# imm_extend_stage

**src/rtl/imm_extend_stage_pkg.sv**
```systemverilog
// Shared select codes, skid-stage state encoding and instruction width for the ID-stage immediate extender.
package imm_extend_stage_pkg;

  localparam int INSTR_W = 32;

  localparam logic [2:0] IMM_SEL_U     = 3'b000;
  localparam logic [2:0] IMM_SEL_I     = 3'b001;
  localparam logic [2:0] IMM_SEL_SHAMT = 3'b010;
  localparam logic [2:0] IMM_SEL_S     = 3'b011;
  localparam logic [2:0] IMM_SEL_B     = 3'b100;
  localparam logic [2:0] IMM_SEL_J     = 3'b101;
  localparam logic [2:0] IMM_SEL_ZIMM  = 3'b110;
  localparam logic [2:0] IMM_SEL_RSVD  = 3'b111;

  typedef enum logic [1:0] {
    EMPTY = 2'd0,
    ONE   = 2'd1,
    TWO   = 2'd2
  } stage_state_e;

endpackage

```
**src/rtl/imm_extend_lane.sv**
```systemverilog
// Per-lane immediate extraction and XLEN extension; purely combinational (0 cycles).
// No backpressure of its own: it follows whatever instruction/select the stage presents.
module imm_extend_lane
  import imm_extend_stage_pkg::*;
#(
  parameter int XLEN = 32
) (
  input  logic [INSTR_W-1:0] instr,
  input  logic [2:0]         sel,
  output logic [XLEN-1:0]    imm,
  output logic               err
);

  // Only RV64 shift amounts carry a sixth bit; bit 30 (arith/logical) is never part of shamt.
  logic shamt_msb;
  logic unused_opcode;

  assign shamt_msb     = (XLEN == 64) ? instr[25] : 1'b0;
  assign unused_opcode = ^instr[6:0];

  always_comb begin
    imm = '0;
    err = 1'b0;
    case (sel)
      IMM_SEL_U:     imm = XLEN'($signed({instr[31:12], 12'b0}));
      IMM_SEL_I:     imm = XLEN'($signed(instr[31:20]));
      IMM_SEL_SHAMT: imm = XLEN'({shamt_msb, instr[24:20]});
      IMM_SEL_S:     imm = XLEN'($signed({instr[31:25], instr[11:7]}));
      IMM_SEL_B:     imm = XLEN'($signed({instr[31], instr[7], instr[30:25], instr[11:8], 1'b0}));
      IMM_SEL_J:     imm = XLEN'($signed({instr[31], instr[19:12], instr[20], instr[30:21], 1'b0}));
      IMM_SEL_ZIMM:  imm = XLEN'(instr[19:15]);
      default:       err = 1'b1;
    endcase
  end

endmodule

```
**src/rtl/imm_extend_stage.sv**
```systemverilog
// Registered LANES-wide immediate extender; 1 cycle from accept to out_valid.
// Backpressure: 2-entry skid (output + skid register); in_ready depends on state only, flush empties both.
module imm_extend_stage
  import imm_extend_stage_pkg::*;
#(
  parameter int XLEN  = 32,
  parameter int LANES = 1
) (
  input  logic                     clk,
  input  logic                     reset_n,
  input  logic                     flush,
  input  logic                     in_valid,
  output logic                     in_ready,
  input  logic [LANES*INSTR_W-1:0] in_instr,
  input  logic [LANES*3-1:0]       in_sel,
  output logic                     out_valid,
  input  logic                     out_ready,
  output logic [LANES*XLEN-1:0]    out_imm,
  output logic [LANES-1:0]         out_err
);

  stage_state_e state_q, state_d;

  logic [LANES*XLEN-1:0] ext_imm;
  logic [LANES-1:0]      ext_err;
  logic [LANES*XLEN-1:0] out_imm_q, skid_imm_q;
  logic [LANES-1:0]      out_err_q, skid_err_q;

  logic accept, emit;
  logic load_out_from_in, load_out_from_skid, load_skid;

  for (genvar k = 0; k < LANES; k++) begin : g_lane
    imm_extend_lane #(
      .XLEN (XLEN)
    ) u_lane (
      .instr (in_instr[INSTR_W*k +: INSTR_W]),
      .sel   (in_sel[3*k +: 3]),
      .imm   (ext_imm[XLEN*k +: XLEN]),
      .err   (ext_err[k])
    );
  end

  assign in_ready  = (state_q != TWO);
  assign out_valid = (state_q != EMPTY);
  assign accept    = in_valid & in_ready;
  assign emit      = out_valid & out_ready;

  always_ff @(posedge clk or negedge reset_n) begin
    if (!reset_n) begin
      state_q <= EMPTY;
    end else begin
      state_q <= state_d;
    end
  end

  always_comb begin
    state_d            = state_q;
    load_out_from_in   = 1'b0;
    load_out_from_skid = 1'b0;
    load_skid          = 1'b0;
    if (flush) begin
      state_d = EMPTY;
    end else begin
      case (state_q)
        EMPTY: begin
          if (accept) begin
            state_d          = ONE;
            load_out_from_in = 1'b1;
          end
        end
        ONE: begin
          if (accept && !emit) begin
            state_d   = TWO;
            load_skid = 1'b1;
          end else if (emit && !accept) begin
            state_d = EMPTY;
          end else if (accept && emit) begin
            load_out_from_in = 1'b1;
          end
        end
        TWO: begin
          // Upstream is stalled here, so the skid entry is the only candidate for the output slot.
          if (emit) begin
            state_d            = ONE;
            load_out_from_skid = 1'b1;
          end
        end
        default: state_d = EMPTY;
      endcase
    end
  end

  always_ff @(posedge clk or negedge reset_n) begin
    if (!reset_n) begin
      out_imm_q  <= '0;
      out_err_q  <= '0;
      skid_imm_q <= '0;
      skid_err_q <= '0;
    end else begin
      if (load_out_from_in) begin
        out_imm_q <= ext_imm;
        out_err_q <= ext_err;
      end else if (load_out_from_skid) begin
        out_imm_q <= skid_imm_q;
        out_err_q <= skid_err_q;
      end
      if (load_skid) begin
        skid_imm_q <= ext_imm;
        skid_err_q <= ext_err;
      end
    end
  end

  assign out_imm = out_imm_q;
  assign out_err = out_err_q;

endmodule

```
**config.mk**
```make
export PLATFORM = sky130hd
export DESIGN_NAME = imm_extend_stage
export DESIGN_NICKNAME = d
export VERILOG_FILES = /design/src/rtl/imm_extend_stage_pkg.sv /design/src/rtl/imm_extend_lane.sv /design/src/rtl/imm_extend_stage.sv
export SDC_FILE = /design/constraint.sdc
export NUM_CORES = 1
export LEC_CHECK = 0
export ABC_CLOCK_PERIOD_IN_PS = 2100
export CAP_MARGIN = 20
export CORE_MARGIN = 3
export CORE_UTILIZATION = 30
export CTS_CLUSTER_SIZE = 25
export DETAILED_ROUTE_END_ITERATION = 8
export SKIP_CTS_REPAIR_TIMING = 1
export SYNTH_ARGS = -nofsm -noshare
export SYNTH_HDL_FRONTEND = slang
export SYNTH_HIERARCHICAL = 1
export SYNTH_SLANG_ARGS = --single-unit
```
**constraint.sdc**
```tcl
create_clock -name clk -period 2.1 [get_ports clk]
set_input_delay 0.42 -clock clk [delete_from_list [all_inputs] [get_ports clk]]
set_output_delay 0.42 -clock clk [all_outputs]
set_load 0.02 [all_outputs]
```
==> results.cfg <==
; physical design summary
[status]
status = finished, final reports clean

[logic_synthesis]
synth.cellmix.compoundShare = 0.198
edf_count = 0
xor_share = 0
adder_share = 0
syn_inst = 304

[routing]
vias_per_cell = 5.33

[run]
maxCapViolCount = 0

[power_and_ir_drop]
p_per_area_nw_per_um2 = 915
p_sw_mw = 1.16
total_power_mw = 4.43
clkPwrFrac = 0.393
powerClk_mw = 1.74

[final_timing]
fmax_mhz = 495
finalCritPeriodShare = 0.962
hold_slack_ps = 430

[final_layout]
clkbuf_count = 9
mostFrequentLayoutCells = dfrtp_1, clkdlybuf4s50_1, and2_0, a221o_1, a21oi_1
register_area_sq_um = 1700

[clock_tree]
h-tree-depth = 3

[die]
die_w_um = 114
io_pins = 75
rows = 38

[critical_path]
cp_max_fo = 8
max_stage_delay_ps = 540
worstPathCellList = or2_2 -> clkdlybuf4s50_1
r2r_slack_ps = 510
[kinds of logic (layout without fill, tap and decap cells)]
family          after synthesis  after routing
simple gates                 72             72
mux                          45             45
compound gates               91             91
flops                        68             68
buf+inv                      28            107
[synthesized netlist by cell type (all sizes together), types with 2 or more instances]
master,number,share of area
and2,37,0.066
nor2,2,0.0021
nand3b,2,0.0043
a221o,30,0.085
a211oi,2,0.0057
or2,2,0.0036
a221oi,4,0.017
a21oi,31,0.045
mux2i,2,0.0057
o21ai,13,0.018
nand2,12,0.013
clkbuf,7,0.0078
dfrtp,68,0.48
nor2b,7,0.015
mux2,43,0.14
inv,2,0.0021
nand2b,4,0.0071
buf,19,0.036
o221ai,7,0.017
[layer usage]
layer	track usage	vias up	part of all wire	routed length [um]
li1	-	1285	-	-
met1	0.207	1402	0.46	4300
met2	0.233	86	0.48	4470
met3	0.0359	13	0.050	469
met4	0.0380	0	0.0074	69
met5	0	-	0	0
[metrics by stage]
stage | instances | worst slack, ps | area, sq um
after CTS | 522 | 60.3 | 4830
after floorplan | 304 | 578 | 3530
after global routing | 523 | 7.52 | 4840
after global placement | 506 | -227 | 4480
after detailed placement | 506 | -244 | 4480
final | 523 | 80.8 | 4840
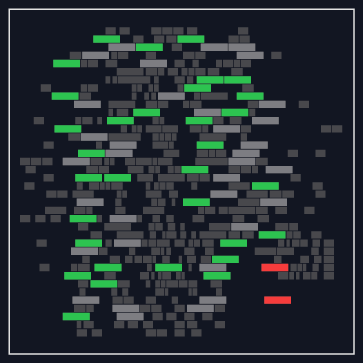
**Above:** imm_extend_stage (where the registers sit).
Drawn at 3 px/um. Other sequential cells in the stronger grey, the rest of the logic in the fainter grey.
[green] skid_imm_q | placed flops: 32
[red] state_q | placed flops: 2
not coloured: 34

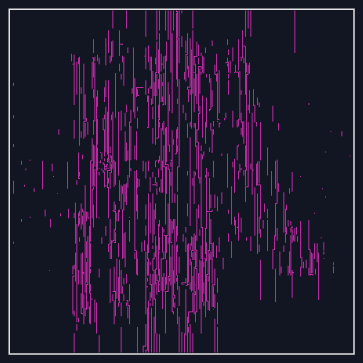
**Above:** imm_extend_stage (M2 wires).
Drawn at 3 px/um.
longest straight run: 40.5 um
main direction: vertical
nets with wire on the layer: 364
wire length on this layer: 4470 um


# intersection_ctrl

**intersection_ctrl: floorplan with the power grid**

Drawn at 8 px/um. Pins as bars on the die edge.
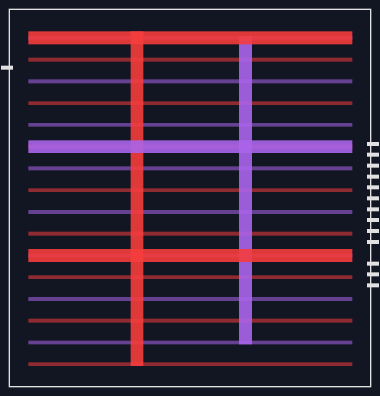
**intersection_ctrl: M2 wires**

Drawn at 8 px/um.
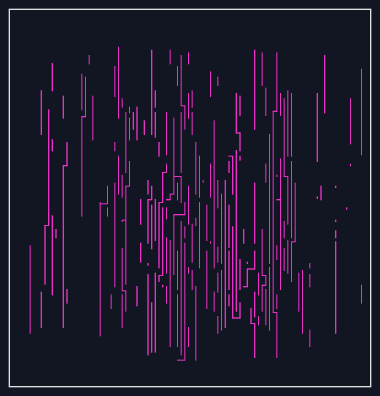
**intersection_ctrl: where the registers sit**

Drawn at 8 px/um. Other sequential cells in the stronger grey, the rest of the logic in the fainter grey.
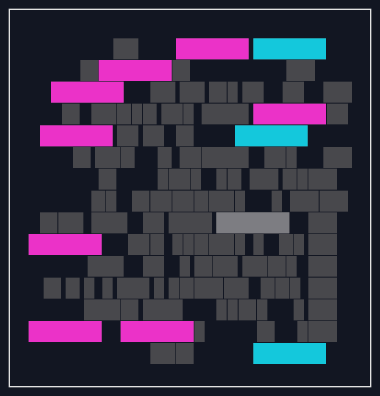
[src/rtl/intersection_ctrl.sv]
`default_nettype none
// ============================================================================
// Module      : intersection_ctrl
// Description : Two-road intersection light sequencer with phase timers,
//               side-road demand and a latched pedestrian walk request.
// Revision    : 1.0 - initial release
// ============================================================================
module intersection_ctrl #(
    parameter int GREEN_MIN = 8,
    parameter int GREEN_MAX = 20,
    parameter int YELLOW_T  = 3,
    parameter int ALLRED_T  = 2,
    parameter int WALK_T    = 6,
    parameter int CNT_W     = 8
) (
    input  logic       clk,
    input  logic       rst_n,
    input  logic       side_req,
    input  logic       ped_req,
    output logic       main_red,
    output logic       main_yellow,
    output logic       main_green,
    output logic       side_red,
    output logic       side_yellow,
    output logic       side_green,
    output logic       walk,
    output logic [2:0] phase
);

    typedef enum logic [2:0] {
        S_ALLRED_M    = 3'd0,
        S_MAIN_GREEN  = 3'd1,
        S_MAIN_YELLOW = 3'd2,
        S_ALLRED_S    = 3'd3,
        S_SIDE_GREEN  = 3'd4,
        S_SIDE_YELLOW = 3'd5,
        S_PED_WALK    = 3'd6
    } state_t;

    // Terminal timer values: a phase of length T leaves when the timer reads T-1.
    localparam logic [CNT_W-1:0] c_GMIN_LAST   = CNT_W'(GREEN_MIN - 1);
    localparam logic [CNT_W-1:0] c_GMAX_LAST   = CNT_W'(GREEN_MAX - 1);
    localparam logic [CNT_W-1:0] c_YELLOW_LAST = CNT_W'(YELLOW_T - 1);
    localparam logic [CNT_W-1:0] c_ALLRED_LAST = CNT_W'(ALLRED_T - 1);
    localparam logic [CNT_W-1:0] c_WALK_LAST   = CNT_W'(WALK_T - 1);

    state_t           r_state;
    state_t           w_state_nxt;
    logic [CNT_W-1:0] r_cnt;
    logic [CNT_W-1:0] w_cnt_nxt;
    logic             r_ped_pend;
    logic             w_ped_pend_nxt;

    always_ff @(posedge clk or negedge rst_n) begin
        if (!rst_n) begin
            r_state    <= S_ALLRED_M;
            r_cnt      <= '0;
            r_ped_pend <= 1'b0;
        end else begin
            r_state    <= w_state_nxt;
            r_cnt      <= w_cnt_nxt;
            r_ped_pend <= w_ped_pend_nxt;
        end
    end

    always_comb begin
        w_state_nxt = r_state;
        case (r_state)
            S_ALLRED_M: begin
                if (r_cnt == c_ALLRED_LAST) w_state_nxt = S_MAIN_GREEN;
            end
            S_MAIN_GREEN: begin
                if ((r_cnt == c_GMIN_LAST) && (side_req || r_ped_pend))
                    w_state_nxt = S_MAIN_YELLOW;
            end
            S_MAIN_YELLOW: begin
                if (r_cnt == c_YELLOW_LAST) w_state_nxt = S_ALLRED_S;
            end
            S_ALLRED_S: begin
                if (r_cnt == c_ALLRED_LAST) begin
                    if (side_req)        w_state_nxt = S_SIDE_GREEN;
                    else if (r_ped_pend) w_state_nxt = S_PED_WALK;
                    else                 w_state_nxt = S_ALLRED_M;
                end
            end
            S_SIDE_GREEN: begin
                if (((r_cnt >= c_GMIN_LAST) && !side_req) || (r_cnt == c_GMAX_LAST))
                    w_state_nxt = S_SIDE_YELLOW;
            end
            S_SIDE_YELLOW: begin
                if (r_cnt == c_YELLOW_LAST)
                    w_state_nxt = r_ped_pend ? S_PED_WALK : S_ALLRED_M;
            end
            S_PED_WALK: begin
                if (r_cnt == c_WALK_LAST) w_state_nxt = S_ALLRED_M;
            end
            default: w_state_nxt = S_ALLRED_M;
        endcase
    end

    // Main green is the rest state, so its timer parks at the minimum rather than wrapping.
    always_comb begin
        w_cnt_nxt = r_cnt + 1'b1;
        if (w_state_nxt != r_state)
            w_cnt_nxt = '0;
        else if ((r_state == S_MAIN_GREEN) && (r_cnt == c_GMIN_LAST))
            w_cnt_nxt = r_cnt;
    end

    always_comb begin
        w_ped_pend_nxt = r_ped_pend;
        if ((w_state_nxt == S_PED_WALK) && (r_state != S_PED_WALK))
            w_ped_pend_nxt = 1'b0;
        else if (ped_req && (r_state != S_PED_WALK))
            w_ped_pend_nxt = 1'b1;
    end

    always_comb begin
        main_red    = 1'b1;
        main_yellow = 1'b0;
        main_green  = 1'b0;
        side_red    = 1'b1;
        side_yellow = 1'b0;
        side_green  = 1'b0;
        walk        = 1'b0;
        case (r_state)
            S_MAIN_GREEN: begin
                main_red   = 1'b0;
                main_green = 1'b1;
            end
            S_MAIN_YELLOW: begin
                main_red    = 1'b0;
                main_yellow = 1'b1;
            end
            S_SIDE_GREEN: begin
                side_red   = 1'b0;
                side_green = 1'b1;
            end
            S_SIDE_YELLOW: begin
                side_red    = 1'b0;
                side_yellow = 1'b1;
            end
            S_PED_WALK: walk = 1'b1;
            default: ;
        endcase
    end

    assign phase = r_state;

endmodule
`default_nettype wire

[config.mk]
export PLATFORM = sky130hd
export DESIGN_NAME = intersection_ctrl
export DESIGN_NICKNAME = d
export VERILOG_FILES = /design/src/rtl/intersection_ctrl.sv
export SDC_FILE = /design/constraint.sdc
export NUM_CORES = 1
export LEC_CHECK = 0
export CORE_AREA = 2 2 43 45
export CTS_CLUSTER_DIAMETER = 100
export DETAILED_ROUTE_END_ITERATION = 12
export DIE_AREA = 0 0 45 47
export GPL_TIMING_DRIVEN = 0
export PLACE_DENSITY = 0.77
export SYNTH_ARGS = -nofsm -noshare
export SYNTH_HDL_FRONTEND = slang
export SYNTH_SLANG_ARGS = --single-unit
[constraint.sdc]
create_clock -name clk -period 3.8 [get_ports clk]
set_clock_uncertainty 0.05 [all_clocks]
set_input_delay 0.76 -clock clk [delete_from_list [all_inputs] [get_ports clk]]
set_output_delay 0.76 -clock clk [all_outputs]
set_load 0.02 [all_outputs]
==> results.cfg <==
; physical design summary
[logic_synthesis]
mux_share = 0
ys_seq_frac = 0.342
async_reset_ff_frac = 1.00
ys.flop_type = dfrtp_1
ys_cells = 103
edf_count = 0
ys_types = 36
simple_gate_area_frac = 0.301
synthTopLogicFamily = simple AND/OR/NAND/NOR gates
adder_share = 0.0427

[critical_path]
endpoint_kind = primary output
crit_buf_inv = 2
path_delay_family = buffers and inverters
worst_ep_arrival_time_ps = 2160
worstSetupStartpointType = flop
critPathRequiredTime_ps = 2990

[final_layout]
clkbuf_count = 4
postLayoutCellArea_sq_um = 1070
flops = 12
n_fill_cell = 147
clockNetworkAreaShare = 0.0340

[clock_tree]
numClockSinks = 12
clock_latency_ps = 280
h-tree-depth = 1

[final_timing]
hold_viol_final = 0
fmax_mhz = 337
setup_violations = 0
slew_headroom = 0.582

[global_route]
grt_overflow = 0
gr-usage-met3 = 0.0346
grt_antenna_before_repair = 0

[power_and_ir_drop]
intPower_mw = 0.436
comb_power_share = 0.639

[die]
chip_area_sq_um = 2120
io_pins = 14
nWellTaps = 17
rows = 15

[routing]
dr_wl_met3_um = 107
routedWlPerCell_um = 14.1
dr.first_iter.drc_count = 15
routed-wl-met2_um = 918

[status]
status = finished, final reports clean

[hold_path]
hold_class = reg -> reg

[placement]
place_ws_ps = 1170
Notes on 'floorplan with the power grid' of intersection_ctrl above:
[purple] VDD
[red] VSS
met5 straps: 3
met1 rails: 16
signal pins: 14
Die Height: 47 um
Die W: 45 um
Max VDD drop: 391 uV
Placeable Area: 1650 sq um

Notes on 'M2 wires' of intersection_ctrl above:
nets with wire on the layer: 104
longest straight run: 25.2 um
grt met2 use: 0.386
final WL: 1930 um
via count of the routed design: 803

Notes on 'where the registers sit' of intersection_ctrl above:
[cyan] phase | placed flops: 3
[magenta] r_cnt | placed flops: 8
not coloured: 1
register area: 300 sq um
Final Util: 0.645
P_seq: 0.184 mW

[cell usage in the layout (no fill, tap or decap), drive strengths merged, types with 4 or more instances in the layout]
cell / n
and3: 9
clkdlybuf4s50: 13
inv: 9
nand3: 5
xnor2: 5
clkbuf: 7
nor3: 4
dfrtp: 12
nor2: 6
nand2: 11
o21ai: 4
[logic make-up (layout without fill, tap and decap cells)]
logic type                 Yosys count  after routing
buffers and inverters               15             32
adders and majority gates            3              3
xor gates and xnor gates             6              6
and+or+nand+nor                     47             47
DFF                                 12             12
AOI/OAI and AO/OA                   20             20
[path summary, 6_finish.rpt]
path / from / to / slack (ps) / cells after the start
setup / recovery: phase[1]$_DFF_PN0_ / main_green / 830 / 3
hold / removal: r_ped_pend$_DFFE_PN0P_ / r_ped_pend$_DFFE_PN0P_ / 570 / 2
setup reg to reg: phase[1]$_DFF_PN0_ / r_cnt[3]$_DFFE_PN0P_ / 1360 / 7
hold reg to reg: r_ped_pend$_DFFE_PN0P_ / r_ped_pend$_DFFE_PN0P_ / 570 / 2
max in group asynchronous: rst_n / r_cnt[7]$_DFFE_PN0P_ / 2530 / 1
min in group asynchronous: rst_n / r_cnt[5]$_DFFE_PN0P_ / 800 / 1

# serial_add_ctrl

**serial_add_ctrl: where the registers sit**

Drawn at 6 px/um. Other sequential cells in the stronger grey, the rest of the logic in the fainter grey.
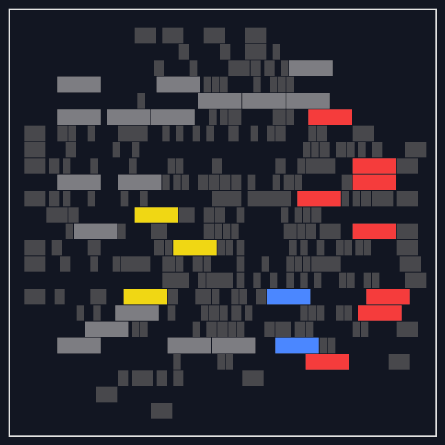
`src/rtl/serial_add_pkg.sv`:
```
// Shared types and constants for the bit-serial adder controller.
package serial_add_pkg;

   localparam int SERIAL_ADD_WIDTH_DEF = 8;

   typedef enum logic [1:0] {
      IDLE = 2'd0,
      RUN  = 2'd1,
      DONE = 2'd2
   } state_e;

endpackage

```
`src/rtl/serial_add_ctrl_fa_bit.sv`:
```
// Combinational 1-bit full adder cell; the only adder in the serial datapath.
module serial_fa_bit (
   input  logic a,
   input  logic b,
   input  logic c,
   output logic sum,
   output logic carry
);

   assign sum   = a ^ b ^ c;
   assign carry = (a & b) | (a & c) | (b & c);

endmodule

```
`src/rtl/serial_add_ctrl.sv`:
```
// Bit-serial adder: one full-adder cell processes one operand bit per RUN cycle.
// Optional SERIAL_ADD_SUB_EN adds a 'sub' port selecting A + ~B + 1.
module serial_add_ctrl
   import serial_add_pkg::*;
#(
   parameter int WIDTH = SERIAL_ADD_WIDTH_DEF
) (
   input  logic             clk,
   input  logic             rst,
   input  logic             start,
   input  logic [WIDTH-1:0] a,
   input  logic [WIDTH-1:0] b,
   input  logic             cin,
`ifdef SERIAL_ADD_SUB_EN
   input  logic             sub,
`endif
   output logic             busy,
   output logic             done,
   output logic [WIDTH-1:0] sum,
   output logic             carry
);

   localparam int                CNT_W    = $clog2(WIDTH);
   localparam logic [CNT_W-1:0] CNT_LAST = CNT_W'(WIDTH - 1);

   state_e             state_q, state_d;
   logic [WIDTH-1:0]   a_q, a_d;
   logic [WIDTH-1:0]   b_q, b_d;
   logic [WIDTH-1:0]   sum_q, sum_d;
   logic [CNT_W-1:0]   cnt_q, cnt_d;
   logic               carry_q, carry_d;
   logic               fa_sum, fa_carry;

   serial_fa_bit u_fa (
      .a     (a_q[cnt_q]),
      .b     (b_q[cnt_q]),
      .c     (carry_q),
      .sum   (fa_sum),
      .carry (fa_carry)
   );

   // NOTE: sequential state uses non-blocking assignments so every register
   // samples the pre-edge values of the others.
   always_ff @(posedge clk) begin
      if (rst) begin
         state_q <= IDLE;
      end else begin
         state_q <= state_d;
      end
   end

   // NOTE: every combinational output gets a default first, so no path can
   // leave it unassigned and infer a latch.
   always_comb begin
      state_d = state_q;
      unique case (state_q)
         IDLE:    if (start) state_d = RUN;
         RUN:     if (cnt_q == CNT_LAST) state_d = DONE;
         DONE:    state_d = IDLE;
         default: state_d = IDLE;
      endcase
   end

   always_comb begin
      busy = (state_q == RUN);
      done = (state_q == DONE);
      sum  = sum_q;
      carry = carry_q;
   end

   // Operand and result registers; subtraction is folded into the captured B and carry.
   always_comb begin
      a_d     = a_q;
      b_d     = b_q;
      sum_d   = sum_q;
      cnt_d   = cnt_q;
      carry_d = carry_q;
      if (state_q == IDLE && start) begin
         a_d   = a;
         sum_d = '0;
         cnt_d = '0;
`ifdef SERIAL_ADD_SUB_EN
         b_d     = sub ? ~b : b;
         carry_d = sub ? 1'b1 : cin;
`else
         b_d     = b;
         carry_d = cin;
`endif
      end else if (state_q == RUN) begin
         sum_d[cnt_q] = fa_sum;
         carry_d      = fa_carry;
         if (cnt_q != CNT_LAST) cnt_d = cnt_q + CNT_W'(1);
      end
   end

   always_ff @(posedge clk) begin
      if (rst) begin
         a_q     <= '0;
         b_q     <= '0;
         sum_q   <= '0;
         cnt_q   <= '0;
         carry_q <= 1'b0;
      end else begin
         a_q     <= a_d;
         b_q     <= b_d;
         sum_q   <= sum_d;
         cnt_q   <= cnt_d;
         carry_q <= carry_d;
      end
   end

endmodule

```
`config.mk`:
```
export PLATFORM = sky130hd
export DESIGN_NAME = serial_add_ctrl
export DESIGN_NICKNAME = d
export VERILOG_FILES = /design/src/rtl/serial_add_pkg.sv /design/src/rtl/serial_add_ctrl_fa_bit.sv /design/src/rtl/serial_add_ctrl.sv
export SDC_FILE = /design/constraint.sdc
export NUM_CORES = 1
export LEC_CHECK = 0
export ABC_AREA = 1
export CAP_MARGIN = 20
export CORE_UTILIZATION = 29
export CTS_CLUSTER_SIZE = 25
export DETAILED_ROUTE_END_ITERATION = 10
export PLACE_DENSITY = 0.58
export SLEW_MARGIN = 20
export SYNTH_ARGS = -nofsm -noshare
export SYNTH_HDL_FRONTEND = slang
export SYNTH_SLANG_ARGS = --single-unit
```
`constraint.sdc`:
```
create_clock -name clk -period 2.3 [get_ports clk]
set_input_delay 0.46 -clock clk [delete_from_list [all_inputs] [get_ports clk]]
set_output_delay 0.46 -clock clk [all_outputs]
set_load 0.02 [all_outputs]
```
==> results.cfg <==
; physical design summary
[status]
status = finished with violations
violations = design-rule violations

[critical_path]
r2r_slack_ps = 320
reg2reg_from = cnt_q[1]$_SDFFE_PP0P_
cp_max_fo = 5
reg2reg_depth = 9
critPathRequiredTime_ps = 1840

[logic_synthesis]
synth_top_cell_by_area = dfxtp_1
synthTopLogicFamily = simple AND/OR/NAND/NOR gates
adder_share = 0.0327
yosysWarnings = 0
netlist_area_sq_um = 1380

[hold_path]
holdPathStages = 2
hold_path_end = a_q[6]$_SDFFE_PP0P_

[power_and_ir_drop]
peakVddDrop_uv = 193
swShare = 0.255
intPower_mw = 0.841

[final_timing]
finalCritPeriodShare = 0.903

[routing]
drc = 4

[die]
die_w_um = 70.9

[clock_tree]
clk_pin_slew_worst_paths_ps = 60
postCtsHoldBufs = 0
clk_path_buf_depth = 2
cts_resized = 0

[placement]
postPlaceCellArea_sq_um = 1730

[final_layout]
clkbuf_count = 7
postLayoutCellArea_sq_um = 1810
seq_share = 0.332
drive_gt1_frac = 0.0628

[global_route]
grtUsageTotal = 0.131
Notes on 'where the registers sit' of serial_add_ctrl above:
[blue] state_q | placed flops: 2
[yellow] cnt_q | placed flops: 3
[red] sum | placed flops: 8 | where: east
not coloured: 17

-- worst max-delay path, delay by kind of cell (launching register included) --
kind                   cells  cell delay, ps
buffers and inverters      3             880
flip-flops                 1             310
AND/OR/NAND/NOR            1             160
-- metal layers --
metal	vias up	global-route usage
li1	706	-
met1	537	0.170
met2	30	0.191
met3	7	0.0427
met4	0	0.0778
met5	-	0
-- metrics by stage --
step | utilization | hold WS, ps
finish | 0.407 | 475
floorplan | - | 446
detailed placement | 0.390 | 469
global placement | 0.390 | 464
CTS | 0.407 | 482
global route | 0.407 | 497
-- state kept, by name (all words and copies together), names as in the netlist --
name,count
a_q,8
b_q,8
sum,8
cnt_q,3
state_q,2
carry,1
-- power by group through the flow --
stage / clock network, mW / logic, mW / registers (mW)
finish: 0.378 / 0.183 / 0.569
global route: 0.418 / 0.209 / 0.572
CTS: 0.393 / 0.185 / 0.569
detailed placement: 0 / 0.185 / 0.580
global placement: 0 / 0.183 / 0.580
floorplan: 0 / 0.115 / 0.578
-- cells by family (layout without fill, tap and decap cells) --
group / count (synthesis) / count (layout)
buf+inv: 25 / 60
fa+ha+maj: 3 / 3
compound gates: 24 / 24
simple gates: 122 / 122
flops: 30 / 30

# hamming_decoder_7_4_pipe

**hamming_decoder_7_4_pipe: M2 wires**

Drawn at 4 px/um.
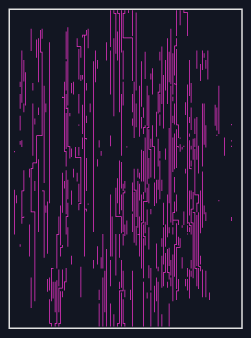
**hamming_decoder_7_4_pipe: floorplan with the power grid**

Drawn at 4 px/um. Pins as bars on the die edge.
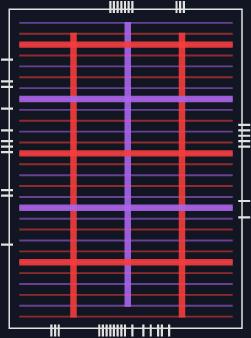
--- config.mk ---
export PLATFORM = sky130hd
export DESIGN_NAME = hamming_decoder_7_4_pipe
export DESIGN_NICKNAME = d
export VERILOG_FILES = /design/src/rtl/hamming_decoder_7_4_pipe.sv
export SDC_FILE = /design/constraint.sdc
export NUM_CORES = 1
export LEC_CHECK = 0
export CAP_MARGIN = 0
export CORE_ASPECT_RATIO = 1.4
export CORE_MARGIN = 2
export CORE_UTILIZATION = 46
export DETAILED_ROUTE_END_ITERATION = 10
export PLACE_DENSITY_LB_ADDON = 0.08
export SLEW_MARGIN = 15
export SYNTH_ARGS = -nofsm -noshare
export SYNTH_HDL_FRONTEND = slang
export SYNTH_SLANG_ARGS = --single-unit
export TNS_END_PERCENT = 20
--- constraint.sdc ---
create_clock -name clk -period 3.4 [get_ports clk]
set_input_delay 0.68 -clock clk [delete_from_list [all_inputs] [get_ports clk]]
set_output_delay 0.68 -clock clk [all_outputs]
set_load 0.005 [all_outputs]
--- src/rtl/hamming_decoder_7_4_pipe.sv ---
// Two-stage pipelined Hamming(7,4) single-error-correcting decoder.
// Stage 1 captures the received word with its syndrome; stage 2 holds the
// corrected word. A ready/valid handshake on both sides provides full
// throughput and backpressure. A saturating counter tallies delivered words
// that needed correction.
module hamming_decoder_7_4_pipe #(
  parameter int CNT_W = 16
) (
  input  logic             clk,
  input  logic             rst_n,
  input  logic             in_valid,
  output logic             in_ready,
  input  logic [6:0]       in_codeword,
  output logic             out_valid,
  input  logic             out_ready,
  output logic [3:0]       out_data,
  output logic [6:0]       out_codeword,
  output logic [2:0]       out_syndrome,
  output logic             out_corrected,
  input  logic             cnt_clr,
  output logic [CNT_W-1:0] err_count
);

  // Syndrome {s4,s2,s1}: the 1-based position of a single flipped bit.
  function automatic logic [2:0] calc_syndrome(input logic [6:0] cw);
    logic s1, s2, s4;
    s1 = cw[0] ^ cw[2] ^ cw[4] ^ cw[6];
    s2 = cw[1] ^ cw[2] ^ cw[5] ^ cw[6];
    s4 = cw[3] ^ cw[4] ^ cw[5] ^ cw[6];
    return {s4, s2, s1};
  endfunction

  // Flip the bit the syndrome points at; a zero syndrome leaves the word alone.
  function automatic logic [6:0] correct_word(input logic [6:0] cw, input logic [2:0] syn);
    logic [6:0] mask;
    mask = 7'd0;
    if (syn != 3'd0) mask = 7'b000_0001 << (syn - 3'd1);
    return cw ^ mask;
  endfunction

  logic             vld_p1_q, vld_p2_q;
  logic [6:0]       cw_p1_q, cw_p2_q, cw_p2_d;
  logic [2:0]       syn_p1_q, syn_p2_q;
  logic [CNT_W-1:0] cnt_q, cnt_d;
  logic             s2_can_load;
  logic             out_hs_corr;

  assign s2_can_load = !vld_p2_q || out_ready;
  assign in_ready    = !vld_p1_q || s2_can_load;

  // Stage-valid flags advance whenever the stage ahead can take a word.
  always_ff @(posedge clk) begin
    if (!rst_n) begin
      vld_p1_q <= 1'b0;
      vld_p2_q <= 1'b0;
    end else begin
      if (in_ready)    vld_p1_q <= in_valid;
      if (s2_can_load) vld_p2_q <= vld_p1_q;
    end
  end

  // ---- stage 1: received word and its syndrome ----
  // Capture the accepted input word and its syndrome.
  always_ff @(posedge clk) begin
    if (in_valid && in_ready) begin
      cw_p1_q  <= in_codeword;
      syn_p1_q <= calc_syndrome(in_codeword);
    end
  end

  assign cw_p2_d = correct_word(cw_p1_q, syn_p1_q);

  // ---- stage 2: corrected word ----
  // Load the corrected result; it is held while downstream stalls.
  always_ff @(posedge clk) begin
    if (s2_can_load && vld_p1_q) begin
      cw_p2_q  <= cw_p2_d;
      syn_p2_q <= syn_p1_q;
    end
  end

  // Payload registers carry no reset, so fields are forced to zero when idle.
  assign out_valid     = vld_p2_q;
  assign out_codeword  = vld_p2_q ? cw_p2_q : 7'd0;
  assign out_data      = vld_p2_q ? {cw_p2_q[6], cw_p2_q[5], cw_p2_q[4], cw_p2_q[2]} : 4'd0;
  assign out_syndrome  = vld_p2_q ? syn_p2_q : 3'd0;
  assign out_corrected = vld_p2_q && (syn_p2_q != 3'd0);

  assign out_hs_corr = out_valid && out_ready && out_corrected;

  // Next count: clear wins, otherwise saturating increment on corrected delivery.
  always_comb begin
    cnt_d = cnt_q;
    if (cnt_clr)                           cnt_d = '0;
    else if (out_hs_corr && (cnt_q != '1)) cnt_d = cnt_q + CNT_W'(1);
  end

  // Corrected-word counter register.
  always_ff @(posedge clk) begin
    if (!rst_n) cnt_q <= '0;
    else        cnt_q <= cnt_d;
  end

  assign err_count = cnt_q;

endmodule

==> results.cfg <==
; physical design summary
[final_layout]
clkbuf_count = 6
stdcell_count = 260
final_nets = 229
buf_share = 0.183
clockNetworkAreaShare = 0.0344

[logic_synthesis]
netlist_area_sq_um = 1870
ys_cells = 172
simple_gate_area_frac = 0.254
synth_nets = 185

[clock_tree]
clk_pin_slew_worst_paths_ps = 70

[die]
chip_area_sq_um = 4590
rows = 27

[power_and_ir_drop]
maxPowerGroup = sequential cells
intPower_mw = 0.701
p_sw_mw = 0.206

[placement]
postPlaceCellArea_sq_um = 2320

[critical_path]
endpoint_kind = primary output
critPathRequiredTime_ps = 2720

[global_route]
grtUsageTotal = 0.178
first_global_vias = 1472

[status]
status = finished, final reports clean

[run]
maxCapViolCount = 0

[routing]
dr.first_iter.drc_count = 56

[hold_path]
holdPathStages = 1

[final_timing]
setup-tns-final_ps = 0
Notes on 'M2 wires' of hamming_decoder_7_4_pipe above:
main direction: vertical
share of all routed wire: 60%
wire length on this layer: 2320 um
final WL: 3880 um
via count of the routed design: 1521
grt met2 use: 0.361

Notes on 'floorplan with the power grid' of hamming_decoder_7_4_pipe above:
[red] VSS
[purple] VDD
signal pins: 45
rows: 27
met1 rails: 28
met4 straps: 3
met5 straps: 5

[layer usage]
layer / GRT usage / vias up / wire [um]
met5: 0 / - / 0
met4: 0.0628 / 0 / 55
met3: 0.0357 / 8 / 122
met2: 0.361 / 37 / 2320
met1: 0.168 / 740 / 1380
li1: - / 736 / -
[worst reg2reg max path, cell delays in order, from the launching register on]
cell	delay [ps]
dfxtp_1	510
o311a_1	310
nand4_1	370
or4_1	540
a21oi_1	160
[state kept, by name, indices dropped and copies added, names as in the netlist]
signal / count
err_count: 16
cw_p1_q: 7
cw_p2_q: 7
syn_p1_q: 3
syn_p2_q: 3
out_valid: 1
vld_p1_q: 1
[synthesized netlist by cell type, types with 4 or more instances]
cell type	instances	area, sq um
a21oi_1	12	60.1
and2_1	13	81.3
buf_4	4	30.0
dfxtp_1	18	360
edfxtp_1	20	601
nand2_1	12	45.0
nand2b_1	4	25.0
nand3_1	4	20.0
nand4_1	4	25.0
nor2b_1	4	25.0
o21a_1	4	30.0
o21ai_0	6	30.0
o31ai_1	6	45.0
or3_1	7	43.8
or4_1	5	37.5
xnor2_1	9	78.8
xor2_1	6	52.6

# mem_stage_sequencer

**mem_stage_sequencer: local utilization**

Drawn at 3 px/um. The die is cut into 11 by 11 equal tiles; black is low, pale yellow is high, 0 to 100% covered.
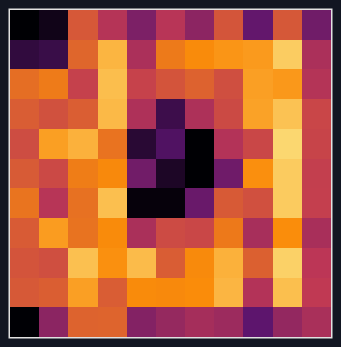
**mem_stage_sequencer: where the registers sit**

Drawn at 3 px/um. Other sequential cells in the stronger grey, the rest of the logic in the fainter grey.
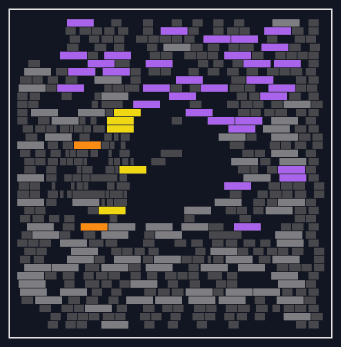
File: src/rtl/mem_stage_sequencer.sv
`timescale 1ns/1ps
// MEM-stage sequencer: freezes the pipeline around one held req/ack data-memory
// access, captures load data for MEM_WB, and halts on timeout/misalign/read+write.
module mem_stage_sequencer #(
  parameter int unsigned TIMEOUT = 16,
  parameter int unsigned CNT_W   = 5
) (
  input  logic        clock,
  input  logic        reset,
  input  logic        MemRead_Mem,
  input  logic        MemWrite_Mem,
  input  logic [31:0] ALUOUT_Mem,
  input  logic [31:0] WriteData_Mem,
  output logic        mem_req,
  output logic        mem_we,
  output logic [31:0] mem_addr,
  output logic [31:0] mem_wdata,
  input  logic        mem_ack,
  input  logic [31:0] mem_rdata,
  output logic [31:0] ReadData_Mem,
  output logic        Stall_Pipe,
  output logic        Bubble_Wb,
  output logic        busy,
  output logic        err,
  output logic [1:0]  err_code
);

  typedef enum logic [1:0] {IDLE, REQ, DONE, ERR} state_t;

  localparam logic [CNT_W-1:0] CNT_LAST = CNT_W'(TIMEOUT - 1);

  state_t           state, state_nx;
  logic [CNT_W-1:0] cnt, cnt_nx;
  logic             req_nx, we_nx, err_nx;
  logic [31:0]      addr_nx, wdata_nx, rdata_nx;
  logic [1:0]       code_nx;
  logic             op;

  assign op = MemRead_Mem | MemWrite_Mem;

  always_ff @(posedge clock or negedge reset) begin
    if (!reset) begin
      state        <= IDLE;
      cnt          <= '0;
      mem_req      <= 1'b0;
      mem_we       <= 1'b0;
      mem_addr     <= '0;
      mem_wdata    <= '0;
      ReadData_Mem <= '0;
      err          <= 1'b0;
      err_code     <= '0;
    end else begin
      state        <= state_nx;
      cnt          <= cnt_nx;
      mem_req      <= req_nx;
      mem_we       <= we_nx;
      mem_addr     <= addr_nx;
      mem_wdata    <= wdata_nx;
      ReadData_Mem <= rdata_nx;
      err          <= err_nx;
      err_code     <= code_nx;
    end
  end

  always_comb begin
    state_nx = state;
    cnt_nx   = cnt;
    req_nx   = mem_req;
    we_nx    = mem_we;
    addr_nx  = mem_addr;
    wdata_nx = mem_wdata;
    rdata_nx = ReadData_Mem;
    err_nx   = err;
    code_nx  = err_code;

    unique case (state)
      IDLE: begin
        if (op) begin
          if (MemRead_Mem && MemWrite_Mem) begin
            state_nx = ERR;
            err_nx   = 1'b1;
            code_nx  = 2'b11;
          end else if (ALUOUT_Mem[1:0] != 2'b00) begin
            state_nx = ERR;
            err_nx   = 1'b1;
            code_nx  = 2'b10;
          end else begin
            addr_nx  = ALUOUT_Mem;
            wdata_nx = WriteData_Mem;
            we_nx    = MemWrite_Mem;
            req_nx   = 1'b1;
            cnt_nx   = '0;
            state_nx = REQ;
          end
        end
      end
      REQ: begin
        // ack is checked first so a completion on the last allowed cycle still succeeds
        if (mem_ack) begin
          req_nx   = 1'b0;
          if (!mem_we) rdata_nx = mem_rdata;
          state_nx = DONE;
        end else if (cnt == CNT_LAST) begin
          req_nx   = 1'b0;
          err_nx   = 1'b1;
          code_nx  = 2'b01;
          state_nx = ERR;
        end else begin
          cnt_nx = cnt + 1'b1;
        end
      end
      DONE: state_nx = IDLE;
      ERR: begin
        state_nx = ERR;
        req_nx   = 1'b0;
      end
      default: state_nx = IDLE;
    endcase
  end

  always_comb begin
    Stall_Pipe = ((state == IDLE) && op) || (state == REQ) || (state == ERR);
    Bubble_Wb  = Stall_Pipe;
    busy       = (state != IDLE);
  end

endmodule

File: config.mk
export PLATFORM = sky130hd
export DESIGN_NAME = mem_stage_sequencer
export DESIGN_NICKNAME = d
export VERILOG_FILES = /design/src/rtl/mem_stage_sequencer.sv
export SDC_FILE = /design/constraint.sdc
export NUM_CORES = 1
export LEC_CHECK = 0
export CORE_AREA = 2 2 105 107
export CTS_CLUSTER_DIAMETER = 40
export CTS_CLUSTER_SIZE = 10
export DETAILED_ROUTE_END_ITERATION = 12
export DIE_AREA = 0 0 107 109
export PLACE_DENSITY_LB_ADDON = 0.3
export SLEW_MARGIN = 20
export SYNTH_ARGS = -nofsm -noshare
export SYNTH_HDL_FRONTEND = slang
export SYNTH_SLANG_ARGS = --single-unit
File: constraint.sdc
create_clock -name clock -period 2.8 [get_ports clock]
set_clock_uncertainty 0.05 [all_clocks]
set_input_delay 0.28 -clock clock [delete_from_list [all_inputs] [get_ports clock]]
set_output_delay 0.28 -clock clock [all_outputs]
set_load 0.005 [all_outputs]
==> results.cfg <==
; physical design summary
[final_layout]
n_fill_cell = 831
logic_gates = 142
postLayoutCellArea_sq_um = 6670
seq_share = 0.405
register_area_sq_um = 2700
clkbuf_count = 13
num-nonclk-buffers = 211
mostFrequentLayoutCells = clkdlybuf4s50_1, dfrtp_1, mux2_2, mux2_1, clkbuf_8
clockNetworkAreaShare = 0.0354
inv_count = 5

[hold_path]
hold_class = in -> async

[global_route]
gr-usage-met3 = 0.0568
busiest_layer = met2
grtUsageTotal = 0.174
met1_usage = 0.213

[logic_synthesis]
syn_inst = 270
simple_gate_area_frac = 0.0405
ys_types = 40
yosysWarnings = 0
synth_area_per_cell_sq_um = 15.7
synth_nets = 374

[critical_path]
endpoint_kind = flop
crit_top_cell = ha_1
reg2reg_depth = 6
cp_slowest_cell = or4b_2
worstSetupStartpointType = flop
reg2reg_from = cnt[0]$_DFFE_PN0P_
path_delay_family = simple AND/OR/NAND/NOR gates

[final_timing]
hold_slack_ps = 406
finalMaxSlewViolations = 0

[die]
nWellTaps = 140
die_h_um = 109
io_pins = 205
chip_area_sq_um = 11700
coreArea_sq_um = 10600

[run]
maxCapViolCount = 0

[power_and_ir_drop]
maxPowerGroup = sequential cells
swShare = 0.256

[placement]
place_ws_ps = 447

[routing]
route.antenna.remaining_nets = 0
highest_layer = met4

[clock_tree]
clk_pin_slew_worst_paths_ps = 100

[status]
status = finished, final reports clean
About 'local utilization' of mem_stage_sequencer:
tiles over 75% full: 22%
emptiest ninth of the die: centre
mean over tiles: 56%
nearly empty tiles: 5.0%
fullest tile: 91%

About 'where the registers sit' of mem_stage_sequencer:
[yellow] cnt | placed flops: 5
[purple] mem_wdata | placed flops: 32
[orange] state | placed flops: 2
not coloured: 69
P_seq: 2.65 mW
Final Util: 0.629

[cells in the mapped netlist (all sizes together) (2+ instances only)]
| cell type | instances | area share |
|---|---|---|
| a31oi | 2 | 0.0030 |
| and2 | 2 | 0.0030 |
| buf | 12 | 0.023 |
| clkbuf | 3 | 0.0027 |
| dfrtp | 108 | 0.64 |
| ha | 3 | 0.0089 |
| inv | 5 | 0.0044 |
| mux2 | 94 | 0.25 |
| nand2 | 5 | 0.0044 |
| nor2 | 3 | 0.0044 |
| nor4 | 2 | 0.0030 |
| nor4b | 2 | 0.0041 |
| nor4bb | 2 | 0.0047 |
| o211ai | 2 | 0.0035 |
| o21ai | 4 | 0.0047 |
| or2 | 2 | 0.0030 |
| or4 | 2 | 0.0044 |
[path summary, 6_finish.rpt]
| path | to | slack [ps] |
|---|---|---|
| max | cnt[3]$_DFFE_PN0P_ | 600 |
| min | mem_addr[8]$_DFFE_PN0P_ | 410 |
| max reg2reg | cnt[3]$_DFFE_PN0P_ | 600 |
| min reg2reg | err$_DFFE_PN0P_ | 430 |
| max in group asynchronous | mem_addr[19]$_DFFE_PN0P_ | 1550 |
| min in group clock | err$_DFFE_PN0P_ | 430 |

# regfile_dump

### src/rtl/cpu_pkg.sv
// Shared CPU definitions: register-file geometry and the debug dump FSM states.
// Pure declarations, no logic.
package cpu_pkg;

  localparam int         NUM_ARCH_REGS = 32;
  localparam logic [4:0] ZERO_REG      = 5'd31;

  typedef enum logic [1:0] {
    IDLE = 2'd0,
    READ = 2'd1,
    SEND = 2'd2,
    DONE = 2'd3
  } dump_state_t;

endpackage

### src/rtl/regfile_dump.sv
// Walks the register file read port X0..X(NUM_REGS-1) and streams each value with its index, XORing a checksum.
// Each beat costs 2 cycles (READ then SEND). SEND holds its beat stable while out_ready is low.
module regfile_dump
  import cpu_pkg::*;
#(
  parameter int NUM_REGS = NUM_ARCH_REGS,
  parameter int DATA_W   = 64
) (
  input  logic              clk,
  input  logic              reset,
  input  logic              start,
  output logic [4:0]        rd_addr,
  input  logic [DATA_W-1:0] rd_data,
  output logic [DATA_W-1:0] out_data,
  output logic [4:0]        out_idx,
  output logic              out_valid,
  input  logic              out_ready,
  output logic              busy,
  output logic              done,
  output logic [DATA_W-1:0] checksum
);

  localparam logic [4:0] LAST_IDX = 5'(NUM_REGS - 1);

  dump_state_t       r_state;
  dump_state_t       w_next_state;
  logic [4:0]        r_idx;
  logic [DATA_W-1:0] r_out_data;
  logic [4:0]        r_out_idx;
  logic [DATA_W-1:0] r_checksum;
  logic              w_out_valid;
  logic              w_busy;
  logic              w_done;

  always_ff @(posedge clk) begin
    if (reset) begin
      r_state <= IDLE;
    end else begin
      r_state <= w_next_state;
    end
  end

  always_comb begin
    w_next_state = r_state;
    w_out_valid  = 1'b0;
    w_busy       = 1'b0;
    w_done       = 1'b0;
    case (r_state)
      IDLE: begin
        if (start) begin
          w_next_state = READ;
        end
      end
      READ: begin
        w_busy       = 1'b1;
        w_next_state = SEND;
      end
      SEND: begin
        w_busy      = 1'b1;
        w_out_valid = 1'b1;
        if (out_ready) begin
          w_next_state = (r_idx == LAST_IDX) ? DONE : READ;
        end
      end
      DONE: begin
        w_done       = 1'b1;
        w_next_state = IDLE;
      end
      default: begin
        w_next_state = IDLE;
      end
    endcase
  end

  // The index stops at the last register, so the next start is what rewinds it to 0.
  always_ff @(posedge clk) begin
    if (reset) begin
      r_idx      <= '0;
      r_out_data <= '0;
      r_out_idx  <= '0;
      r_checksum <= '0;
    end else begin
      case (r_state)
        IDLE: begin
          if (start) begin
            r_idx      <= '0;
            r_checksum <= '0;
          end
        end
        READ: begin
          r_out_data <= rd_data;
          r_out_idx  <= r_idx;
        end
        SEND: begin
          if (out_ready) begin
            r_checksum <= r_checksum ^ r_out_data;
            if (r_idx != LAST_IDX) begin
              r_idx <= r_idx + 5'd1;
            end
          end
        end
        default: begin
        end
      endcase
    end
  end

  assign rd_addr   = r_idx;
  assign out_data  = r_out_data;
  assign out_idx   = r_out_idx;
  assign out_valid = w_out_valid;
  assign busy      = w_busy;
  assign done      = w_done;
  assign checksum  = r_checksum;

endmodule

### config.mk
export PLATFORM = sky130hd
export DESIGN_NAME = regfile_dump
export DESIGN_NICKNAME = d
export VERILOG_FILES = /design/src/rtl/cpu_pkg.sv /design/src/rtl/regfile_dump.sv
export SDC_FILE = /design/constraint.sdc
export NUM_CORES = 1
export LEC_CHECK = 0
export ABC_AREA = 0
export CAP_MARGIN = 20
export CORE_MARGIN = 2
export CORE_UTILIZATION = 40
export CTS_BUF_LIST = sky130_fd_sc_hd__clkbuf_16
export DETAILED_ROUTE_END_ITERATION = 10
export GPL_TIMING_DRIVEN = 0
export MAX_ROUTING_LAYER = met4
export PLACE_DENSITY = 0.77
export SETUP_SLACK_MARGIN = 0.15
export SLEW_MARGIN = 20
export SYNTH_ARGS = -nofsm -noshare
export SYNTH_HDL_FRONTEND = slang
export SYNTH_SLANG_ARGS = --single-unit
### constraint.sdc
create_clock -name clk -period 1.6 [get_ports clk]
set_input_delay 0.24 -clock clk [delete_from_list [all_inputs] [get_ports clk]]
set_output_delay 0.24 -clock clk [all_outputs]
set_load 0.05 [all_outputs]
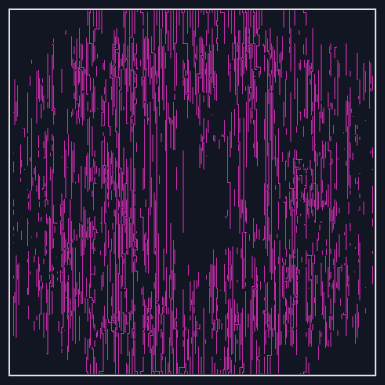
**Above:** regfile_dump (M2 wires).
Drawn at 3 px/um.
share of all routed wire: 50%
nets with wire on the layer: 800

==> results.cfg <==
; physical design summary
[power_and_ir_drop]
intPower_mw = 8.35
total_power_mw = 12.9
comb_power_share = 0.398
maxPowerGroup = combinational logic
peakVddDrop_uv = 1050
p_sw_mw = 4.59
powerClk_mw = 3.68
power_frac_seq = 0.318

[clock_tree]
clk_pin_slew_worst_paths_ps = 60
numClockSinks = 140

[die]
core_util_floorplan = 0.414
coreArea_sq_um = 13300

[logic_synthesis]
synth_nets = 635

[final_layout]
drive_gt1_frac = 0.322
layout.area.comb_sq_um = 2580
final_nets = 899

[final_timing]
setup_violations = 71
setup_slack_ps = -126
min_period_ps = 1730

[status]
violations = negative setup slack
status = finished with violations

[critical_path]
worstPathCellList = inv_6 -> ha_4 -> buf_6 -> or2_4 -> clkbuf_16 -> clkbuf_16 -> nand4_1 -> xor2_1 -> nor2_1
path_class = reg -> reg
worstSetupStartpointType = flop

[global_route]
grt_max_degree = 17

[routing]
route.antenna.remaining_nets = 0
dr_wl_met3_um = 1010
routed-wl-met2_um = 8940

[placement]
portBuffers = 208

[run]
log.warning_count = 33
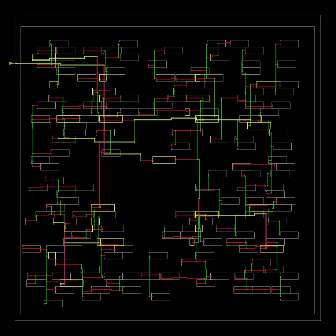
**Above:** regfile_dump (clock routing).
Latency at later pin: 420 ps
Final Skew: 7.26 ps
CTS Buf Count: 17
flop count: 140

-- stage by stage --
step / instance area, sq um / setup WS [ps] / instances / hold WS (ps)
4_1_cts: 9340 / -103 / 1002 / 427
2_1_floorplan: 5600 / -72.4 / 560 / 387
3_3_place_gp: 7900 / -501 / 944 / 479
6_report: 9370 / -126 / 1011 / 433
5_1_grt: 9370 / -171 / 1011 / 441
3_5_place_dp: 7900 / -541 / 944 / 484
-- final timing paths --
| check | endpoint | slack, ps | start |
|---|---|---|---|
| hold / removal | out_data[46]$_SDFFE_PP0N_ | 430 | rd_data[46] |
| setup / recovery | checksum[33]$_SDFFE_PP0P_ | -130 | r_state[0]$_SDFFE_PP0P_ |
| hold reg to reg | out_idx[2]$_SDFFE_PP0N_ | 500 | out_idx[2]$_SDFFE_PP0N_ |
| setup reg to reg | checksum[33]$_SDFFE_PP0P_ | -130 | r_state[0]$_SDFFE_PP0P_ |
-- worst max-delay path: cells and delay by family, from the launching register on --
| kind | cells | cell delay [ps] |
|---|---|---|
| xor+xnor | 1 | 160 |
| fa+ha+maj | 1 | 150 |
| buf+inv | 4 | 510 |
| flops | 1 | 370 |
| simple gates | 3 | 420 |

# muldiv_unit

**muldiv_unit: routed clock nets over the placement**

Drawn at 1.5 px/um.
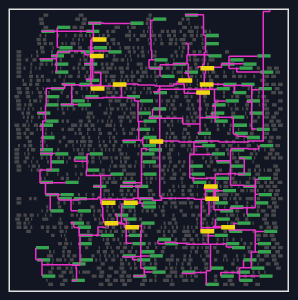
**muldiv_unit: floorplan with the power grid**

Drawn at 2 px/um. Pins as bars on the die edge.
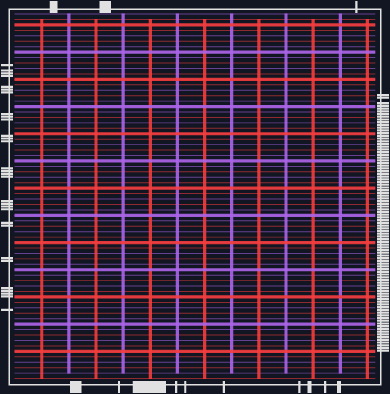
**src/rtl/muldiv_unit.sv**
```systemverilog
// muldiv_unit: iterative HI/LO multiply/divide unit, one operand bit per cycle.
// Build option: define MULDIV_DIVIDE_EN to include the restoring divider (op 10/11).
module muldiv_unit #(
  parameter int WIDTH = 32
) (
  input  logic             clk,
  input  logic             reset,
  input  logic             start,
  input  logic [1:0]       op,
  input  logic [WIDTH-1:0] srca,
  input  logic [WIDTH-1:0] srcb,
  input  logic             hiwrite,
  input  logic             lowrite,
  input  logic [WIDTH-1:0] wd,
  output logic             busy,
  output logic             done,
  output logic [WIDTH-1:0] hi,
  output logic [WIDTH-1:0] lo
);

  localparam int CNT_W = (WIDTH > 1) ? $clog2(WIDTH) : 1;

  localparam logic [1:0] IDLE = 2'd0;
  localparam logic [1:0] ITER = 2'd1;
  localparam logic [1:0] FIX  = 2'd2;
  localparam logic [1:0] DONE = 2'd3;

  logic [1:0]         state;
  logic [CNT_W-1:0]   cnt;
  logic               sign_a;
  logic               sign_b;
  logic [WIDTH-1:0]   acch;
  logic [WIDTH-1:0]   accl;
  logic [WIDTH-1:0]   opb;
  logic [WIDTH:0]     mul_sum;
  logic [WIDTH-1:0]   acch_nxt;
  logic [WIDTH-1:0]   accl_nxt;
  logic [2*WIDTH-1:0] fix_result;
`ifdef MULDIV_DIVIDE_EN
  logic               div_q;
  logic [WIDTH:0]     div_sh;
  logic [WIDTH:0]     div_diff;
  logic               div_ge;
`endif

  function automatic logic [WIDTH-1:0] negate_w(input logic [WIDTH-1:0] v, input logic neg);
    return neg ? (~v + WIDTH'(1)) : v;
  endfunction

  function automatic logic [2*WIDTH-1:0] negate_dw(input logic [2*WIDTH-1:0] v, input logic neg);
    return neg ? (~v + (2*WIDTH)'(1)) : v;
  endfunction

  // Unsigned ops use the raw operand; the most-negative value maps onto itself as 2^(WIDTH-1).
  function automatic logic [WIDTH-1:0] magnitude(input logic [WIDTH-1:0] v, input logic is_signed);
    logic signed [WIDTH-1:0] sv;
    sv = v;
    return (is_signed && (sv < 0)) ? negate_w(v, 1'b1) : v;
  endfunction

  assign busy = (state != IDLE);
  assign done = (state == DONE);

  // Iteration step: {acch, accl} is the product shift register for multiply,
  // and {remainder, dividend/quotient} for divide.
  always_comb begin
    mul_sum  = {1'b0, acch} + (accl[0] ? {1'b0, opb} : '0);
    acch_nxt = mul_sum[WIDTH:1];
    accl_nxt = {mul_sum[0], accl[WIDTH-1:1]};
`ifdef MULDIV_DIVIDE_EN
    div_sh   = {acch, accl[WIDTH-1]};
    div_ge   = (div_sh >= {1'b0, opb});
    div_diff = div_sh - {1'b0, opb};
    if (div_q) begin
      acch_nxt = div_ge ? div_diff[WIDTH-1:0] : div_sh[WIDTH-1:0];
      accl_nxt = {accl[WIDTH-2:0], div_ge};
    end
`endif
  end

  // Sign correction: a zero divisor falls out naturally as all-ones quotient and remainder = dividend.
  always_comb begin
    fix_result = negate_dw({acch, accl}, sign_a ^ sign_b);
`ifdef MULDIV_DIVIDE_EN
    if (div_q) begin
      fix_result[WIDTH-1:0]       = negate_w(accl, sign_a ^ sign_b);
      fix_result[2*WIDTH-1:WIDTH] = negate_w(acch, sign_a);
    end
`endif
  end

  always_ff @(posedge clk or posedge reset) begin
    if (reset) begin
      state  <= IDLE;
      cnt    <= '0;
      sign_a <= 1'b0;
      sign_b <= 1'b0;
      acch   <= '0;
      accl   <= '0;
      opb    <= '0;
      hi     <= '0;
      lo     <= '0;
`ifdef MULDIV_DIVIDE_EN
      div_q  <= 1'b0;
`endif
    end else begin
      case (state)
        IDLE: begin
          if (hiwrite) hi <= wd;
          if (lowrite) lo <= wd;
          if (start) begin
            sign_a <= ~op[0] & srca[WIDTH-1];
            sign_b <= ~op[0] & srcb[WIDTH-1];
            acch   <= '0;
            accl   <= magnitude(srca, ~op[0]);
            opb    <= magnitude(srcb, ~op[0]);
            cnt    <= CNT_W'(WIDTH-1);
`ifdef MULDIV_DIVIDE_EN
            div_q  <= op[1];
            state  <= ITER;
`else
            state  <= op[1] ? DONE : ITER;
`endif
          end
        end
        ITER: begin
          acch <= acch_nxt;
          accl <= accl_nxt;
          cnt  <= cnt - CNT_W'(1);
          if (cnt == '0) state <= FIX;
        end
        FIX: begin
          {hi, lo} <= fix_result;
          state    <= DONE;
        end
        DONE: begin
          state <= IDLE;
        end
      endcase
    end
  end

endmodule

```
**config.mk**
```make
export PLATFORM = sky130hd
export DESIGN_NAME = muldiv_unit
export DESIGN_NICKNAME = d
export VERILOG_FILES = /design/src/rtl/muldiv_unit.sv
export SDC_FILE = /design/constraint.sdc
export NUM_CORES = 1
export LEC_CHECK = 0
export CAP_MARGIN = 20
export CELL_PAD_IN_SITES_DETAIL_PLACEMENT = 1
export CELL_PAD_IN_SITES_GLOBAL_PLACEMENT = 2
export CORE_AREA = 2 2 183 185
export CTS_CLUSTER_SIZE = 14
export DETAILED_ROUTE_END_ITERATION = 7
export DIE_AREA = 0 0 185 187
export PLACE_DENSITY_LB_ADDON = 0.3
export SLEW_MARGIN = 30
export SYNTH_ARGS = -nofsm -noshare
export SYNTH_HDL_FRONTEND = slang
export SYNTH_SLANG_ARGS = --single-unit
```
**constraint.sdc**
```tcl
create_clock -name clk -period 9.6 [get_ports clk]
set_clock_uncertainty 0.1 [all_clocks]
set_input_delay 1.44 -clock clk [delete_from_list [all_inputs] [get_ports clk]]
set_output_delay 1.44 -clock clk [all_outputs]
set_load 0.02 [all_outputs]
```
==> results.cfg <==
; physical design summary
[status]
status = finished, final reports clean

[clock_tree]
cts_made_buffers = 17
cts_setup_buffers = 0

[final_layout]
drive_gt1_frac = 0.0477
antennaDiodeCount = 0

[logic_synthesis]
synth.most_common_cell = dfrtp_1
ys_seq_frac = 0.364
syn_inst = 1384
synth_nets = 1529
synth_area_per_cell_sq_um = 8.39
synth_flops = 169
xor_share = 0.106
synth_top_cell_by_area = dfrtp_1
mux_share = 0.00604

[final_timing]
setup-tns-final_ps = 0
hold_viol_final = 0
fmax_mhz = 259
finalMaxSlewViolations = 0

[routing]
routedWlPerCell_um = 20.7

[power_and_ir_drop]
maxPowerGroup = combinational logic
powerClk_mw = 0.736
p_leak_nw = 5.85
intPower_mw = 2.60
p_sw_mw = 2.51
comb_cell_power_mw = 2.97
comb_power_share = 0.581

[critical_path]
worstSetupStartpointType = input pin
critPathRequiredTime_ps = 9850
setup.worst_path.start = srca[2]
cp_max_fo = 6
max_stage_delay_ps = 560

[die]
io_pins = 169
rows = 67

[placement]
gp_congestion = 0.887

[global_route]
grt_pass1_wl_um = 63700
grt_antenna_before_repair = 0

[hold_path]
hold_path_end = opb[11]$_DFFE_PP0P_
Notes on 'routed clock nets over the placement' of muldiv_unit above:
[magenta] clock wires | length: 2640 um
[green] flip-flops | count: 169
[yellow] clock drivers | count: 17
flops lie: widely spread

Notes on 'floorplan with the power grid' of muldiv_unit above:
[red] VSS
[purple] VDD
met5 straps: 13
met1 rails: 68
met4 straps: 13

## worst max-delay path, delay by kind of cell
kind,cells,cell delay [ps]
AND/OR/NAND/NOR,4,1710
buffers and inverters,1,470
AND-OR/OR-AND,2,310
XOR/XNOR,1,160
## metrics by stage
step           area [sq um]  setup WS [ps]  total power, mW  instances  hold WS [ps]
2_1_floorplan         11600           3480             3.29       1384           342
3_3_place_gp          13700           5360             4.29       1927           353
3_5_place_dp          13700           5300             4.37       1927           362
4_1_cts               14300           5720             5.12       1959           379
5_1_grt               14300           5430             5.51       1959           402
6_report              14300           5740             5.11       1959           373
## flip-flops by register name (all words and copies together), names as in the netlist
signal / count
acch: 32
accl: 32
cnt: 5
hi: 32
lo: 32
opb: 32
sign_a: 1
sign_b: 1
state: 2
## layer usage
metal / part of all wire / track usage
met5: 0 / 0
met4: 0.016 / 0.0565
met3: 0.042 / 0.0271
met2: 0.43 / 0.352
met1: 0.51 / 0.362
## final cells by class
type,instances,area (sq um),share of cell area
tap,448,561,0.0392
clock inverter,15,178,0.0124
clock buffer,17,425,0.0298
sequential,169,4230,0.296
multi-input combinational,1102,7010,0.490
inverter,28,113,0.00788
timing repair buffer,180,1780,0.124

# tap_pipeline

**tap_pipeline: local utilization**

Drawn at 3 px/um. The die is cut into 11 by 11 equal tiles; black is low, pale yellow is high, 0 to 100% covered.
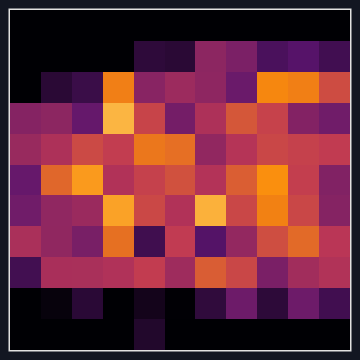
**tap_pipeline: where the registers sit**

Drawn at 3 px/um. Other cells in grey.
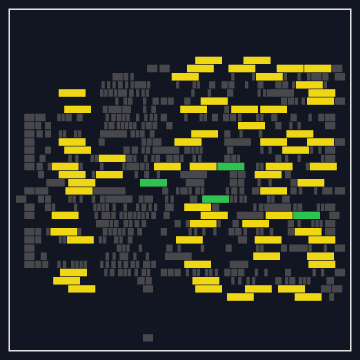
File: config.mk
export PLATFORM = sky130hd
export DESIGN_NAME = tap_pipeline
export DESIGN_NICKNAME = d
export VERILOG_FILES = /design/src/rtl/tap_pipeline_pkg.sv /design/src/rtl/tap_pipeline_stage.sv /design/src/rtl/tap_pipeline.sv
export SDC_FILE = /design/constraint.sdc
export NUM_CORES = 1
export LEC_CHECK = 0
export ABC_AREA = 1
export CORE_MARGIN = 1.5
export CORE_UTILIZATION = 30
export CTS_CLUSTER_SIZE = 25
export DETAILED_ROUTE_END_ITERATION = 6
export PLACE_DENSITY = 0.54
export SETUP_SLACK_MARGIN = 0.02
export SLEW_MARGIN = 20
export SYNTH_ARGS = -nofsm -noshare
export SYNTH_HDL_FRONTEND = slang
export SYNTH_HIERARCHICAL = 1
export SYNTH_SLANG_ARGS = --single-unit
File: constraint.sdc
create_clock -name CLK -period 2.85 [get_ports CLK]
set_input_delay 0.57 -clock CLK [delete_from_list [all_inputs] [get_ports CLK]]
set_output_delay 0.57 -clock CLK [all_outputs]
set_load 0.02 [all_outputs]
File: src/rtl/tap_pipeline_pkg.sv
// Shared types and helpers for tap_pipeline.
// Holds the per-channel transform select encoding, the depth limit and the
// single-channel transform function used at the stage-1 input.
package tap_pipeline_pkg;

  // Deepest pipeline the block supports.
  localparam int TAP_MAX_DEPTH = 16;

  // Widest channel the transform helper can process.
  localparam int TAP_MAX_WIDTH = 64;

  typedef enum logic [1:0] {
    MODE_PASS = 2'd0,
    MODE_INV  = 2'd1,
    MODE_INC  = 2'd2,
    MODE_REV  = 2'd3
  } tap_mode_e;

  // Transform one channel. The channel is carried zero-extended in a
  // TAP_MAX_WIDTH vector. Only the low 'width' bits of the result are
  // meaningful, and the bits above them are forced to zero. The caller must
  // pass a constant width so that the bit-reverse loop folds into wiring.
  function automatic logic [TAP_MAX_WIDTH-1:0] tap_func(
    input logic [TAP_MAX_WIDTH-1:0] data,
    input tap_mode_e                mode,
    input int                       width
  );
    logic [TAP_MAX_WIDTH-1:0] mask;
    logic [TAP_MAX_WIDTH-1:0] res;
    if (width >= TAP_MAX_WIDTH) begin
      mask = '1;
    end else begin
      mask = (TAP_MAX_WIDTH'(1) << width) - TAP_MAX_WIDTH'(1);
    end
    res = '0;
    case (mode)
      MODE_PASS: res = data;
      MODE_INV:  res = ~data;
      MODE_INC:  res = data + TAP_MAX_WIDTH'(1);
      MODE_REV: begin
        for (int i = 0; i < TAP_MAX_WIDTH; i++) begin
          if (i < width) res[i] = data[width-1-i];
        end
      end
      default:   res = data;
    endcase
    return res & mask;
  endfunction

endpackage

File: src/rtl/tap_pipeline_stage.sv
// One pipeline stage: a valid bit and a data word.
// On reset, both the valid bit and the data are cleared. Flush clears only the
// valid bit and leaves the data as it was. Data loads only when the incoming
// beat is valid, so a stage that holds no valid beat keeps its old contents.
module tap_pipe_stage #(
  parameter int W = 16
) (
  input  logic         CLK,
  input  logic         RST,
  input  logic         i_adv,
  input  logic         i_flush,
  input  logic         i_valid,
  input  logic [W-1:0] i_data,
  output logic         o_valid,
  output logic [W-1:0] o_data
);

  logic         r_valid;
  logic [W-1:0] r_data;

  // Stage register: flush wins over advance, and data moves only with a valid beat.
  always_ff @(posedge CLK or negedge RST) begin
    if (!RST) begin
      r_valid <= 1'b0;
      r_data  <= '0;
    end else if (i_flush) begin
      r_valid <= 1'b0;
    end else if (i_adv) begin
      r_valid <= i_valid;
      if (i_valid) r_data <= i_data;
    end
  end

  assign o_valid = r_valid;
  assign o_data  = r_data;

endmodule

File: src/rtl/tap_pipeline.sv
// tap_pipeline: a registered pipeline of DEPTH stages (2..16) that carries CH
// packed channels of WIDTH bits each.
// Stage 0 captures IN. Stage 1 loads a per-channel transform of stage 0,
// with the transform chosen by MODE. The remaining stages are delay registers.
//
// Handshake: a beat moves across a boundary when the upstream side is valid and
// the downstream side is ready in the same cycle. A stage can accept a beat when
// it is empty or when the stage after it is accepting. OUT_READY feeds the last
// stage. This ready chain is combinational, so a full pipeline that is being
// drained still accepts one beat per cycle, with no bubbles. FLUSH forces
// IN_READY low and clears every valid bit at the next edge.
//
// Optional build macro TAP_PIPELINE_LEVEL_COUNT_EN adds the LEVEL output. LEVEL
// is a registered count of the stages that hold a valid beat.
module tap_pipeline
  import tap_pipeline_pkg::*;
#(
  parameter int WIDTH = 8,
  parameter int CH    = 2,
  parameter int DEPTH = 4
) (
  input  logic                        CLK,
  input  logic                        RST,
  input  logic [WIDTH*CH-1:0]         IN,
  input  logic                        IN_VALID,
  output logic                        IN_READY,
  input  logic [2*CH-1:0]             MODE,
  input  logic                        FLUSH,
  output logic [WIDTH*CH-1:0]         OUT,
  output logic                        OUT_VALID,
`ifdef TAP_PIPELINE_LEVEL_COUNT_EN
  output logic [$clog2(DEPTH+1)-1:0]  LEVEL,
`endif
  input  logic                        OUT_READY
);

  localparam int DW = WIDTH * CH;

  logic [DEPTH-1:0] w_v;
  logic [DEPTH-1:0] w_vin;
  logic [DEPTH-1:0] w_adv;
  logic [DW-1:0]    w_d   [DEPTH];
  logic [DW-1:0]    w_din [DEPTH];
  logic [DW-1:0]    w_fx;

  // Ready chain from the output back to the input. It is built with an
  // accumulator so that no vector depends on itself.
  always_comb begin
    logic acc;
    w_adv = '0;
    acc   = OUT_READY;
    for (int i = DEPTH - 1; i >= 0; i--) begin
      acc      = acc | ~w_v[i];
      w_adv[i] = acc;
    end
  end

  assign w_vin = {w_v[DEPTH-2:0], IN_VALID};

  // Per-channel transform of stage 0. MODE is sampled as the beat enters stage 1.
  for (genvar k = 0; k < CH; k++) begin : g_fx
    assign w_fx[k*WIDTH +: WIDTH] = WIDTH'(tap_func(TAP_MAX_WIDTH'(w_d[0][k*WIDTH +: WIDTH]),
                                                    tap_mode_e'(MODE[2*k +: 2]), WIDTH));
  end

  for (genvar i = 0; i < DEPTH; i++) begin : g_stage
    if (i == 0) begin : g_in
      assign w_din[i] = IN;
    end else if (i == 1) begin : g_xf
      assign w_din[i] = w_fx;
    end else begin : g_dly
      assign w_din[i] = w_d[i-1];
    end

    tap_pipe_stage #(.W(DW)) u_stage (
      .CLK     (CLK),
      .RST     (RST),
      .i_adv   (w_adv[i]),
      .i_flush (FLUSH),
      .i_valid (w_vin[i]),
      .i_data  (w_din[i]),
      .o_valid (w_v[i]),
      .o_data  (w_d[i])
    );
  end

  assign IN_READY  = w_adv[0] & ~FLUSH;
  assign OUT       = w_d[DEPTH-1];
  assign OUT_VALID = w_v[DEPTH-1];

`ifdef TAP_PIPELINE_LEVEL_COUNT_EN
  localparam int LW = $clog2(DEPTH + 1);

  logic [LW-1:0] w_level_next;
  logic [LW-1:0] r_level;

  // Occupancy the stages will have after the coming edge.
  always_comb begin
    logic nv;
    w_level_next = '0;
    for (int i = 0; i < DEPTH; i++) begin
      nv           = FLUSH ? 1'b0 : (w_adv[i] ? w_vin[i] : w_v[i]);
      w_level_next = w_level_next + LW'(nv);
    end
  end

  // Occupancy register. It stays in step with the stage valid bits.
  always_ff @(posedge CLK or negedge RST) begin
    if (!RST) r_level <= '0;
    else      r_level <= w_level_next;
  end

  assign LEVEL = r_level;
`endif

endmodule

==> results.cfg <==
; physical design summary
[status]
status = finished, final reports clean

[routing]
vias_per_cell = 4.72

[clock_tree]
clk_pin_slew_worst_paths_ps = 60
h-tree-depth = 3
cts-root-buf = clkbuf_16

[final_layout]
logic_gates = 329
num-nonclk-buffers = 51
clkbuf_count = 9
postLayoutCellArea_sq_um = 4390
antennaDiodeCount = 0
layout_top_cell = nand2_1

[logic_synthesis]
synth_flops = 68
synth.most_common_cell = nand2_1
netlist_area_sq_um = 3650
simple_gate_area_frac = 0.372
ys_types = 27
xor_share = 0
edf_count = 0
adder_share = 0.00685

[placement]
detailed_place_hpwl_um = 5510

[critical_path]
worstPathCellList = clkdlybuf4s50_1 -> inv_1 -> nand2_1 -> inv_1 -> nand4_1 -> inv_1 -> nor2_1 -> dlymetal6s2s_1
critPathRequiredTime_ps = 2280
worstReg2RegEnd = g_stage[1].u_stage/o_data[14]$_DFFE_PN0P_

[final_timing]
hold_slack_ps = 432
slew_headroom = 0.437
setup_slack_ps = 458
tightest_slew_ps = 844

[global_route]
grtUsageTotal = 0.127
grt_antenna_before_repair = 0
grt_max_degree = 69
grt_overflow = 0

[die]
coreArea_sq_um = 12000
core_util_floorplan = 0.305

[power_and_ir_drop]
p_per_area_nw_per_um2 = 669
About 'local utilization' of tap_pipeline:
nearly empty tiles: 25%
mean over tiles: 33%
fullest tile: 84%

About 'where the registers sit' of tap_pipeline:
[green] g_stage.u_stage/o_valid | placed flops: 4
[yellow] g_stage.u_stage/o_data | placed flops: 64
sequential share of cell area: 0.387
P_seq: 1.28 mW
register area: 1700 sq um
Final Util: 0.367

==> cells by family (layout without fill, tap and decap cells) <==
family / count (synthesis) / count (layout)
AND-OR/OR-AND: 41 / 41
adder cells (fa/ha/maj): 2 / 2
buffers and inverters: 52 / 94
flip-flops: 68 / 68
AND/OR/NAND/NOR: 286 / 286
==> sequential cells by signal (all words and copies together) (netlist names) <==
signal,flops
g_stage.u_stage/o_data,64
g_stage.u_stage/o_valid,4
==> worst max path at each step <==
| stage | from | endpoint | cells after the start |
|---|---|---|---|
| floorplan | OUT_READY | IN_READY | 6 |
| global placement | OUT_READY | IN_READY | 8 |
| detailed placement | OUT_READY | IN_READY | 8 |
| CTS | OUT_READY | IN_READY | 8 |
| global route | OUT_READY | IN_READY | 8 |
| finish | OUT_READY | IN_READY | 8 |
==> per-layer routing <==
metal  global-route usage  up-vias  wire length, um
met4               0.0408        0               91
met5                    0        -                0
met1                0.169     1344             3840
li1                     -     1592                -
met2                0.202       67             3320
met3               0.0321       11              315
==> power breakdown <==
part	internal (mW)	switching, mW	total (mW)
Sequential	1.15	0.136	1.28
Combinational	0.245	0.305	0.550
Clock	0.682	0.424	1.11

# alu_share_ctrl

**alu_share_ctrl: M2 wires**

Drawn at 4 px/um.
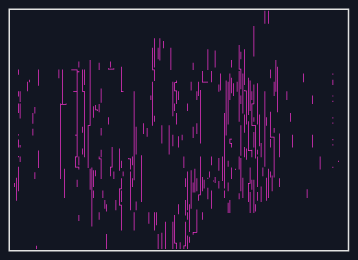
$ cat src/rtl/alu_share_pkg.sv
// Shared definitions for the ALU-sharing sequencer: op codes, FSM states, data width.
package alu_share_pkg;

  localparam int unsigned DATA_W = 4;

  localparam logic [1:0] OP_ADD     = 2'b00;
  localparam logic [1:0] OP_ABSDIFF = 2'b01;
  localparam logic [1:0] OP_SUB     = 2'b10;
  localparam logic [1:0] OP_ADD2    = 2'b11;

  typedef enum logic [1:0] {
    IDLE,
    EXEC,
    RESP
  } state_e;

endpackage

$ cat src/rtl/alu.sv
// Team 4-bit combinational ALU: add, subtract and absolute difference with signed flags.
module ALU
  import alu_share_pkg::*;
(
  input  logic [DATA_W-1:0] a,
  input  logic [DATA_W-1:0] b,
  input  logic [1:0]        op,
  output logic [DATA_W-1:0] result,
  output logic              overflow,
  output logic              zero
);

  logic              add_sel;
  logic [DATA_W-1:0] b_eff;
  logic [DATA_W-1:0] raw;

  always_comb begin
    add_sel  = (op == OP_ADD) || (op == OP_ADD2);
    // Subtract as a + ~b + 1 so both paths share one adder.
    b_eff    = add_sel ? b : ~b;
    raw      = a + b_eff + {{(DATA_W-1){1'b0}}, ~add_sel};
    overflow = (a[DATA_W-1] == b_eff[DATA_W-1]) && (raw[DATA_W-1] != a[DATA_W-1]);
    zero     = (raw == '0);
    // Flags describe the raw difference; only the result is folded to a magnitude.
    result   = ((op == OP_ABSDIFF) && raw[DATA_W-1]) ? -raw : raw;
  end

endmodule

$ cat src/rtl/alu_rr_pick2.sv
// Two-way round-robin pick: a lone valid wins, a tie goes to the side not granted last.
module alu_rr_pick2 (
  input  logic [1:0] valid,
  input  logic       last_grant,
  output logic       grant_valid,
  output logic       grant
);

  always_comb begin
    grant_valid = |valid;
    grant       = (&valid) ? ~last_grant : valid[1];
  end

endmodule

$ cat src/rtl/alu_share_ctrl.sv
// Arbitrating sequencer sharing one ALU between two valid/ready requesters, one op in flight.
module alu_share_ctrl
  import alu_share_pkg::*;
#(
  parameter int unsigned SETTLE_CYCLES = 1
) (
  input  logic              clk,
  input  logic              rst,
  input  logic              req0_valid,
  output logic              req0_ready,
  input  logic [DATA_W-1:0] req0_a,
  input  logic [DATA_W-1:0] req0_b,
  input  logic [1:0]        req0_op,
  input  logic              req1_valid,
  output logic              req1_ready,
  input  logic [DATA_W-1:0] req1_a,
  input  logic [DATA_W-1:0] req1_b,
  input  logic [1:0]        req1_op,
  output logic              resp0_valid,
  input  logic              resp0_ready,
  output logic [DATA_W-1:0] resp0_result,
  output logic              resp0_overflow,
  output logic              resp0_zero,
  output logic              resp1_valid,
  input  logic              resp1_ready,
  output logic [DATA_W-1:0] resp1_result,
  output logic              resp1_overflow,
  output logic              resp1_zero,
  output logic              busy
);

  localparam logic [3:0] CNT_LOAD = 4'(SETTLE_CYCLES - 1);

  state_e            state_q;
  logic [DATA_W-1:0] a_q, b_q, res_q;
  logic [1:0]        op_q;
  logic              gid_q, last_grant_q, ovf_q, zero_q;
  logic [3:0]        cnt_q;

  logic [DATA_W-1:0] alu_result;
  logic              alu_overflow, alu_zero;
  logic              grant_valid, grant, accept, resp_hs;

  alu_rr_pick2 u_pick (
    .valid       ({req1_valid, req0_valid}),
    .last_grant  (last_grant_q),
    .grant_valid (grant_valid),
    .grant       (grant)
  );

  // Operands reach the ALU only through registers so its inputs are stable while settling.
  ALU u_alu (
    .a        (a_q),
    .b        (b_q),
    .op       (op_q),
    .result   (alu_result),
    .overflow (alu_overflow),
    .zero     (alu_zero)
  );

  always_comb begin
    req0_ready     = !rst && (state_q == IDLE) && grant_valid && !grant;
    req1_ready     = !rst && (state_q == IDLE) && grant_valid && grant;
    accept         = (req0_valid && req0_ready) || (req1_valid && req1_ready);
    resp0_valid    = (state_q == RESP) && !gid_q;
    resp1_valid    = (state_q == RESP) && gid_q;
    resp_hs        = (resp0_valid && resp0_ready) || (resp1_valid && resp1_ready);
    resp0_result   = res_q;
    resp0_overflow = ovf_q;
    resp0_zero     = zero_q;
    resp1_result   = res_q;
    resp1_overflow = ovf_q;
    resp1_zero     = zero_q;
    busy           = (state_q != IDLE);
  end

  always_ff @(posedge clk) begin
    if (rst) begin
      state_q      <= IDLE;
      a_q          <= '0;
      b_q          <= '0;
      op_q         <= '0;
      gid_q        <= 1'b0;
      last_grant_q <= 1'b1;
      cnt_q        <= '0;
      res_q        <= '0;
      ovf_q        <= 1'b0;
      zero_q       <= 1'b0;
    end else begin
      unique case (state_q)
        IDLE: begin
          if (accept) begin
            a_q          <= grant ? req1_a : req0_a;
            b_q          <= grant ? req1_b : req0_b;
            op_q         <= grant ? req1_op : req0_op;
            gid_q        <= grant;
            last_grant_q <= grant;
            cnt_q        <= CNT_LOAD;
            state_q      <= EXEC;
          end
        end
        EXEC: begin
          if (cnt_q == '0) begin
            res_q   <= alu_result;
            ovf_q   <= alu_overflow;
            zero_q  <= alu_zero;
            state_q <= RESP;
          end else begin
            cnt_q <= cnt_q - 1'b1;
          end
        end
        RESP: begin
          if (resp_hs) state_q <= IDLE;
        end
        default: state_q <= IDLE;
      endcase
    end
  end

endmodule

$ cat config.mk
export PLATFORM = sky130hd
export DESIGN_NAME = alu_share_ctrl
export DESIGN_NICKNAME = d
export VERILOG_FILES = /design/src/rtl/alu_share_pkg.sv /design/src/rtl/alu.sv /design/src/rtl/alu_rr_pick2.sv /design/src/rtl/alu_share_ctrl.sv
export SDC_FILE = /design/constraint.sdc
export NUM_CORES = 1
export LEC_CHECK = 0
export ABC_AREA = 1
export CORE_ASPECT_RATIO = 0.7
export CORE_MARGIN = 1.5
export CORE_UTILIZATION = 30
export DETAILED_ROUTE_END_ITERATION = 6
export HOLD_SLACK_MARGIN = 0.06
export PLACE_DENSITY = 0.56
export RECOVER_POWER = 50
export SETUP_SLACK_MARGIN = 0.1
export SLEW_MARGIN = 20
export SYNTH_ARGS = -nofsm -noshare
export SYNTH_HDL_FRONTEND = slang
export SYNTH_SLANG_ARGS = --single-unit
$ cat constraint.sdc
create_clock -name clk -period 2.3 [get_ports clk]
set_input_delay 0.46 -clock clk [delete_from_list [all_inputs] [get_ports clk]]
set_output_delay 0.46 -clock clk [all_outputs]
set_load 0.02 [all_outputs]
==> results.cfg <==
; physical design summary
[clock_tree]
clock_latency_ps = 270
cts_resized = 3
cts_setup_buffers = 0
clk_path_buf_depth = 2

[final_timing]
setup_slack_ps = 201
hold_viol_final = 0
setup-tns-final_ps = 0
min_period_ps = 2100
tightest_slew_ps = 853
rsz0062_at_grt = no
finClkSkew_ps = 2.63
slew_headroom = 0.432
hold_slack_ps = 485

[logic_synthesis]
edf_count = 0
simple_gate_area_frac = 0.300
adder_share = 0.0593
netlist_area_sq_um = 1390
ys_types = 32
ys.flop_type = dfxtp_1
synth_nets = 229
synth_top_cell_by_area = dfxtp_1
xor_share = 0.0252

[power_and_ir_drop]
p_sw_mw = 0.402
intPower_mw = 0.812
peakVddDrop_uv = 293
power_frac_seq = 0.395

[critical_path]
worstReg2RegEnd = resp0_result[2]$_SDFFE_PP0P_
worst_ep_arrival_time_ps = 2270
reg2reg_from = op_q[0]$_SDFFE_PP0P_

[status]
status = finished, final reports clean

[run]
maxCapViolCount = 0
log.warning_count = 26

[die]
coreArea_sq_um = 4400
die_w_um = 84.4
chip_area_sq_um = 5070

[placement]
postPlaceCellArea_sq_um = 1840

[final_layout]
area.growth.synth_to_final_pct = 37.2
final_core_util = 0.434

[routing]
route.antenna.remaining_nets = 0
dr.first_iter.drc_count = 26

[global_route]
grt_overflow = 0
grt_antenna_before_repair = 0
## Picture notes: 'M2 wires' of alu_share_ctrl
share of all routed wire: 35%
main direction: vertical
grt met2 use: 0.174
final WL: 3020 um
via count of the routed design: 1245

==> power groups by stage <==
stage	sequential, mW	clock (mW)	combinational, mW
floorplan	0.495	0	0.286
global placement	0.488	0	0.424
detailed placement	0.488	0	0.431
CTS	0.479	0.297	0.436
global route	0.485	0.317	0.500
finish	0.479	0.286	0.448
==> state kept, by name, summed over array words and instances, names as in the netlist <==
register and cells:
gid_q 1, cnt_q 4, state_q 2, resp0_zero 1
resp0_overflow 1, b_q 4, resp0_result 4, a_q 4
op_q 2, last_grant_q 1
==> final cells by class <==
class / instances / area, sq um
inverter: 31 / 116
sequential: 24 / 482
fill: 470 / 2490
multi-input combinational: 130 / 719
timing repair buffer: 49 / 469
clock buffer: 4 / 55.1
tap: 55 / 68.8
==> logic make-up after synthesis <==
logic type	count (synthesis)
xor+xnor	4
simple gates	93
fa+ha+maj	6
buf+inv	43
compound gates	27
flops	24
==> metal layers <==
metal	track usage	vias up	share of wire
li1	-	703	-
met1	0.204	497	0.58
met2	0.174	41	0.35
met3	0.0428	4	0.058
met4	0.0415	0	0.013
met5	0	-	0

# regfile_wb_arbiter_flat

**regfile_wb_arbiter_flat: clock routing**

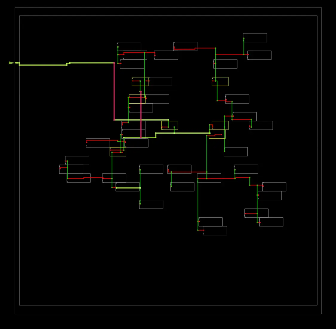
**regfile_wb_arbiter_flat: local utilization**

Drawn at 4 px/um. The die is cut into 10 by 10 equal tiles; black is low, pale yellow is high, 0 to 100% covered.
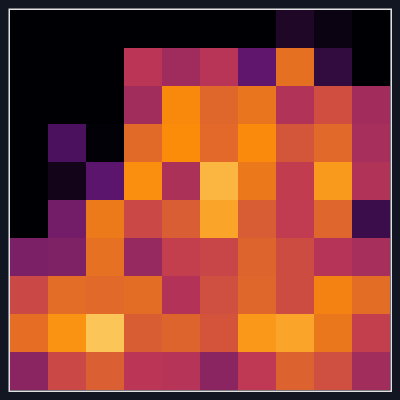
**regfile_wb_arbiter_flat: M2 wires**

Drawn at 4 px/um.
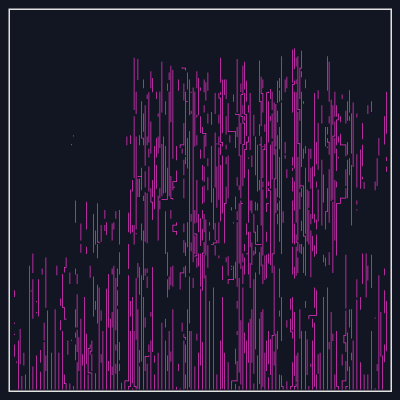
[src/rtl/regfile_wb_arbiter_if.sv]
// rtl/regfile_wb_arbiter_if.sv - write-back port, long-latency return, issue and lookup signals
interface regfile_wb_arbiter_if;
    logic        a_valid;
    logic [4:0]  a_rd;
    logic [31:0] a_data;
    logic        b_valid;
    logic [4:0]  b_rd;
    logic [31:0] b_data;
    logic        b_ready;
    logic        stall_pipe;
    logic        iss_valid;
    logic [4:0]  iss_rd;
    logic [4:0]  addr_rs1;
    logic [4:0]  addr_rs2;
    logic        busy_rs1;
    logic        busy_rs2;
    logic        rf_write_enable;
    logic [4:0]  rf_addr_rd;
    logic [31:0] rf_data_rd;

    modport master (
        output a_valid, a_rd, a_data,
        output b_valid, b_rd, b_data,
        output iss_valid, iss_rd, addr_rs1, addr_rs2,
        input  b_ready, stall_pipe, busy_rs1, busy_rs2,
        input  rf_write_enable, rf_addr_rd, rf_data_rd
    );

    modport slave (
        input  a_valid, a_rd, a_data,
        input  b_valid, b_rd, b_data,
        input  iss_valid, iss_rd, addr_rs1, addr_rs2,
        output b_ready, stall_pipe, busy_rs1, busy_rs2,
        output rf_write_enable, rf_addr_rd, rf_data_rd
    );
endinterface

[src/rtl/regfile_wb_arbiter.sv]
// rtl/regfile_wb_arbiter.sv - register file write-port arbiter with starvation guard and pending-write scoreboard
module regfile_wb_arbiter #(
    parameter int MAX_WAIT = 4
) (
    input  logic                 clock,
    input  logic                 reset,
    regfile_wb_arbiter_if.slave  bus
);

    typedef enum logic {
        ST_NORMAL = 1'b0,
        ST_STARVE = 1'b1
    } state_t;

    localparam logic [3:0] WAIT_LAST = 4'(MAX_WAIT - 1);

    state_t      state;
    state_t      state_next;
    logic [3:0]  wait_cnt;
    logic [3:0]  wait_cnt_next;
    logic [31:0] busy;
    logic [31:0] busy_next;

    logic        a_eff;
    logic        grant_b;
    logic        b_hs;
    logic        b_ready;
    logic        stall_pipe;
    logic        rf_we;
    logic [4:0]  rf_addr;
    logic [31:0] rf_data;

    // Arbitration and write-port mux; everything is quiet while reset is held.
    always_comb begin
        a_eff      = 1'b0;
        grant_b    = 1'b0;
        b_ready    = 1'b0;
        stall_pipe = 1'b0;
        rf_we      = 1'b0;
        rf_addr    = bus.a_rd;
        rf_data    = bus.a_data;
        if (!reset) begin
            case (state)
                ST_NORMAL: begin
                    a_eff = bus.a_valid & (bus.a_rd != 5'd0);
                    if (a_eff) begin
                        rf_we = 1'b1;
                    end else if (bus.b_valid) begin
                        grant_b = 1'b1;
                        b_ready = 1'b1;
                    end
                end
                ST_STARVE: begin
                    stall_pipe = 1'b1;
                    b_ready    = 1'b1;
                    grant_b    = bus.b_valid;
                end
                default: ;
            endcase
        end
        if (grant_b) begin
            rf_we   = (bus.b_rd != 5'd0);
            rf_addr = bus.b_rd;
            rf_data = bus.b_data;
        end
    end

    assign b_hs = bus.b_valid & b_ready;

    always_comb begin
        wait_cnt_next = wait_cnt;
        state_next    = state;
        if (b_hs || !bus.b_valid) begin
            wait_cnt_next = 4'd0;
        end else if (state == ST_NORMAL) begin
            wait_cnt_next = wait_cnt + 4'd1;
        end
        case (state)
            ST_NORMAL: begin
                if (bus.b_valid && !b_ready && (wait_cnt == WAIT_LAST)) begin
                    state_next = ST_STARVE;
                end
            end
            ST_STARVE: begin
                // Leaving on a dropped b_valid tolerates a misbehaving requester.
                if (b_hs || !bus.b_valid) begin
                    state_next = ST_NORMAL;
                end
            end
            default: state_next = ST_NORMAL;
        endcase
    end

    // Set is applied after clear so a same-cycle re-dispatch keeps the bit.
    always_comb begin
        busy_next = busy;
        if (b_hs && (bus.b_rd != 5'd0)) begin
            busy_next[bus.b_rd] = 1'b0;
        end
        if (bus.iss_valid && (bus.iss_rd != 5'd0)) begin
            busy_next[bus.iss_rd] = 1'b1;
        end
        busy_next[0] = 1'b0;
    end

    always_ff @(posedge clock) begin
        if (reset) begin
            state    <= ST_NORMAL;
            wait_cnt <= 4'd0;
            busy     <= 32'd0;
        end else begin
            state    <= state_next;
            wait_cnt <= wait_cnt_next;
            busy     <= busy_next;
        end
    end

    assign bus.b_ready         = b_ready;
    assign bus.stall_pipe      = stall_pipe;
    assign bus.rf_write_enable = rf_we;
    assign bus.rf_addr_rd      = rf_addr;
    assign bus.rf_data_rd      = rf_data;
    assign bus.busy_rs1        = !reset & busy[bus.addr_rs1];
    assign bus.busy_rs2        = !reset & busy[bus.addr_rs2];

endmodule

[src/flat_wrapper.sv]
// flat-port wrapper written by rule: the top's interface ports become plain ports
module regfile_wb_arbiter_flat 
#(
    parameter int MAX_WAIT = 4
)
  (clock, reset, bus_a_valid, bus_a_rd, bus_a_data, bus_b_valid, bus_b_rd, bus_b_data, bus_iss_valid, bus_iss_rd, bus_addr_rs1, bus_addr_rs2, bus_b_ready, bus_stall_pipe, bus_busy_rs1, bus_busy_rs2, bus_rf_write_enable, bus_rf_addr_rd, bus_rf_data_rd);
  regfile_wb_arbiter_if bus_i ();
  input  logic clock;
  input  logic reset;
  input wire logic [$bits(bus_i.a_valid)-1:0] bus_a_valid;
  input wire logic [$bits(bus_i.a_rd)-1:0] bus_a_rd;
  input wire logic [$bits(bus_i.a_data)-1:0] bus_a_data;
  input wire logic [$bits(bus_i.b_valid)-1:0] bus_b_valid;
  input wire logic [$bits(bus_i.b_rd)-1:0] bus_b_rd;
  input wire logic [$bits(bus_i.b_data)-1:0] bus_b_data;
  input wire logic [$bits(bus_i.iss_valid)-1:0] bus_iss_valid;
  input wire logic [$bits(bus_i.iss_rd)-1:0] bus_iss_rd;
  input wire logic [$bits(bus_i.addr_rs1)-1:0] bus_addr_rs1;
  input wire logic [$bits(bus_i.addr_rs2)-1:0] bus_addr_rs2;
  output wire logic [$bits(bus_i.b_ready)-1:0] bus_b_ready;
  output wire logic [$bits(bus_i.stall_pipe)-1:0] bus_stall_pipe;
  output wire logic [$bits(bus_i.busy_rs1)-1:0] bus_busy_rs1;
  output wire logic [$bits(bus_i.busy_rs2)-1:0] bus_busy_rs2;
  output wire logic [$bits(bus_i.rf_write_enable)-1:0] bus_rf_write_enable;
  output wire logic [$bits(bus_i.rf_addr_rd)-1:0] bus_rf_addr_rd;
  output wire logic [$bits(bus_i.rf_data_rd)-1:0] bus_rf_data_rd;
  assign bus_i.a_valid = bus_a_valid;
  assign bus_i.a_rd = bus_a_rd;
  assign bus_i.a_data = bus_a_data;
  assign bus_i.b_valid = bus_b_valid;
  assign bus_i.b_rd = bus_b_rd;
  assign bus_i.b_data = bus_b_data;
  assign bus_i.iss_valid = bus_iss_valid;
  assign bus_i.iss_rd = bus_iss_rd;
  assign bus_i.addr_rs1 = bus_addr_rs1;
  assign bus_i.addr_rs2 = bus_addr_rs2;
  assign bus_b_ready = bus_i.b_ready;
  assign bus_stall_pipe = bus_i.stall_pipe;
  assign bus_busy_rs1 = bus_i.busy_rs1;
  assign bus_busy_rs2 = bus_i.busy_rs2;
  assign bus_rf_write_enable = bus_i.rf_write_enable;
  assign bus_rf_addr_rd = bus_i.rf_addr_rd;
  assign bus_rf_data_rd = bus_i.rf_data_rd;
  regfile_wb_arbiter #(.MAX_WAIT(MAX_WAIT)) u_core (.clock(clock), .reset(reset), .bus(bus_i));
endmodule
[config.mk]
export PLATFORM = sky130hd
export DESIGN_NAME = regfile_wb_arbiter_flat
export DESIGN_NICKNAME = d
export VERILOG_FILES = /design/src/rtl/regfile_wb_arbiter_if.sv /design/src/rtl/regfile_wb_arbiter.sv /design/src/flat_wrapper.sv
export SDC_FILE = /design/constraint.sdc
export NUM_CORES = 1
export LEC_CHECK = 0
export CORE_UTILIZATION = 30
export DETAILED_ROUTE_END_ITERATION = 10
export GPL_ROUTABILITY_DRIVEN = 1
export PLACE_DENSITY = 0.71
export SETUP_SLACK_MARGIN = 0.2
export SYNTH_ARGS = -nofsm -noshare
export SYNTH_HDL_FRONTEND = slang
export SYNTH_SLANG_ARGS = --single-unit
[constraint.sdc]
create_clock -name clock -period 4.5 [get_ports clock]
set_clock_uncertainty 0.1 [all_clocks]
set_input_delay 0.675 -clock clock [delete_from_list [all_inputs] [get_ports clock]]
set_output_delay 0.675 -clock clock [all_outputs]
set_load 0.01 [all_outputs]
==> results.cfg <==
; physical design summary
[logic_synthesis]
mux_share = 0.334
area_leaders = dfxtp_1, mux2_4, mux2_2, mux4_2, a21oi_1
simple_gate_area_frac = 0.181
synth_top_cell_by_area = dfxtp_1

[critical_path]
worstSetupStartpointType = input pin
critPathRequiredTime_ps = 3720

[routing]
dr.first_iter.drc_count = 196
drc = 0
routed-wl-met2_um = 4660

[final_layout]
final_nets = 513

[clock_tree]
cts_setup_buffers = 0

[final_timing]
finalCritPeriodShare = 0.876

[power_and_ir_drop]
seq_power_mw = 0.325
peakVddDrop_uv = 101

[placement]
detailed_place_hpwl_um = 7410

[global_route]
grt_pass1_wl_um = 14700
met1_usage = 0.275

[status]
status = finished, final reports clean
Notes on 'clock routing' of regfile_wb_arbiter_flat above:
CTS Sinks: 36
Clk. pwr: 0.243 mW

Notes on 'local utilization' of regfile_wb_arbiter_flat above:
fullest tile: 88%
nearly empty tiles: 19%
mean over tiles: 44%
emptiest ninth of the die: north-west
tiles over 75% full: 8.0%
FP Core Util: 0.313
Placeable Area: 8300 sq um

Notes on 'M2 wires' of regfile_wb_arbiter_flat above:
share of all routed wire: 49%
longest straight run: 43.5 um
nets with wire on the layer: 432
wire length on this layer: 4660 um

kinds of logic after synthesis:
kind of cell | Yosys count
multiplexers | 62
AND-OR/OR-AND | 76
buffers and inverters | 18
AND/OR/NAND/NOR | 95
XOR/XNOR | 3
adder cells (fa/ha/maj) | 1
flip-flops | 36
state kept, by name (all words and copies together) (netlist names):
register	count
u_core.busy	31
u_core.wait_cnt	4
u_core.state	1
worst min path at each step:
stage	cells after the start	endpoint
3_3_place_gp	2	u_core.busy[12]$_SDFF_PP0_
5_1_grt	2	u_core.busy[23]$_SDFF_PP0_
2_1_floorplan	2	u_core.busy[3]$_SDFF_PP0_
6_report	2	u_core.busy[4]$_SDFF_PP0_
4_1_cts	2	u_core.busy[9]$_SDFF_PP0_
3_5_place_dp	2	u_core.busy[9]$_SDFF_PP0_
cell type report:
class	count	area, sq um	area share
tap	105	131	0.0320
sequential	36	721	0.175
inverter	1	3.75	0.000914
timing repair buffer	137	1370	0.333
clock buffer	7	96.3	0.0235
multi-input combinational	237	1790	0.436
worst max-delay path, stage by stage:
cell and delay [ps]:
clkdlybuf4s50_1 440, or4_4 550, o21ai_4 220, nand2_2 70
buf_4 320, mux2_2 340, clkdlybuf4s50_1 550

# alu_sequencer

<file path="src/rtl/alu_sequencer.sv">
// Four-register micro-sequencer driving an external 8-bit ALU: IDLE/DECODE/EXECUTE/WRITEBACK.
// Optional carry/borrow output carry_flag is built only when ALU_SEQ_CARRY_EN is defined.
module alu_sequencer #(
   parameter int unsigned DATA_W = 8
) (
   input  logic              clk,
   input  logic              rst_n,
   input  logic [15:0]       instr,
   input  logic              instr_valid,
   output logic              instr_ready,
   output logic [DATA_W-1:0] alu_a,
   output logic [DATA_W-1:0] alu_b,
   output logic [2:0]        alu_sel,
   input  logic [DATA_W-1:0] alu_out,
   output logic              done,
   output logic [DATA_W-1:0] result,
   output logic              zero_flag,
   input  logic [1:0]        dbg_addr,
   output logic [DATA_W-1:0] dbg_data
`ifdef ALU_SEQ_CARRY_EN
   ,
   output logic              carry_flag
`endif
);

   typedef enum logic [1:0] {
      StIdle,
      StDecode,
      StExecute,
      StWriteback
   } state_e;

   state_e state_q, state_d;

   logic [15:0]       instr_q;
   logic [DATA_W-1:0] regs_q [4];
   logic [DATA_W-1:0] alu_a_q, alu_b_q, exe_q, result_q;
   logic [2:0]        alu_sel_q;
   logic              done_q, zero_q;
   logic              accept;

   // Fields of the accepted instruction
   logic              is_imm;
   logic [2:0]        op_sel;
   logic [1:0]        rd, ra, rb;
   logic [DATA_W-1:0] imm, wb_val;

   always_comb begin
      is_imm = instr_q[15];
      op_sel = instr_q[14:12];
      rd     = is_imm ? instr_q[9:8] : instr_q[11:10];
      ra     = instr_q[9:8];
      rb     = instr_q[7:6];
      imm    = instr_q[7:0];
      wb_val = is_imm ? imm : exe_q;
   end

   assign instr_ready = (state_q == StIdle);
   assign accept      = instr_valid && instr_ready;

   always_comb begin
      state_d = state_q;
      unique case (state_q)
         StIdle: begin
            if (accept) begin
               state_d = instr[15] ? StWriteback : StDecode;
            end
         end
         StDecode:    state_d = StExecute;
         StExecute:   state_d = StWriteback;
         StWriteback: state_d = StIdle;
         default:     state_d = StIdle;
      endcase
   end

   always_ff @(posedge clk or negedge rst_n) begin
      if (!rst_n) begin
         state_q <= StIdle;
      end else begin
         state_q <= state_d;
      end
   end

`ifdef ALU_SEQ_CARRY_EN
   logic              carry_exe_q, carry_q;
   logic [DATA_W:0]   sum_ext;

   // Carry is derived from the latched operands, independent of the external ALU
   assign sum_ext = {1'b0, alu_a_q} + {1'b0, alu_b_q};

   always_ff @(posedge clk or negedge rst_n) begin
      if (!rst_n) begin
         carry_exe_q <= 1'b0;
         carry_q     <= 1'b0;
      end else begin
         if (state_q == StExecute) begin
            unique case (alu_sel_q)
               3'b100:  carry_exe_q <= sum_ext[DATA_W];
               3'b101:  carry_exe_q <= (alu_a_q < alu_b_q);
               default: carry_exe_q <= 1'b0;
            endcase
         end
         if (state_q == StWriteback && !is_imm) begin
            carry_q <= carry_exe_q;
         end
      end
   end

   assign carry_flag = carry_q;
`endif

   always_ff @(posedge clk or negedge rst_n) begin
      if (!rst_n) begin
         instr_q   <= '0;
         alu_a_q   <= '0;
         alu_b_q   <= '0;
         alu_sel_q <= '0;
         exe_q     <= '0;
         result_q  <= '0;
         zero_q    <= 1'b1;
         done_q    <= 1'b0;
         for (int i = 0; i < 4; i++) begin
            regs_q[i] <= '0;
         end
      end else begin
         done_q <= 1'b0;
         unique case (state_q)
            StIdle: begin
               if (accept) begin
                  instr_q <= instr;
               end
            end
            StDecode: begin
               alu_a_q   <= regs_q[ra];
               alu_b_q   <= regs_q[rb];
               alu_sel_q <= op_sel;
            end
            StExecute: begin
               exe_q <= alu_out;
            end
            StWriteback: begin
               regs_q[rd] <= wb_val;
               result_q   <= wb_val;
               zero_q     <= (wb_val == '0);
               done_q     <= 1'b1;
            end
            default: ;
         endcase
      end
   end

   assign alu_a     = alu_a_q;
   assign alu_b     = alu_b_q;
   assign alu_sel   = alu_sel_q;
   assign done      = done_q;
   assign result    = result_q;
   assign zero_flag = zero_q;
   // Old register value stays visible until the writeback edge
   assign dbg_data  = regs_q[dbg_addr];

endmodule
</file>
<file path="config.mk">
export PLATFORM = sky130hd
export DESIGN_NAME = alu_sequencer
export DESIGN_NICKNAME = d
export VERILOG_FILES = /design/src/rtl/alu_sequencer.sv
export SDC_FILE = /design/constraint.sdc
export NUM_CORES = 1
export LEC_CHECK = 0
export ABC_AREA = 1
export CORE_AREA = 2 2 81 161
export DETAILED_ROUTE_END_ITERATION = 8
export DIE_AREA = 0 0 83 163
export PLACE_DENSITY = 0.56
export SETUP_SLACK_MARGIN = 0.1
export SYNTH_ARGS = -nofsm -noshare
export SYNTH_HDL_FRONTEND = slang
export SYNTH_SLANG_ARGS = --single-unit
</file>
<file path="constraint.sdc">
create_clock -name clk -period 1.9 [get_ports clk]
set_input_delay 0.475 -clock clk [delete_from_list [all_inputs] [get_ports clk]]
set_output_delay 0.475 -clock clk [all_outputs]
set_load 0.1 [all_outputs]
</file>
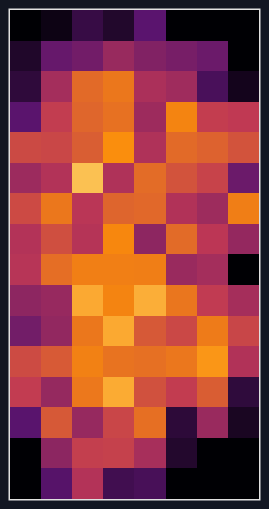
**Above:** alu_sequencer (local utilization).
Drawn at 3 px/um. The die is cut into 8 by 16 equal tiles; black is low, pale yellow is high, 0 to 100% covered.
tiles over 75% full: 5.5%
nearly empty tiles: 10%
emptiest ninth of the die: south-east
densest ninth of the die: centre
fullest tile: 87%
mean over tiles: 44%

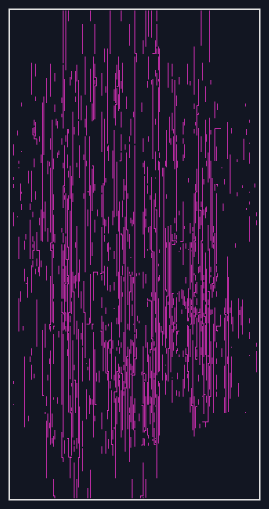
**Above:** alu_sequencer (M2 wires).
Drawn at 3 px/um.
longest straight run: 62.2 um
main direction: vertical
share of all routed wire: 51%
grt met2 use: 0.304
final WL: 11400 um
via count of the routed design: 3653

==> results.cfg <==
; physical design summary
[status]
status = finished, final reports clean

[routing]
vias_per_cell = 4.90
dr.pass1.iters = 4
route.antenna.remaining_nets = 0

[final_timing]
fmax_mhz = 558
setup_violations = 0
hold_viol_final = 0

[global_route]
grt_max_degree = 34
grt_antenna_before_repair = 0

[logic_synthesis]
yosys-stat-area_sq_um = 4260
ys_cells = 508

[critical_path]
cp_slowest_cell = buf_12

[clock_tree]
clk_path_buf_depth = 2

[final_layout]
final_nets = 623
==> layer usage <==
layer / part of all wire / wire length [um]
met1: 0.41 / 4720
met2: 0.51 / 5810
met3: 0.041 / 470
met4: 0.036 / 409
met5: 0 / 0
==> what timing repair did <==
item | CTS | global route
setup buffers | 1 | 5
pin swaps | 0 | 1
hold buffers | 0 | 0
setup endpoints to repair | 8 | 8
gates resized | 36 | 7
gates cloned | 3 | 0
==> final cells by class <==
class                      instances  area (sq um)
sequential                        87          2180
inverter                          39           158
timing repair buffer              96          1330
clock buffer                      10           229
timing repair inverter             2          10.0
tap                              150           188
fill                            1177          6220
multi-input combinational        355          2000
clock inverter                     6          93.8
==> kinds of logic after synthesis <==
group / share of synthesized area
and+or+nand+nor: 0.192
AOI/OAI and AO/OA: 0.200
DFF: 0.512
buffers and inverters: 0.0714
muxes: 0.0132
adders and majority gates: 0.0118
==> per-stage QoR <==
step                      area (sq um)  setup slack (ps)
after floorplan                   4460             -38.3
after global placement            5700              -434
after detailed placement          5700              -449
after CTS                         6130              92.7
after global routing              6180              52.8
final                             6180               109

# rx_byte_fifo

**rx_byte_fifo: where the registers sit**

Drawn at 3 px/um. Other sequential cells in the stronger grey, the rest of the logic in the fainter grey.
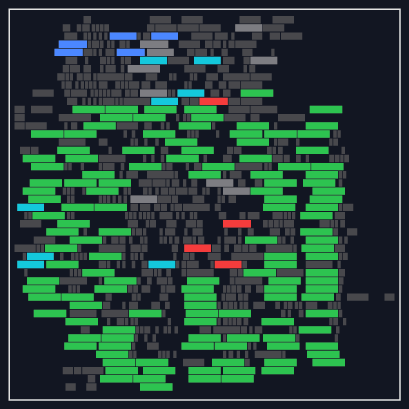
**rx_byte_fifo: local utilization**

Drawn at 3 px/um. The die is cut into 13 by 13 equal tiles; black is low, pale yellow is high, 0 to 100% covered.
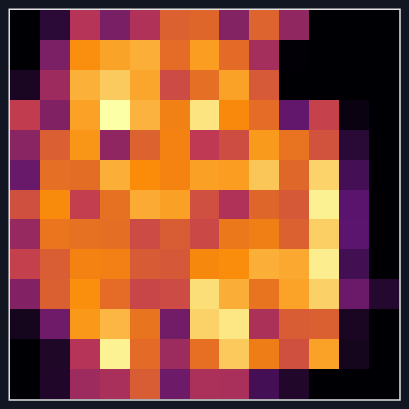
**rx_byte_fifo: floorplan with the power grid**

Drawn at 3 px/um. Pins as bars on the die edge.
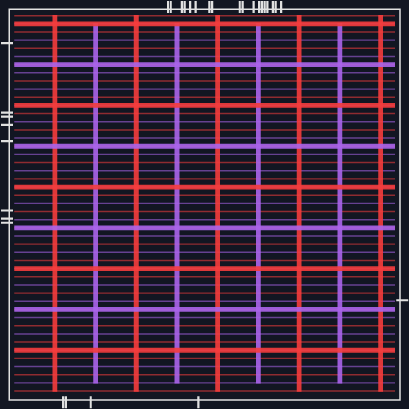
## config.mk

```make
export PLATFORM = sky130hd
export DESIGN_NAME = rx_byte_fifo
export DESIGN_NICKNAME = d
export VERILOG_FILES = /design/src/rtl/rx_byte_fifo.sv
export SDC_FILE = /design/constraint.sdc
export NUM_CORES = 1
export LEC_CHECK = 0
export ABC_AREA = 1
export CORE_UTILIZATION = 40
export CTS_CLUSTER_DIAMETER = 60
export CTS_CLUSTER_SIZE = 30
export DETAILED_ROUTE_END_ITERATION = 10
export GPL_ROUTABILITY_DRIVEN = 0
export HOLD_SLACK_MARGIN = 0.08
export SYNTH_ARGS = -nofsm -noshare
export SYNTH_HDL_FRONTEND = slang
export SYNTH_SLANG_ARGS = --single-unit
```

## constraint.sdc

```tcl
create_clock -name RdClk -period 1.5 [get_ports RdClk]
set_input_delay 0.3 -clock RdClk [delete_from_list [all_inputs] [get_ports RdClk]]
set_output_delay 0.3 -clock RdClk [all_outputs]
set_load 0.05 [all_outputs]
```

## src/rtl/rx_byte_fifo.sv

```systemverilog
// rx_byte_fifo: single-clock byte FIFO feeding the APB read glue with registered read data
//
// Ports:
//   RdClk      - FIFO clock for both write and read sides
//   PRESETn    - asynchronous active-low reset; discards all stored data
//   WrEn       - producer write strobe
//   WrData     - producer byte
//   Full       - FIFO holds DEPTH entries
//   AlmostFull - occupancy >= AFULL_THRESH
//   RdEn       - consumer read strobe
//   RdData     - registered read byte, valid the cycle after an accepted read
//   Empty      - FIFO holds no entries
//   Count      - current occupancy, 0..DEPTH
//   Overflow   - sticky: write attempted while Full
//   Underflow  - sticky: read attempted while Empty
//   ClrErr     - synchronous clear of Overflow/Underflow (a same-cycle new error wins)
module rx_byte_fifo #(
   parameter int DEPTH        = 16,
   parameter int ADDR_W       = 4,
   parameter int AFULL_THRESH = 12
) (
   input  logic              RdClk,
   input  logic              PRESETn,
   input  logic              WrEn,
   input  logic [7:0]        WrData,
   output logic              Full,
   output logic              AlmostFull,
   input  logic              RdEn,
   output logic [7:0]        RdData,
   output logic              Empty,
   output logic [ADDR_W:0]   Count,
   output logic              Overflow,
   output logic              Underflow,
   input  logic              ClrErr
);
   localparam int CW = ADDR_W + 1;
   logic [7:0]    mem [DEPTH];
   logic [CW-1:0] wr_ptr_q, wr_ptr_d, rd_ptr_q, rd_ptr_d, count_q, count_d;
   logic [7:0]    rdata_q, rdata_d;
   logic          full_q, full_d, empty_q, empty_d, afull_q, afull_d;
   logic          ovf_q, ovf_d, udf_q, udf_d;
   logic          wr_acc, rd_acc;
   // acceptance uses the registered (pre-edge) flags, so an empty FIFO never falls through
   assign wr_acc = WrEn & ~full_q;
   assign rd_acc = RdEn & ~empty_q;
   always_comb begin
      wr_ptr_d = wr_acc ? wr_ptr_q + CW'(1) : wr_ptr_q;
      rd_ptr_d = rd_acc ? rd_ptr_q + CW'(1) : rd_ptr_q;
      rdata_d  = rd_acc ? mem[rd_ptr_q[ADDR_W-1:0]] : rdata_q;
      count_d  = (wr_acc & ~rd_acc) ? count_q + CW'(1) :
                 (rd_acc & ~wr_acc) ? count_q - CW'(1) : count_q;
      full_d   = (count_d == CW'(DEPTH));
      empty_d  = (count_d == '0);
      afull_d  = (count_d >= CW'(AFULL_THRESH));
      ovf_d    = (WrEn & full_q) | (ovf_q & ~ClrErr);
      udf_d    = (RdEn & empty_q) | (udf_q & ~ClrErr);
   end
   always_ff @(posedge RdClk or negedge PRESETn) begin
      if (!PRESETn) begin
         wr_ptr_q <= '0;
         rd_ptr_q <= '0;
         count_q  <= '0;
         rdata_q  <= 8'h00;
         full_q   <= 1'b0;
         empty_q  <= 1'b1;
         afull_q  <= 1'b0;
         ovf_q    <= 1'b0;
         udf_q    <= 1'b0;
      end else begin
         wr_ptr_q <= wr_ptr_d;
         rd_ptr_q <= rd_ptr_d;
         count_q  <= count_d;
         rdata_q  <= rdata_d;
         full_q   <= full_d;
         empty_q  <= empty_d;
         afull_q  <= afull_d;
         ovf_q    <= ovf_d;
         udf_q    <= udf_d;
      end
   end
   // storage is deliberately not reset; the pointers make stale contents unreachable
   always_ff @(posedge RdClk) begin
      if (wr_acc) mem[wr_ptr_q[ADDR_W-1:0]] <= WrData;
   end
   assign Full       = full_q;
   assign Empty      = empty_q;
   assign AlmostFull = afull_q;
   assign Count      = count_q;
   assign RdData     = rdata_q;
   assign Overflow   = ovf_q;
   assign Underflow  = udf_q;
endmodule

```

==> results.cfg <==
; physical design summary
[final_layout]
final_nets = 697
layout_top_cell = nand2_1
antennaDiodeCount = 0
mostFrequentLayoutCells = nand2_1, edfxtp_1, nand3_1, buf_4, buf_12
clockNetworkAreaShare = 0.0667
clkbuf_count = 18
flops = 154
num-nonclk-buffers = 90

[placement]
place_ws_ps = -408

[power_and_ir_drop]
power_frac_seq = 0.339
maxPowerGroup = combinational logic
total_power_mw = 17.3
p_per_area_nw_per_um2 = 2010
p_sw_mw = 6.71
p_leak_nw = 3.44
comb_power_share = 0.422

[final_timing]
setup_violations = 1
fmax_mhz = 656
setup_slack_ps = -24.3
slew_headroom = 0.552
hold_slack_ps = 232

[routing]
drc = 0

[status]
status = finished with violations
violations = negative setup slack

[logic_synthesis]
ys_types = 26
synthTopLogicFamily = simple AND/OR/NAND/NOR gates
simple_gate_area_frac = 0.237
synth_flops = 154
synth_top_area_share = 0.589
synth.most_common_cell = nand2_1

[critical_path]
path_delay_family = flip-flops
max_stage_delay_ps = 660
worstPathCellList = buf_12
crit_buf_inv = 1
critPathRequiredTime_ps = 1200
cp_max_fo = 3
worst_ep_arrival_time_ps = 1220

[clock_tree]
postCtsHoldBufs = 0
clock_latency_ps = 420
cts-root-buf = clkbuf_16
cts_made_buffers = 17

[global_route]
grtUsageTotal = 0.197
## Picture notes: 'where the registers sit' of rx_byte_fifo
[blue] Count | placed flops: 5
[cyan] RdData | placed flops: 8
[green] mem | placed flops: 128
[red] rd_ptr_q | placed flops: 4
register area: 4510 sq um
Final Util: 0.543
P_seq: 5.88 mW
sequential share of cell area: 0.522

## Picture notes: 'local utilization' of rx_byte_fifo
mean over tiles: 50%
tiles over 75% full: 24%
fullest tile: 100%
FP Core Util: 0.411
Placeable Area: 15900 sq um

## Picture notes: 'floorplan with the power grid' of rx_byte_fifo
[red] VSS
[purple] VDD
met1 rails: 47
rows: 46
met5 straps: 9
met4 straps: 9
Die Height: 130 um
Die W: 130 um
Max VDD drop: 1140 uV

-- sequential cells by signal, indices dropped and copies added (netlist names) --
register,cells
Full,1
RdData,8
Empty,1
mem,128
wr_ptr_q,4
AlmostFull,1
rd_ptr_q,4
Underflow,1
Overflow,1
Count,5
-- path summary, 6_finish.rpt --
| kind | start | endpoint | cells past startpoint | slack, ps |
|---|---|---|---|---|
| min in group RdClk | WrEn | Overflow$_DFF_PN0_ | 4 | 310 |
| setup / recovery | Empty$_DFF_PN1_ | Empty | 1 | -20 |
| max in group asynchronous | PRESETn | Empty$_DFF_PN1_ | 2 | 1030 |
| hold / removal | PRESETn | Overflow$_DFF_PN0_ | 2 | 230 |
| setup reg to reg | Empty$_DFF_PN1_ | Full$_DFF_PN0_ | 9 | 20 |
| hold reg to reg | RdData[0]$_DFFE_PN0P_ | RdData[0]$_DFFE_PN0P_ | 2 | 540 |
-- layer usage --
layer	routed length (um)	track usage	vias to the layer above
met5	0	0	-
met4	384	0.0739	0
met3	988	0.0385	27
met2	8340	0.325	165
met1	7200	0.259	2283
li1	-	-	2165

# restoring_divider

**restoring_divider: floorplan with the power grid**

Drawn at 6 px/um. Pins as bars on the die edge.
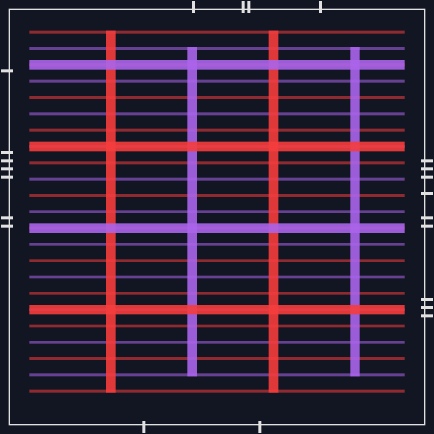
**restoring_divider: routed clock nets over the placement**

Drawn at 4 px/um.
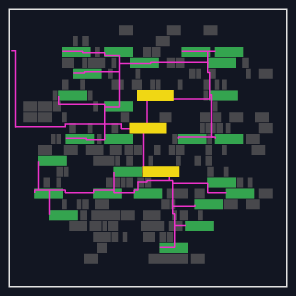
===== config.mk =====
export PLATFORM = sky130hd
export DESIGN_NAME = restoring_divider
export DESIGN_NICKNAME = d
export VERILOG_FILES = /design/src/rtl/restoring_divider.sv
export SDC_FILE = /design/constraint.sdc
export NUM_CORES = 1
export LEC_CHECK = 0
export CAP_MARGIN = 20
export CELL_PAD_IN_SITES_DETAIL_PLACEMENT = 0
export CELL_PAD_IN_SITES_GLOBAL_PLACEMENT = 1
export CORE_MARGIN = 3
export CORE_UTILIZATION = 30
export CTS_BUF_LIST = sky130_fd_sc_hd__clkbuf_16
export CTS_CLUSTER_DIAMETER = 200
export DETAILED_ROUTE_END_ITERATION = 8
export PLACE_DENSITY_LB_ADDON = 0.1
export SETUP_SLACK_MARGIN = 0.5
export SYNTH_ARGS = -nofsm -noshare
export SYNTH_HDL_FRONTEND = slang
export SYNTH_SLANG_ARGS = --single-unit
export TNS_END_PERCENT = 50

===== constraint.sdc =====
create_clock -name clk -period 5.2 [get_ports clk]
set_input_delay 0.78 -clock clk [delete_from_list [all_inputs] [get_ports clk]]
set_output_delay 0.78 -clock clk [all_outputs]
set_load 0.02 [all_outputs]

===== src/rtl/restoring_divider.sv =====
// Unsigned restoring divider: one quotient bit per clock, WIDTH steps per operation.
// Latency: done pulses WIDTH cycles after the accepting edge (one cycle for a zero divisor).
// Backpressure: start is only accepted in IDLE or DONE; it is ignored while busy.
module restoring_divider #(
    parameter int WIDTH = 4
) (
    input  logic             clk,
    input  logic             rst,
    input  logic             start,
    input  logic [WIDTH-1:0] dividend,
    input  logic [WIDTH-1:0] divisor,
    output logic [WIDTH-1:0] quotient,
    output logic [WIDTH-1:0] remainder,
    output logic             busy,
    output logic             done,
    output logic             div_by_zero
);

    typedef enum logic [1:0] {
        S_IDLE = 2'd0,
        S_CALC = 2'd1,
        S_DONE = 2'd2
    } state_t;

    // Step counter runs 0..WIDTH-1; WIDTH >= 2 keeps CW at least 1 bit.
    localparam int CW = $clog2(WIDTH);
    localparam logic [CW-1:0] LAST_STEP = CW'(WIDTH - 1);

    state_t           r_state;
    state_t           w_next;
    logic [CW-1:0]    r_cnt;
    logic [WIDTH-1:0] r_work;   // dividend bits shift out of the MSB, quotient bits shift into the LSB
    logic [WIDTH-1:0] r_dvs;
    logic [WIDTH:0]   r_prem;   // partial remainder, one bit wider than the operands

    logic             w_accept;
    logic             w_zero;
    logic             w_last;
    logic             w_qbit;
    logic [WIDTH:0]   w_shift;
    logic [WIDTH:0]   w_trial;
    logic [WIDTH:0]   w_prem_nxt;
    logic [WIDTH-1:0] w_work_nxt;

    assign w_zero = (divisor == '0);
    assign w_last = (r_cnt == LAST_STEP);

    // One restoring step: shift in the next dividend bit, try subtracting the divisor
    // (inverted divisor plus carry-in), keep the difference only if it did not go negative.
    assign w_shift    = (r_prem << 1) | {{WIDTH{1'b0}}, r_work[WIDTH-1]};
    assign w_trial    = w_shift + ~{1'b0, r_dvs} + (WIDTH+1)'(1);
    assign w_qbit     = ~w_trial[WIDTH];
    assign w_prem_nxt = w_qbit ? w_trial : w_shift;
    assign w_work_nxt = {r_work[WIDTH-2:0], w_qbit};

    // State register.
    always_ff @(posedge clk) begin
        if (rst) begin
            r_state <= S_IDLE;
        end else begin
            r_state <= w_next;
        end
    end

    // Next-state, start acceptance and status outputs.
    always_comb begin
        w_next   = r_state;
        w_accept = 1'b0;
        busy     = 1'b0;
        done     = 1'b0;
        case (r_state)
            S_IDLE: begin
                if (start) begin
                    w_accept = 1'b1;
                    w_next   = w_zero ? S_DONE : S_CALC;
                end
            end
            S_CALC: begin
                busy = 1'b1;
                if (w_last) begin
                    w_next = S_DONE;
                end
            end
            S_DONE: begin
                done = 1'b1;
                if (start) begin
                    w_accept = 1'b1;
                    w_next   = w_zero ? S_DONE : S_CALC;
                end else begin
                    w_next = S_IDLE;
                end
            end
            default: begin
                w_next = S_IDLE;
            end
        endcase
    end

    // Operand capture, iteration and result registers; results only change at a completion edge.
    always_ff @(posedge clk) begin
        if (rst) begin
            r_work      <= '0;
            r_dvs       <= '0;
            r_prem      <= '0;
            r_cnt       <= '0;
            quotient    <= '0;
            remainder   <= '0;
            div_by_zero <= 1'b0;
        end else if (w_accept) begin
            r_work <= dividend;
            r_dvs  <= divisor;
            r_prem <= '0;
            r_cnt  <= '0;
            if (w_zero) begin
                quotient    <= '1;
                remainder   <= dividend;
                div_by_zero <= 1'b1;
            end
        end else if (r_state == S_CALC) begin
            r_work <= w_work_nxt;
            r_prem <= w_prem_nxt;
            r_cnt  <= r_cnt + CW'(1);
            if (w_last) begin
                quotient    <= w_work_nxt;
                remainder   <= w_prem_nxt[WIDTH-1:0];
                div_by_zero <= 1'b0;
            end
        end
    end

endmodule


==> results.cfg <==
; physical design summary
[clock_tree]
h-tree-depth = 1
cts_setup_buffers = 0
numClockSinks = 25

[run]
log.warning_count = 26

[critical_path]
worstSetupStartpointType = input pin
critPathRequiredTime_ps = 5390

[global_route]
first_global_vias = 967
grtUsageTotal = 0.134

[routing]
wl_um = 2820
routedWlPerCell_um = 13.6
highest_layer = met4
vias_per_cell = 4.95

[final_layout]
comb_share = 0.419
inv_count = 8
layout.area.comb_sq_um = 634

[final_timing]
setup-tns-final_ps = 0
min_period_ps = 3030

[die]
chip_area_sq_um = 4760
core_util_floorplan = 0.318

[status]
status = finished, final reports clean
## Picture notes: 'floorplan with the power grid' of restoring_divider
[red] VSS
[purple] VDD
signal pins: 22
met5 straps: 4
rows: 22
met4 straps: 4
met1 rails: 23
Placeable Area: 3740 sq um
Max VDD drop: 117 uV
Die W: 69.0 um
Die Height: 69.0 um

## Picture notes: 'routed clock nets over the placement' of restoring_divider
[yellow] clock drivers | count: 3
[green] flip-flops | count: 25
[magenta] clock wires | length: 332 um
routed clock nets: 4

==> tightest hold or removal path, delay by kind of cell, from the launching register on <==
family             cells  cell delay [ps]
AOI/OAI and AO/OA      1               50
and+or+nand+nor        1               50
DFF                    1              310
==> how the worst max path moves through the flow <==
stage	slack, ps	startpoint	cells past startpoint	end
finish	2170	start	6	remainder[1]$_SDFFE_PP0P_
global route	1860	start	6	remainder[1]$_SDFFE_PP0P_
CTS	2210	start	6	remainder[1]$_SDFFE_PP0P_
detailed placement	1940	start	6	remainder[1]$_SDFFE_PP0P_
global placement	2050	start	6	remainder[3]$_SDFFE_PP0P_
floorplan	3200	r_work[3]$_SDFFE_PP0P_	9	remainder[0]$_SDFFE_PP0P_
==> kinds of logic after synthesis <==
group,Yosys count,synth area share
simple gates,55,0.205
mux,4,0.0379
xor+xnor,4,0.0452
compound gates,32,0.176
flops,25,0.421
buf+inv,14,0.0463
fa+ha+maj,6,0.0694
==> power breakdown <==
| group | internal, mW | total, mW | switching, mW |
|---|---|---|---|
| registers | 0.200 | 0.207 | 0.00634 |
| clock network | 0.104 | 0.171 | 0.0675 |
| logic | 0.0420 | 0.0935 | 0.0515 |

# truth_table_sweeper

**truth_table_sweeper: where the registers sit**

Drawn at 6 px/um. Other sequential cells in the stronger grey, the rest of the logic in the fainter grey.
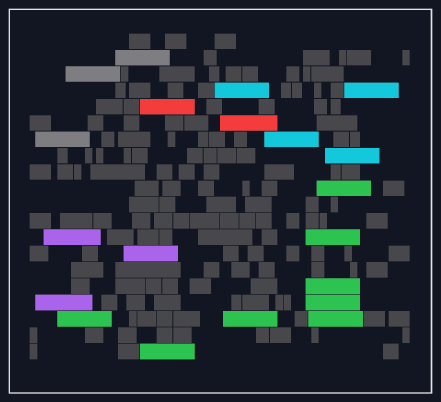
==> src/rtl/truth_sweep_pkg.sv <==
// Shared types and constants for the truth table sweeper.
// Contents: sweep FSM state enum, settle counter width, largest supported N_IN.
package truth_sweep_pkg;

  localparam int unsigned SETTLE_CNT_W = 4;
  localparam int unsigned MAX_N_IN     = 6;

  typedef enum logic [1:0] {
    ST_IDLE   = 2'd0,
    ST_SETTLE = 2'd1,
    ST_SAMPLE = 2'd2,
    ST_DONE   = 2'd3
  } sweep_state_e;

endpackage

==> src/rtl/truth_table_sweeper_settle_counter.sv <==
// Settle wait counter: loadable down-counter with a zero flag.
// Ports: clk, rst_n (async active-low), load/load_val (preset),
//        dec (count down, saturates at zero), zero_c (count == 0).
module settle_counter
  import truth_sweep_pkg::*;
#(
  parameter int unsigned W = SETTLE_CNT_W
) (
  input  logic         clk,
  input  logic         rst_n,
  input  logic         load,
  input  logic [W-1:0] load_val,
  input  logic         dec,
  output logic         zero_c
);

  logic [W-1:0] count_q;

  // Load takes priority over decrement.
  always_ff @(posedge clk or negedge rst_n) begin
    if (!rst_n) begin
      count_q <= '0;
    end else if (load) begin
      count_q <= load_val;
    end else if (dec && (count_q != '0)) begin
      count_q <= count_q - W'(1);
    end
  end

  assign zero_c = (count_q == '0);

endmodule

==> src/rtl/truth_table_sweeper.sv <==
// Truth table sweeper: drives every input vector of a small combinational
// function, waits SETTLE_CYCLES per vector, captures f into truth_tbl and,
// when built with TRUTH_SWEEP_COMPARE_EN, compares against a golden table.
// Ports: clk, rst_n (async active-low), start, abort, f, expected (golden),
//        abc (vector driven, MSB = A), busy, done (1-cycle pulse),
//        table_valid, truth_tbl, pass, first_mismatch.
// Macro TRUTH_SWEEP_COMPARE_EN: builds the compare logic; without it
// pass/first_mismatch stay 0 and expected is ignored.
module truth_table_sweeper
  import truth_sweep_pkg::*;
#(
  parameter int unsigned N_IN          = 3,
  parameter int unsigned SETTLE_CYCLES = 2
) (
  input  logic                   clk,
  input  logic                   rst_n,
  input  logic                   start,
  input  logic                   abort,
  input  logic                   f,
  input  logic [(1<<N_IN)-1:0]   expected,
  output logic [N_IN-1:0]        abc,
  output logic                   busy,
  output logic                   done,
  output logic                   table_valid,
  output logic [(1<<N_IN)-1:0]   truth_tbl,
  output logic                   pass,
  output logic [N_IN-1:0]        first_mismatch
);

  localparam int unsigned TBL_W       = 1 << N_IN;
  // Counter holds the remaining settle cycles minus one when SETTLE is entered.
  localparam int unsigned SETTLE_LOAD = (SETTLE_CYCLES > 0) ? SETTLE_CYCLES - 1 : 0;

  // Parameter range guard.
  if ((N_IN < 1) || (N_IN > MAX_N_IN) || (SETTLE_CYCLES > ((1 << SETTLE_CNT_W) - 1)))
  begin : g_bad_param
    $error("truth_table_sweeper: parameter out of range");
  end

  sweep_state_e        state_q, state_d;
  logic [N_IN-1:0]     abc_q, abc_d;
  logic                busy_q, busy_d;
  logic                done_q, done_d;
  logic                tv_q, tv_d;
  logic [TBL_W-1:0]    tbl_q, tbl_d;
  logic                pass_q, pass_d;
  logic [N_IN-1:0]     fm_q, fm_d;

  logic                cnt_load;
  logic                cnt_dec;
  logic                cnt_zero_c;
  logic                cmp_pass_c;
  logic [N_IN-1:0]     cmp_fm_c;

  settle_counter #(.W(SETTLE_CNT_W)) u_settle_counter (
    .clk      (clk),
    .rst_n    (rst_n),
    .load     (cnt_load),
    .load_val (SETTLE_CNT_W'(SETTLE_LOAD)),
    .dec      (cnt_dec),
    .zero_c   (cnt_zero_c)
  );

  // Golden-table comparison on the captured table.
`ifdef TRUTH_SWEEP_COMPARE_EN
  logic [TBL_W-1:0] diff_c;

  always_comb begin
    diff_c     = tbl_q ^ expected;
    cmp_pass_c = (diff_c == '0);
    cmp_fm_c   = '0;
    // Scan downward so the lowest differing index wins.
    for (int i = int'(TBL_W) - 1; i >= 0; i--) begin
      if (diff_c[i]) cmp_fm_c = N_IN'(i);
    end
  end
`else
  logic unused_expected;
  assign unused_expected = ^expected;
  assign cmp_pass_c      = 1'b0;
  assign cmp_fm_c        = '0;
`endif

  // State and output registers.
  always_ff @(posedge clk or negedge rst_n) begin
    if (!rst_n) begin
      state_q <= ST_IDLE;
      abc_q   <= '0;
      busy_q  <= 1'b0;
      done_q  <= 1'b0;
      tv_q    <= 1'b0;
      tbl_q   <= '0;
      pass_q  <= 1'b0;
      fm_q    <= '0;
    end else begin
      state_q <= state_d;
      abc_q   <= abc_d;
      busy_q  <= busy_d;
      done_q  <= done_d;
      tv_q    <= tv_d;
      tbl_q   <= tbl_d;
      pass_q  <= pass_d;
      fm_q    <= fm_d;
    end
  end

  // Next-state and next-output logic.
  always_comb begin
    state_d  = state_q;
    abc_d    = abc_q;
    busy_d   = busy_q;
    done_d   = 1'b0;
    tv_d     = tv_q;
    tbl_d    = tbl_q;
    pass_d   = pass_q;
    fm_d     = fm_q;
    cnt_load = 1'b0;
    cnt_dec  = 1'b0;

    case (state_q)
      ST_IDLE: begin
        // Abort in the same cycle drops the start request.
        if (start && !abort) begin
          abc_d  = '0;
          busy_d = 1'b1;
          tv_d   = 1'b0;
          tbl_d  = '0;
          if (SETTLE_CYCLES == 0) begin
            state_d = ST_SAMPLE;
          end else begin
            state_d  = ST_SETTLE;
            cnt_load = 1'b1;
          end
        end
      end

      ST_SETTLE: begin
        if (abort) begin
          state_d = ST_IDLE;
          busy_d  = 1'b0;
        end else if (cnt_zero_c) begin
          state_d = ST_SAMPLE;
        end else begin
          cnt_dec = 1'b1;
        end
      end

      ST_SAMPLE: begin
        if (abort) begin
          state_d = ST_IDLE;
          busy_d  = 1'b0;
        end else begin
          tbl_d[abc_q] = f;
          // No wrap: the last vector ends the sweep instead of incrementing.
          if (abc_q != '1) begin
            abc_d = abc_q + N_IN'(1);
            if (SETTLE_CYCLES == 0) begin
              state_d = ST_SAMPLE;
            end else begin
              state_d  = ST_SETTLE;
              cnt_load = 1'b1;
            end
          end else begin
            state_d = ST_DONE;
          end
        end
      end

      ST_DONE: begin
        done_d  = 1'b1;
        busy_d  = 1'b0;
        tv_d    = 1'b1;
        pass_d  = cmp_pass_c;
        fm_d    = cmp_fm_c;
        state_d = ST_IDLE;
      end

      default: begin
        state_d = ST_IDLE;
      end
    endcase
  end

  assign abc            = abc_q;
  assign busy           = busy_q;
  assign done           = done_q;
  assign table_valid    = tv_q;
  assign truth_tbl      = tbl_q;
  assign pass           = pass_q;
  assign first_mismatch = fm_q;

endmodule

==> config.mk <==
export PLATFORM = sky130hd
export DESIGN_NAME = truth_table_sweeper
export DESIGN_NICKNAME = d
export VERILOG_FILES = /design/src/rtl/truth_sweep_pkg.sv /design/src/rtl/truth_table_sweeper_settle_counter.sv /design/src/rtl/truth_table_sweeper.sv
export SDC_FILE = /design/constraint.sdc
export NUM_CORES = 1
export LEC_CHECK = 0
export ABC_CLOCK_PERIOD_IN_PS = 1700
export CAP_MARGIN = 20
export CELL_PAD_IN_SITES_DETAIL_PLACEMENT = 0
export CELL_PAD_IN_SITES_GLOBAL_PLACEMENT = 1
export CORE_ASPECT_RATIO = 0.9
export CORE_MARGIN = 3
export CORE_UTILIZATION = 33
export DETAILED_ROUTE_END_ITERATION = 10
export PLACE_DENSITY_LB_ADDON = 0.1
export SLEW_MARGIN = 20
export SYNTH_ARGS = -nofsm -noshare
export SYNTH_HDL_FRONTEND = slang
export SYNTH_SLANG_ARGS = --single-unit
export TNS_END_PERCENT = 50
==> constraint.sdc <==
create_clock -name clk -period 1.7 [get_ports clk]
set_clock_uncertainty 0.15 [all_clocks]
set_input_delay 0.17 -clock clk [delete_from_list [all_inputs] [get_ports clk]]
set_output_delay 0.17 -clock clk [all_outputs]
set_load 0.03 [all_outputs]
==> results.cfg <==
; physical design summary
[final_layout]
drive_gt1_frac = 0.364
layout_top_cell = buf_4
logic_gates = 83
final_nets = 184
layout.area.comb_sq_um = 712
num-nonclk-buffers = 43
seq_share = 0.288
postLayoutCellArea_sq_um = 1750
flops = 20

[clock_tree]
clk_path_buf_depth = 2
clock_latency_ps = 260
clk_pin_slew_worst_paths_ps = 80

[power_and_ir_drop]
comb_power_share = 0.532
swShare = 0.368
comb_cell_power_mw = 1.31

[die]
coreArea_sq_um = 3450
die_w_um = 70.1
die_h_um = 63.7
core_util_floorplan = 0.354

[logic_synthesis]
synth.cellmix.compoundShare = 0.203
syn_inst = 122
async_reset_ff_frac = 1.00
synth.most_common_cell = dfrtp_1
yosys-stat-area_sq_um = 1220
area_leaders = dfrtp_1, ha_1, a211oi_1, inv_1, o22ai_1
mux_share = 0.0318
ys.flop_type = dfrtp_1

[final_timing]
fmax_mhz = 580
finalCritPeriodShare = 1.01
setup_slack_ps = -24.1
setup_violations = 1
rsz0062_at_grt = yes

[hold_path]
hold_class = in -> async

[critical_path]
path_class = reg -> reg
critPathRequiredTime_ps = 1700
worstReg2RegEnd = abc[0]$_DFFE_PN0P_

[global_route]
first_global_vias = 1022
grtUsageTotal = 0.136

[routing]
wl_um = 2850

[status]
status = finished with violations
violations = negative setup slack
## Picture notes: 'where the registers sit' of truth_table_sweeper
[green] truth_tbl | placed flops: 8
[purple] abc | placed flops: 3
[cyan] u_settle_counter.count_q | placed flops: 4 | where: north-east
[red] state_q | placed flops: 2

## registers in the layout (all words and copies together), names as in the netlist
signal,count
truth_tbl,8
u_settle_counter.count_q,4
abc,3
state_q,2
busy,1
done,1
table_valid,1
## critical path, stage by stage (launching register included)
cell and delay [ps]:
dfrtp_1 410, inv_2 130, ha_4 160, or2b_4 270
and3b_2 220, mux2_4 270
## worst max path at each step
stage	startpoint	to	depth (start not counted)
after global routing	state_q[1]$_DFFE_PN0P_	abc[0]$_DFFE_PN0P_	5
after global placement	abort	u_settle_counter.count_q[3]$_DFFE_PN0P_	4
after CTS	state_q[0]$_DFFE_PN0P_	truth_tbl[0]$_DFFE_PN0P_	5
final	state_q[1]$_DFFE_PN0P_	abc[0]$_DFFE_PN0P_	5
after detailed placement	abort	u_settle_counter.count_q[2]$_DFFE_PN0P_	4
after floorplan	state_q[1]$_DFFE_PN0P_	abc[0]$_DFFE_PN0P_	5
## metal layers
metal | up-vias | share of wire | global-route usage
li1 | 513 | - | -
met2 | 18 | 0.46 | 0.206
met3 | 5 | 0.040 | 0.0383
met4 | 0 | 0.015 | 0.0431
met5 | - | 0 | 0
met1 | 500 | 0.49 | 0.185

# v_tile_simd

## src/rtl/v_tile_simd.sv

```systemverilog
// Parametrised SIMD vector tile: two operand FIFOs, config register, lane-serial grouped add/sub.
// Optional signed saturation of group results is compiled in with `define V_TILE_SAT_EN.

module v_tile_simd_fifo #(
  parameter int W     = 64,
  parameter int DEPTH = 2
) (
  input  logic         clk,
  input  logic         reset,
  input  logic         push,
  input  logic         pop,
  input  logic [W-1:0] din,
  output logic [W-1:0] dout,
  output logic         full,
  output logic         empty,
  output logic         ack
);
  localparam int PW = (DEPTH > 1) ? $clog2(DEPTH) : 1;
  localparam int CW = $clog2(DEPTH + 1);

  logic [W-1:0]  mem [DEPTH];
  logic [PW-1:0] wp, rp;
  logic [CW-1:0] cnt;
  logic          do_push, do_pop;

  assign full    = (cnt == CW'(DEPTH));
  assign empty   = (cnt == '0);
  assign do_push = push & ~full;
  assign do_pop  = pop & ~empty;
  assign dout    = mem[rp];

  always_ff @(posedge clk) begin
    if (do_push) mem[wp] <= din;
  end

  always_ff @(posedge clk or negedge reset) begin
    if (!reset) begin
      wp  <= '0;
      rp  <= '0;
      cnt <= '0;
      ack <= 1'b0;
    end else begin
      ack <= do_push;
      if (do_push) wp <= (wp == PW'(DEPTH - 1)) ? '0 : wp + 1'b1;
      if (do_pop)  rp <= (rp == PW'(DEPTH - 1)) ? '0 : rp + 1'b1;
      case ({do_push, do_pop})
        2'b10:   cnt <= cnt + 1'b1;
        2'b01:   cnt <= cnt - 1'b1;
        default: cnt <= cnt;
      endcase
    end
  end
endmodule

module v_tile_simd #(
  parameter int LANE_W    = 16,
  parameter int NUM_LANES = 4,
  parameter int DEPTH     = 2,
  parameter int CFG_W     = 16
) (
  input  logic                        clk,
  input  logic                        reset,
  input  logic                        on_off,
  input  logic                        write_en1,
  output logic                        write_rdy1,
  input  logic [NUM_LANES*LANE_W-1:0] w_data_in1,
  output logic                        write_ack1,
  input  logic                        write_en2,
  output logic                        write_rdy2,
  input  logic [NUM_LANES*LANE_W-1:0] w_data_in2,
  output logic                        write_ack2,
  input  logic                        write_en3,
  output logic                        write_rdy3,
  input  logic [CFG_W-1:0]            w_data_in3,
  output logic                        write_ack3,
  output logic [NUM_LANES*LANE_W-1:0] adder_outputs,
  output logic [3:0]                  dest_info,
  output logic                        out_valid,
  input  logic                        out_ready,
  output logic                        adder_ack,
  output logic                        busy
);
  localparam int W  = NUM_LANES * LANE_W;
  localparam int LG = (NUM_LANES > 1) ? $clog2(NUM_LANES) : 0;
  localparam int IW = LG + 1;

  typedef enum logic [1:0] {IDLE, EXEC, DONE} state_t;
  state_t state, state_nx;

  logic [W-1:0]     a_dout, b_dout;
  logic             a_full, a_empty, b_full, b_empty;
  logic             start, last, cfg_wr;
  logic [CFG_W-1:0] cfg_q;
  logic [W-1:0]     a_q, b_q, acc_q, nx_acc, res;
  logic [NUM_LANES-1:0] carry_q, carry_nx;
  logic [IW-1:0]    gm_q, gm_start, k_q;
  logic             op_q;
  logic [3:0]       dest_q;
  logic             cfg_unused;

  int unsigned      gmi, kqi, base;
  logic             cin;
  logic [LANE_W-1:0] b_eff;
  logic [LANE_W:0]  sum;

  v_tile_simd_fifo #(.W(W), .DEPTH(DEPTH)) u_fifo_a (
    .clk(clk), .reset(reset), .push(write_en1), .pop(start), .din(w_data_in1),
    .dout(a_dout), .full(a_full), .empty(a_empty), .ack(write_ack1)
  );

  v_tile_simd_fifo #(.W(W), .DEPTH(DEPTH)) u_fifo_b (
    .clk(clk), .reset(reset), .push(write_en2), .pop(start), .din(w_data_in2),
    .dout(b_dout), .full(b_full), .empty(b_empty), .ack(write_ack2)
  );

  assign write_rdy1 = ~a_full;
  assign write_rdy2 = ~b_full;
  assign cfg_wr     = write_en3 & write_rdy3;

`ifdef V_TILE_SAT_EN
  logic sat_q;
  assign cfg_unused = ^cfg_q[CFG_W-1:9];
`else
  assign cfg_unused = ^cfg_q[CFG_W-1:8];
`endif

  always_ff @(posedge clk or negedge reset) begin
    if (!reset) state <= IDLE;
    else        state <= state_nx;
  end

  always_comb begin
    state_nx = state;
    case (state)
      IDLE:    if (start)     state_nx = EXEC;
      EXEC:    if (last)      state_nx = DONE;
      DONE:    if (out_ready) state_nx = IDLE;
      default:                state_nx = IDLE;
    endcase
  end

  always_comb begin
    busy       = (state != IDLE);
    out_valid  = (state == DONE);
    write_rdy3 = (state != EXEC);
    start      = (state == IDLE) & on_off & ~a_empty & ~b_empty;
    last       = (state == EXEC) & (k_q == gm_q);
  end

  // Group size is 2^min(mode, log2 NUM_LANES); stored as a lane-index mask.
  always_comb begin
    if (cfg_q[2:0] >= 3'(LG)) gm_start = IW'((32'd1 << LG) - 32'd1);
    else                      gm_start = IW'((32'd1 << cfg_q[2:0]) - 32'd1);
  end

  // Each EXEC edge computes lane (base + k) of every group; carry is held at the group's base index.
  always_comb begin
    gmi      = 32'(gm_q);
    kqi      = 32'(k_q);
    nx_acc   = acc_q;
    carry_nx = carry_q;
    base     = 0;
    cin      = 1'b0;
    b_eff    = '0;
    sum      = '0;
    for (int unsigned i = 0; i < NUM_LANES; i++) begin
      if ((i & gmi) == kqi) begin
        base  = i & ~gmi;
        cin   = (kqi == 0) ? op_q : carry_q[base];
        b_eff = op_q ? ~b_q[i*LANE_W +: LANE_W] : b_q[i*LANE_W +: LANE_W];
        sum   = {1'b0, a_q[i*LANE_W +: LANE_W]} + {1'b0, b_eff} + {{LANE_W{1'b0}}, cin};
        nx_acc[i*LANE_W +: LANE_W] = sum[LANE_W-1:0];
        carry_nx[base] = sum[LANE_W];
      end
    end
  end

`ifdef V_TILE_SAT_EN
  int unsigned top;
  logic        sa, sb, sr;

  // Signed overflow per group judged from the top lane's sign bits of A, effective B and the sum.
  always_comb begin
    res = nx_acc;
    top = 0;
    sa  = 1'b0;
    sb  = 1'b0;
    sr  = 1'b0;
    if (sat_q) begin
      for (int unsigned i = 0; i < NUM_LANES; i++) begin
        top = i | gmi;
        sa  = a_q[top*LANE_W + LANE_W - 1];
        sb  = b_q[top*LANE_W + LANE_W - 1] ^ op_q;
        sr  = nx_acc[top*LANE_W + LANE_W - 1];
        if ((sa == sb) && (sr != sa))
          res[i*LANE_W +: LANE_W] = (i == top) ? {sa, {(LANE_W-1){~sa}}} : {LANE_W{~sa}};
      end
    end
  end
`else
  assign res = nx_acc;
`endif

  always_ff @(posedge clk or negedge reset) begin
    if (!reset) begin
      cfg_q         <= '0;
      write_ack3    <= 1'b0;
      adder_ack     <= 1'b0;
      a_q           <= '0;
      b_q           <= '0;
      acc_q         <= '0;
      carry_q       <= '0;
      gm_q          <= '0;
      k_q           <= '0;
      op_q          <= 1'b0;
      dest_q        <= '0;
      adder_outputs <= '0;
      dest_info     <= '0;
`ifdef V_TILE_SAT_EN
      sat_q         <= 1'b0;
`endif
    end else begin
      write_ack3 <= cfg_wr;
      adder_ack  <= out_valid & out_ready;
      if (cfg_wr) cfg_q <= w_data_in3;
      if (start) begin
        a_q    <= a_dout;
        b_q    <= b_dout;
        gm_q   <= gm_start;
        op_q   <= cfg_q[3];
        dest_q <= cfg_q[7:4];
        k_q    <= '0;
`ifdef V_TILE_SAT_EN
        sat_q  <= cfg_q[8];
`endif
      end else if (state == EXEC) begin
        k_q     <= k_q + 1'b1;
        acc_q   <= nx_acc;
        carry_q <= carry_nx;
        if (last) begin
          adder_outputs <= res;
          dest_info     <= dest_q;
        end
      end
    end
  end
endmodule

```

## config.mk

```make
export PLATFORM = sky130hd
export DESIGN_NAME = v_tile_simd
export DESIGN_NICKNAME = d
export VERILOG_FILES = /design/src/rtl/v_tile_simd.sv
export SDC_FILE = /design/constraint.sdc
export NUM_CORES = 1
export LEC_CHECK = 0
export ABC_AREA = 0
export CORE_UTILIZATION = 55
export CTS_BUF_LIST = sky130_fd_sc_hd__clkbuf_2 sky130_fd_sc_hd__clkbuf_4 sky130_fd_sc_hd__clkbuf_8
export DETAILED_ROUTE_END_ITERATION = 12
export DONT_BUFFER_PORTS = 1
export PLACE_DENSITY = 0.7
export SYNTH_ARGS = -nofsm -noshare
export SYNTH_HDL_FRONTEND = slang
export SYNTH_SLANG_ARGS = --single-unit
export TNS_END_PERCENT = 5
```

## constraint.sdc

```tcl
create_clock -name clk -period 4.76 [get_ports clk]
set_input_delay 1.428 -clock clk [delete_from_list [all_inputs] [get_ports clk]]
set_output_delay 1.428 -clock clk [all_outputs]
set_load 0.02 [all_outputs]
```

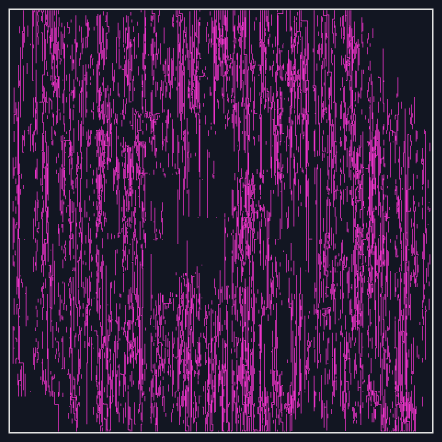
**Above:** v_tile_simd (M2 wires).
Drawn at 2 px/um.
longest straight run: 138 um
share of all routed wire: 48%

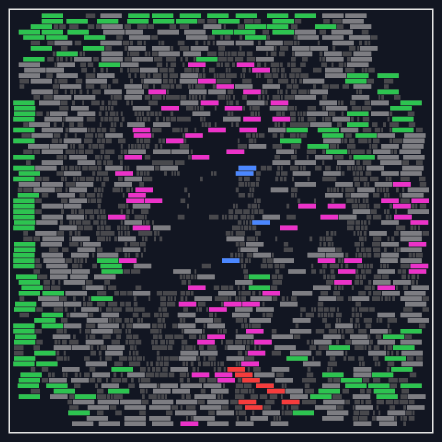
**Above:** v_tile_simd (where the registers sit).
Drawn at 2 px/um. Other sequential cells in the stronger grey, the rest of the logic in the fainter grey.
[red] cfg_q | placed flops: 8 | where: south
[blue] carry_q | placed flops: 4 | where: centre
[green] u_fifo_b.mem | placed flops: 128 | where: widely spread
[magenta] adder_outputs | placed flops: 64
not coloured: 349

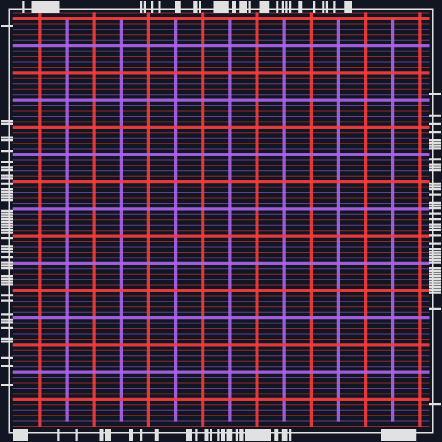
**Above:** v_tile_simd (floorplan with the power grid).
Drawn at 2 px/um. Pins as bars on the die edge.
[purple] VDD
[red] VSS
signal pins: 228
rows: 76
met1 rails: 77
met5 straps: 15
met4 straps: 15
Placeable Area: 43100 sq um

==> cell families after synthesis <==
logic type               Yosys count
AND/OR/NAND/NOR                  479
AND-OR/OR-AND                    392
adder cells (fa/ha/maj)           72
multiplexers                     191
XOR/XNOR                         127
flip-flops                       553
buffers and inverters            123
==> per-stage QoR <==
step           utilization  std cells
2_1_floorplan            -       1937
3_3_place_gp         0.570       2443
3_5_place_dp         0.570       2443
4_1_cts              0.613       2606
5_1_grt              0.613       2606
6_report             0.613       2606
==> path summary, 6_finish.rpt <==
path	cells after the start	start	slack (ps)	endpoint
max	14	k_q[0]$_DFFE_PN0P_	890	carry_q[0]$_DFFE_PN0P_
min	2	dest_q[2]$_DFFE_PN0P_	460	dest_info[2]$_DFFE_PN0P_
max reg2reg	14	k_q[0]$_DFFE_PN0P_	890	carry_q[0]$_DFFE_PN0P_
min reg2reg	2	dest_q[2]$_DFFE_PN0P_	460	dest_info[2]$_DFFE_PN0P_
max in group asynchronous	0	reset	2890	u_fifo_b.rp$_DFFE_PN0P_
min in group asynchronous	0	reset	470	u_fifo_a.cnt[1]$_DFFE_PN0P_
==> results.cfg <==
; physical design summary
[status]
status = finished, final reports clean

[logic_synthesis]
synth.cellmix.compoundShare = 0.0976
synth_nets = 2160
mux_share = 0.0820
yosys-stat-area_sq_um = 24000
synth_flops = 553

[final_layout]
flops = 553
buf_share = 0.00550

[critical_path]
max_stage_delay_ps = 500
worstSetupStartpointType = flop

[placement]
detailed_place_hpwl_um = 32900

[die]
io_pins = 228
rows = 76

[final_timing]
finClkSkew_ps = 23.4
slew_headroom = 0.00170
min_period_ps = 3870
finalMaxSlewViolations = 0

[clock_tree]
clk_path_buf_depth = 3
h-tree-depth = 3

[routing]
drc = 0
highest_layer = met5
routedWlPerCell_um = 19.5

[global_route]
gr-usage-met3 = 0.0758

# mips_multicycle_controller

**mips_multicycle_controller: floorplan with the power grid**

Drawn at 6 px/um. Pins as bars on the die edge.
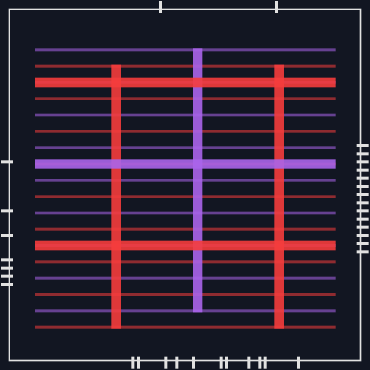
**mips_multicycle_controller: routed clock nets over the placement**

Drawn at 4 px/um.
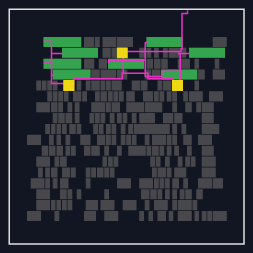
<file path="src/rtl/mips_mc_pkg.sv">
// Shared types and encodings for the multicycle MIPS controller.
package mips_mc_pkg;

   typedef enum logic [3:0] {
      FETCH,
      DECODE,
      MEMADR,
      MEMRD,
      MEMWB,
      MEMWR,
      RTYPEEX,
      RTYPEWB,
      BEQEX,
      ADDIEX,
      ADDIWB,
      JEX,
      BNEEX
   } state_t;

   // ALU operation class requested by the FSM; FUNCT defers to the funct field.
   typedef enum logic [1:0] {
      ADD,
      SUB,
      FUNCT
   } alu_op_t;

   localparam logic [5:0] OP_RTYPE = 6'b000000;
   localparam logic [5:0] OP_LW    = 6'b100011;
   localparam logic [5:0] OP_SW    = 6'b101011;
   localparam logic [5:0] OP_BEQ   = 6'b000100;
   localparam logic [5:0] OP_BNE   = 6'b000101;
   localparam logic [5:0] OP_ADDI  = 6'b001000;
   localparam logic [5:0] OP_J     = 6'b000010;

   localparam logic [5:0] FN_ADD = 6'b100000;
   localparam logic [5:0] FN_SUB = 6'b100010;
   localparam logic [5:0] FN_AND = 6'b100100;
   localparam logic [5:0] FN_OR  = 6'b100101;
   localparam logic [5:0] FN_SLT = 6'b101010;

   localparam logic [2:0] ALU_ADD = 3'b010;
   localparam logic [2:0] ALU_SUB = 3'b110;
   localparam logic [2:0] ALU_AND = 3'b000;
   localparam logic [2:0] ALU_OR  = 3'b001;
   localparam logic [2:0] ALU_SLT = 3'b111;

endpackage

</file>
<file path="src/rtl/mips_mc_alu_decoder.sv">
// Maps the FSM's ALU operation class plus funct onto the 3-bit ALU control.
module mips_mc_alu_decoder
   import mips_mc_pkg::*;
(
   input  alu_op_t     alu_op,
   input  logic [5:0]  funct,
   output logic [2:0]  alu_ctrl
);

   // Unknown funct codes fall back to add rather than flagging an error.
   always_comb begin
      alu_ctrl = ALU_ADD;
      case (alu_op)
         SUB:     alu_ctrl = ALU_SUB;
         FUNCT: begin
            case (funct)
               FN_ADD:  alu_ctrl = ALU_ADD;
               FN_SUB:  alu_ctrl = ALU_SUB;
               FN_AND:  alu_ctrl = ALU_AND;
               FN_OR:   alu_ctrl = ALU_OR;
               FN_SLT:  alu_ctrl = ALU_SLT;
               default: alu_ctrl = ALU_ADD;
            endcase
         end
         default: alu_ctrl = ALU_ADD;
      endcase
   end

endmodule

</file>
<file path="src/rtl/mips_multicycle_controller.sv">
// Control FSM for a multicycle MIPS core with a unified instruction/data memory.
// Optional feature macro: MIPS_MC_BNE_EN adds the bne instruction (BNEEX state).
module mips_multicycle_controller
   import mips_mc_pkg::*;
#(
   parameter int unsigned RESET_PC_HOLD = 0
) (
   input  logic       clk,
   input  logic       reset,
   input  logic [5:0] op,
   input  logic [5:0] funct,
   input  logic       zero,
   input  logic       mem_ready,
   output logic       mem_req,
   output logic       mem_write,
   output logic       i_or_d,
   output logic       ir_write,
   output logic       pc_en,
   output logic [1:0] pc_src,
   output logic       alu_src_a,
   output logic [1:0] alu_src_b,
   output logic [2:0] alu_ctrl,
   output logic       reg_write,
   output logic       reg_dest,
   output logic       mem_to_reg,
   output logic       instr_done,
   output logic       illegal_op
);

   localparam logic [3:0] HoldInit = 4'(RESET_PC_HOLD);

   state_t     state_q, state_d;
   logic [3:0] hold_q, hold_d;

   alu_op_t    alu_op;
   logic [2:0] alu_ctrl_s;
   logic       mem_req_s, mem_write_s, i_or_d_s, ir_write_s, pc_write;
   logic       branch_eq, branch_ne;
   logic [1:0] pc_src_s, alu_src_b_s;
   logic       alu_src_a_s, reg_write_s, reg_dest_s, mem_to_reg_s;
   logic       instr_done_s, illegal_op_s;

   // State register and post-reset hold counter.
   always_ff @(posedge clk or negedge reset) begin
      if (!reset) begin
         state_q <= FETCH;
         hold_q  <= HoldInit;
      end else begin
         state_q <= state_d;
         hold_q  <= hold_d;
      end
   end

   // Next-state and per-state datapath controls.
   always_comb begin
      state_d      = state_q;
      hold_d       = hold_q;
      alu_op       = ADD;
      mem_req_s    = 1'b0;
      mem_write_s  = 1'b0;
      i_or_d_s     = 1'b0;
      ir_write_s   = 1'b0;
      pc_write     = 1'b0;
      branch_eq    = 1'b0;
      branch_ne    = 1'b0;
      pc_src_s     = 2'b00;
      alu_src_a_s  = 1'b0;
      alu_src_b_s  = 2'b00;
      reg_write_s  = 1'b0;
      reg_dest_s   = 1'b0;
      mem_to_reg_s = 1'b0;
      instr_done_s = 1'b0;
      illegal_op_s = 1'b0;
      case (state_q)
         FETCH: begin
            if (hold_q != 4'd0) begin
               hold_d = hold_q - 4'd1;
            end else begin
               mem_req_s   = 1'b1;
               alu_src_b_s = 2'b01;
               if (mem_ready) begin
                  ir_write_s = 1'b1;
                  pc_write   = 1'b1;
                  state_d    = DECODE;
               end
            end
         end
         DECODE: begin
            // Precompute the branch target while the opcode is decoded.
            alu_src_b_s = 2'b11;
            case (op)
               OP_LW, OP_SW: state_d = MEMADR;
               OP_RTYPE:     state_d = RTYPEEX;
               OP_BEQ:       state_d = BEQEX;
               OP_ADDI:      state_d = ADDIEX;
               OP_J:         state_d = JEX;
`ifdef MIPS_MC_BNE_EN
               OP_BNE:       state_d = BNEEX;
`endif
               default: begin
                  illegal_op_s = 1'b1;
                  instr_done_s = 1'b1;
                  state_d      = FETCH;
               end
            endcase
         end
         MEMADR: begin
            alu_src_a_s = 1'b1;
            alu_src_b_s = 2'b10;
            state_d     = (op == OP_SW) ? MEMWR : MEMRD;
         end
         MEMRD: begin
            mem_req_s = 1'b1;
            i_or_d_s  = 1'b1;
            if (mem_ready) state_d = MEMWB;
         end
         MEMWB: begin
            reg_write_s  = 1'b1;
            mem_to_reg_s = 1'b1;
            instr_done_s = 1'b1;
            state_d      = FETCH;
         end
         MEMWR: begin
            mem_req_s   = 1'b1;
            mem_write_s = 1'b1;
            i_or_d_s    = 1'b1;
            if (mem_ready) begin
               instr_done_s = 1'b1;
               state_d      = FETCH;
            end
         end
         RTYPEEX: begin
            alu_src_a_s = 1'b1;
            alu_op      = FUNCT;
            state_d     = RTYPEWB;
         end
         RTYPEWB: begin
            reg_write_s  = 1'b1;
            reg_dest_s   = 1'b1;
            instr_done_s = 1'b1;
            state_d      = FETCH;
         end
         BEQEX: begin
            alu_src_a_s  = 1'b1;
            alu_op       = SUB;
            pc_src_s     = 2'b01;
            branch_eq    = 1'b1;
            instr_done_s = 1'b1;
            state_d      = FETCH;
         end
`ifdef MIPS_MC_BNE_EN
         BNEEX: begin
            alu_src_a_s  = 1'b1;
            alu_op       = SUB;
            pc_src_s     = 2'b01;
            branch_ne    = 1'b1;
            instr_done_s = 1'b1;
            state_d      = FETCH;
         end
`endif
         ADDIEX: begin
            alu_src_a_s = 1'b1;
            alu_src_b_s = 2'b10;
            state_d     = ADDIWB;
         end
         ADDIWB: begin
            reg_write_s  = 1'b1;
            instr_done_s = 1'b1;
            state_d      = FETCH;
         end
         JEX: begin
            pc_src_s     = 2'b10;
            pc_write     = 1'b1;
            instr_done_s = 1'b1;
            state_d      = FETCH;
         end
         // Unused encodings (and BNEEX when bne is disabled) recover to FETCH.
         default: state_d = FETCH;
      endcase
   end

   mips_mc_alu_decoder u_alu_decoder (
      .alu_op   (alu_op),
      .funct    (funct),
      .alu_ctrl (alu_ctrl_s)
   );

   // Outputs are forced low combinationally while reset is held.
   always_comb begin
      mem_req    = reset & mem_req_s;
      mem_write  = reset & mem_write_s;
      i_or_d     = reset & i_or_d_s;
      ir_write   = reset & ir_write_s;
      pc_en      = reset & (pc_write | (branch_eq & zero) | (branch_ne & ~zero));
      pc_src     = reset ? pc_src_s : 2'b00;
      alu_src_a  = reset & alu_src_a_s;
      alu_src_b  = reset ? alu_src_b_s : 2'b00;
      alu_ctrl   = reset ? alu_ctrl_s : 3'b000;
      reg_write  = reset & reg_write_s;
      reg_dest   = reset & reg_dest_s;
      mem_to_reg = reset & mem_to_reg_s;
      instr_done = reset & instr_done_s;
      illegal_op = reset & illegal_op_s;
   end

endmodule
</file>
<file path="config.mk">
export PLATFORM = sky130hd
export DESIGN_NAME = mips_multicycle_controller
export DESIGN_NICKNAME = d
export VERILOG_FILES = /design/src/rtl/mips_mc_pkg.sv /design/src/rtl/mips_mc_alu_decoder.sv /design/src/rtl/mips_multicycle_controller.sv
export SDC_FILE = /design/constraint.sdc
export NUM_CORES = 1
export LEC_CHECK = 0
export ABC_AREA = 1
export CAP_MARGIN = 5
export CORE_MARGIN = 4
export CORE_UTILIZATION = 40
export CTS_CLUSTER_DIAMETER = 80
export DETAILED_ROUTE_END_ITERATION = 12
export GPL_TIMING_DRIVEN = 0
export PLACE_DENSITY = 0.7
export SLEW_MARGIN = 20
export SYNTH_ARGS = -nofsm -noshare
export SYNTH_HDL_FRONTEND = slang
export SYNTH_HIERARCHICAL = 1
export SYNTH_SLANG_ARGS = --single-unit
</file>
<file path="constraint.sdc">
create_clock -name clk -period 2.58 [get_ports clk]
set_input_delay 0.516 -clock clk [delete_from_list [all_inputs] [get_ports clk]]
set_output_delay 0.516 -clock clk [all_outputs]
set_load 0.01 [all_outputs]
</file>
==> results.cfg <==
; physical design summary
[status]
status = finished, final reports clean

[final_layout]
final_core_util = 0.645
postLayoutCellArea_sq_um = 1500
layout_top_cell = nand2_1
mostFrequentLayoutCells = nand2_1, inv_1, nor2_1, clkdlybuf4s50_1, nand3_1

[routing]
vias_per_cell = 4.71
drc = 0
dr.first_iter.drc_count = 27

[global_route]
first_global_vias = 1085
grtUsageTotal = 0.168
grt_max_degree = 16

[final_timing]
finalCritPeriodShare = 0.973
setup-tns-final_ps = 0
fmax_mhz = 399
rsz0062_at_grt = yes
min_period_ps = 2510
slew_headroom = 0.702

[logic_synthesis]
mux_share = 0
yosysWarnings = 6
synth_top_area_share = 0.204
ys_cells = 191
netlist_top_cells_count = nand2_1, inv_1, nor2_1, nand3_1, dfrtp_1
synth_flops = 8
ys_seq_frac = 0.198
synth_area_per_cell_sq_um = 5.30

[power_and_ir_drop]
p_per_area_nw_per_um2 = 630
maxPowerGroup = combinational logic
comb_power_share = 0.667

[critical_path]
worstPathCellList = buf_4 -> buf_4 -> nor2_4 -> inv_1 -> nor2_2 -> a21oi_1 -> nor2_1 -> clkdlybuf4s50_1
path_delay_family = buffers and inverters
setup.worst_path.start = state_q[3]$_DFFE_PN0P_
crit_end = alu_src_b[1]
worstSetupStartpointType = flop
crit_top_cell = buf_4
path_class = reg -> out
cp_slowest_cell = clkdlybuf4s50_1

[die]
rows = 17
die_w_um = 58.3
chip_area_sq_um = 3400

[placement]
portBuffers = 33
gp_congestion = 0.847
About 'floorplan with the power grid' of mips_multicycle_controller:
[red] VSS
[purple] VDD
met4 straps: 3
rows: 17

About 'routed clock nets over the placement' of mips_multicycle_controller:
[magenta] clock wires | length: 127 um
[yellow] clock drivers | count: 3
[green] flip-flops | count: 8
routed clock nets: 4

## how the worst min path moves through the flow
stage | start | endpoint | slack [ps]
finish | reset | hold_q[3]$_DFFE_PN0P_ | 120
global placement | hold_q[3]$_DFFE_PN0P_ | hold_q[3]$_DFFE_PN0P_ | 470
global route | reset | hold_q[0]$_DFFE_PN0P_ | 130
detailed placement | hold_q[1]$_DFFE_PN0P_ | hold_q[1]$_DFFE_PN0P_ | 490
CTS | reset | hold_q[3]$_DFFE_PN0P_ | 140
floorplan | reset | hold_q[0]$_DFFE_PN0P_ | 220
## registers in the layout, summed over array words and instances (netlist names)
signal,cells
hold_q,4
state_q,4
## routing by layer
| layer | vias to the layer above | track usage | wire (um) |
|---|---|---|---|
| met2 | 42 | 0.303 | 1360 |
| met4 | 0 | 0.0199 | 0 |
| li1 | 663 | - | - |
| met3 | 0 | 0.0395 | 204 |
| met5 | - | 0 | 0 |
| met1 | 530 | 0.208 | 1240 |
## final cells by class
type                    count  area (sq um)  area share
plain buffers               1          3.75     0.00251
clock buffers               3          22.5      0.0151
inverters                  44           165       0.110
multi-input cells         138           689       0.461
flip-flops and latches      8           204       0.136
well taps                  28          35.0      0.0234
repair buffers             40           375       0.251

# entropy_bitstream_packer_flat

**entropy_bitstream_packer_flat: floorplan with the power grid**

Drawn at 2 px/um. Pins as bars on the die edge.
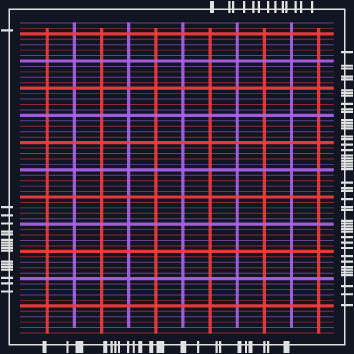
**entropy_bitstream_packer_flat: clock routing**

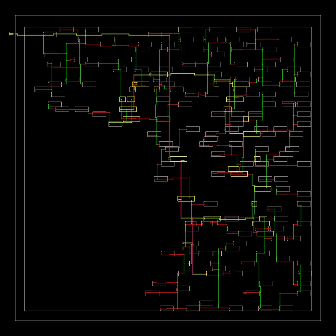
`config.mk`:
```
export PLATFORM = sky130hd
export DESIGN_NAME = entropy_bitstream_packer_flat
export DESIGN_NICKNAME = d
export VERILOG_FILES = /design/src/rtl/entropy_bitstream_packer_pkg.sv /design/src/rtl/entropy_bitstream_packer_if.sv /design/src/rtl/entropy_bitstream_packer_acc_shifter.sv /design/src/rtl/entropy_bitstream_packer.sv /design/src/flat_wrapper.sv
export SDC_FILE = /design/constraint.sdc
export NUM_CORES = 1
export LEC_CHECK = 0
export ABC_CLOCK_PERIOD_IN_PS = 7450
export CELL_PAD_IN_SITES_DETAIL_PLACEMENT = 1
export CELL_PAD_IN_SITES_GLOBAL_PLACEMENT = 2
export CORE_MARGIN = 5
export CORE_UTILIZATION = 41
export DETAILED_ROUTE_END_ITERATION = 10
export DONT_BUFFER_PORTS = 1
export PLACE_DENSITY_LB_ADDON = 0.1
export SYNTH_ARGS = -nofsm -noshare
export SYNTH_HDL_FRONTEND = slang
export SYNTH_SLANG_ARGS = --single-unit
export TNS_END_PERCENT = 5
```
`constraint.sdc`:
```
create_clock -name clk -period 7.45 [get_ports clk]
set_input_delay 0.745 -clock clk [delete_from_list [all_inputs] [get_ports clk]]
set_output_delay 0.745 -clock clk [all_outputs]
set_load 0.005 [all_outputs]
```
`src/rtl/entropy_bitstream_packer_pkg.sv`:
```
// Shared constants, FSM state type and helpers for the entropy bitstream packer.
package entropy_pkg;

  localparam int unsigned OUT_WIDTH    = 32;
  localparam int unsigned MAX_CODE_LEN = 32;
  localparam int unsigned CNT_WIDTH    = 32;
  localparam int unsigned ACC_WIDTH    = 2 * OUT_WIDTH;
  localparam int unsigned LEN_WIDTH    = 6;
  localparam int unsigned FILL_WIDTH   = $clog2(ACC_WIDTH + 1);

  typedef enum logic [1:0] {
    ST_RUN   = 2'd0,
    ST_FLUSH = 2'd1,
    ST_DONE  = 2'd2
  } state_t;

  // Low-bit mask covering 'len' bits; len >= OUT_WIDTH gives all ones.
  function automatic logic [OUT_WIDTH-1:0] len_mask(input logic [LEN_WIDTH-1:0] len);
    logic [OUT_WIDTH-1:0] m;
    m = '1;
    if (len < LEN_WIDTH'(OUT_WIDTH)) begin
      m = ~(m << len);
    end
    return m;
  endfunction

endpackage

```
`src/rtl/entropy_bitstream_packer_if.sv`:
```
// Codeword input stream, packed word output stream and segment status.
interface entropy_bitstream_packer_if import entropy_pkg::*; ();

  logic                  in_valid;
  logic                  in_ready;
  logic [OUT_WIDTH-1:0]  in_code;
  logic [LEN_WIDTH-1:0]  in_length;
  logic                  in_flush;
  logic                  out_valid;
  logic                  out_ready;
  logic [OUT_WIDTH-1:0]  out_data;
  logic                  out_last;
  logic [LEN_WIDTH-1:0]  out_bits;
  logic [CNT_WIDTH-1:0]  total_bits;
  logic                  flush_done;
  logic                  len_err;

  // Producer of codewords / consumer of packed words.
  modport master (
    output in_valid, in_code, in_length, in_flush, out_ready,
    input  in_ready, out_valid, out_data, out_last, out_bits,
           total_bits, flush_done, len_err
  );

  // The packer itself.
  modport slave (
    input  in_valid, in_code, in_length, in_flush, out_ready,
    output in_ready, out_valid, out_data, out_last, out_bits,
           total_bits, flush_done, len_err
  );

endinterface

```
`src/rtl/entropy_bitstream_packer_acc_shifter.sv`:
```
// Combinational next-state for the 64-bit MSB-first accumulator and its fill count.
module bitstream_acc_shifter import entropy_pkg::*; (
  input  logic [ACC_WIDTH-1:0]  acc_i,
  input  logic [FILL_WIDTH-1:0] fill_i,
  input  logic [OUT_WIDTH-1:0]  code_i,
  input  logic [LEN_WIDTH-1:0]  len_i,
  input  logic                  append_i,
  input  logic                  drain_i,
  output logic [ACC_WIDTH-1:0]  acc_o,
  output logic [FILL_WIDTH-1:0] fill_o
);

  logic [ACC_WIDTH-1:0]  base_acc;
  logic [FILL_WIDTH-1:0] base_fill;
  logic [FILL_WIDTH-1:0] shamt;
  logic [ACC_WIDTH-1:0]  placed;

  // Drain first, then append at the post-drain position so the codeword MSB lands at bit 63-fill.
  always_comb begin
    base_acc  = acc_i;
    base_fill = fill_i;
    if (drain_i) begin
      base_acc  = acc_i << OUT_WIDTH;
      base_fill = fill_i - FILL_WIDTH'(OUT_WIDTH);
    end
    shamt  = FILL_WIDTH'(ACC_WIDTH) - base_fill - FILL_WIDTH'(len_i);
    placed = ACC_WIDTH'(code_i & len_mask(len_i)) << shamt;
    acc_o  = base_acc;
    fill_o = base_fill;
    if (append_i) begin
      acc_o  = base_acc | placed;
      fill_o = base_fill + FILL_WIDTH'(len_i);
    end
  end

endmodule

```
`src/rtl/entropy_bitstream_packer.sv`:
```
// Packs variable-length codewords MSB-first into 32-bit words, with flush/pad and bit counting.
module entropy_bitstream_packer import entropy_pkg::*; (
  input  logic                        clk,
  input  logic                        reset,
  entropy_bitstream_packer_if.slave   bus
);

  state_t                state_q, state_d;
  logic [ACC_WIDTH-1:0]  acc_q, acc_d, acc_shift;
  logic [FILL_WIDTH-1:0] fill_q, fill_d, fill_shift;
  logic [OUT_WIDTH-1:0]  out_data_q;
  logic                  out_valid_q;
  logic                  out_last_q;
  logic [LEN_WIDTH-1:0]  out_bits_q;
  logic [CNT_WIDTH-1:0]  total_q;
  logic                  flush_done_q;
  logic                  len_err_q;

  logic                  in_ready;
  logic                  accept;
  logic                  reg_free;
  logic                  full_word;
  logic                  len_over;
  logic [LEN_WIDTH-1:0]  len_c;
  logic                  drain;
  logic                  load_pad;
  logic                  clear;

  assign len_over  = bus.in_length > LEN_WIDTH'(MAX_CODE_LEN);
  assign len_c     = len_over ? LEN_WIDTH'(MAX_CODE_LEN) : bus.in_length;
  assign in_ready  = (state_q == ST_RUN) && (fill_q <= FILL_WIDTH'(OUT_WIDTH));
  assign accept    = bus.in_valid && in_ready;
  assign reg_free  = !out_valid_q || bus.out_ready;
  assign full_word = fill_q >= FILL_WIDTH'(OUT_WIDTH);

  // FSM next state plus drain/pad/clear decisions for this cycle.
  always_comb begin
    state_d  = state_q;
    drain    = 1'b0;
    load_pad = 1'b0;
    clear    = 1'b0;
    case (state_q)
      ST_RUN: begin
        drain = full_word && reg_free;
        if (accept && bus.in_flush) begin
          state_d = ST_FLUSH;
        end
      end
      ST_FLUSH: begin
        if (full_word) begin
          drain = reg_free;
        end else if (fill_q != '0) begin
          if (reg_free) begin
            load_pad = 1'b1;
            state_d  = ST_DONE;
          end
        end else begin
          state_d = ST_DONE;
        end
      end
      ST_DONE: begin
        if (reg_free) begin
          clear   = 1'b1;
          state_d = ST_RUN;
        end
      end
      default: state_d = ST_RUN;
    endcase
  end

  bitstream_acc_shifter u_shifter (
    .acc_i    (acc_q),
    .fill_i   (fill_q),
    .code_i   (bus.in_code),
    .len_i    (len_c),
    .append_i (accept),
    .drain_i  (drain),
    .acc_o    (acc_shift),
    .fill_o   (fill_shift)
  );

  assign acc_d  = clear ? '0 : acc_shift;
  assign fill_d = clear ? '0 : fill_shift;

  // State, accumulator, output register, bit counter and sticky error flag.
  always_ff @(posedge clk) begin
    if (reset) begin
      state_q      <= ST_RUN;
      acc_q        <= '0;
      fill_q       <= '0;
      out_data_q   <= '0;
      out_valid_q  <= 1'b0;
      out_last_q   <= 1'b0;
      out_bits_q   <= '0;
      total_q      <= '0;
      flush_done_q <= 1'b0;
      len_err_q    <= 1'b0;
    end else begin
      state_q      <= state_d;
      acc_q        <= acc_d;
      fill_q       <= fill_d;
      flush_done_q <= clear;
      if (accept) begin
        total_q <= total_q + CNT_WIDTH'(len_c);
        if (len_over) begin
          len_err_q <= 1'b1;
        end
      end else if (clear) begin
        total_q <= '0;
      end
      if (drain) begin
        out_data_q  <= acc_q[ACC_WIDTH-1 -: OUT_WIDTH];
        out_valid_q <= 1'b1;
        out_last_q  <= 1'b0;
        out_bits_q  <= LEN_WIDTH'(OUT_WIDTH);
      end else if (load_pad) begin
        // Bits below fill are always zero, so the top half is already padded.
        out_data_q  <= acc_q[ACC_WIDTH-1 -: OUT_WIDTH];
        out_valid_q <= 1'b1;
        out_last_q  <= 1'b1;
        out_bits_q  <= fill_q[LEN_WIDTH-1:0];
      end else if (out_valid_q && bus.out_ready) begin
        out_valid_q <= 1'b0;
        out_last_q  <= 1'b0;
      end
    end
  end

  assign bus.in_ready   = in_ready;
  assign bus.out_valid  = out_valid_q;
  assign bus.out_data   = out_data_q;
  assign bus.out_last   = out_last_q;
  assign bus.out_bits   = out_bits_q;
  assign bus.total_bits = total_q;
  assign bus.flush_done = flush_done_q;
  assign bus.len_err    = len_err_q;

endmodule

```
`src/flat_wrapper.sv`:
```
// flat-port wrapper written by rule: the top's interface ports become plain ports
module entropy_bitstream_packer_flat import entropy_pkg::*;
  (clk, reset, bus_in_valid, bus_in_code, bus_in_length, bus_in_flush, bus_out_ready, bus_in_ready, bus_out_valid, bus_out_data, bus_out_last, bus_out_bits, bus_total_bits, bus_flush_done, bus_len_err);
  entropy_bitstream_packer_if bus_i ();
  input  logic clk;
  input  logic reset;
  input wire logic [$bits(bus_i.in_valid)-1:0] bus_in_valid;
  input wire logic [$bits(bus_i.in_code)-1:0] bus_in_code;
  input wire logic [$bits(bus_i.in_length)-1:0] bus_in_length;
  input wire logic [$bits(bus_i.in_flush)-1:0] bus_in_flush;
  input wire logic [$bits(bus_i.out_ready)-1:0] bus_out_ready;
  output wire logic [$bits(bus_i.in_ready)-1:0] bus_in_ready;
  output wire logic [$bits(bus_i.out_valid)-1:0] bus_out_valid;
  output wire logic [$bits(bus_i.out_data)-1:0] bus_out_data;
  output wire logic [$bits(bus_i.out_last)-1:0] bus_out_last;
  output wire logic [$bits(bus_i.out_bits)-1:0] bus_out_bits;
  output wire logic [$bits(bus_i.total_bits)-1:0] bus_total_bits;
  output wire logic [$bits(bus_i.flush_done)-1:0] bus_flush_done;
  output wire logic [$bits(bus_i.len_err)-1:0] bus_len_err;
  assign bus_i.in_valid = bus_in_valid;
  assign bus_i.in_code = bus_in_code;
  assign bus_i.in_length = bus_in_length;
  assign bus_i.in_flush = bus_in_flush;
  assign bus_i.out_ready = bus_out_ready;
  assign bus_in_ready = bus_i.in_ready;
  assign bus_out_valid = bus_i.out_valid;
  assign bus_out_data = bus_i.out_data;
  assign bus_out_last = bus_i.out_last;
  assign bus_out_bits = bus_i.out_bits;
  assign bus_total_bits = bus_i.total_bits;
  assign bus_flush_done = bus_i.flush_done;
  assign bus_len_err = bus_i.len_err;
  entropy_bitstream_packer u_core (.clk(clk), .reset(reset), .bus(bus_i));
endmodule
```
==> results.cfg <==
; physical design summary
[final_timing]
setup_violations = 0
rsz0062_at_grt = no
fmax_mhz = 214
slew_headroom = 0.285

[routing]
dr.first_iter.drc_count = 1010
route.antenna.remaining_nets = 0
routedWlPerCell_um = 25.2

[power_and_ir_drop]
p_leak_nw = 3.88
p_per_area_nw_per_um2 = 504
intPower_mw = 2.47

[die]
rows = 57

[status]
status = finished, final reports clean

[clock_tree]
cts-root-buf = clkbuf_16
cts_setup_buffers = 0

[global_route]
met2_usage = 0.426
busiest_layer = met2
gr-usage-met3 = 0.0796

[placement]
postPlaceCellArea_sq_um = 10300
detailed_place_hpwl_um = 28000

[final_layout]
register_area_sq_um = 2940
antennaDiodeCount = 0

[logic_synthesis]
synth.cellmix.compoundShare = 0.298
netlist_top_cells_count = nand2_1, dfxtp_1, a21oi_1, nor2_1, clkbuf_1
synth_nets = 1351
About 'floorplan with the power grid' of entropy_bitstream_packer_flat:
[red] VSS
[purple] VDD
rows: 57
signal pins: 118

About 'clock routing' of entropy_bitstream_packer_flat:
clkbuf count: 17
flop count: 147
Latency at later pin: 440 ps
Clk. pwr: 0.861 mW
CTS Buf Count: 17

[worst min path at each step]
stage | to | depth (start not counted)
after floorplan | u_core.acc_q[20]$_SDFF_PP0_ | 2
after global placement | u_core.bus.out_data[26]$_SDFFE_PP0P_ | 2
after detailed placement | u_core.acc_q[16]$_SDFF_PP0_ | 2
after CTS | u_core.bus.out_data[17]$_SDFFE_PP0P_ | 1
after global routing | u_core.bus.total_bits[22]$_SDFFE_PP0P_ | 1
final | u_core.bus.total_bits[29]$_SDFFE_PP0P_ | 1
[registers in the layout (all words and copies together) (netlist names)]
name,cells
u_core.acc_q,64
u_core.bus.out_data,32
u_core.bus.total_bits,32
u_core.fill_q,7
u_core.bus.out_bits,6
u_core.state_q,2
u_core.bus.flush_done,1
u_core.bus.len_err,1
u_core.bus.out_last,1
u_core.bus.out_valid,1
[power groups by stage]
stage               Sequential, mW  Combinational, mW  Clock [mW]
floorplan                     1.01               2.43           0
global placement              1.07               3.44           0
detailed placement            1.07               3.44           0
CTS                           1.06               3.47       0.881
global route                  1.08               3.78       0.916
finish                        1.06               3.55       0.861

# arb_mux

**arb_mux: routed clock nets over the placement**

Drawn at 3 px/um.
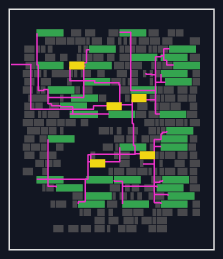
[config.mk]
export PLATFORM = sky130hd
export DESIGN_NAME = arb_mux
export DESIGN_NICKNAME = d
export VERILOG_FILES = /design/src/rtl/arb_mux.sv
export SDC_FILE = /design/constraint.sdc
export NUM_CORES = 1
export LEC_CHECK = 0
export CAP_MARGIN = 10
export CORE_ASPECT_RATIO = 1.2
export CORE_MARGIN = 4
export CORE_UTILIZATION = 39
export DETAILED_ROUTE_END_ITERATION = 12
export PLACE_DENSITY = 0.92
export SYNTH_ARGS = -nofsm -noshare
export SYNTH_HDL_FRONTEND = slang
export SYNTH_SLANG_ARGS = --single-unit
[constraint.sdc]
create_clock -name clk -period 3.4 [get_ports clk]
set_input_delay 0.85 -clock clk [delete_from_list [all_inputs] [get_ports clk]]
set_output_delay 0.85 -clock clk [all_outputs]
set_load 0.1 [all_outputs]
[src/rtl/arb_mux.sv]
// arb_mux: N-channel round-robin arbitrating mux with a single registered output stage
// and valid/ready handshakes. Define ARB_MUX_LOCK_EN to build grant locking.
module arb_mux #(
  parameter int N = 2,
  parameter int W = 32,
  localparam int SW = (N > 1) ? $clog2(N) : 1
) (
  input  logic           clk,
  input  logic           rst,
  input  logic [N*W-1:0] in_data,
  input  logic [N-1:0]   in_valid,
  input  logic [N-1:0]   in_lock,
  output logic [N-1:0]   in_ready,
  output logic [W-1:0]   out_data,
  output logic           out_valid,
  input  logic           out_ready,
  output logic [SW-1:0]  out_sel
);

  logic          load_en;
  logic [N-1:0]  eligible;
  logic          found;
  logic [SW-1:0] grant;
  logic [W-1:0]  grant_data;
  logic [SW-1:0] last;

  assign load_en = !out_valid || out_ready;

`ifdef ARB_MUX_LOCK_EN
  logic          locked;
  logic [SW-1:0] lock_ch;
  logic          grant_lock;

  // While locked, only the owning channel may compete, even when it is idle.
  always_comb begin
    eligible = '0;
    for (int i = 0; i < N; i++) begin
      if (!locked || SW'(i) == lock_ch) begin
        eligible[i] = in_valid[i];
      end
    end
  end

  always_comb begin
    grant_lock = 1'b0;
    for (int i = 0; i < N; i++) begin
      if (SW'(i) == grant) begin
        grant_lock = in_lock[i];
      end
    end
  end

  // Every transferred beat decides whether its channel keeps the lock.
  always_ff @(posedge clk or posedge rst) begin
    if (rst) begin
      locked  <= 1'b0;
      lock_ch <= '0;
    end else if (load_en && found) begin
      locked  <= grant_lock;
      lock_ch <= grant;
    end
  end
`else
  logic unused_lock;

  assign eligible    = in_valid;
  assign unused_lock = ^in_lock;
`endif

  // Round-robin search starting one past the last granted channel, wrapping.
  always_comb begin
    found = 1'b0;
    grant = '0;
    for (int k = 1; k <= N; k++) begin
      for (int i = 0; i < N; i++) begin
        if (!found && eligible[i] && i == (int'(last) + k) % N) begin
          found = 1'b1;
          grant = SW'(i);
        end
      end
    end
  end

  always_comb begin
    grant_data = '0;
    in_ready   = '0;
    for (int i = 0; i < N; i++) begin
      if (SW'(i) == grant) begin
        grant_data  = in_data[i*W +: W];
        in_ready[i] = load_en && found;
      end
    end
  end

  // Output register reloads whenever it is empty or being drained this cycle.
  always_ff @(posedge clk or posedge rst) begin
    if (rst) begin
      out_valid <= 1'b0;
      out_data  <= '0;
      out_sel   <= '0;
      last      <= SW'(N - 1);
    end else if (load_en) begin
      if (found) begin
        out_valid <= 1'b1;
        out_data  <= grant_data;
        out_sel   <= grant;
        last      <= grant;
      end else begin
        out_valid <= 1'b0;
      end
    end
  end

endmodule

==> results.cfg <==
; physical design summary
[status]
status = finished, final reports clean

[final_timing]
setup_slack_ps = 552
rsz0062_at_grt = no
setup_violations = 0
slew_headroom = 0.708
tightest_slew_ps = 437

[global_route]
gr-usage-met3 = 0.0577
met2_usage = 0.337

[logic_synthesis]
synth.most_common_cell = dfrtp_1
synth.cellmix.compoundShare = 0.206
synth_top_area_share = 0.509
netlist_area_sq_um = 1670
synth_nets = 232
syn_inst = 161
area_leaders = dfrtp_1, a221o_1, nor3_1, nand2_1, buf_2
mux_share = 0
ys_cells = 161
ys.flop_type = dfrtp_1
yosysWarnings = 0
yosys-stat-area_sq_um = 1670

[power_and_ir_drop]
p_sw_mw = 0.807
seq_power_mw = 0.524
intPower_mw = 0.859
powerClk_mw = 0.283

[clock_tree]
clk_pin_slew_worst_paths_ps = 60
clk_path_buf_depth = 2
cts_tree = yes
cts_setup_buffers = 0
cts_resized = 0
numClockSinks = 35
cts_made_buffers = 5

[critical_path]
max_stage_delay_ps = 520
critPathRequiredTime_ps = 2550
crit_end = in_ready[1]
worst_ep_arrival_time_ps = 2000
worstPathCellList = clkdlybuf4s50_1 -> buf_4 -> nand2_1 -> and3_4 -> buf_12
reg2reg_depth = 4
worstSetupStartpointType = input pin
r2r_slack_ps = 1880

[die]
die_w_um = 67.7
io_pins = 107

[final_layout]
mostFrequentLayoutCells = clkdlybuf4s50_1, buf_4, dfrtp_1, nand2_1
postLayoutCellArea_sq_um = 2750

[routing]
drc = 0
## Picture notes: 'routed clock nets over the placement' of arb_mux
[magenta] clock wires | length: 422 um
[green] flip-flops | count: 35
[yellow] clock drivers | count: 5
routed clock nets: 6
Latency at later pin: 280 ps
Final Skew: 4.81 ps

sequential cells by signal, summed over array words and instances, names as in the netlist:
register   flops
out_sel        1
out_valid      1
out_data      32
last           1
area by class of cell:
type                    count  area (sq um)
fillers                   316          1290
repair buffers            112          1040
flip-flops and latches     35           877
multi-input cells         106           682
clock buffers               7          76.3
well taps                  54          67.6
clock inverters             1          5.00
inverters                   1          3.75
critical path: cells and delay by family:
kind,cells,cell delay [ps]
buffers and inverters,3,880
AND/OR/NAND/NOR,2,260
worst min-delay path by stage:
| stage | end | start | slack [ps] |
|---|---|---|---|
| 2_1_floorplan | last$_DFFE_PP1P_ | last$_DFFE_PP1P_ | 500 |
| 3_3_place_gp | out_sel$_DFFE_PP0P_ | out_sel$_DFFE_PP0P_ | 480 |
| 4_1_cts | out_sel$_DFFE_PP0P_ | out_sel$_DFFE_PP0P_ | 490 |
| 5_1_grt | out_data[0]$_DFFE_PP0P_ | out_data[0]$_DFFE_PP0P_ | 530 |
| 3_5_place_dp | out_sel$_DFFE_PP0P_ | out_sel$_DFFE_PP0P_ | 480 |
| 6_report | out_sel$_DFFE_PP0P_ | out_sel$_DFFE_PP0P_ | 490 |

# ddr_fifo_burst_scheduler_flat

`src/rtl/ddr_fifo_burst_scheduler_pkg.sv`:
```
// Shared types and defaults for the DDR FIFO burst scheduler.
package ddr_fifo_pkg;
  typedef enum logic [2:0] {
    ST_IDLE, ST_ARB, ST_WR_CMD, ST_WR_WAIT, ST_RD_CMD, ST_RD_WAIT
  } state_e;

  typedef enum logic {GRANT_RD = 1'b0, GRANT_WR = 1'b1} grant_e;

  localparam int DEF_BURST_BEATS = 64;
  localparam int DEF_BEAT_BYTES  = 64;
  localparam int DEF_SLOT_W      = 17;

  // AXI len field is beats-1.
  function automatic logic [7:0] cmd_len_f(input int beats);
    return 8'(beats - 1);
  endfunction
endpackage

```
`src/rtl/ddr_fifo_burst_scheduler_if.sv`:
```
// Command handshake and completion signals between scheduler and AXI master.
interface ddr_fifo_burst_scheduler_if #(parameter int DDR_ADDR_W = 31);
  logic                  cmd_valid;
  logic                  cmd_ready;
  logic                  cmd_write;
  logic [DDR_ADDR_W-1:0] cmd_addr;
  logic [7:0]            cmd_len;
  logic                  wr_done;
  logic                  rd_done;

  modport master (output cmd_valid, cmd_write, cmd_addr, cmd_len,
                  input  cmd_ready, wr_done, rd_done);
  modport slave  (input  cmd_valid, cmd_write, cmd_addr, cmd_len,
                  output cmd_ready, wr_done, rd_done);
endinterface

```
`src/rtl/ddr_fifo_burst_scheduler_ring_ptr_ctr.sv`:
```
// Modulo-2^SLOT_W ring pointer with increment enable and synchronous clear.
module ring_ptr_ctr
  import ddr_fifo_pkg::*;
#(
  parameter int SLOT_W = DEF_SLOT_W
) (
  input  logic              clk,
  input  logic              rst,
  input  logic              clr_i,
  input  logic              inc_i,
  output logic [SLOT_W-1:0] ptr_o
);
  logic [SLOT_W-1:0] ptr_q;

  always_ff @(posedge clk) begin
    if (rst || clr_i)  ptr_q <= '0;
    else if (inc_i)    ptr_q <= ptr_q + 1'b1;
  end

  assign ptr_o = ptr_q;
endmodule

```
`src/rtl/ddr_fifo_burst_scheduler.sv`:
```
// Arbitrates write/read bursts between staging buffers and a DDR ring,
// tracking fill level, read priming and sticky over/underflow.
module ddr_fifo_burst_scheduler
  import ddr_fifo_pkg::*;
#(
  parameter int                    DDR_ADDR_W  = 31,
  parameter logic [DDR_ADDR_W-1:0] BASE_ADDR   = '0,
  parameter int                    SLOT_W      = DEF_SLOT_W,
  parameter int                    BURST_BEATS = DEF_BURST_BEATS,
  parameter int                    BEAT_BYTES  = DEF_BEAT_BYTES,
  parameter int                    LVL_W       = 16
) (
  input  logic                  clk,
  input  logic                  rst,
  input  logic                  start_work,
  input  logic [31:0]           delay_thread,
  input  logic [LVL_W-1:0]      wr_level,
  input  logic [LVL_W-1:0]      rd_space,
  ddr_fifo_burst_scheduler_if.master bus,
  output logic [SLOT_W:0]       fill_bursts,
  output logic                  primed,
  output logic                  overflow,
  output logic                  underflow
);
  localparam int               ADDR_SHIFT = $clog2(BURST_BEATS * BEAT_BYTES);
  localparam logic [LVL_W-1:0] BURST_LVL  = LVL_W'(BURST_BEATS);

  state_e                state_q, state_d;
  grant_e                last_grant_q, last_grant_d;
  logic [SLOT_W:0]       fill_q, fill_d;
  logic                  primed_q, primed_d;
  logic                  ovf_q, ovf_d;
  logic                  unf_q, unf_d;
  logic                  cmd_valid_q, cmd_valid_d;
  logic                  cmd_write_q, cmd_write_d;
  logic [DDR_ADDR_W-1:0] cmd_addr_q, cmd_addr_d;

  logic                  wr_inc, rd_inc, ptr_clr;
  logic [SLOT_W-1:0]     wr_ptr, rd_ptr;
  logic [DDR_ADDR_W-1:0] wr_addr, rd_addr;
  logic                  ring_full, wr_want, rd_want, wr_elig, rd_elig, prime_hit;

  ring_ptr_ctr #(.SLOT_W(SLOT_W)) u_wr_ptr (
    .clk(clk), .rst(rst), .clr_i(ptr_clr), .inc_i(wr_inc), .ptr_o(wr_ptr)
  );
  ring_ptr_ctr #(.SLOT_W(SLOT_W)) u_rd_ptr (
    .clk(clk), .rst(rst), .clr_i(ptr_clr), .inc_i(rd_inc), .ptr_o(rd_ptr)
  );

  assign wr_addr   = BASE_ADDR + (DDR_ADDR_W'(wr_ptr) << ADDR_SHIFT);
  assign rd_addr   = BASE_ADDR + (DDR_ADDR_W'(rd_ptr) << ADDR_SHIFT);

  // fill_q reaches 2^SLOT_W only when every slot is occupied.
  assign ring_full = fill_q[SLOT_W];
  assign wr_want   = (wr_level >= BURST_LVL);
  assign rd_want   = (rd_space >= BURST_LVL);
  assign wr_elig   = wr_want && !ring_full;
  assign rd_elig   = primed_q && (fill_q != '0) && rd_want;
  // A full ring satisfies any threshold above capacity.
  assign prime_hit = (32'(fill_q) >= delay_thread) || ring_full;

  always_comb begin
    state_d      = state_q;
    last_grant_d = last_grant_q;
    fill_d       = fill_q;
    primed_d     = primed_q || prime_hit;
    ovf_d        = ovf_q;
    unf_d        = unf_q;
    cmd_valid_d  = cmd_valid_q;
    cmd_write_d  = cmd_write_q;
    cmd_addr_d   = cmd_addr_q;
    wr_inc       = 1'b0;
    rd_inc       = 1'b0;
    ptr_clr      = 1'b0;
    case (state_q)
      ST_IDLE: begin
        if (!start_work) begin
          ptr_clr      = 1'b1;
          fill_d       = '0;
          primed_d     = 1'b0;
          ovf_d        = 1'b0;
          unf_d        = 1'b0;
          last_grant_d = GRANT_RD;
        end else begin
          state_d = ST_ARB;
        end
      end
      ST_ARB: begin
        if (wr_want && ring_full)                  ovf_d = 1'b1;
        if (primed_q && fill_q == '0 && rd_want)   unf_d = 1'b1;
        if (!start_work) begin
          state_d = ST_IDLE;
        end else if (wr_elig && (!rd_elig || last_grant_q == GRANT_RD)) begin
          state_d     = ST_WR_CMD;
          cmd_valid_d = 1'b1;
          cmd_write_d = 1'b1;
          cmd_addr_d  = wr_addr;
        end else if (rd_elig) begin
          state_d     = ST_RD_CMD;
          cmd_valid_d = 1'b1;
          cmd_write_d = 1'b0;
          cmd_addr_d  = rd_addr;
        end
      end
      ST_WR_CMD: begin
        if (bus.cmd_ready) begin
          cmd_valid_d  = 1'b0;
          wr_inc       = 1'b1;
          last_grant_d = GRANT_WR;
          state_d      = ST_WR_WAIT;
        end
      end
      ST_WR_WAIT: begin
        if (bus.wr_done) begin
          fill_d  = fill_q + 1'b1;
          state_d = ST_ARB;
        end
      end
      ST_RD_CMD: begin
        // The slot is released at the handshake, not at completion.
        if (bus.cmd_ready) begin
          cmd_valid_d  = 1'b0;
          rd_inc       = 1'b1;
          last_grant_d = GRANT_RD;
          fill_d       = fill_q - 1'b1;
          state_d      = ST_RD_WAIT;
        end
      end
      ST_RD_WAIT: begin
        if (bus.rd_done) state_d = ST_ARB;
      end
      default: state_d = ST_IDLE;
    endcase
  end

  always_ff @(posedge clk) begin
    if (rst) begin
      state_q      <= ST_IDLE;
      last_grant_q <= GRANT_RD;
      fill_q       <= '0;
      primed_q     <= 1'b0;
      ovf_q        <= 1'b0;
      unf_q        <= 1'b0;
      cmd_valid_q  <= 1'b0;
      cmd_write_q  <= 1'b0;
      cmd_addr_q   <= '0;
    end else begin
      state_q      <= state_d;
      last_grant_q <= last_grant_d;
      fill_q       <= fill_d;
      primed_q     <= primed_d;
      ovf_q        <= ovf_d;
      unf_q        <= unf_d;
      cmd_valid_q  <= cmd_valid_d;
      cmd_write_q  <= cmd_write_d;
      cmd_addr_q   <= cmd_addr_d;
    end
  end

  assign bus.cmd_valid = cmd_valid_q;
  assign bus.cmd_write = cmd_write_q;
  assign bus.cmd_addr  = cmd_addr_q;
  assign bus.cmd_len   = cmd_len_f(BURST_BEATS);
  assign fill_bursts   = fill_q;
  assign primed        = primed_q;
  assign overflow      = ovf_q;
  assign underflow     = unf_q;
endmodule

```
`src/flat_wrapper.sv`:
```
// flat-port wrapper written by rule: the top's interface ports become plain ports
module ddr_fifo_burst_scheduler_flat import ddr_fifo_pkg::*;
#(
  parameter int                    DDR_ADDR_W  = 31,
  parameter logic [DDR_ADDR_W-1:0] BASE_ADDR   = '0,
  parameter int                    SLOT_W      = DEF_SLOT_W,
  parameter int                    BURST_BEATS = DEF_BURST_BEATS,
  parameter int                    BEAT_BYTES  = DEF_BEAT_BYTES,
  parameter int                    LVL_W       = 16
)
  (clk, rst, start_work, delay_thread, wr_level, rd_space, fill_bursts, primed, overflow, underflow, bus_cmd_valid, bus_cmd_write, bus_cmd_addr, bus_cmd_len, bus_cmd_ready, bus_wr_done, bus_rd_done);
  ddr_fifo_burst_scheduler_if #(.DDR_ADDR_W(DDR_ADDR_W)) bus_i ();
  input  logic clk;
  input  logic rst;
  input  logic start_work;
  input  logic [31:0] delay_thread;
  input  logic [LVL_W-1:0] wr_level;
  input  logic [LVL_W-1:0] rd_space;
  output logic [SLOT_W:0] fill_bursts;
  output logic primed;
  output logic overflow;
  output logic underflow;
  output wire logic [$bits(bus_i.cmd_valid)-1:0] bus_cmd_valid;
  output wire logic [$bits(bus_i.cmd_write)-1:0] bus_cmd_write;
  output wire logic [$bits(bus_i.cmd_addr)-1:0] bus_cmd_addr;
  output wire logic [$bits(bus_i.cmd_len)-1:0] bus_cmd_len;
  input wire logic [$bits(bus_i.cmd_ready)-1:0] bus_cmd_ready;
  input wire logic [$bits(bus_i.wr_done)-1:0] bus_wr_done;
  input wire logic [$bits(bus_i.rd_done)-1:0] bus_rd_done;
  assign bus_cmd_valid = bus_i.cmd_valid;
  assign bus_cmd_write = bus_i.cmd_write;
  assign bus_cmd_addr = bus_i.cmd_addr;
  assign bus_cmd_len = bus_i.cmd_len;
  assign bus_i.cmd_ready = bus_cmd_ready;
  assign bus_i.wr_done = bus_wr_done;
  assign bus_i.rd_done = bus_rd_done;
  ddr_fifo_burst_scheduler #(.DDR_ADDR_W(DDR_ADDR_W), .BASE_ADDR(BASE_ADDR), .SLOT_W(SLOT_W), .BURST_BEATS(BURST_BEATS), .BEAT_BYTES(BEAT_BYTES), .LVL_W(LVL_W)) u_core (.clk(clk), .rst(rst), .start_work(start_work), .delay_thread(delay_thread), .wr_level(wr_level), .rd_space(rd_space), .bus(bus_i), .fill_bursts(fill_bursts), .primed(primed), .overflow(overflow), .underflow(underflow));
endmodule
```
`config.mk`:
```
export PLATFORM = sky130hd
export DESIGN_NAME = ddr_fifo_burst_scheduler_flat
export DESIGN_NICKNAME = d
export VERILOG_FILES = /design/src/rtl/ddr_fifo_burst_scheduler_pkg.sv /design/src/rtl/ddr_fifo_burst_scheduler_if.sv /design/src/rtl/ddr_fifo_burst_scheduler_ring_ptr_ctr.sv /design/src/rtl/ddr_fifo_burst_scheduler.sv /design/src/flat_wrapper.sv
export SDC_FILE = /design/constraint.sdc
export NUM_CORES = 1
export LEC_CHECK = 0
export ABC_AREA = 1
export CORE_MARGIN = 5
export CORE_UTILIZATION = 55
export CTS_CLUSTER_DIAMETER = 60
export DETAILED_ROUTE_END_ITERATION = 8
export HOLD_SLACK_MARGIN = 0.06
export PLACE_DENSITY = 0.95
export SYNTH_ARGS = -nofsm -noshare
export SYNTH_HDL_FRONTEND = slang
export SYNTH_HIERARCHICAL = 1
export SYNTH_SLANG_ARGS = --single-unit
```
`constraint.sdc`:
```
create_clock -name clk -period 6.7 [get_ports clk]
set_clock_uncertainty 0.05 [all_clocks]
set_input_delay 1.34 -clock clk [delete_from_list [all_inputs] [get_ports clk]]
set_output_delay 1.34 -clock clk [all_outputs]
set_load 0.01 [all_outputs]
```
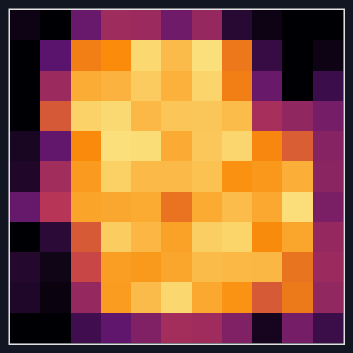
**Above:** ddr_fifo_burst_scheduler_flat (local utilization).
Drawn at 3 px/um. The die is cut into 11 by 11 equal tiles; black is low, pale yellow is high, 0 to 100% covered.
densest ninth of the die: centre
emptiest ninth of the die: north-east
mean over tiles: 54%

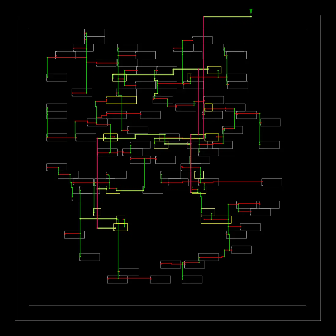
**Above:** ddr_fifo_burst_scheduler_flat (clock routing).
Clk. pwr: 0.403 mW
Latency at later pin: 370 ps
CTS Sinks: 78
clkbuf count: 10
CTS Buf Count: 9

==> results.cfg <==
; physical design summary
[status]
status = finished, final reports clean

[logic_synthesis]
synth_top_area_share = 0.278
netlist_top_cells_count = nand2_1, inv_1, nor2_1, a21oi_1, dfxtp_1
ys_seq_frac = 0.278
yosys-stat-area_sq_um = 5630
ys_types = 41
async_reset_ff_frac = 0
netlist_area_sq_um = 5630
edf_count = 0

[final_layout]
antennaDiodeCount = 0
num-nonclk-buffers = 98
flops = 78
register_area_sq_um = 1560
logic_gates = 652

[critical_path]
cp.depth = 4
critPathRequiredTime_ps = 6900
cp_slowest_cell = clkdlybuf4s50_1
setup.worst_path.start = rst

[routing]
dr.first_iter.drc_count = 487
routedWlPerCell_um = 13.5
drc = 0
wl_um = 15000

[clock_tree]
clk_pin_slew_worst_paths_ps = 80
h-tree-depth = 3
clk_path_buf_depth = 2

[placement]
gp_congestion = 0.915
portBuffers = 97
place_ws_ps = 2950

[die]
core_util_floorplan = 0.555
rows = 37
io_pins = 132
die_h_um = 111

[power_and_ir_drop]
total_power_mw = 1.13

[final_timing]
slew_headroom = 0.345
min_period_ps = 3540

[run]
log.warning_count = 38

[global_route]
grtUsageTotal = 0.240
==> power by group through the flow <==
| stage | logic [mW] | clock network (mW) | registers [mW] |
|---|---|---|---|
| after global routing | 0.250 | 0.431 | 0.500 |
| after CTS | 0.226 | 0.405 | 0.497 |
| final | 0.229 | 0.403 | 0.496 |
| after detailed placement | 0.224 | 0 | 0.507 |
| after global placement | 0.219 | 0 | 0.507 |
| after floorplan | 0.134 | 0 | 0.513 |
==> worst reg2reg max path: cells and delay by family, from the launching register on <==
| kind | cells | cell delay, ps |
|---|---|---|
| AOI/OAI and AO/OA | 2 | 320 |
| and+or+nand+nor | 8 | 1400 |
| adders and majority gates | 1 | 420 |
| DFF | 1 | 360 |
| buffers and inverters | 1 | 80 |
==> per-stage QoR <==
step	instance area, sq um	cells	utilization
floorplan	5700	897	-
global placement	6600	1094	0.651
detailed placement	6600	1094	0.651
CTS	6820	1110	0.672
global route	6820	1110	0.672
finish	6820	1110	0.672
==> kinds of logic after synthesis <==
logic type	count (synthesis)	synth area share
AOI/OAI and AO/OA	138	0.132
xor gates and xnor gates	9	0.0140
adders and majority gates	37	0.0836
buffers and inverters	167	0.132
DFF	78	0.278
other	2	0.00133
and+or+nand+nor	446	0.360

# channel_failover_scheduler

**channel_failover_scheduler: where the registers sit**

Drawn at 2 px/um. Other sequential cells in the stronger grey, the rest of the logic in the fainter grey.
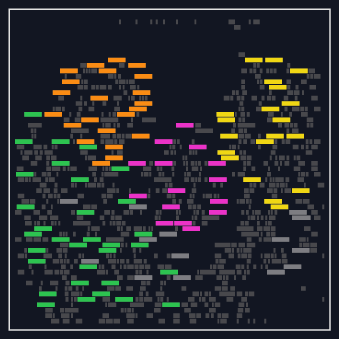
**channel_failover_scheduler: local utilization**

Drawn at 2 px/um. The die is cut into 16 by 16 equal tiles; black is low, pale yellow is high, 0 to 100% covered.
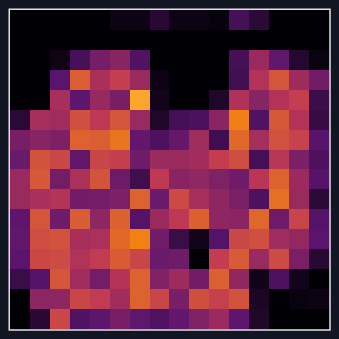
<file path="src/rtl/channel_failover_scheduler.sv">
// channel_failover_scheduler: picks the active TS input from channel health, priority list and revert holdoff.
// Define SWITCH_COUNT_EN to build the saturating automatic-switch counter; otherwise switch_count is 0.
module channel_failover_scheduler #(
  parameter int WIN_CYCLES = 2700000,
  parameter int ERR_THRESH = 8,
  parameter int TICK_DIV = 27000
) (
  input  logic        clk,
  input  logic        rstn,
  input  logic        fallback_enable,
  input  logic        manual_enable,
  input  logic [1:0]  manual_channel,
  input  logic [7:0]  channel_priority,
  input  logic [19:0] reset_timer,
  input  logic [3:0]  signal_present,
  input  logic [7:0]  error_count_ch0,
  input  logic [7:0]  error_count_ch1,
  input  logic [7:0]  error_count_ch2,
  input  logic [7:0]  error_count_ch3,
  output logic [1:0]  active_channel,
  output logic [3:0]  channel_healthy,
  output logic        switch_pulse,
  output logic [2:0]  sched_state,
  output logic [15:0] switch_count
);
  localparam int WW = $clog2(WIN_CYCLES + 1);
  localparam int TW = $clog2(TICK_DIV + 1);
  typedef enum logic [2:0] {
    MANUAL = 3'd0, PRIMARY = 3'd1, FALLBACK = 3'd2, HOLDOFF = 3'd3, NO_SIGNAL = 3'd4, FIXED = 3'd5
  } state_t;
  state_t state, state_n;
  logic [WW-1:0] win_cnt;
  logic [TW-1:0] tick, tick_n;
  logic [19:0] holdoff, ho_n;
  logic [3:0][7:0] cnt, snap;
  logic [3:0] err_bad;
  logic [1:0] cand, act_n;
  logic [2:0] cand_pos, act_pos;
  logic cand_ok, higher, take, win_wrap;
  assign cnt = {error_count_ch3, error_count_ch2, error_count_ch1, error_count_ch0};
  assign win_wrap = win_cnt == WW'(WIN_CYCLES - 1);
  always_ff @(posedge clk or negedge rstn) begin
    if (!rstn) begin
      win_cnt <= '0;
      err_bad <= '0;
      snap <= '0;
      channel_healthy <= '0;
    end else begin
      win_cnt <= win_wrap ? '0 : win_cnt + 1'b1;
      channel_healthy <= signal_present & ~err_bad;
      if (win_wrap)
        for (int i = 0; i < 4; i++) begin
          err_bad[i] <= 32'(8'(cnt[i] - snap[i])) >= ERR_THRESH;
          snap[i] <= cnt[i];
        end
    end
  end
  // Scan from the lowest-priority entry so the earliest matching position wins.
  always_comb begin
    cand_ok = 1'b0;
    cand = '0;
    cand_pos = 3'd4;
    act_pos = 3'd4;
    for (int j = 3; j >= 0; j--) begin
      if (channel_healthy[channel_priority[2*j +: 2]]) begin
        cand_ok = 1'b1;
        cand = channel_priority[2*j +: 2];
        cand_pos = 3'(j);
      end
      if (channel_priority[2*j +: 2] == active_channel) act_pos = 3'(j);
    end
  end
  assign higher = cand_ok && cand_pos < act_pos;
  always_comb begin
    state_n = state;
    act_n = active_channel;
    ho_n = holdoff;
    tick_n = tick;
    take = 1'b0;
    if (manual_enable) begin
      state_n = MANUAL;
      act_n = manual_channel;
    end else if (!fallback_enable) begin
      state_n = FIXED;
      act_n = channel_priority[1:0];
    end else if (state == MANUAL || state == FIXED || state == NO_SIGNAL || !channel_healthy[active_channel]) begin
      take = 1'b1;
    end else if (state == FALLBACK) begin
      if (higher) begin
        state_n = HOLDOFF;
        ho_n = reset_timer;
        tick_n = '0;
      end
    end else if (state == HOLDOFF) begin
      if (!higher) begin
        state_n = FALLBACK;
        ho_n = '0;
      end else if (holdoff == '0) begin
        take = 1'b1;
      end else if (tick == TW'(TICK_DIV - 1)) begin
        tick_n = '0;
        ho_n = holdoff - 1'b1;
      end else begin
        tick_n = tick + 1'b1;
      end
    end
    if (take) begin
      state_n = !cand_ok ? NO_SIGNAL : cand_pos == 3'd0 ? PRIMARY : FALLBACK;
      act_n = cand_ok ? cand : active_channel;
      ho_n = '0;
    end
  end
  always_ff @(posedge clk or negedge rstn) begin
    if (!rstn) begin
      state <= PRIMARY;
      active_channel <= '0;
      switch_pulse <= 1'b0;
      holdoff <= '0;
      tick <= '0;
    end else begin
      state <= state_n;
      active_channel <= act_n;
      switch_pulse <= act_n != active_channel;
      holdoff <= ho_n;
      tick <= tick_n;
    end
  end
  assign sched_state = state;
`ifdef SWITCH_COUNT_EN
  logic [15:0] sw_cnt;
  always_ff @(posedge clk or negedge rstn) begin
    if (!rstn) sw_cnt <= '0;
    else if (take && act_n != active_channel && sw_cnt != 16'hFFFF) sw_cnt <= sw_cnt + 1'b1;
  end
  assign switch_count = sw_cnt;
`else
  assign switch_count = '0;
`endif
endmodule
</file>
<file path="config.mk">
export PLATFORM = sky130hd
export DESIGN_NAME = channel_failover_scheduler
export DESIGN_NICKNAME = d
export VERILOG_FILES = /design/src/rtl/channel_failover_scheduler.sv
export SDC_FILE = /design/constraint.sdc
export NUM_CORES = 1
export LEC_CHECK = 0
export ABC_CLOCK_PERIOD_IN_PS = 5760
export CAP_MARGIN = 0
export CORE_MARGIN = 2
export CORE_UTILIZATION = 28
export DETAILED_ROUTE_END_ITERATION = 8
export HOLD_SLACK_MARGIN = 0.08
export PLACE_DENSITY = 0.48
export SYNTH_ARGS = -nofsm -noshare
export SYNTH_HDL_FRONTEND = slang
export SYNTH_SLANG_ARGS = --single-unit
export TNS_END_PERCENT = 1
</file>
<file path="constraint.sdc">
create_clock -name clk -period 5.76 [get_ports clk]
set_input_delay 1.152 -clock clk [delete_from_list [all_inputs] [get_ports clk]]
set_output_delay 1.152 -clock clk [all_outputs]
set_load 0.01 [all_outputs]
</file>
==> results.cfg <==
; physical design summary
[status]
status = finished, final reports clean

[hold_path]
hold_class = reg -> reg

[die]
rows = 56

[logic_synthesis]
yosys-stat-area_sq_um = 6780
syn_inst = 772
area_leaders = dfrtp_1, ha_1, o21ai_0, xor2_1, nand2_1
synth_top_cell_by_area = dfrtp_1
ys.flop_type = dfrtp_1

[clock_tree]
numClockSinks = 103
clock_latency_ps = 350
cts_made_buffers = 9
h-tree-depth = 3
cts_tree = yes
cts-root-buf = clkbuf_16

[final_timing]
finalMaxSlewViolations = 0
hold_viol_final = 0
finalCritPeriodShare = 0.877
slew_headroom = 0.271
fmax_mhz = 198

[global_route]
grtUsageTotal = 0.127
first_global_vias = 5301

[power_and_ir_drop]
peakVddDrop_uv = 119
p_per_area_nw_per_um2 = 184
seq_power_mw = 0.736
clkPwrFrac = 0.389
total_power_mw = 1.50

[routing]
drc = 0
route.antenna.remaining_nets = 0
vias_per_cell = 4.75
routedWlPerCell_um = 13.6

[critical_path]
worstSetupStartpointType = input pin
cp_slowest_cell = clkdlybuf4s50_1
max_stage_delay_ps = 620

[final_layout]
mostFrequentLayoutCells = dfrtp_1, o21ai_0, clkdlybuf4s50_1, nand2_1, inv_1
stdcell_count = 1161
area.growth.synth_to_final_pct = 20.2

[placement]
detailed_place_hpwl_um = 11300
About 'where the registers sit' of channel_failover_scheduler:
[orange] win_cnt | placed flops: 22
[magenta] tick | placed flops: 15 | where: centre
[green] snap | placed flops: 32
[yellow] holdoff | placed flops: 20

About 'local utilization' of channel_failover_scheduler:
mean over tiles: 30%
nearly empty tiles: 18%
emptiest ninth of the die: north
tiles over 75% full: 0.40%
fullest tile: 80%
densest ninth of the die: west
FP Core Util: 0.287
Placeable Area: 23600 sq um
Final Util: 0.345

## final timing paths
check | endpoint | slack, ps | start | cells past startpoint
max | holdoff[9]$_DFFE_PN0P_ | 710 | channel_priority[2] | 15
min | channel_healthy[0]$_DFF_PN0_ | 440 | err_bad[0]$_DFFE_PN0N_ | 1
max in group asynchronous | snap[20]$_DFFE_PN0N_ | 3830 | rstn | 2
min in group asynchronous | active_channel[1]$_DFF_PN0_ | 900 | rstn | 1
max reg2reg | holdoff[9]$_DFFE_PN0P_ | 1660 | channel_healthy[3]$_DFF_PN0_ | 14
min reg2reg | channel_healthy[0]$_DFF_PN0_ | 440 | err_bad[0]$_DFFE_PN0N_ | 1
## worst max-delay path, delay by kind of cell
kind / cells / cell delay [ps]
adders and majority gates: 1 / 350
buffers and inverters: 3 / 1090
muxes: 1 / 590
AOI/OAI and AO/OA: 5 / 1230
and+or+nand+nor: 5 / 910
## layer usage
metal  share of wire  track usage
met4           0.013       0.0310
met1            0.48        0.166
met5               0            0
met3           0.046       0.0353
met2            0.47        0.207
## final cells by class
cell class,instances,area (sq um)
fill,2484,15500
multi-input combinational,580,3820
sequential,103,2580
timing repair buffer,89,876
tap,319,399
clock buffer,11,243
inverter,54,203
clock inverter,5,32.5

# fetch_unit

**fetch_unit: floorplan with the power grid**

Drawn at 2 px/um. Pins as bars on the die edge.
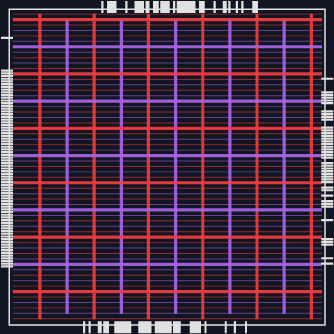
**fetch_unit: M2 wires**

Drawn at 2 px/um.
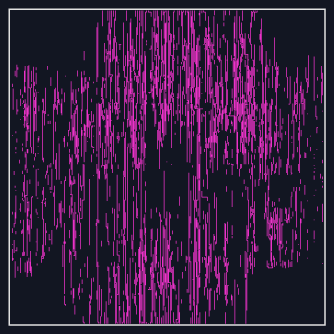
**fetch_unit: clock routing**

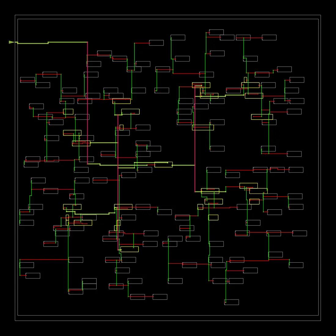
<file path="config.mk">
export PLATFORM = sky130hd
export DESIGN_NAME = fetch_unit
export DESIGN_NICKNAME = d
export VERILOG_FILES = /design/src/rtl/rv32_pkg.sv /design/src/rtl/pc_next_logic.sv /design/src/rtl/fetch_unit.sv
export SDC_FILE = /design/constraint.sdc
export NUM_CORES = 1
export LEC_CHECK = 0
export CAP_MARGIN = 40
export CELL_PAD_IN_SITES_DETAIL_PLACEMENT = 1
export CELL_PAD_IN_SITES_GLOBAL_PLACEMENT = 2
export CORE_UTILIZATION = 25
export DETAILED_ROUTE_END_ITERATION = 10
export GPL_TIMING_DRIVEN = 0
export PLACE_DENSITY = 0.85
export SYNTH_ARGS = -nofsm -noshare
export SYNTH_HDL_FRONTEND = slang
export SYNTH_SLANG_ARGS = --single-unit
</file>
<file path="constraint.sdc">
create_clock -name clk -period 2.62 [get_ports clk]
set_input_delay 0.262 -clock clk [delete_from_list [all_inputs] [get_ports clk]]
set_output_delay 0.262 -clock clk [all_outputs]
set_load 0.02 [all_outputs]
</file>
<file path="src/rtl/rv32_pkg.sv">
// Shared RV32I definitions: opcode constants, the NOP encoding and the fetch FSM state type.
package rv32_pkg;

    localparam logic [6:0]  OP_LOAD   = 7'b0000011;
    localparam logic [6:0]  OP_STORE  = 7'b0100011;
    localparam logic [6:0]  OP_RTYPE  = 7'b0110011;
    localparam logic [6:0]  OP_BRANCH = 7'b1100011;

    // addi x0, x0, 0
    localparam logic [31:0] NOP_INSTR = 32'h0000_0013;

    typedef enum logic [0:0] {
        S_REQ   = 1'b0,
        S_VALID = 1'b1
    } fetch_state_t;

endpackage

</file>
<file path="src/rtl/pc_next_logic.sv">
// Next-PC selection for fetch: sequential step or word-aligned branch target,
// with a flag for redirect targets that were not word aligned.
module pc_next_logic
    import rv32_pkg::*;
#(
    parameter int XLEN    = 32,
    parameter int PC_STEP = 4
) (
    input  logic [XLEN-1:0] instr_pc,
    input  logic            pc_src,
    input  logic [XLEN-1:0] pc_target,
    output logic [XLEN-1:0] pc_next,
    output logic            misalign
);

    logic [XLEN-1:0] pc_seq;
    logic [XLEN-1:0] pc_aligned;

    // Sequential step wraps naturally at 2^XLEN.
    assign pc_seq     = instr_pc + XLEN'(PC_STEP);
    assign pc_aligned = {pc_target[XLEN-1:2], 2'b00};

    assign pc_next  = pc_src ? pc_aligned : pc_seq;
    assign misalign = pc_src && (pc_target[1:0] != 2'b00);

endmodule

</file>
<file path="src/rtl/fetch_unit.sv">
// Instruction fetch stage: one outstanding imem request, registered instruction
// handed to decode over valid/ready, branch redirect applied on the handshake.
//
//   state   | meaning
//   --------+------------------------------------------------------------
//   S_REQ   | request pc from imem, wait for imem_rvalid
//   S_VALID | instruction registered and offered to decode, wait for ready
module fetch_unit
    import rv32_pkg::*;
#(
    parameter int              XLEN     = 32,
    parameter logic [XLEN-1:0] RESET_PC = '0,
    parameter int              PC_STEP  = 4
) (
    input  logic            clk,
    input  logic            rst_n,
    output logic            imem_req,
    output logic [XLEN-1:0] imem_addr,
    input  logic            imem_rvalid,
    input  logic [XLEN-1:0] imem_rdata,
    output logic [XLEN-1:0] instr,
    output logic [XLEN-1:0] instr_pc,
    output logic [6:0]      opcode,
    output logic            instr_valid,
    input  logic            instr_ready,
    input  logic            pc_src,
    input  logic [XLEN-1:0] pc_target,
    output logic            misalign_err,
    output logic [31:0]     instr_count
);

    fetch_state_t    state;
    logic [XLEN-1:0] pc;
    logic [XLEN-1:0] instr_q;
    logic [XLEN-1:0] instr_pc_q;
    logic            misalign_q;
    logic [31:0]     count_q;

    logic            handshake;
    logic [XLEN-1:0] pc_next;
    logic            misalign;

    assign handshake = (state == S_VALID) && instr_ready;

    pc_next_logic #(
        .XLEN    (XLEN),
        .PC_STEP (PC_STEP)
    ) u_pc_next (
        .instr_pc  (instr_pc_q),
        .pc_src    (pc_src),
        .pc_target (pc_target),
        .pc_next   (pc_next),
        .misalign  (misalign)
    );

    always_ff @(posedge clk) begin
        if (!rst_n) begin
            state      <= S_REQ;
            pc         <= RESET_PC;
            instr_q    <= XLEN'(NOP_INSTR);
            instr_pc_q <= RESET_PC;
            misalign_q <= 1'b0;
            count_q    <= '0;
        end else begin
            case (state)
                S_REQ: begin
                    if (imem_rvalid) begin
                        instr_q    <= imem_rdata;
                        instr_pc_q <= pc;
                        state      <= S_VALID;
                    end
                end
                S_VALID: begin
                    // A stray imem_rvalid here is a protocol violation and is dropped.
                    if (handshake) begin
                        pc         <= pc_next;
                        misalign_q <= misalign_q | misalign;
                        count_q    <= count_q + 32'd1;
                        state      <= S_REQ;
                    end
                end
                default: state <= S_REQ;
            endcase
        end
    end

    // Reset gating is the only non-registered term on the request.
    assign imem_req     = rst_n && (state == S_REQ);
    assign imem_addr    = pc;
    assign instr        = instr_q;
    assign instr_pc     = instr_pc_q;
    assign opcode       = instr_q[6:0];
    assign instr_valid  = (state == S_VALID);
    assign misalign_err = misalign_q;
    assign instr_count  = count_q;

endmodule

</file>
==> results.cfg <==
; physical design summary
[power_and_ir_drop]
total_power_mw = 4.99
powerClk_mw = 2.35
p_per_area_nw_per_um2 = 551

[logic_synthesis]
edf_count = 0
synth_flops = 130
ys_cells = 774
yosysWarnings = 0
async_reset_ff_frac = 0
synth_area_per_cell_sq_um = 7.77

[final_layout]
comb_share = 0.341
antennaDiodeCount = 0
final_nets = 1069
mostFrequentLayoutCells = clkdlybuf4s50_1, nand2_1, dfxtp_1, a21oi_1, clkbuf_1

[critical_path]
crit_buf_inv = 4
worst_ep_arrival_time_ps = 2200
path_class = in -> out

[run]
log.warning_count = 26
maxCapViolCount = 0

[final_timing]
setup_violations = 0
min_period_ps = 2460
hold_slack_ps = 362

[die]
io_pins = 207
nWellTaps = 319

[global_route]
gr-usage-met3 = 0.0575
met1_usage = 0.257
first_global_vias = 6650

[status]
status = finished, final reports clean
Notes on 'floorplan with the power grid' of fetch_unit above:
[red] VSS
[purple] VDD
met5 straps: 11
signal pins: 207
met1 rails: 57
rows: 56
met4 straps: 11

Notes on 'M2 wires' of fetch_unit above:
nets with wire on the layer: 914
main direction: vertical
longest straight run: 67.0 um
wire length on this layer: 11400 um
via count of the routed design: 6600
final WL: 24600 um
grt met2 use: 0.331

Notes on 'clock routing' of fetch_unit above:
Final Skew: 8.67 ps
CTS Sinks: 130
CTS Buf Count: 17
Latency at later pin: 420 ps
clkbuf count: 25

[state kept, by name, indices dropped and copies added, names as in the netlist]
register,cells
instr,32
misalign_err,1
instr_count,32
instr_valid,1
instr_pc,32
imem_addr,32
[tightest hold or removal path: cells and delay by family]
kind	cells	cell delay, ps
muxes	1	60
and+or+nand+nor	1	160
buffers and inverters	1	250
[repair_timing]
item	CTS	global route
gates resized	0	3
endpoints found under the setup margin	1	5
hold buffers	0	0
pin swaps	0	0
[cells by family after synthesis]
group | share of synthesized area
mux | 0.0166
compound gates | 0.167
flops | 0.433
buf+inv | 0.0553
simple gates | 0.299
xor+xnor | 0.0248
fa+ha+maj | 0.00416
[final timing paths]
check                                                    end  slack, ps                   start  depth (start not counted)
worst min-delay path            instr_count[21]$_SDFFE_PN0P_        360                   rst_n                          3
worst max register to register     misalign_err$_SDFFE_PN0P_        290  instr_valid$_SDFF_PN0_                          7
worst min register to register        instr[16]$_SDFFE_PN0P_        450  instr[16]$_SDFFE_PN0P_                          2
worst max-delay path                                imem_req        160                   rst_n                          5

# lc3b_decode_queue_flat

--- src/rtl/lc3b_decode_queue_if.sv ---
`default_nettype none
// +----------------------------------------------------------------------------+
// | lc3b_decode_queue_if                                                       |
// | Instruction-in / micro-op-out handshake bundle for the LC-3b decode queue. |
// | Revision: 1.0                                                              |
// +----------------------------------------------------------------------------+
interface lc3b_decode_queue_if #(
    parameter int DEPTH = 4
);
    // out_ctrl layout, MSB first: opcode[3:0] aluop[2:0] aluBmux immmux[1:0] sr2mux
    // wbdatamux[1:0] marmux[1:0] adjmux jsrmux dstmux regAmux load_cc load_dst
    localparam int CTRL_W = 21;
    localparam int CNT_W  = $clog2(DEPTH + 1);

    logic              flush;
    logic              in_valid;
    logic              in_ready;
    logic [15:0]       in_instr;
    logic [15:0]       in_pc;
    logic              out_valid;
    logic              out_ready;
    logic [CTRL_W-1:0] out_ctrl;
    logic [15:0]       out_instr;
    logic [15:0]       out_pc;
    logic              out_uop;
    logic [CNT_W-1:0]  count;
    logic              illegal;

    modport master (
        output flush, in_valid, in_instr, in_pc, out_ready,
        input  in_ready, out_valid, out_ctrl, out_instr, out_pc, out_uop, count, illegal
    );

    modport slave (
        input  flush, in_valid, in_instr, in_pc, out_ready,
        output in_ready, out_valid, out_ctrl, out_instr, out_pc, out_uop, count, illegal
    );
endinterface
`default_nettype wire

--- src/rtl/lc3b_decode_queue.sv ---
`default_nettype none
// +----------------------------------------------------------------------------+
// | lc3b_decode_queue                                                          |
// | LC-3b decode stage: instruction -> control-word micro-ops, buffered in a   |
// | DEPTH-entry FIFO; LDI/STI optionally split into two micro-ops.             |
// | Revision: 1.0                                                              |
// +----------------------------------------------------------------------------+
module lc3b_decode_queue #(
    parameter int DEPTH  = 4,
    parameter int IND_EN = 1
) (
    input  logic               clk,
    input  logic               rst,
    lc3b_decode_queue_if.slave bus
);
    typedef enum logic [2:0] {
        alu_add  = 3'd0,
        alu_and  = 3'd1,
        alu_not  = 3'd2,
        alu_pass = 3'd3,
        alu_sll  = 3'd4,
        alu_srl  = 3'd5,
        alu_sra  = 3'd6
    } alu_ops;

    typedef struct packed {
        logic [3:0] opcode;
        alu_ops     aluop;
        logic       aluBmux;
        logic [1:0] immmux;
        logic       sr2mux;
        logic [1:0] wbdatamux;
        logic [1:0] marmux;
        logic       adjmux;
        logic       jsrmux;
        logic       dstmux;
        logic       regAmux;
        logic       load_cc;
        logic       load_dst;
    } lc3b_control_word;

    typedef struct packed {
        lc3b_control_word ctrl;
        logic [15:0]      instr;
        logic [15:0]      pc;
        logic             uop;
    } entry_t;

    localparam int c_PTR_W = $clog2(DEPTH);
    localparam int c_CNT_W = $clog2(DEPTH + 1);
    localparam logic [c_PTR_W-1:0] c_LAST = c_PTR_W'(DEPTH - 1);
    localparam logic [c_CNT_W-1:0] c_FULL = c_CNT_W'(DEPTH);

    localparam logic [3:0] c_OP_BR  = 4'h0, c_OP_ADD = 4'h1, c_OP_LDB = 4'h2, c_OP_STB = 4'h3;
    localparam logic [3:0] c_OP_JSR = 4'h4, c_OP_AND = 4'h5, c_OP_LDR = 4'h6, c_OP_STR = 4'h7;
    localparam logic [3:0] c_OP_RTI = 4'h8, c_OP_NOT = 4'h9, c_OP_LDI = 4'hA, c_OP_STI = 4'hB;
    localparam logic [3:0] c_OP_JMP = 4'hC, c_OP_SHF = 4'hD, c_OP_LEA = 4'hE, c_OP_TRP = 4'hF;

    localparam logic [0:0] c_ST_ISSUE = 1'b0;
    localparam logic [0:0] c_ST_IND2  = 1'b1;

    function automatic lc3b_control_word f_decode(input logic [3:0] op, input logic b11,
                                                  input logic b5, input logic b4,
                                                  input logic second);
        lc3b_control_word w;
        w        = '0;
        w.aluop  = alu_pass;
        w.opcode = op;
        case (op)
            c_OP_ADD, c_OP_AND: begin
                w.aluop    = (op == c_OP_ADD) ? alu_add : alu_and;
                w.aluBmux  = b5;
                w.load_cc  = 1'b1;
                w.load_dst = 1'b1;
            end
            c_OP_NOT: begin
                w.aluop    = alu_not;
                w.load_cc  = 1'b1;
                w.load_dst = 1'b1;
            end
            c_OP_SHF: begin
                w.immmux   = 2'b01;
                w.aluBmux  = 1'b1;
                w.aluop    = !b4 ? alu_sll : (b5 ? alu_sra : alu_srl);
                w.load_cc  = 1'b1;
                w.load_dst = 1'b1;
            end
            c_OP_LDR, c_OP_LDB: begin
                w.immmux    = (op == c_OP_LDB) ? 2'b11 : 2'b10;
                w.aluBmux   = 1'b1;
                w.aluop     = alu_add;
                w.wbdatamux = 2'b01;
                w.load_cc   = 1'b1;
                w.load_dst  = 1'b1;
            end
            c_OP_STR, c_OP_STB: begin
                w.sr2mux  = 1'b1;
                w.immmux  = (op == c_OP_STB) ? 2'b11 : 2'b10;
                w.aluBmux = 1'b1;
                w.aluop   = alu_add;
            end
            c_OP_LDI, c_OP_STI: begin
                if (IND_EN == 0) begin
                    // Without indirection these behave exactly as LDR/STR
                    w.immmux  = 2'b10;
                    w.aluBmux = 1'b1;
                    w.aluop   = alu_add;
                    if (op == c_OP_LDI) begin
                        w.wbdatamux = 2'b01;
                        w.load_cc   = 1'b1;
                        w.load_dst  = 1'b1;
                    end else begin
                        w.sr2mux = 1'b1;
                    end
                end else if (!second) begin
                    // Pointer fetch: LDR addressing, nothing written back
                    w.immmux    = 2'b10;
                    w.aluBmux   = 1'b1;
                    w.aluop     = alu_add;
                    w.wbdatamux = 2'b01;
                end else if (op == c_OP_LDI) begin
                    w.wbdatamux = 2'b01;
                    w.load_cc   = 1'b1;
                    w.load_dst  = 1'b1;
                end else begin
                    w.sr2mux = 1'b1;
                end
            end
            c_OP_LEA: begin
                w.marmux   = 2'b01;
                w.load_cc  = 1'b1;
                w.load_dst = 1'b1;
            end
            c_OP_JSR: begin
                w.adjmux   = 1'b1;
                w.jsrmux   = b11;
                w.marmux   = 2'b10;
                w.dstmux   = 1'b1;
                w.load_dst = 1'b1;
            end
            c_OP_TRP: begin
                w.regAmux   = 1'b1;
                w.wbdatamux = 2'b10;
                w.dstmux    = 1'b1;
                w.load_dst  = 1'b1;
            end
            c_OP_BR, c_OP_JMP: ;
            default: w = '0;
        endcase
        return w;
    endfunction

    function automatic logic [c_PTR_W-1:0] f_next(input logic [c_PTR_W-1:0] ptr);
        return (ptr == c_LAST) ? '0 : ptr + 1'b1;
    endfunction

    logic [0:0]         r_state;
    logic [0:0]         w_state_next;
    logic [c_PTR_W-1:0] r_wr;
    logic [c_PTR_W-1:0] r_rd;
    logic [c_CNT_W-1:0] r_count;
    logic               r_illegal;
    logic [15:0]        r_hold_instr;
    logic [15:0]        r_hold_pc;
    entry_t             r_mem [DEPTH];

    logic   w_full;
    logic   w_in_ready;
    logic   w_accept;
    logic   w_push;
    logic   w_pop;
    logic   w_ind;
    entry_t w_push_entry;
    entry_t w_head;

    assign w_full   = (r_count == c_FULL);
    assign w_accept = bus.in_valid && w_in_ready;
    assign w_pop    = bus.out_ready && (r_count != '0) && !bus.flush;
    assign w_ind    = (IND_EN != 0) &&
                      ((bus.in_instr[15:12] == c_OP_LDI) || (bus.in_instr[15:12] == c_OP_STI));

    always_ff @(posedge clk) begin
        if (rst) begin
            r_state <= c_ST_ISSUE;
        end else begin
            r_state <= w_state_next;
        end
    end

    always_comb begin
        w_state_next = r_state;
        w_in_ready   = 1'b0;
        w_push       = 1'b0;
        w_push_entry = '0;
        case (r_state)
            c_ST_ISSUE: begin
                w_in_ready = !w_full && !rst && !bus.flush;
                if (bus.in_valid && w_in_ready) begin
                    w_push             = 1'b1;
                    w_push_entry.ctrl  = f_decode(bus.in_instr[15:12], bus.in_instr[11],
                                                  bus.in_instr[5], bus.in_instr[4], 1'b0);
                    w_push_entry.instr = bus.in_instr;
                    w_push_entry.pc    = bus.in_pc;
                    if (w_ind) begin
                        w_state_next = c_ST_IND2;
                    end
                end
            end
            c_ST_IND2: begin
                if (!w_full && !rst && !bus.flush) begin
                    w_push             = 1'b1;
                    w_push_entry.ctrl  = f_decode(r_hold_instr[15:12], r_hold_instr[11],
                                                  r_hold_instr[5], r_hold_instr[4], 1'b1);
                    w_push_entry.instr = r_hold_instr;
                    w_push_entry.pc    = r_hold_pc;
                    w_push_entry.uop   = 1'b1;
                    w_state_next       = c_ST_ISSUE;
                end
            end
            default: w_state_next = c_ST_ISSUE;
        endcase
        if (bus.flush) begin
            w_state_next = c_ST_ISSUE;
        end
    end

    always_ff @(posedge clk) begin
        if (rst || bus.flush) begin
            r_wr      <= '0;
            r_rd      <= '0;
            r_count   <= '0;
            r_illegal <= 1'b0;
        end else begin
            r_illegal <= w_accept && (bus.in_instr[15:12] == c_OP_RTI);
            if (w_push) begin
                r_wr <= f_next(r_wr);
            end
            if (w_pop) begin
                r_rd <= f_next(r_rd);
            end
            if (w_push && !w_pop) begin
                r_count <= r_count + 1'b1;
            end else if (!w_push && w_pop) begin
                r_count <= r_count - 1'b1;
            end
        end
    end

    // Payload storage carries no reset; empty slots are masked at the head
    always_ff @(posedge clk) begin
        if (w_push) begin
            r_mem[r_wr] <= w_push_entry;
        end
        if (w_accept) begin
            r_hold_instr <= bus.in_instr;
            r_hold_pc    <= bus.in_pc;
        end
    end

    assign w_head        = (r_count != '0) ? r_mem[r_rd] : '0;
    assign bus.in_ready  = w_in_ready;
    assign bus.out_valid = (r_count != '0);
    assign bus.out_ctrl  = w_head.ctrl;
    assign bus.out_instr = w_head.instr;
    assign bus.out_pc    = w_head.pc;
    assign bus.out_uop   = w_head.uop;
    assign bus.count     = r_count;
    assign bus.illegal   = r_illegal;
endmodule
`default_nettype wire

--- src/flat_wrapper.sv ---
// flat-port wrapper written by rule: the top's interface ports become plain ports
module lc3b_decode_queue_flat 
#(
    parameter int DEPTH  = 4,
    parameter int IND_EN = 1
)
  (clk, rst, bus_flush, bus_in_valid, bus_in_instr, bus_in_pc, bus_out_ready, bus_in_ready, bus_out_valid, bus_out_ctrl, bus_out_instr, bus_out_pc, bus_out_uop, bus_count, bus_illegal);
  lc3b_decode_queue_if #(.DEPTH(DEPTH)) bus_i ();
  input  logic clk;
  input  logic rst;
  input wire logic [$bits(bus_i.flush)-1:0] bus_flush;
  input wire logic [$bits(bus_i.in_valid)-1:0] bus_in_valid;
  input wire logic [$bits(bus_i.in_instr)-1:0] bus_in_instr;
  input wire logic [$bits(bus_i.in_pc)-1:0] bus_in_pc;
  input wire logic [$bits(bus_i.out_ready)-1:0] bus_out_ready;
  output wire logic [$bits(bus_i.in_ready)-1:0] bus_in_ready;
  output wire logic [$bits(bus_i.out_valid)-1:0] bus_out_valid;
  output wire logic [$bits(bus_i.out_ctrl)-1:0] bus_out_ctrl;
  output wire logic [$bits(bus_i.out_instr)-1:0] bus_out_instr;
  output wire logic [$bits(bus_i.out_pc)-1:0] bus_out_pc;
  output wire logic [$bits(bus_i.out_uop)-1:0] bus_out_uop;
  output wire logic [$bits(bus_i.count)-1:0] bus_count;
  output wire logic [$bits(bus_i.illegal)-1:0] bus_illegal;
  assign bus_i.flush = bus_flush;
  assign bus_i.in_valid = bus_in_valid;
  assign bus_i.in_instr = bus_in_instr;
  assign bus_i.in_pc = bus_in_pc;
  assign bus_i.out_ready = bus_out_ready;
  assign bus_in_ready = bus_i.in_ready;
  assign bus_out_valid = bus_i.out_valid;
  assign bus_out_ctrl = bus_i.out_ctrl;
  assign bus_out_instr = bus_i.out_instr;
  assign bus_out_pc = bus_i.out_pc;
  assign bus_out_uop = bus_i.out_uop;
  assign bus_count = bus_i.count;
  assign bus_illegal = bus_i.illegal;
  lc3b_decode_queue #(.DEPTH(DEPTH), .IND_EN(IND_EN)) u_core (.clk(clk), .rst(rst), .bus(bus_i));
endmodule
--- config.mk ---
export PLATFORM = sky130hd
export DESIGN_NAME = lc3b_decode_queue_flat
export DESIGN_NICKNAME = d
export VERILOG_FILES = /design/src/rtl/lc3b_decode_queue_if.sv /design/src/rtl/lc3b_decode_queue.sv /design/src/flat_wrapper.sv
export SDC_FILE = /design/constraint.sdc
export NUM_CORES = 1
export LEC_CHECK = 0
export ABC_AREA = 1
export CORE_UTILIZATION = 35
export CTS_BUF_LIST = sky130_fd_sc_hd__clkbuf_4
export DETAILED_ROUTE_END_ITERATION = 16
export PLACE_DENSITY_LB_ADDON = 0.15
export SYNTH_ARGS = -nofsm -noshare
export SYNTH_HDL_FRONTEND = slang
export SYNTH_SLANG_ARGS = --single-unit
--- constraint.sdc ---
create_clock -name clk -period 5 [get_ports clk]
set_input_delay 0.5 -clock clk [delete_from_list [all_inputs] [get_ports clk]]
set_output_delay 0.5 -clock clk [all_outputs]
set_load 0.01 [all_outputs]
==> results.cfg <==
; physical design summary
[logic_synthesis]
synth_top_area_share = 0.679

[clock_tree]
cts_made_buffers = 70
numClockSinks = 255
cts_resized = 0

[routing]
vias_per_cell = 4.81
route.antenna.remaining_nets = 0
dr.pass1.iters = 5

[final_layout]
layout_top_cell = edfxtp_1
postLayoutCellArea_sq_um = 13000
final_nets = 1134
drive_gt1_frac = 0.125

[placement]
postPlaceCellArea_sq_um = 12100
place_ws_ps = 1720
detailed_place_hpwl_um = 15000

[power_and_ir_drop]
p_per_area_nw_per_um2 = 347
total_power_mw = 4.50
seq_power_mw = 2.36
swShare = 0.222

[hold_path]
hold_path_end = u_core.r_hold_pc[14]$_DFFE_PP_
holdPathStages = 1

[final_timing]
hold_slack_ps = 412
tightest_slew_ps = 966
setup_violations = 0
hold_viol_final = 0

[status]
status = finished, final reports clean

[global_route]
first_global_vias = 7212
grt_max_degree = 72

[critical_path]
critPathRequiredTime_ps = 4500
cp_max_fo = 71
worst_ep_arrival_time_ps = 3320
worstPathCellList = buf_4 -> nor2_1 -> nor2_1 -> o21ai_0 -> a21oi_1 -> clkdlybuf4s50_1
max_stage_delay_ps = 690
path_class = reg -> out
endpoint_kind = primary output

[run]
maxCapViolCount = 0

[die]
rows = 63
-- cells by family after synthesis --
kind of cell	Yosys count	share of synthesized area
AND/OR/NAND/NOR	411	0.153
flip-flops	255	0.699
AND-OR/OR-AND	195	0.0943
buffers and inverters	92	0.0442
adder cells (fa/ha/maj)	7	0.00881
XOR/XNOR	1	0.000811
-- per-layer routing --
layer  GRT usage  up-vias  share of wire
li1            -     3622              -
met5           0        -        0.00066
met3      0.0388       44          0.058
met1       0.223     3473           0.45
met2       0.265      211           0.47
met4      0.0616        2          0.018
-- cell type report --
class	instances	area, sq um	share of cell area
Sequential cell	255	7550	0.582
Multi-Input combinational cell	614	2800	0.216
Timing Repair Buffer	110	1080	0.0831
Clock buffer	98	736	0.0567
Tap cell	390	488	0.0376
Clock inverter	22	178	0.0137
Inverter	39	146	0.0113
Antenna cell	2	5.00	0.000385
-- flip-flops by register name (all words and copies together) (netlist names), named ones only --
register             cells
u_core.r_hold_instr     16
u_core.r_mem           212
u_core.r_state           1
u_core.r_hold_pc        16
u_core.r_rd              2
u_core.bus.illegal       1
u_core.r_wr              2
u_core.bus.count         3
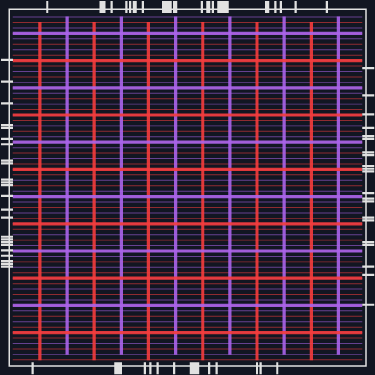
**Above:** lc3b_decode_queue_flat (floorplan with the power grid).
Drawn at 2 px/um. Pins as bars on the die edge.
[red] VSS
[purple] VDD
met1 rails: 64
met4 straps: 12
signal pins: 97
met5 straps: 12
rows: 63
Max VDD drop: 139 uV
Placeable Area: 30000 sq um
Die Height: 178 um
Die W: 178 um

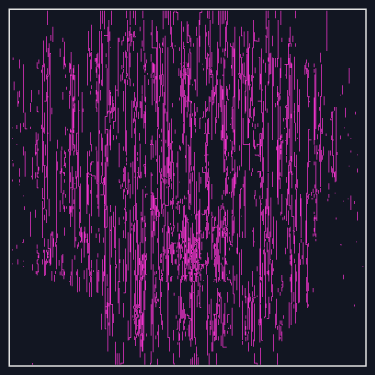
**Above:** lc3b_decode_queue_flat (M2 wires).
Drawn at 2 px/um.
longest straight run: 71.1 um
wire length on this layer: 12100 um
grt met2 use: 0.265
final WL: 25700 um
via count of the routed design: 7352


# instr_prefetch_buffer

**src/rtl/instr_prefetch_buffer_pkg.sv**
```systemverilog
// Shared widths and sizing for the instruction prefetch buffer.
package instr_prefetch_buffer_pkg;

  localparam int unsigned ADDR_W        = 32;
  localparam int unsigned DATA_W        = 32;
  localparam int unsigned DEFAULT_DEPTH = 2;

  // Width of a counter that must hold 0..depth inclusive.
  function automatic int unsigned cnt_width(input int unsigned depth);
    return $clog2(depth + 1);
  endfunction

  localparam int unsigned DEFAULT_CNT_W = cnt_width(DEFAULT_DEPTH);

endpackage

```
**src/rtl/instr_prefetch_buffer_fifo.sv**
```systemverilog
// Small synchronous FIFO holding fetched instruction words awaiting the IF stage.
module instr_prefetch_buffer_fifo
  import instr_prefetch_buffer_pkg::*;
#(
  parameter int unsigned DEPTH = DEFAULT_DEPTH
) (
  input  logic                           clk,
  input  logic                           i_rst,
  input  logic                           i_push,
  input  logic                           i_pop,
  input  logic                           i_flush,
  input  logic [DATA_W-1:0]              i_data,
  output logic [DATA_W-1:0]              o_data,
  output logic [cnt_width(DEPTH)-1:0]    o_count,
  output logic                           o_empty,
  output logic                           o_full
);

  localparam int unsigned CNT_W = cnt_width(DEPTH);
  localparam int unsigned PTR_W = (DEPTH > 1) ? $clog2(DEPTH) : 1;

  logic [DATA_W-1:0] r_mem [DEPTH];
  logic [PTR_W-1:0]  r_rd_ptr;
  logic [PTR_W-1:0]  r_wr_ptr;
  logic [CNT_W-1:0]  r_count;
  logic              w_do_push;
  logic              w_do_pop;

  function automatic logic [PTR_W-1:0] ptr_inc(input logic [PTR_W-1:0] p);
    return (p == PTR_W'(DEPTH - 1)) ? '0 : p + PTR_W'(1);
  endfunction

  // Push is allowed into a full FIFO only when the head leaves the same cycle.
  always_comb begin
    w_do_pop  = i_pop && (r_count != '0);
    w_do_push = i_push && ((r_count != CNT_W'(DEPTH)) || w_do_pop);
  end

  // Pointer and occupancy tracking; flush empties the FIFO in one edge.
  always_ff @(posedge clk) begin
    if (i_rst || i_flush) begin
      r_rd_ptr <= '0;
      r_wr_ptr <= '0;
      r_count  <= '0;
    end else begin
      if (w_do_push) r_wr_ptr <= ptr_inc(r_wr_ptr);
      if (w_do_pop)  r_rd_ptr <= ptr_inc(r_rd_ptr);
      r_count <= r_count + CNT_W'(w_do_push) - CNT_W'(w_do_pop);
    end
  end

  // Storage array; contents are don't-care while the FIFO is empty.
  always_ff @(posedge clk) begin
    if (w_do_push && !i_rst && !i_flush) r_mem[r_wr_ptr] <= i_data;
  end

  assign o_data  = r_mem[r_rd_ptr];
  assign o_count = r_count;
  assign o_empty = (r_count == '0);
  assign o_full  = (r_count == CNT_W'(DEPTH));

endmodule

```
**src/rtl/instr_prefetch_buffer.sv**
```systemverilog
// Sequential instruction prefetcher between IF and an OBI instruction port.
module instr_prefetch_buffer
  import instr_prefetch_buffer_pkg::*;
#(
  parameter int unsigned PULP_OBI   = 0,
  parameter int unsigned COREV_PULP = 1,
  parameter int unsigned DEPTH      = DEFAULT_DEPTH
) (
  input  logic              clk,
  input  logic              rst_n,          // active-high synchronous reset
  input  logic              req_i,
  input  logic              branch_i,
  input  logic [ADDR_W-1:0] branch_addr_i,
  input  logic              hwlp_jump_i,
  input  logic [ADDR_W-1:0] hwlp_target_i,
  input  logic              fetch_ready_i,
  input  logic              instr_gnt_i,
  input  logic              instr_rvalid_i,
  input  logic [DATA_W-1:0] instr_rdata_i,
  input  logic              instr_err_i,
  input  logic              instr_err_pmp_i,
  output logic              fetch_valid_o,
  output logic [DATA_W-1:0] fetch_rdata_o,
  output logic              instr_req_o,
  output logic [ADDR_W-1:0] instr_addr_o,
  output logic              busy_o
);

  localparam int unsigned CNT_W = cnt_width(DEPTH);
  localparam int unsigned OCC_W = CNT_W + 1;

  logic [ADDR_W-1:0] r_addr;
  logic [ADDR_W-1:0] r_hold_addr;
  logic [CNT_W-1:0]  r_outstanding;
  logic [CNT_W-1:0]  r_flush_cnt;
  logic              r_hold;
  logic              r_hold_stale;

  logic              w_redirect;
  logic [ADDR_W-1:0] w_target;
  logic              w_rsp;
  logic              w_drop;
  logic              w_rsp_ok;
  logic              w_push;
  logic              w_pop;
  logic              w_hold_act;
  logic              w_req_new;
  logic              w_gnt;
  logic              w_stale_gnt;
  logic [OCC_W-1:0]  w_occupancy;
  logic [CNT_W-1:0]  w_out_next;
  logic [CNT_W-1:0]  w_flush_next;
  logic [ADDR_W-1:0] w_addr_next;
  logic [DATA_W-1:0] w_fifo_head;
  logic [CNT_W-1:0]  w_fifo_count;
  logic              w_fifo_empty;
  logic              w_fifo_full;
  logic              w_unused_sig;

  // Error flags carry no meaning here; occupancy is tracked via the count.
  assign w_unused_sig = instr_err_i ^ instr_err_pmp_i ^ w_fifo_full;

  // Redirect selection: branch beats hardware-loop jump, target word-aligned.
  always_comb begin
    w_redirect = branch_i || ((COREV_PULP != 0) && hwlp_jump_i);
    w_target   = branch_i ? {branch_addr_i[ADDR_W-1:2], 2'b00}
                          : {hwlp_target_i[ADDR_W-1:2], 2'b00};
  end

  // Response classification and IF-side output path (bypass or FIFO head).
  always_comb begin
    w_rsp         = instr_rvalid_i && (r_outstanding != '0) && !rst_n;
    w_drop        = w_rsp && (r_flush_cnt != '0);
    w_rsp_ok      = w_rsp && (r_flush_cnt == '0) && !w_redirect;
    fetch_valid_o = 1'b0;
    fetch_rdata_o = '0;
    w_push        = 1'b0;
    w_pop         = 1'b0;
    if (!rst_n && !w_redirect) begin
      if (w_fifo_empty) begin
        fetch_valid_o = w_rsp_ok;
        fetch_rdata_o = w_rsp_ok ? instr_rdata_i : '0;
        w_push        = w_rsp_ok && !fetch_ready_i;
      end else begin
        fetch_valid_o = 1'b1;
        fetch_rdata_o = w_fifo_head;
        w_pop         = fetch_ready_i;
        w_push        = w_rsp_ok;
      end
    end
  end

  // Request gating: a pending un-granted strict-OBI request is held stable.
  always_comb begin
    w_occupancy  = OCC_W'(r_outstanding) + OCC_W'(w_fifo_count) - OCC_W'(w_pop);
    w_req_new    = req_i && (w_occupancy < OCC_W'(DEPTH));
    w_hold_act   = (PULP_OBI == 0) && r_hold;
    instr_req_o  = !rst_n && (w_hold_act || w_req_new);
    instr_addr_o = w_hold_act ? r_hold_addr : r_addr;
    w_gnt        = instr_req_o && instr_gnt_i;
  end

  // Next outstanding/flush/address; a grant of a stale held request is discarded later.
  always_comb begin
    w_stale_gnt  = w_gnt && w_hold_act && r_hold_stale;
    w_out_next   = r_outstanding + CNT_W'(w_gnt) - CNT_W'(w_rsp);
    w_flush_next = w_redirect ? w_out_next
                              : r_flush_cnt - CNT_W'(w_drop) + CNT_W'(w_stale_gnt);
    w_addr_next  = r_addr;
    if (w_redirect)                  w_addr_next = w_target;
    else if (w_gnt && !w_stale_gnt)  w_addr_next = instr_addr_o + ADDR_W'(4);
  end

  // Control state registers.
  always_ff @(posedge clk) begin
    if (rst_n) begin
      r_addr        <= '0;
      r_hold_addr   <= '0;
      r_outstanding <= '0;
      r_flush_cnt   <= '0;
      r_hold        <= 1'b0;
      r_hold_stale  <= 1'b0;
    end else begin
      r_addr        <= w_addr_next;
      r_outstanding <= w_out_next;
      r_flush_cnt   <= w_flush_next;
      r_hold        <= (PULP_OBI == 0) && instr_req_o && !instr_gnt_i;
      r_hold_addr   <= instr_addr_o;
      r_hold_stale  <= (PULP_OBI == 0) && instr_req_o && !instr_gnt_i &&
                       ((w_hold_act && r_hold_stale) || w_redirect);
    end
  end

  instr_prefetch_buffer_fifo #(
    .DEPTH (DEPTH)
  ) u_fifo (
    .clk     (clk),
    .i_rst   (rst_n),
    .i_push  (w_push),
    .i_pop   (w_pop),
    .i_flush (w_redirect),
    .i_data  (instr_rdata_i),
    .o_data  (w_fifo_head),
    .o_count (w_fifo_count),
    .o_empty (w_fifo_empty),
    .o_full  (w_fifo_full)
  );

  assign busy_o = (r_outstanding != '0) || (w_fifo_count != '0);

endmodule

```
**config.mk**
```make
export PLATFORM = sky130hd
export DESIGN_NAME = instr_prefetch_buffer
export DESIGN_NICKNAME = d
export VERILOG_FILES = /design/src/rtl/instr_prefetch_buffer_pkg.sv /design/src/rtl/instr_prefetch_buffer_fifo.sv /design/src/rtl/instr_prefetch_buffer.sv
export SDC_FILE = /design/constraint.sdc
export NUM_CORES = 1
export LEC_CHECK = 0
export CAP_MARGIN = 15
export CORE_MARGIN = 5
export CORE_UTILIZATION = 50
export CTS_BUF_LIST = sky130_fd_sc_hd__clkbuf_8
export DETAILED_ROUTE_END_ITERATION = 16
export MAX_ROUTING_LAYER = met4
export PLACE_DENSITY = 0.91
export RECOVER_POWER = 100
export SETUP_SLACK_MARGIN = 0.02
export SYNTH_ARGS = -nofsm -noshare
export SYNTH_HDL_FRONTEND = slang
export SYNTH_SLANG_ARGS = --single-unit
```
**constraint.sdc**
```tcl
create_clock -name clk -period 4.8 [get_ports clk]
set_input_delay 0.96 -clock clk [delete_from_list [all_inputs] [get_ports clk]]
set_output_delay 0.96 -clock clk [all_outputs]
set_load 0.02 [all_outputs]
```
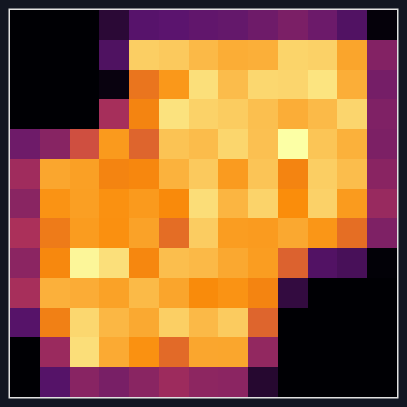
**Above:** instr_prefetch_buffer (local utilization).
Drawn at 3 px/um. The die is cut into 13 by 13 equal tiles; black is low, pale yellow is high, 0 to 100% covered.
mean over tiles: 55%
tiles over 75% full: 47%
nearly empty tiles: 18%
FP Core Util: 0.510
Final Util: 0.672

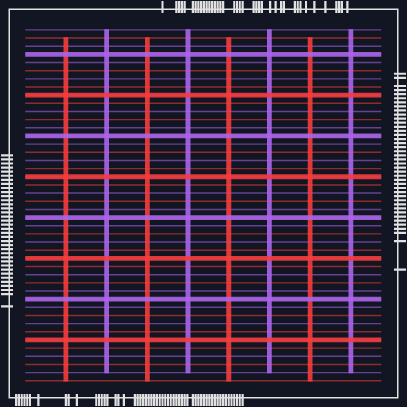
**Above:** instr_prefetch_buffer (floorplan with the power grid).
Drawn at 3 px/um. Pins as bars on the die edge.
[red] VSS
[purple] VDD
rows: 43
met4 straps: 8
Placeable Area: 13900 sq um
Die Height: 129 um
Die W: 129 um

==> results.cfg <==
; physical design summary
[status]
status = finished with violations
violations = max-capacitance violations, max-slew violations

[global_route]
grt_antenna_before_repair = 0

[final_timing]
setup_violations = 0
finalMaxSlewViolations = 39

[final_layout]
clockNetworkAreaShare = 0.0425
top_register = u_fifo.r_mem

[critical_path]
reg2reg_from = r_hold$_SDFF_PP0_
path_class = in -> out
worstSetupStartpointType = input pin

[routing]
route.antenna.remaining_nets = 0
dr.pass1.iters = 5
highest_layer = met4

[logic_synthesis]
async_reset_ff_frac = 0

[run]
maxCapViolCount = 1
[cells in the mapped netlist, types with 4 or more instances]
library cell	count	area (sq um)
a2111oi_0	6	52.6
a211o_1	5	43.8
nor3_1	7	35.0
nor2_1	66	248
and3_1	10	62.6
and2_1	9	56.3
nand2b_1	5	31.3
nand2_1	62	233
o21ai_0	51	255
mux2i_1	61	611
a31oi_1	4	25.0
a211oi_1	5	37.5
a222oi_1	4	40.0
xnor2_1	21	184
nand3_1	24	120
and4_1	4	35.0
dfxtp_1	75	1500
inv_1	36	135
a22oi_1	13	97.6
a21oi_1	25	125
clkbuf_1	31	116
nand4b_1	7	61.3
edfxtp_1	64	1920
o211ai_1	4	30.0
nand3b_1	4	30.0
mux2_2	7	78.8
o22ai_1	10	62.6
ha_1	9	113
nor2b_1	5	31.3
o21ai_1	4	20.0
o31ai_1	7	52.6
nand4_1	20	125
buf_2	9	45.0
[repair_timing]
item	in CTS	in global routing
endpoints found under the setup margin	1	1
setup buffers	0	0
resized	1	4
pin swaps	0	0
[report_power, final]
part,switching (mW),internal (mW)
Clock,0.468,0.476
Sequential,0.0515,1.28
Combinational,0.257,0.222

# neuron_layer_ctrl

**config.mk**
```make
export PLATFORM = sky130hd
export DESIGN_NAME = neuron_layer_ctrl
export DESIGN_NICKNAME = d
export VERILOG_FILES = /design/src/rtl/snn_pkg.sv /design/src/rtl/neuron.sv /design/src/rtl/neuron_layer_ctrl.sv
export SDC_FILE = /design/constraint.sdc
export NUM_CORES = 1
export LEC_CHECK = 0
export CORE_ASPECT_RATIO = 0.75
export CORE_MARGIN = 2
export CORE_UTILIZATION = 36
export CTS_CLUSTER_SIZE = 20
export DETAILED_ROUTE_END_ITERATION = 12
export PLACE_DENSITY = 0.64
export SLEW_MARGIN = 30
export SYNTH_ARGS = -nofsm -noshare
export SYNTH_HDL_FRONTEND = slang
export SYNTH_SLANG_ARGS = --single-unit
```
**constraint.sdc**
```tcl
create_clock -name clk -period 11.4 [get_ports clk]
set_clock_uncertainty 0.2 [all_clocks]
set_input_delay 1.71 -clock clk [delete_from_list [all_inputs] [get_ports clk]]
set_output_delay 1.71 -clock clk [all_outputs]
set_load 0.1 [all_outputs]
```
**src/rtl/snn_pkg.sv**
```systemverilog
// Shared types and constants for the spiking-neuron layer sequencer and its neuron cell.
package snn_pkg;

    typedef enum logic [2:0] {
        IDLE   = 3'd0,
        LOAD   = 3'd1,
        ACCUM  = 3'd2,
        DRAIN  = 3'd3,
        DECAY  = 3'd4,
        OUTPUT = 3'd5
    } state_t;

    localparam logic FUNC_ADD   = 1'b0;
    localparam logic FUNC_DECAY = 1'b1;

endpackage

```
**src/rtl/neuron.sv**
```systemverilog
// Combinational neuron cell: wrapping add of a weight (spike = carry out), or
// multiplicative decay by a Q0.SIZE beta (spike = strict threshold crossing).
module neuron
    import snn_pkg::*;
#(
    parameter int SIZE = 8
) (
    input  logic            function_sel,
    input  logic [SIZE-1:0] v_mem_in,
    input  logic [SIZE-1:0] weight,
    input  logic [SIZE-1:0] beta,
    input  logic [SIZE-1:0] v_th,
    output logic [SIZE-1:0] v_mem_out,
    output logic            spike
);

    logic [SIZE:0]     sum;
    logic [2*SIZE-1:0] prod;
    logic [SIZE-1:0]   decayed;

    assign sum     = {1'b0, v_mem_in} + {1'b0, weight};
    assign prod    = {{SIZE{1'b0}}, v_mem_in} * {{SIZE{1'b0}}, beta};
    assign decayed = prod[2*SIZE-1:SIZE];

    always_comb begin
        v_mem_out = sum[SIZE-1:0];
        spike     = sum[SIZE];
        if (function_sel == FUNC_DECAY) begin
            v_mem_out = decayed;
            spike     = (decayed > v_th);
        end
    end

endmodule

```
**src/rtl/neuron_layer_ctrl.sv**
```systemverilog
// Time-multiplexes one neuron cell over a fully connected SNN layer: accumulates
// weighted input spikes per neuron, then decays/fires, and hands the spike vector on.
module neuron_layer_ctrl
    import snn_pkg::*;
#(
    parameter int SIZE        = 8,
    parameter int NUM_INPUTS  = 16,
    parameter int NUM_NEURONS = 16,
    parameter int WADDR_W     = $clog2(NUM_NEURONS*NUM_INPUTS)
) (
    input  logic                   clk,
    input  logic                   rst_n,
    input  logic                   start,
    input  logic                   clear_vmem,
    input  logic [NUM_INPUTS-1:0]  in_spikes,
    input  logic [SIZE-1:0]        beta,
    input  logic [SIZE-1:0]        v_th,
    output logic                   w_rd_en,
    output logic [WADDR_W-1:0]     w_addr,
    input  logic [SIZE-1:0]        w_rdata,
    output logic                   busy,
    output logic                   out_valid,
    input  logic                   out_ready,
    output logic [NUM_NEURONS-1:0] out_spikes,
    output logic                   done
);

    localparam int NW = (NUM_NEURONS > 1) ? $clog2(NUM_NEURONS) : 1;
    localparam int IW = $clog2(NUM_INPUTS);

    state_t state_q, state_d;

    logic [NUM_INPUTS-1:0]  spk_q, spk_d;
    logic [NW-1:0]          n_q, n_d;
    logic [IW-1:0]          i_q, i_d;
    logic [SIZE-1:0]        acc_q, acc_d;
    logic                   ovf_q, ovf_d;
    logic                   pend_q, pend_d;
    logic [NUM_NEURONS-1:0] out_spikes_q, out_spikes_d;
    logic [SIZE-1:0]        vmem_q [NUM_NEURONS];
    logic [SIZE-1:0]        vmem_d [NUM_NEURONS];

    logic            last_input;
    logic            last_neuron;
    logic            fired;
    logic            nrn_func;
    logic [SIZE-1:0] nrn_weight;
    logic [SIZE-1:0] nrn_out;
    logic            nrn_spike;

    assign last_input  = (i_q == IW'(NUM_INPUTS - 1));
    assign last_neuron = (n_q == NW'(NUM_NEURONS - 1));

    neuron #(
        .SIZE(SIZE)
    ) u_neuron (
        .function_sel(nrn_func),
        .v_mem_in    (acc_q),
        .weight      (nrn_weight),
        .beta        (beta),
        .v_th        (v_th),
        .v_mem_out   (nrn_out),
        .spike       (nrn_spike)
    );

    always_ff @(posedge clk or negedge rst_n) begin
        if (!rst_n) begin
            state_q <= IDLE;
        end else begin
            state_q <= state_d;
        end
    end

    always_comb begin
        state_d = state_q;
        case (state_q)
            IDLE:    if (start) state_d = LOAD;
            LOAD:    state_d = ACCUM;
            ACCUM:   if (last_input) state_d = DRAIN;
            DRAIN:   state_d = DECAY;
            DECAY:   state_d = last_neuron ? OUTPUT : LOAD;
            OUTPUT:  if (out_ready) state_d = IDLE;
            default: state_d = IDLE;
        endcase
    end

    // Address is forced to zero whenever no read is issued so the bus is quiet when idle.
    always_comb begin
        busy      = (state_q != IDLE);
        out_valid = (state_q == OUTPUT);
        done      = (state_q == OUTPUT) && out_ready;
        w_rd_en   = (state_q == ACCUM) && spk_q[i_q];
        w_addr    = '0;
        if (w_rd_en) begin
            w_addr = WADDR_W'(n_q) * WADDR_W'(NUM_INPUTS) + WADDR_W'(i_q);
        end
    end

    assign out_spikes = out_spikes_q;

    always_comb begin
        spk_d        = spk_q;
        n_d          = n_q;
        i_d          = i_q;
        acc_d        = acc_q;
        ovf_d        = ovf_q;
        pend_d       = w_rd_en;
        out_spikes_d = out_spikes_q;
        vmem_d       = vmem_q;
        nrn_func     = FUNC_ADD;
        nrn_weight   = w_rdata;
        fired        = 1'b0;

        case (state_q)
            IDLE: begin
                if (start) begin
                    spk_d        = in_spikes;
                    n_d          = '0;
                    out_spikes_d = '0;
                end else if (clear_vmem) begin
                    for (int k = 0; k < NUM_NEURONS; k++) begin
                        vmem_d[k] = '0;
                    end
                end
            end
            LOAD: begin
                acc_d = vmem_q[n_q];
                i_d   = '0;
                ovf_d = 1'b0;
            end
            ACCUM, DRAIN: begin
                // Weight data lags its read strobe by one cycle; retire it into acc now.
                if (pend_q) begin
                    acc_d = nrn_out;
                    ovf_d = ovf_q | nrn_spike;
                end
                if (state_q == ACCUM && !last_input) begin
                    i_d = i_q + IW'(1);
                end
            end
            DECAY: begin
                nrn_func   = FUNC_DECAY;
                nrn_weight = '0;
                fired      = nrn_spike | ovf_q;
                vmem_d[n_q]       = fired ? '0 : nrn_out;
                out_spikes_d[n_q] = fired;
                if (!last_neuron) begin
                    n_d = n_q + NW'(1);
                end
            end
            default: begin
            end
        endcase
    end

    always_ff @(posedge clk or negedge rst_n) begin
        if (!rst_n) begin
            spk_q        <= '0;
            n_q          <= '0;
            i_q          <= '0;
            acc_q        <= '0;
            ovf_q        <= 1'b0;
            pend_q       <= 1'b0;
            out_spikes_q <= '0;
            for (int k = 0; k < NUM_NEURONS; k++) begin
                vmem_q[k] <= '0;
            end
        end else begin
            spk_q        <= spk_d;
            n_q          <= n_d;
            i_q          <= i_d;
            acc_q        <= acc_d;
            ovf_q        <= ovf_d;
            pend_q       <= pend_d;
            out_spikes_q <= out_spikes_d;
            for (int k = 0; k < NUM_NEURONS; k++) begin
                vmem_q[k] <= vmem_d[k];
            end
        end
    end

endmodule

```
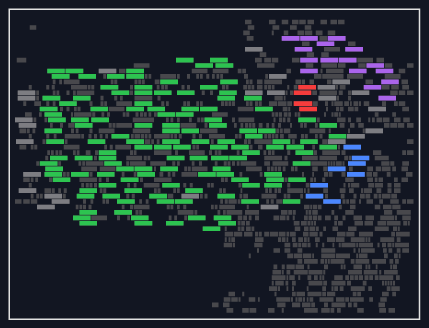
**Above:** neuron_layer_ctrl (where the registers sit).
Drawn at 2 px/um. Other sequential cells in the stronger grey, the rest of the logic in the fainter grey.
[purple] spk_q | placed flops: 16 | where: north-east
[blue] acc_q | placed flops: 8 | where: east
[green] vmem_q | placed flops: 128
[red] n_q | placed flops: 4
not coloured: 25

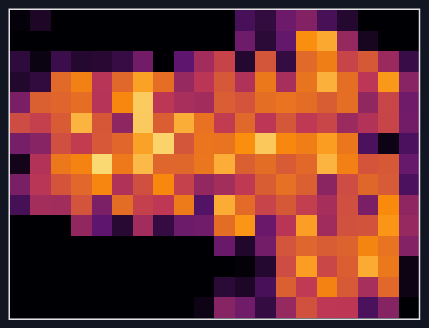
**Above:** neuron_layer_ctrl (local utilization).
Drawn at 2 px/um. The die is cut into 20 by 15 equal tiles; black is low, pale yellow is high, 0 to 100% covered.
densest ninth of the die: centre
nearly empty tiles: 24%
fullest tile: 92%
FP Core Util: 0.370
Final Util: 0.424

==> results.cfg <==
; physical design summary
[status]
status = finished, final reports clean

[logic_synthesis]
yosysWarnings = 0
edf_count = 0
synth_flops = 181
ys_seq_frac = 0.418
async_reset_ff_frac = 1.00
yosys-stat-area_sq_um = 10800
ys_types = 60

[critical_path]
reg2reg_from = acc_q[1]$_DFFE_PN0P_
crit_end = vmem_q[58]$_DFFE_PN0P_
worstPathCellList = clkdlybuf4s50_1 -> and2_1 -> fa_1 -> fa_1 -> fa_1 -> inv_1 -> fa_1 -> inv_1 -> ha_1 -> a211oi_1 -> o211ai_2 -> nand2_1 -> xor2_1 -> inv_1 -> ha_1 -> nor2b_1 -> o21bai_1 -> nand4_1 -> a211oi_4 -> buf_4 -> nand2_2 -> o21ai_0
cp.depth = 22
setup.worst_path.start = beta[7]
crit_top_cell = fa_1
cp_max_fo = 16
worstSetupStartpointType = input pin
worst_ep_arrival_time_ps = 8510
reg2reg_depth = 21

[clock_tree]
clk_path_buf_depth = 2
cts_made_buffers = 17
cts_resized = 0
postCtsHoldBufs = 0
cts_setup_buffers = 0

[routing]
dr.pass1.iters = 6
drc = 0
vias_per_cell = 5.54
dr.first_iter.drc_count = 744

[placement]
gp_congestion = 0.809
dp_cells = 1436
postPlaceCellArea_sq_um = 11800
place_ws_ps = 2650

[final_layout]
drive_gt1_frac = 0.111
mostFrequentLayoutCells = dfrtp_1, nand3_1, o21ai_0, clkdlybuf4s50_1, and2_1
stdcell_count = 1468
register_area_sq_um = 4530

[hold_path]
hp-start = vmem_q[69]$_DFFE_PN0P_

[final_timing]
tightest_slew_ps = 996
setup_slack_ps = 3020
finalCritPeriodShare = 0.735
hold_viol_final = 0

[die]
chip_area_sq_um = 31500
io_pins = 73
rows = 54

[power_and_ir_drop]
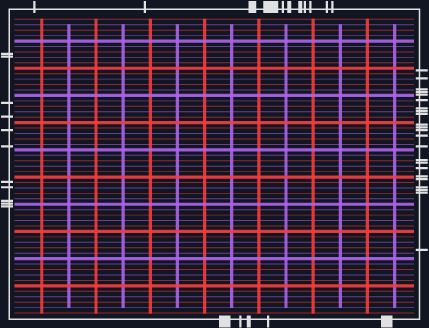
**Above:** neuron_layer_ctrl (floorplan with the power grid).
Drawn at 2 px/um. Pins as bars on the die edge.
[red] VSS
[purple] VDD
met5 straps: 10
met4 straps: 14
met1 rails: 55
signal pins: 73
rows: 54
Die W: 204 um
Die Height: 154 um
Placeable Area: 29300 sq um

-- metal layers --
layer	vias up	wire [um]	share of wire
li1	3769	-	-
met3	33	1630	0.058
met4	0	262	0.0094
met1	4119	13400	0.48
met2	216	12700	0.45
met5	-	0	0
-- area by class of cell --
type	instances	share of cell area
Multi-Input combinational cell	729	0.469
Clock inverter	13	0.0119
Tap cell	392	0.0394
Timing Repair Buffer	81	0.0640
Clock buffer	19	0.0348
Inverter	53	0.0160
Sequential cell	181	0.364
-- state kept, by name (all words and copies together), names as in the netlist --
name and count:
acc_q 8, i_q 4, n_q 4, out_spikes 16, ovf_q 1, pend_q 1
spk_q 16, state_q 3, vmem_q 128
-- cells by family (layout without fill, tap and decap cells) --
family                   Yosys count  in the layout  share of synthesized area
AND-OR/OR-AND                    228            228                      0.120
flip-flops                       181            181                      0.418
multiplexers                      64             64                      0.113
XOR/XNOR                          14             14                     0.0113
buffers and inverters            122            166                     0.0446
adder cells (fa/ha/maj)           90             90                      0.129
AND/OR/NAND/NOR                  333            333                      0.164


## Gallery

Where the registers sit.
(a)
Drawn at 3 px/um. Other sequential cells in the stronger grey, the rest of the logic in the fainter grey.
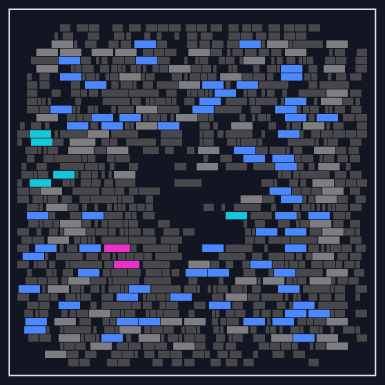
(b)
Drawn at 3 px/um. Other sequential cells in the stronger grey, the rest of the logic in the fainter grey.
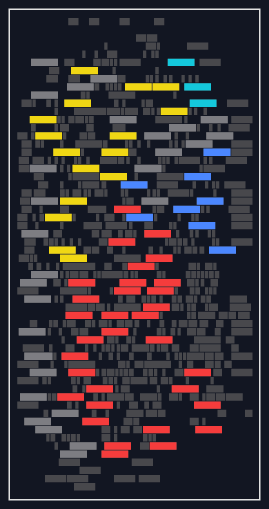
(c)
Drawn at 2 px/um. Other sequential cells in the stronger grey, the rest of the logic in the fainter grey.
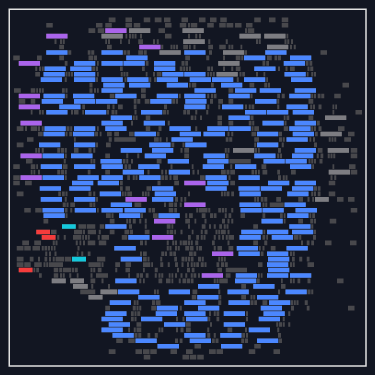
(d)
Drawn at 4 px/um. Other sequential cells in the stronger grey, the rest of the logic in the fainter grey.
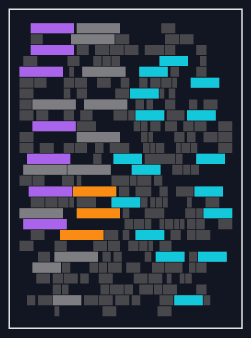
(e)
Drawn at 4 px/um. Other sequential cells in the stronger grey, the rest of the logic in the fainter grey.
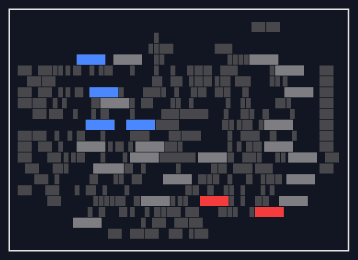
(f)
Drawn at 2 px/um. Other sequential cells in the stronger grey, the rest of the logic in the fainter grey.
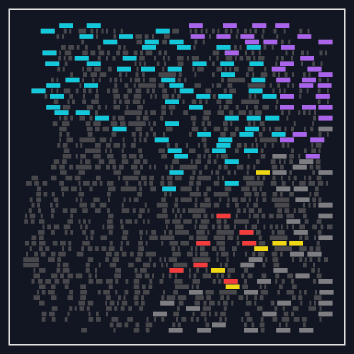
(b) -> alu_sequencer
(a) -> regfile_dump
(e) -> alu_share_ctrl
(c) -> lc3b_decode_queue_flat
(d) -> hamming_decoder_7_4_pipe
(f) -> entropy_bitstream_packer_flat
The one with the fewest sequential cells is (e).
The one with the most sequential cells is (c).

Key to (c):
[cyan] u_core.r_wr | placed flops: 2
[red] u_core.bus.count | placed flops: 3
[blue] u_core.r_mem | placed flops: 212 | where: widely spread
[purple] u_core.r_hold_instr | placed flops: 16
not coloured: 22


==> notes/layouts.md <==
Pictures saved along the way, in no particular order.

Local utilization.
picture 1
Drawn at 2 px/um. The die is cut into 18 by 18 equal tiles; black is low, pale yellow is high, 0 to 100% covered.
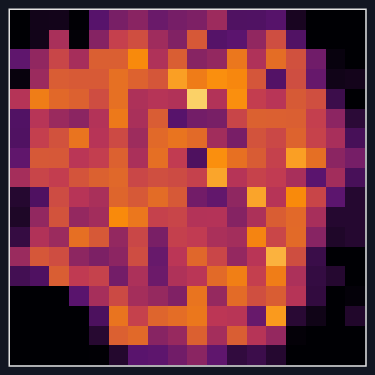
picture 2
Drawn at 4 px/um. The die is cut into 7 by 8 equal tiles; black is low, pale yellow is high, 0 to 100% covered.
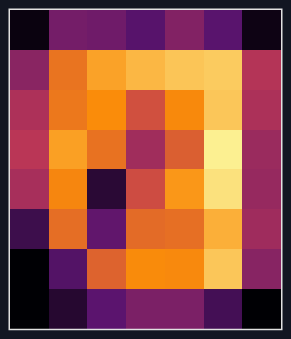
picture 3
Drawn at 6 px/um. The die is cut into 7 by 7 equal tiles; black is low, pale yellow is high, 0 to 100% covered.
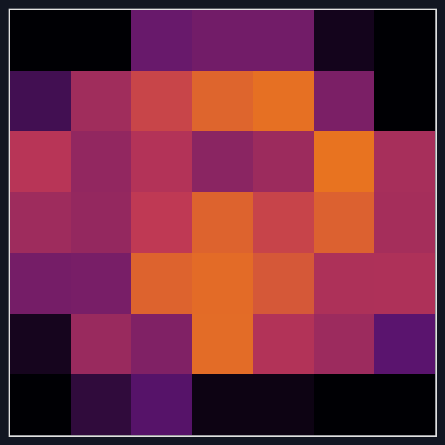
picture 4
Drawn at 6 px/um. The die is cut into 7 by 6 equal tiles; black is low, pale yellow is high, 0 to 100% covered.
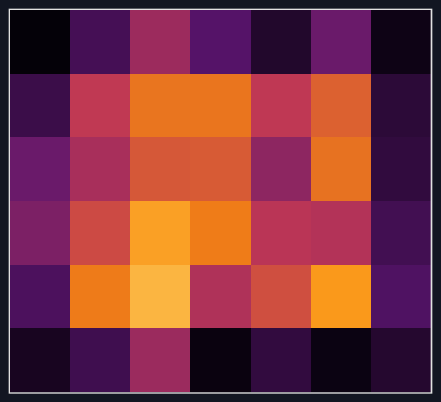
picture 5
Drawn at 6 px/um. The die is cut into 7 by 7 equal tiles; black is low, pale yellow is high, 0 to 100% covered.
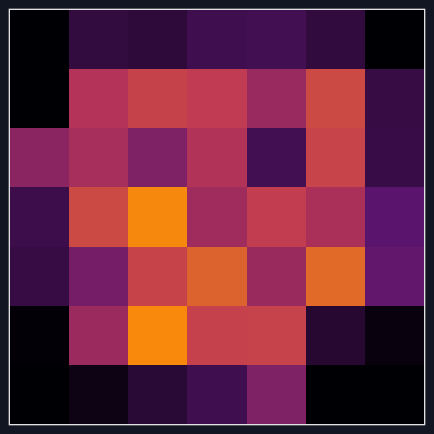
picture 6
Drawn at 4 px/um. The die is cut into 8 by 6 equal tiles; black is low, pale yellow is high, 0 to 100% covered.
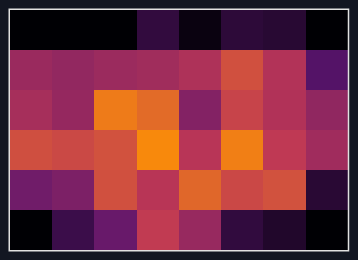
picture 2 -> arb_mux
picture 1 -> lc3b_decode_queue_flat
picture 4 -> truth_table_sweeper
picture 5 -> restoring_divider
picture 3 -> serial_add_ctrl
picture 6 -> alu_share_ctrl
The one with the largest die is picture 1.
The one with the highest utilization is picture 2.

Key to picture 6:
emptiest ninth of the die: north-west
densest ninth of the die: centre
fullest tile: 74%
mean over tiles: 36%
nearly empty tiles: 13%

No activity file was given, so power comes from the tool's default toggle rates.
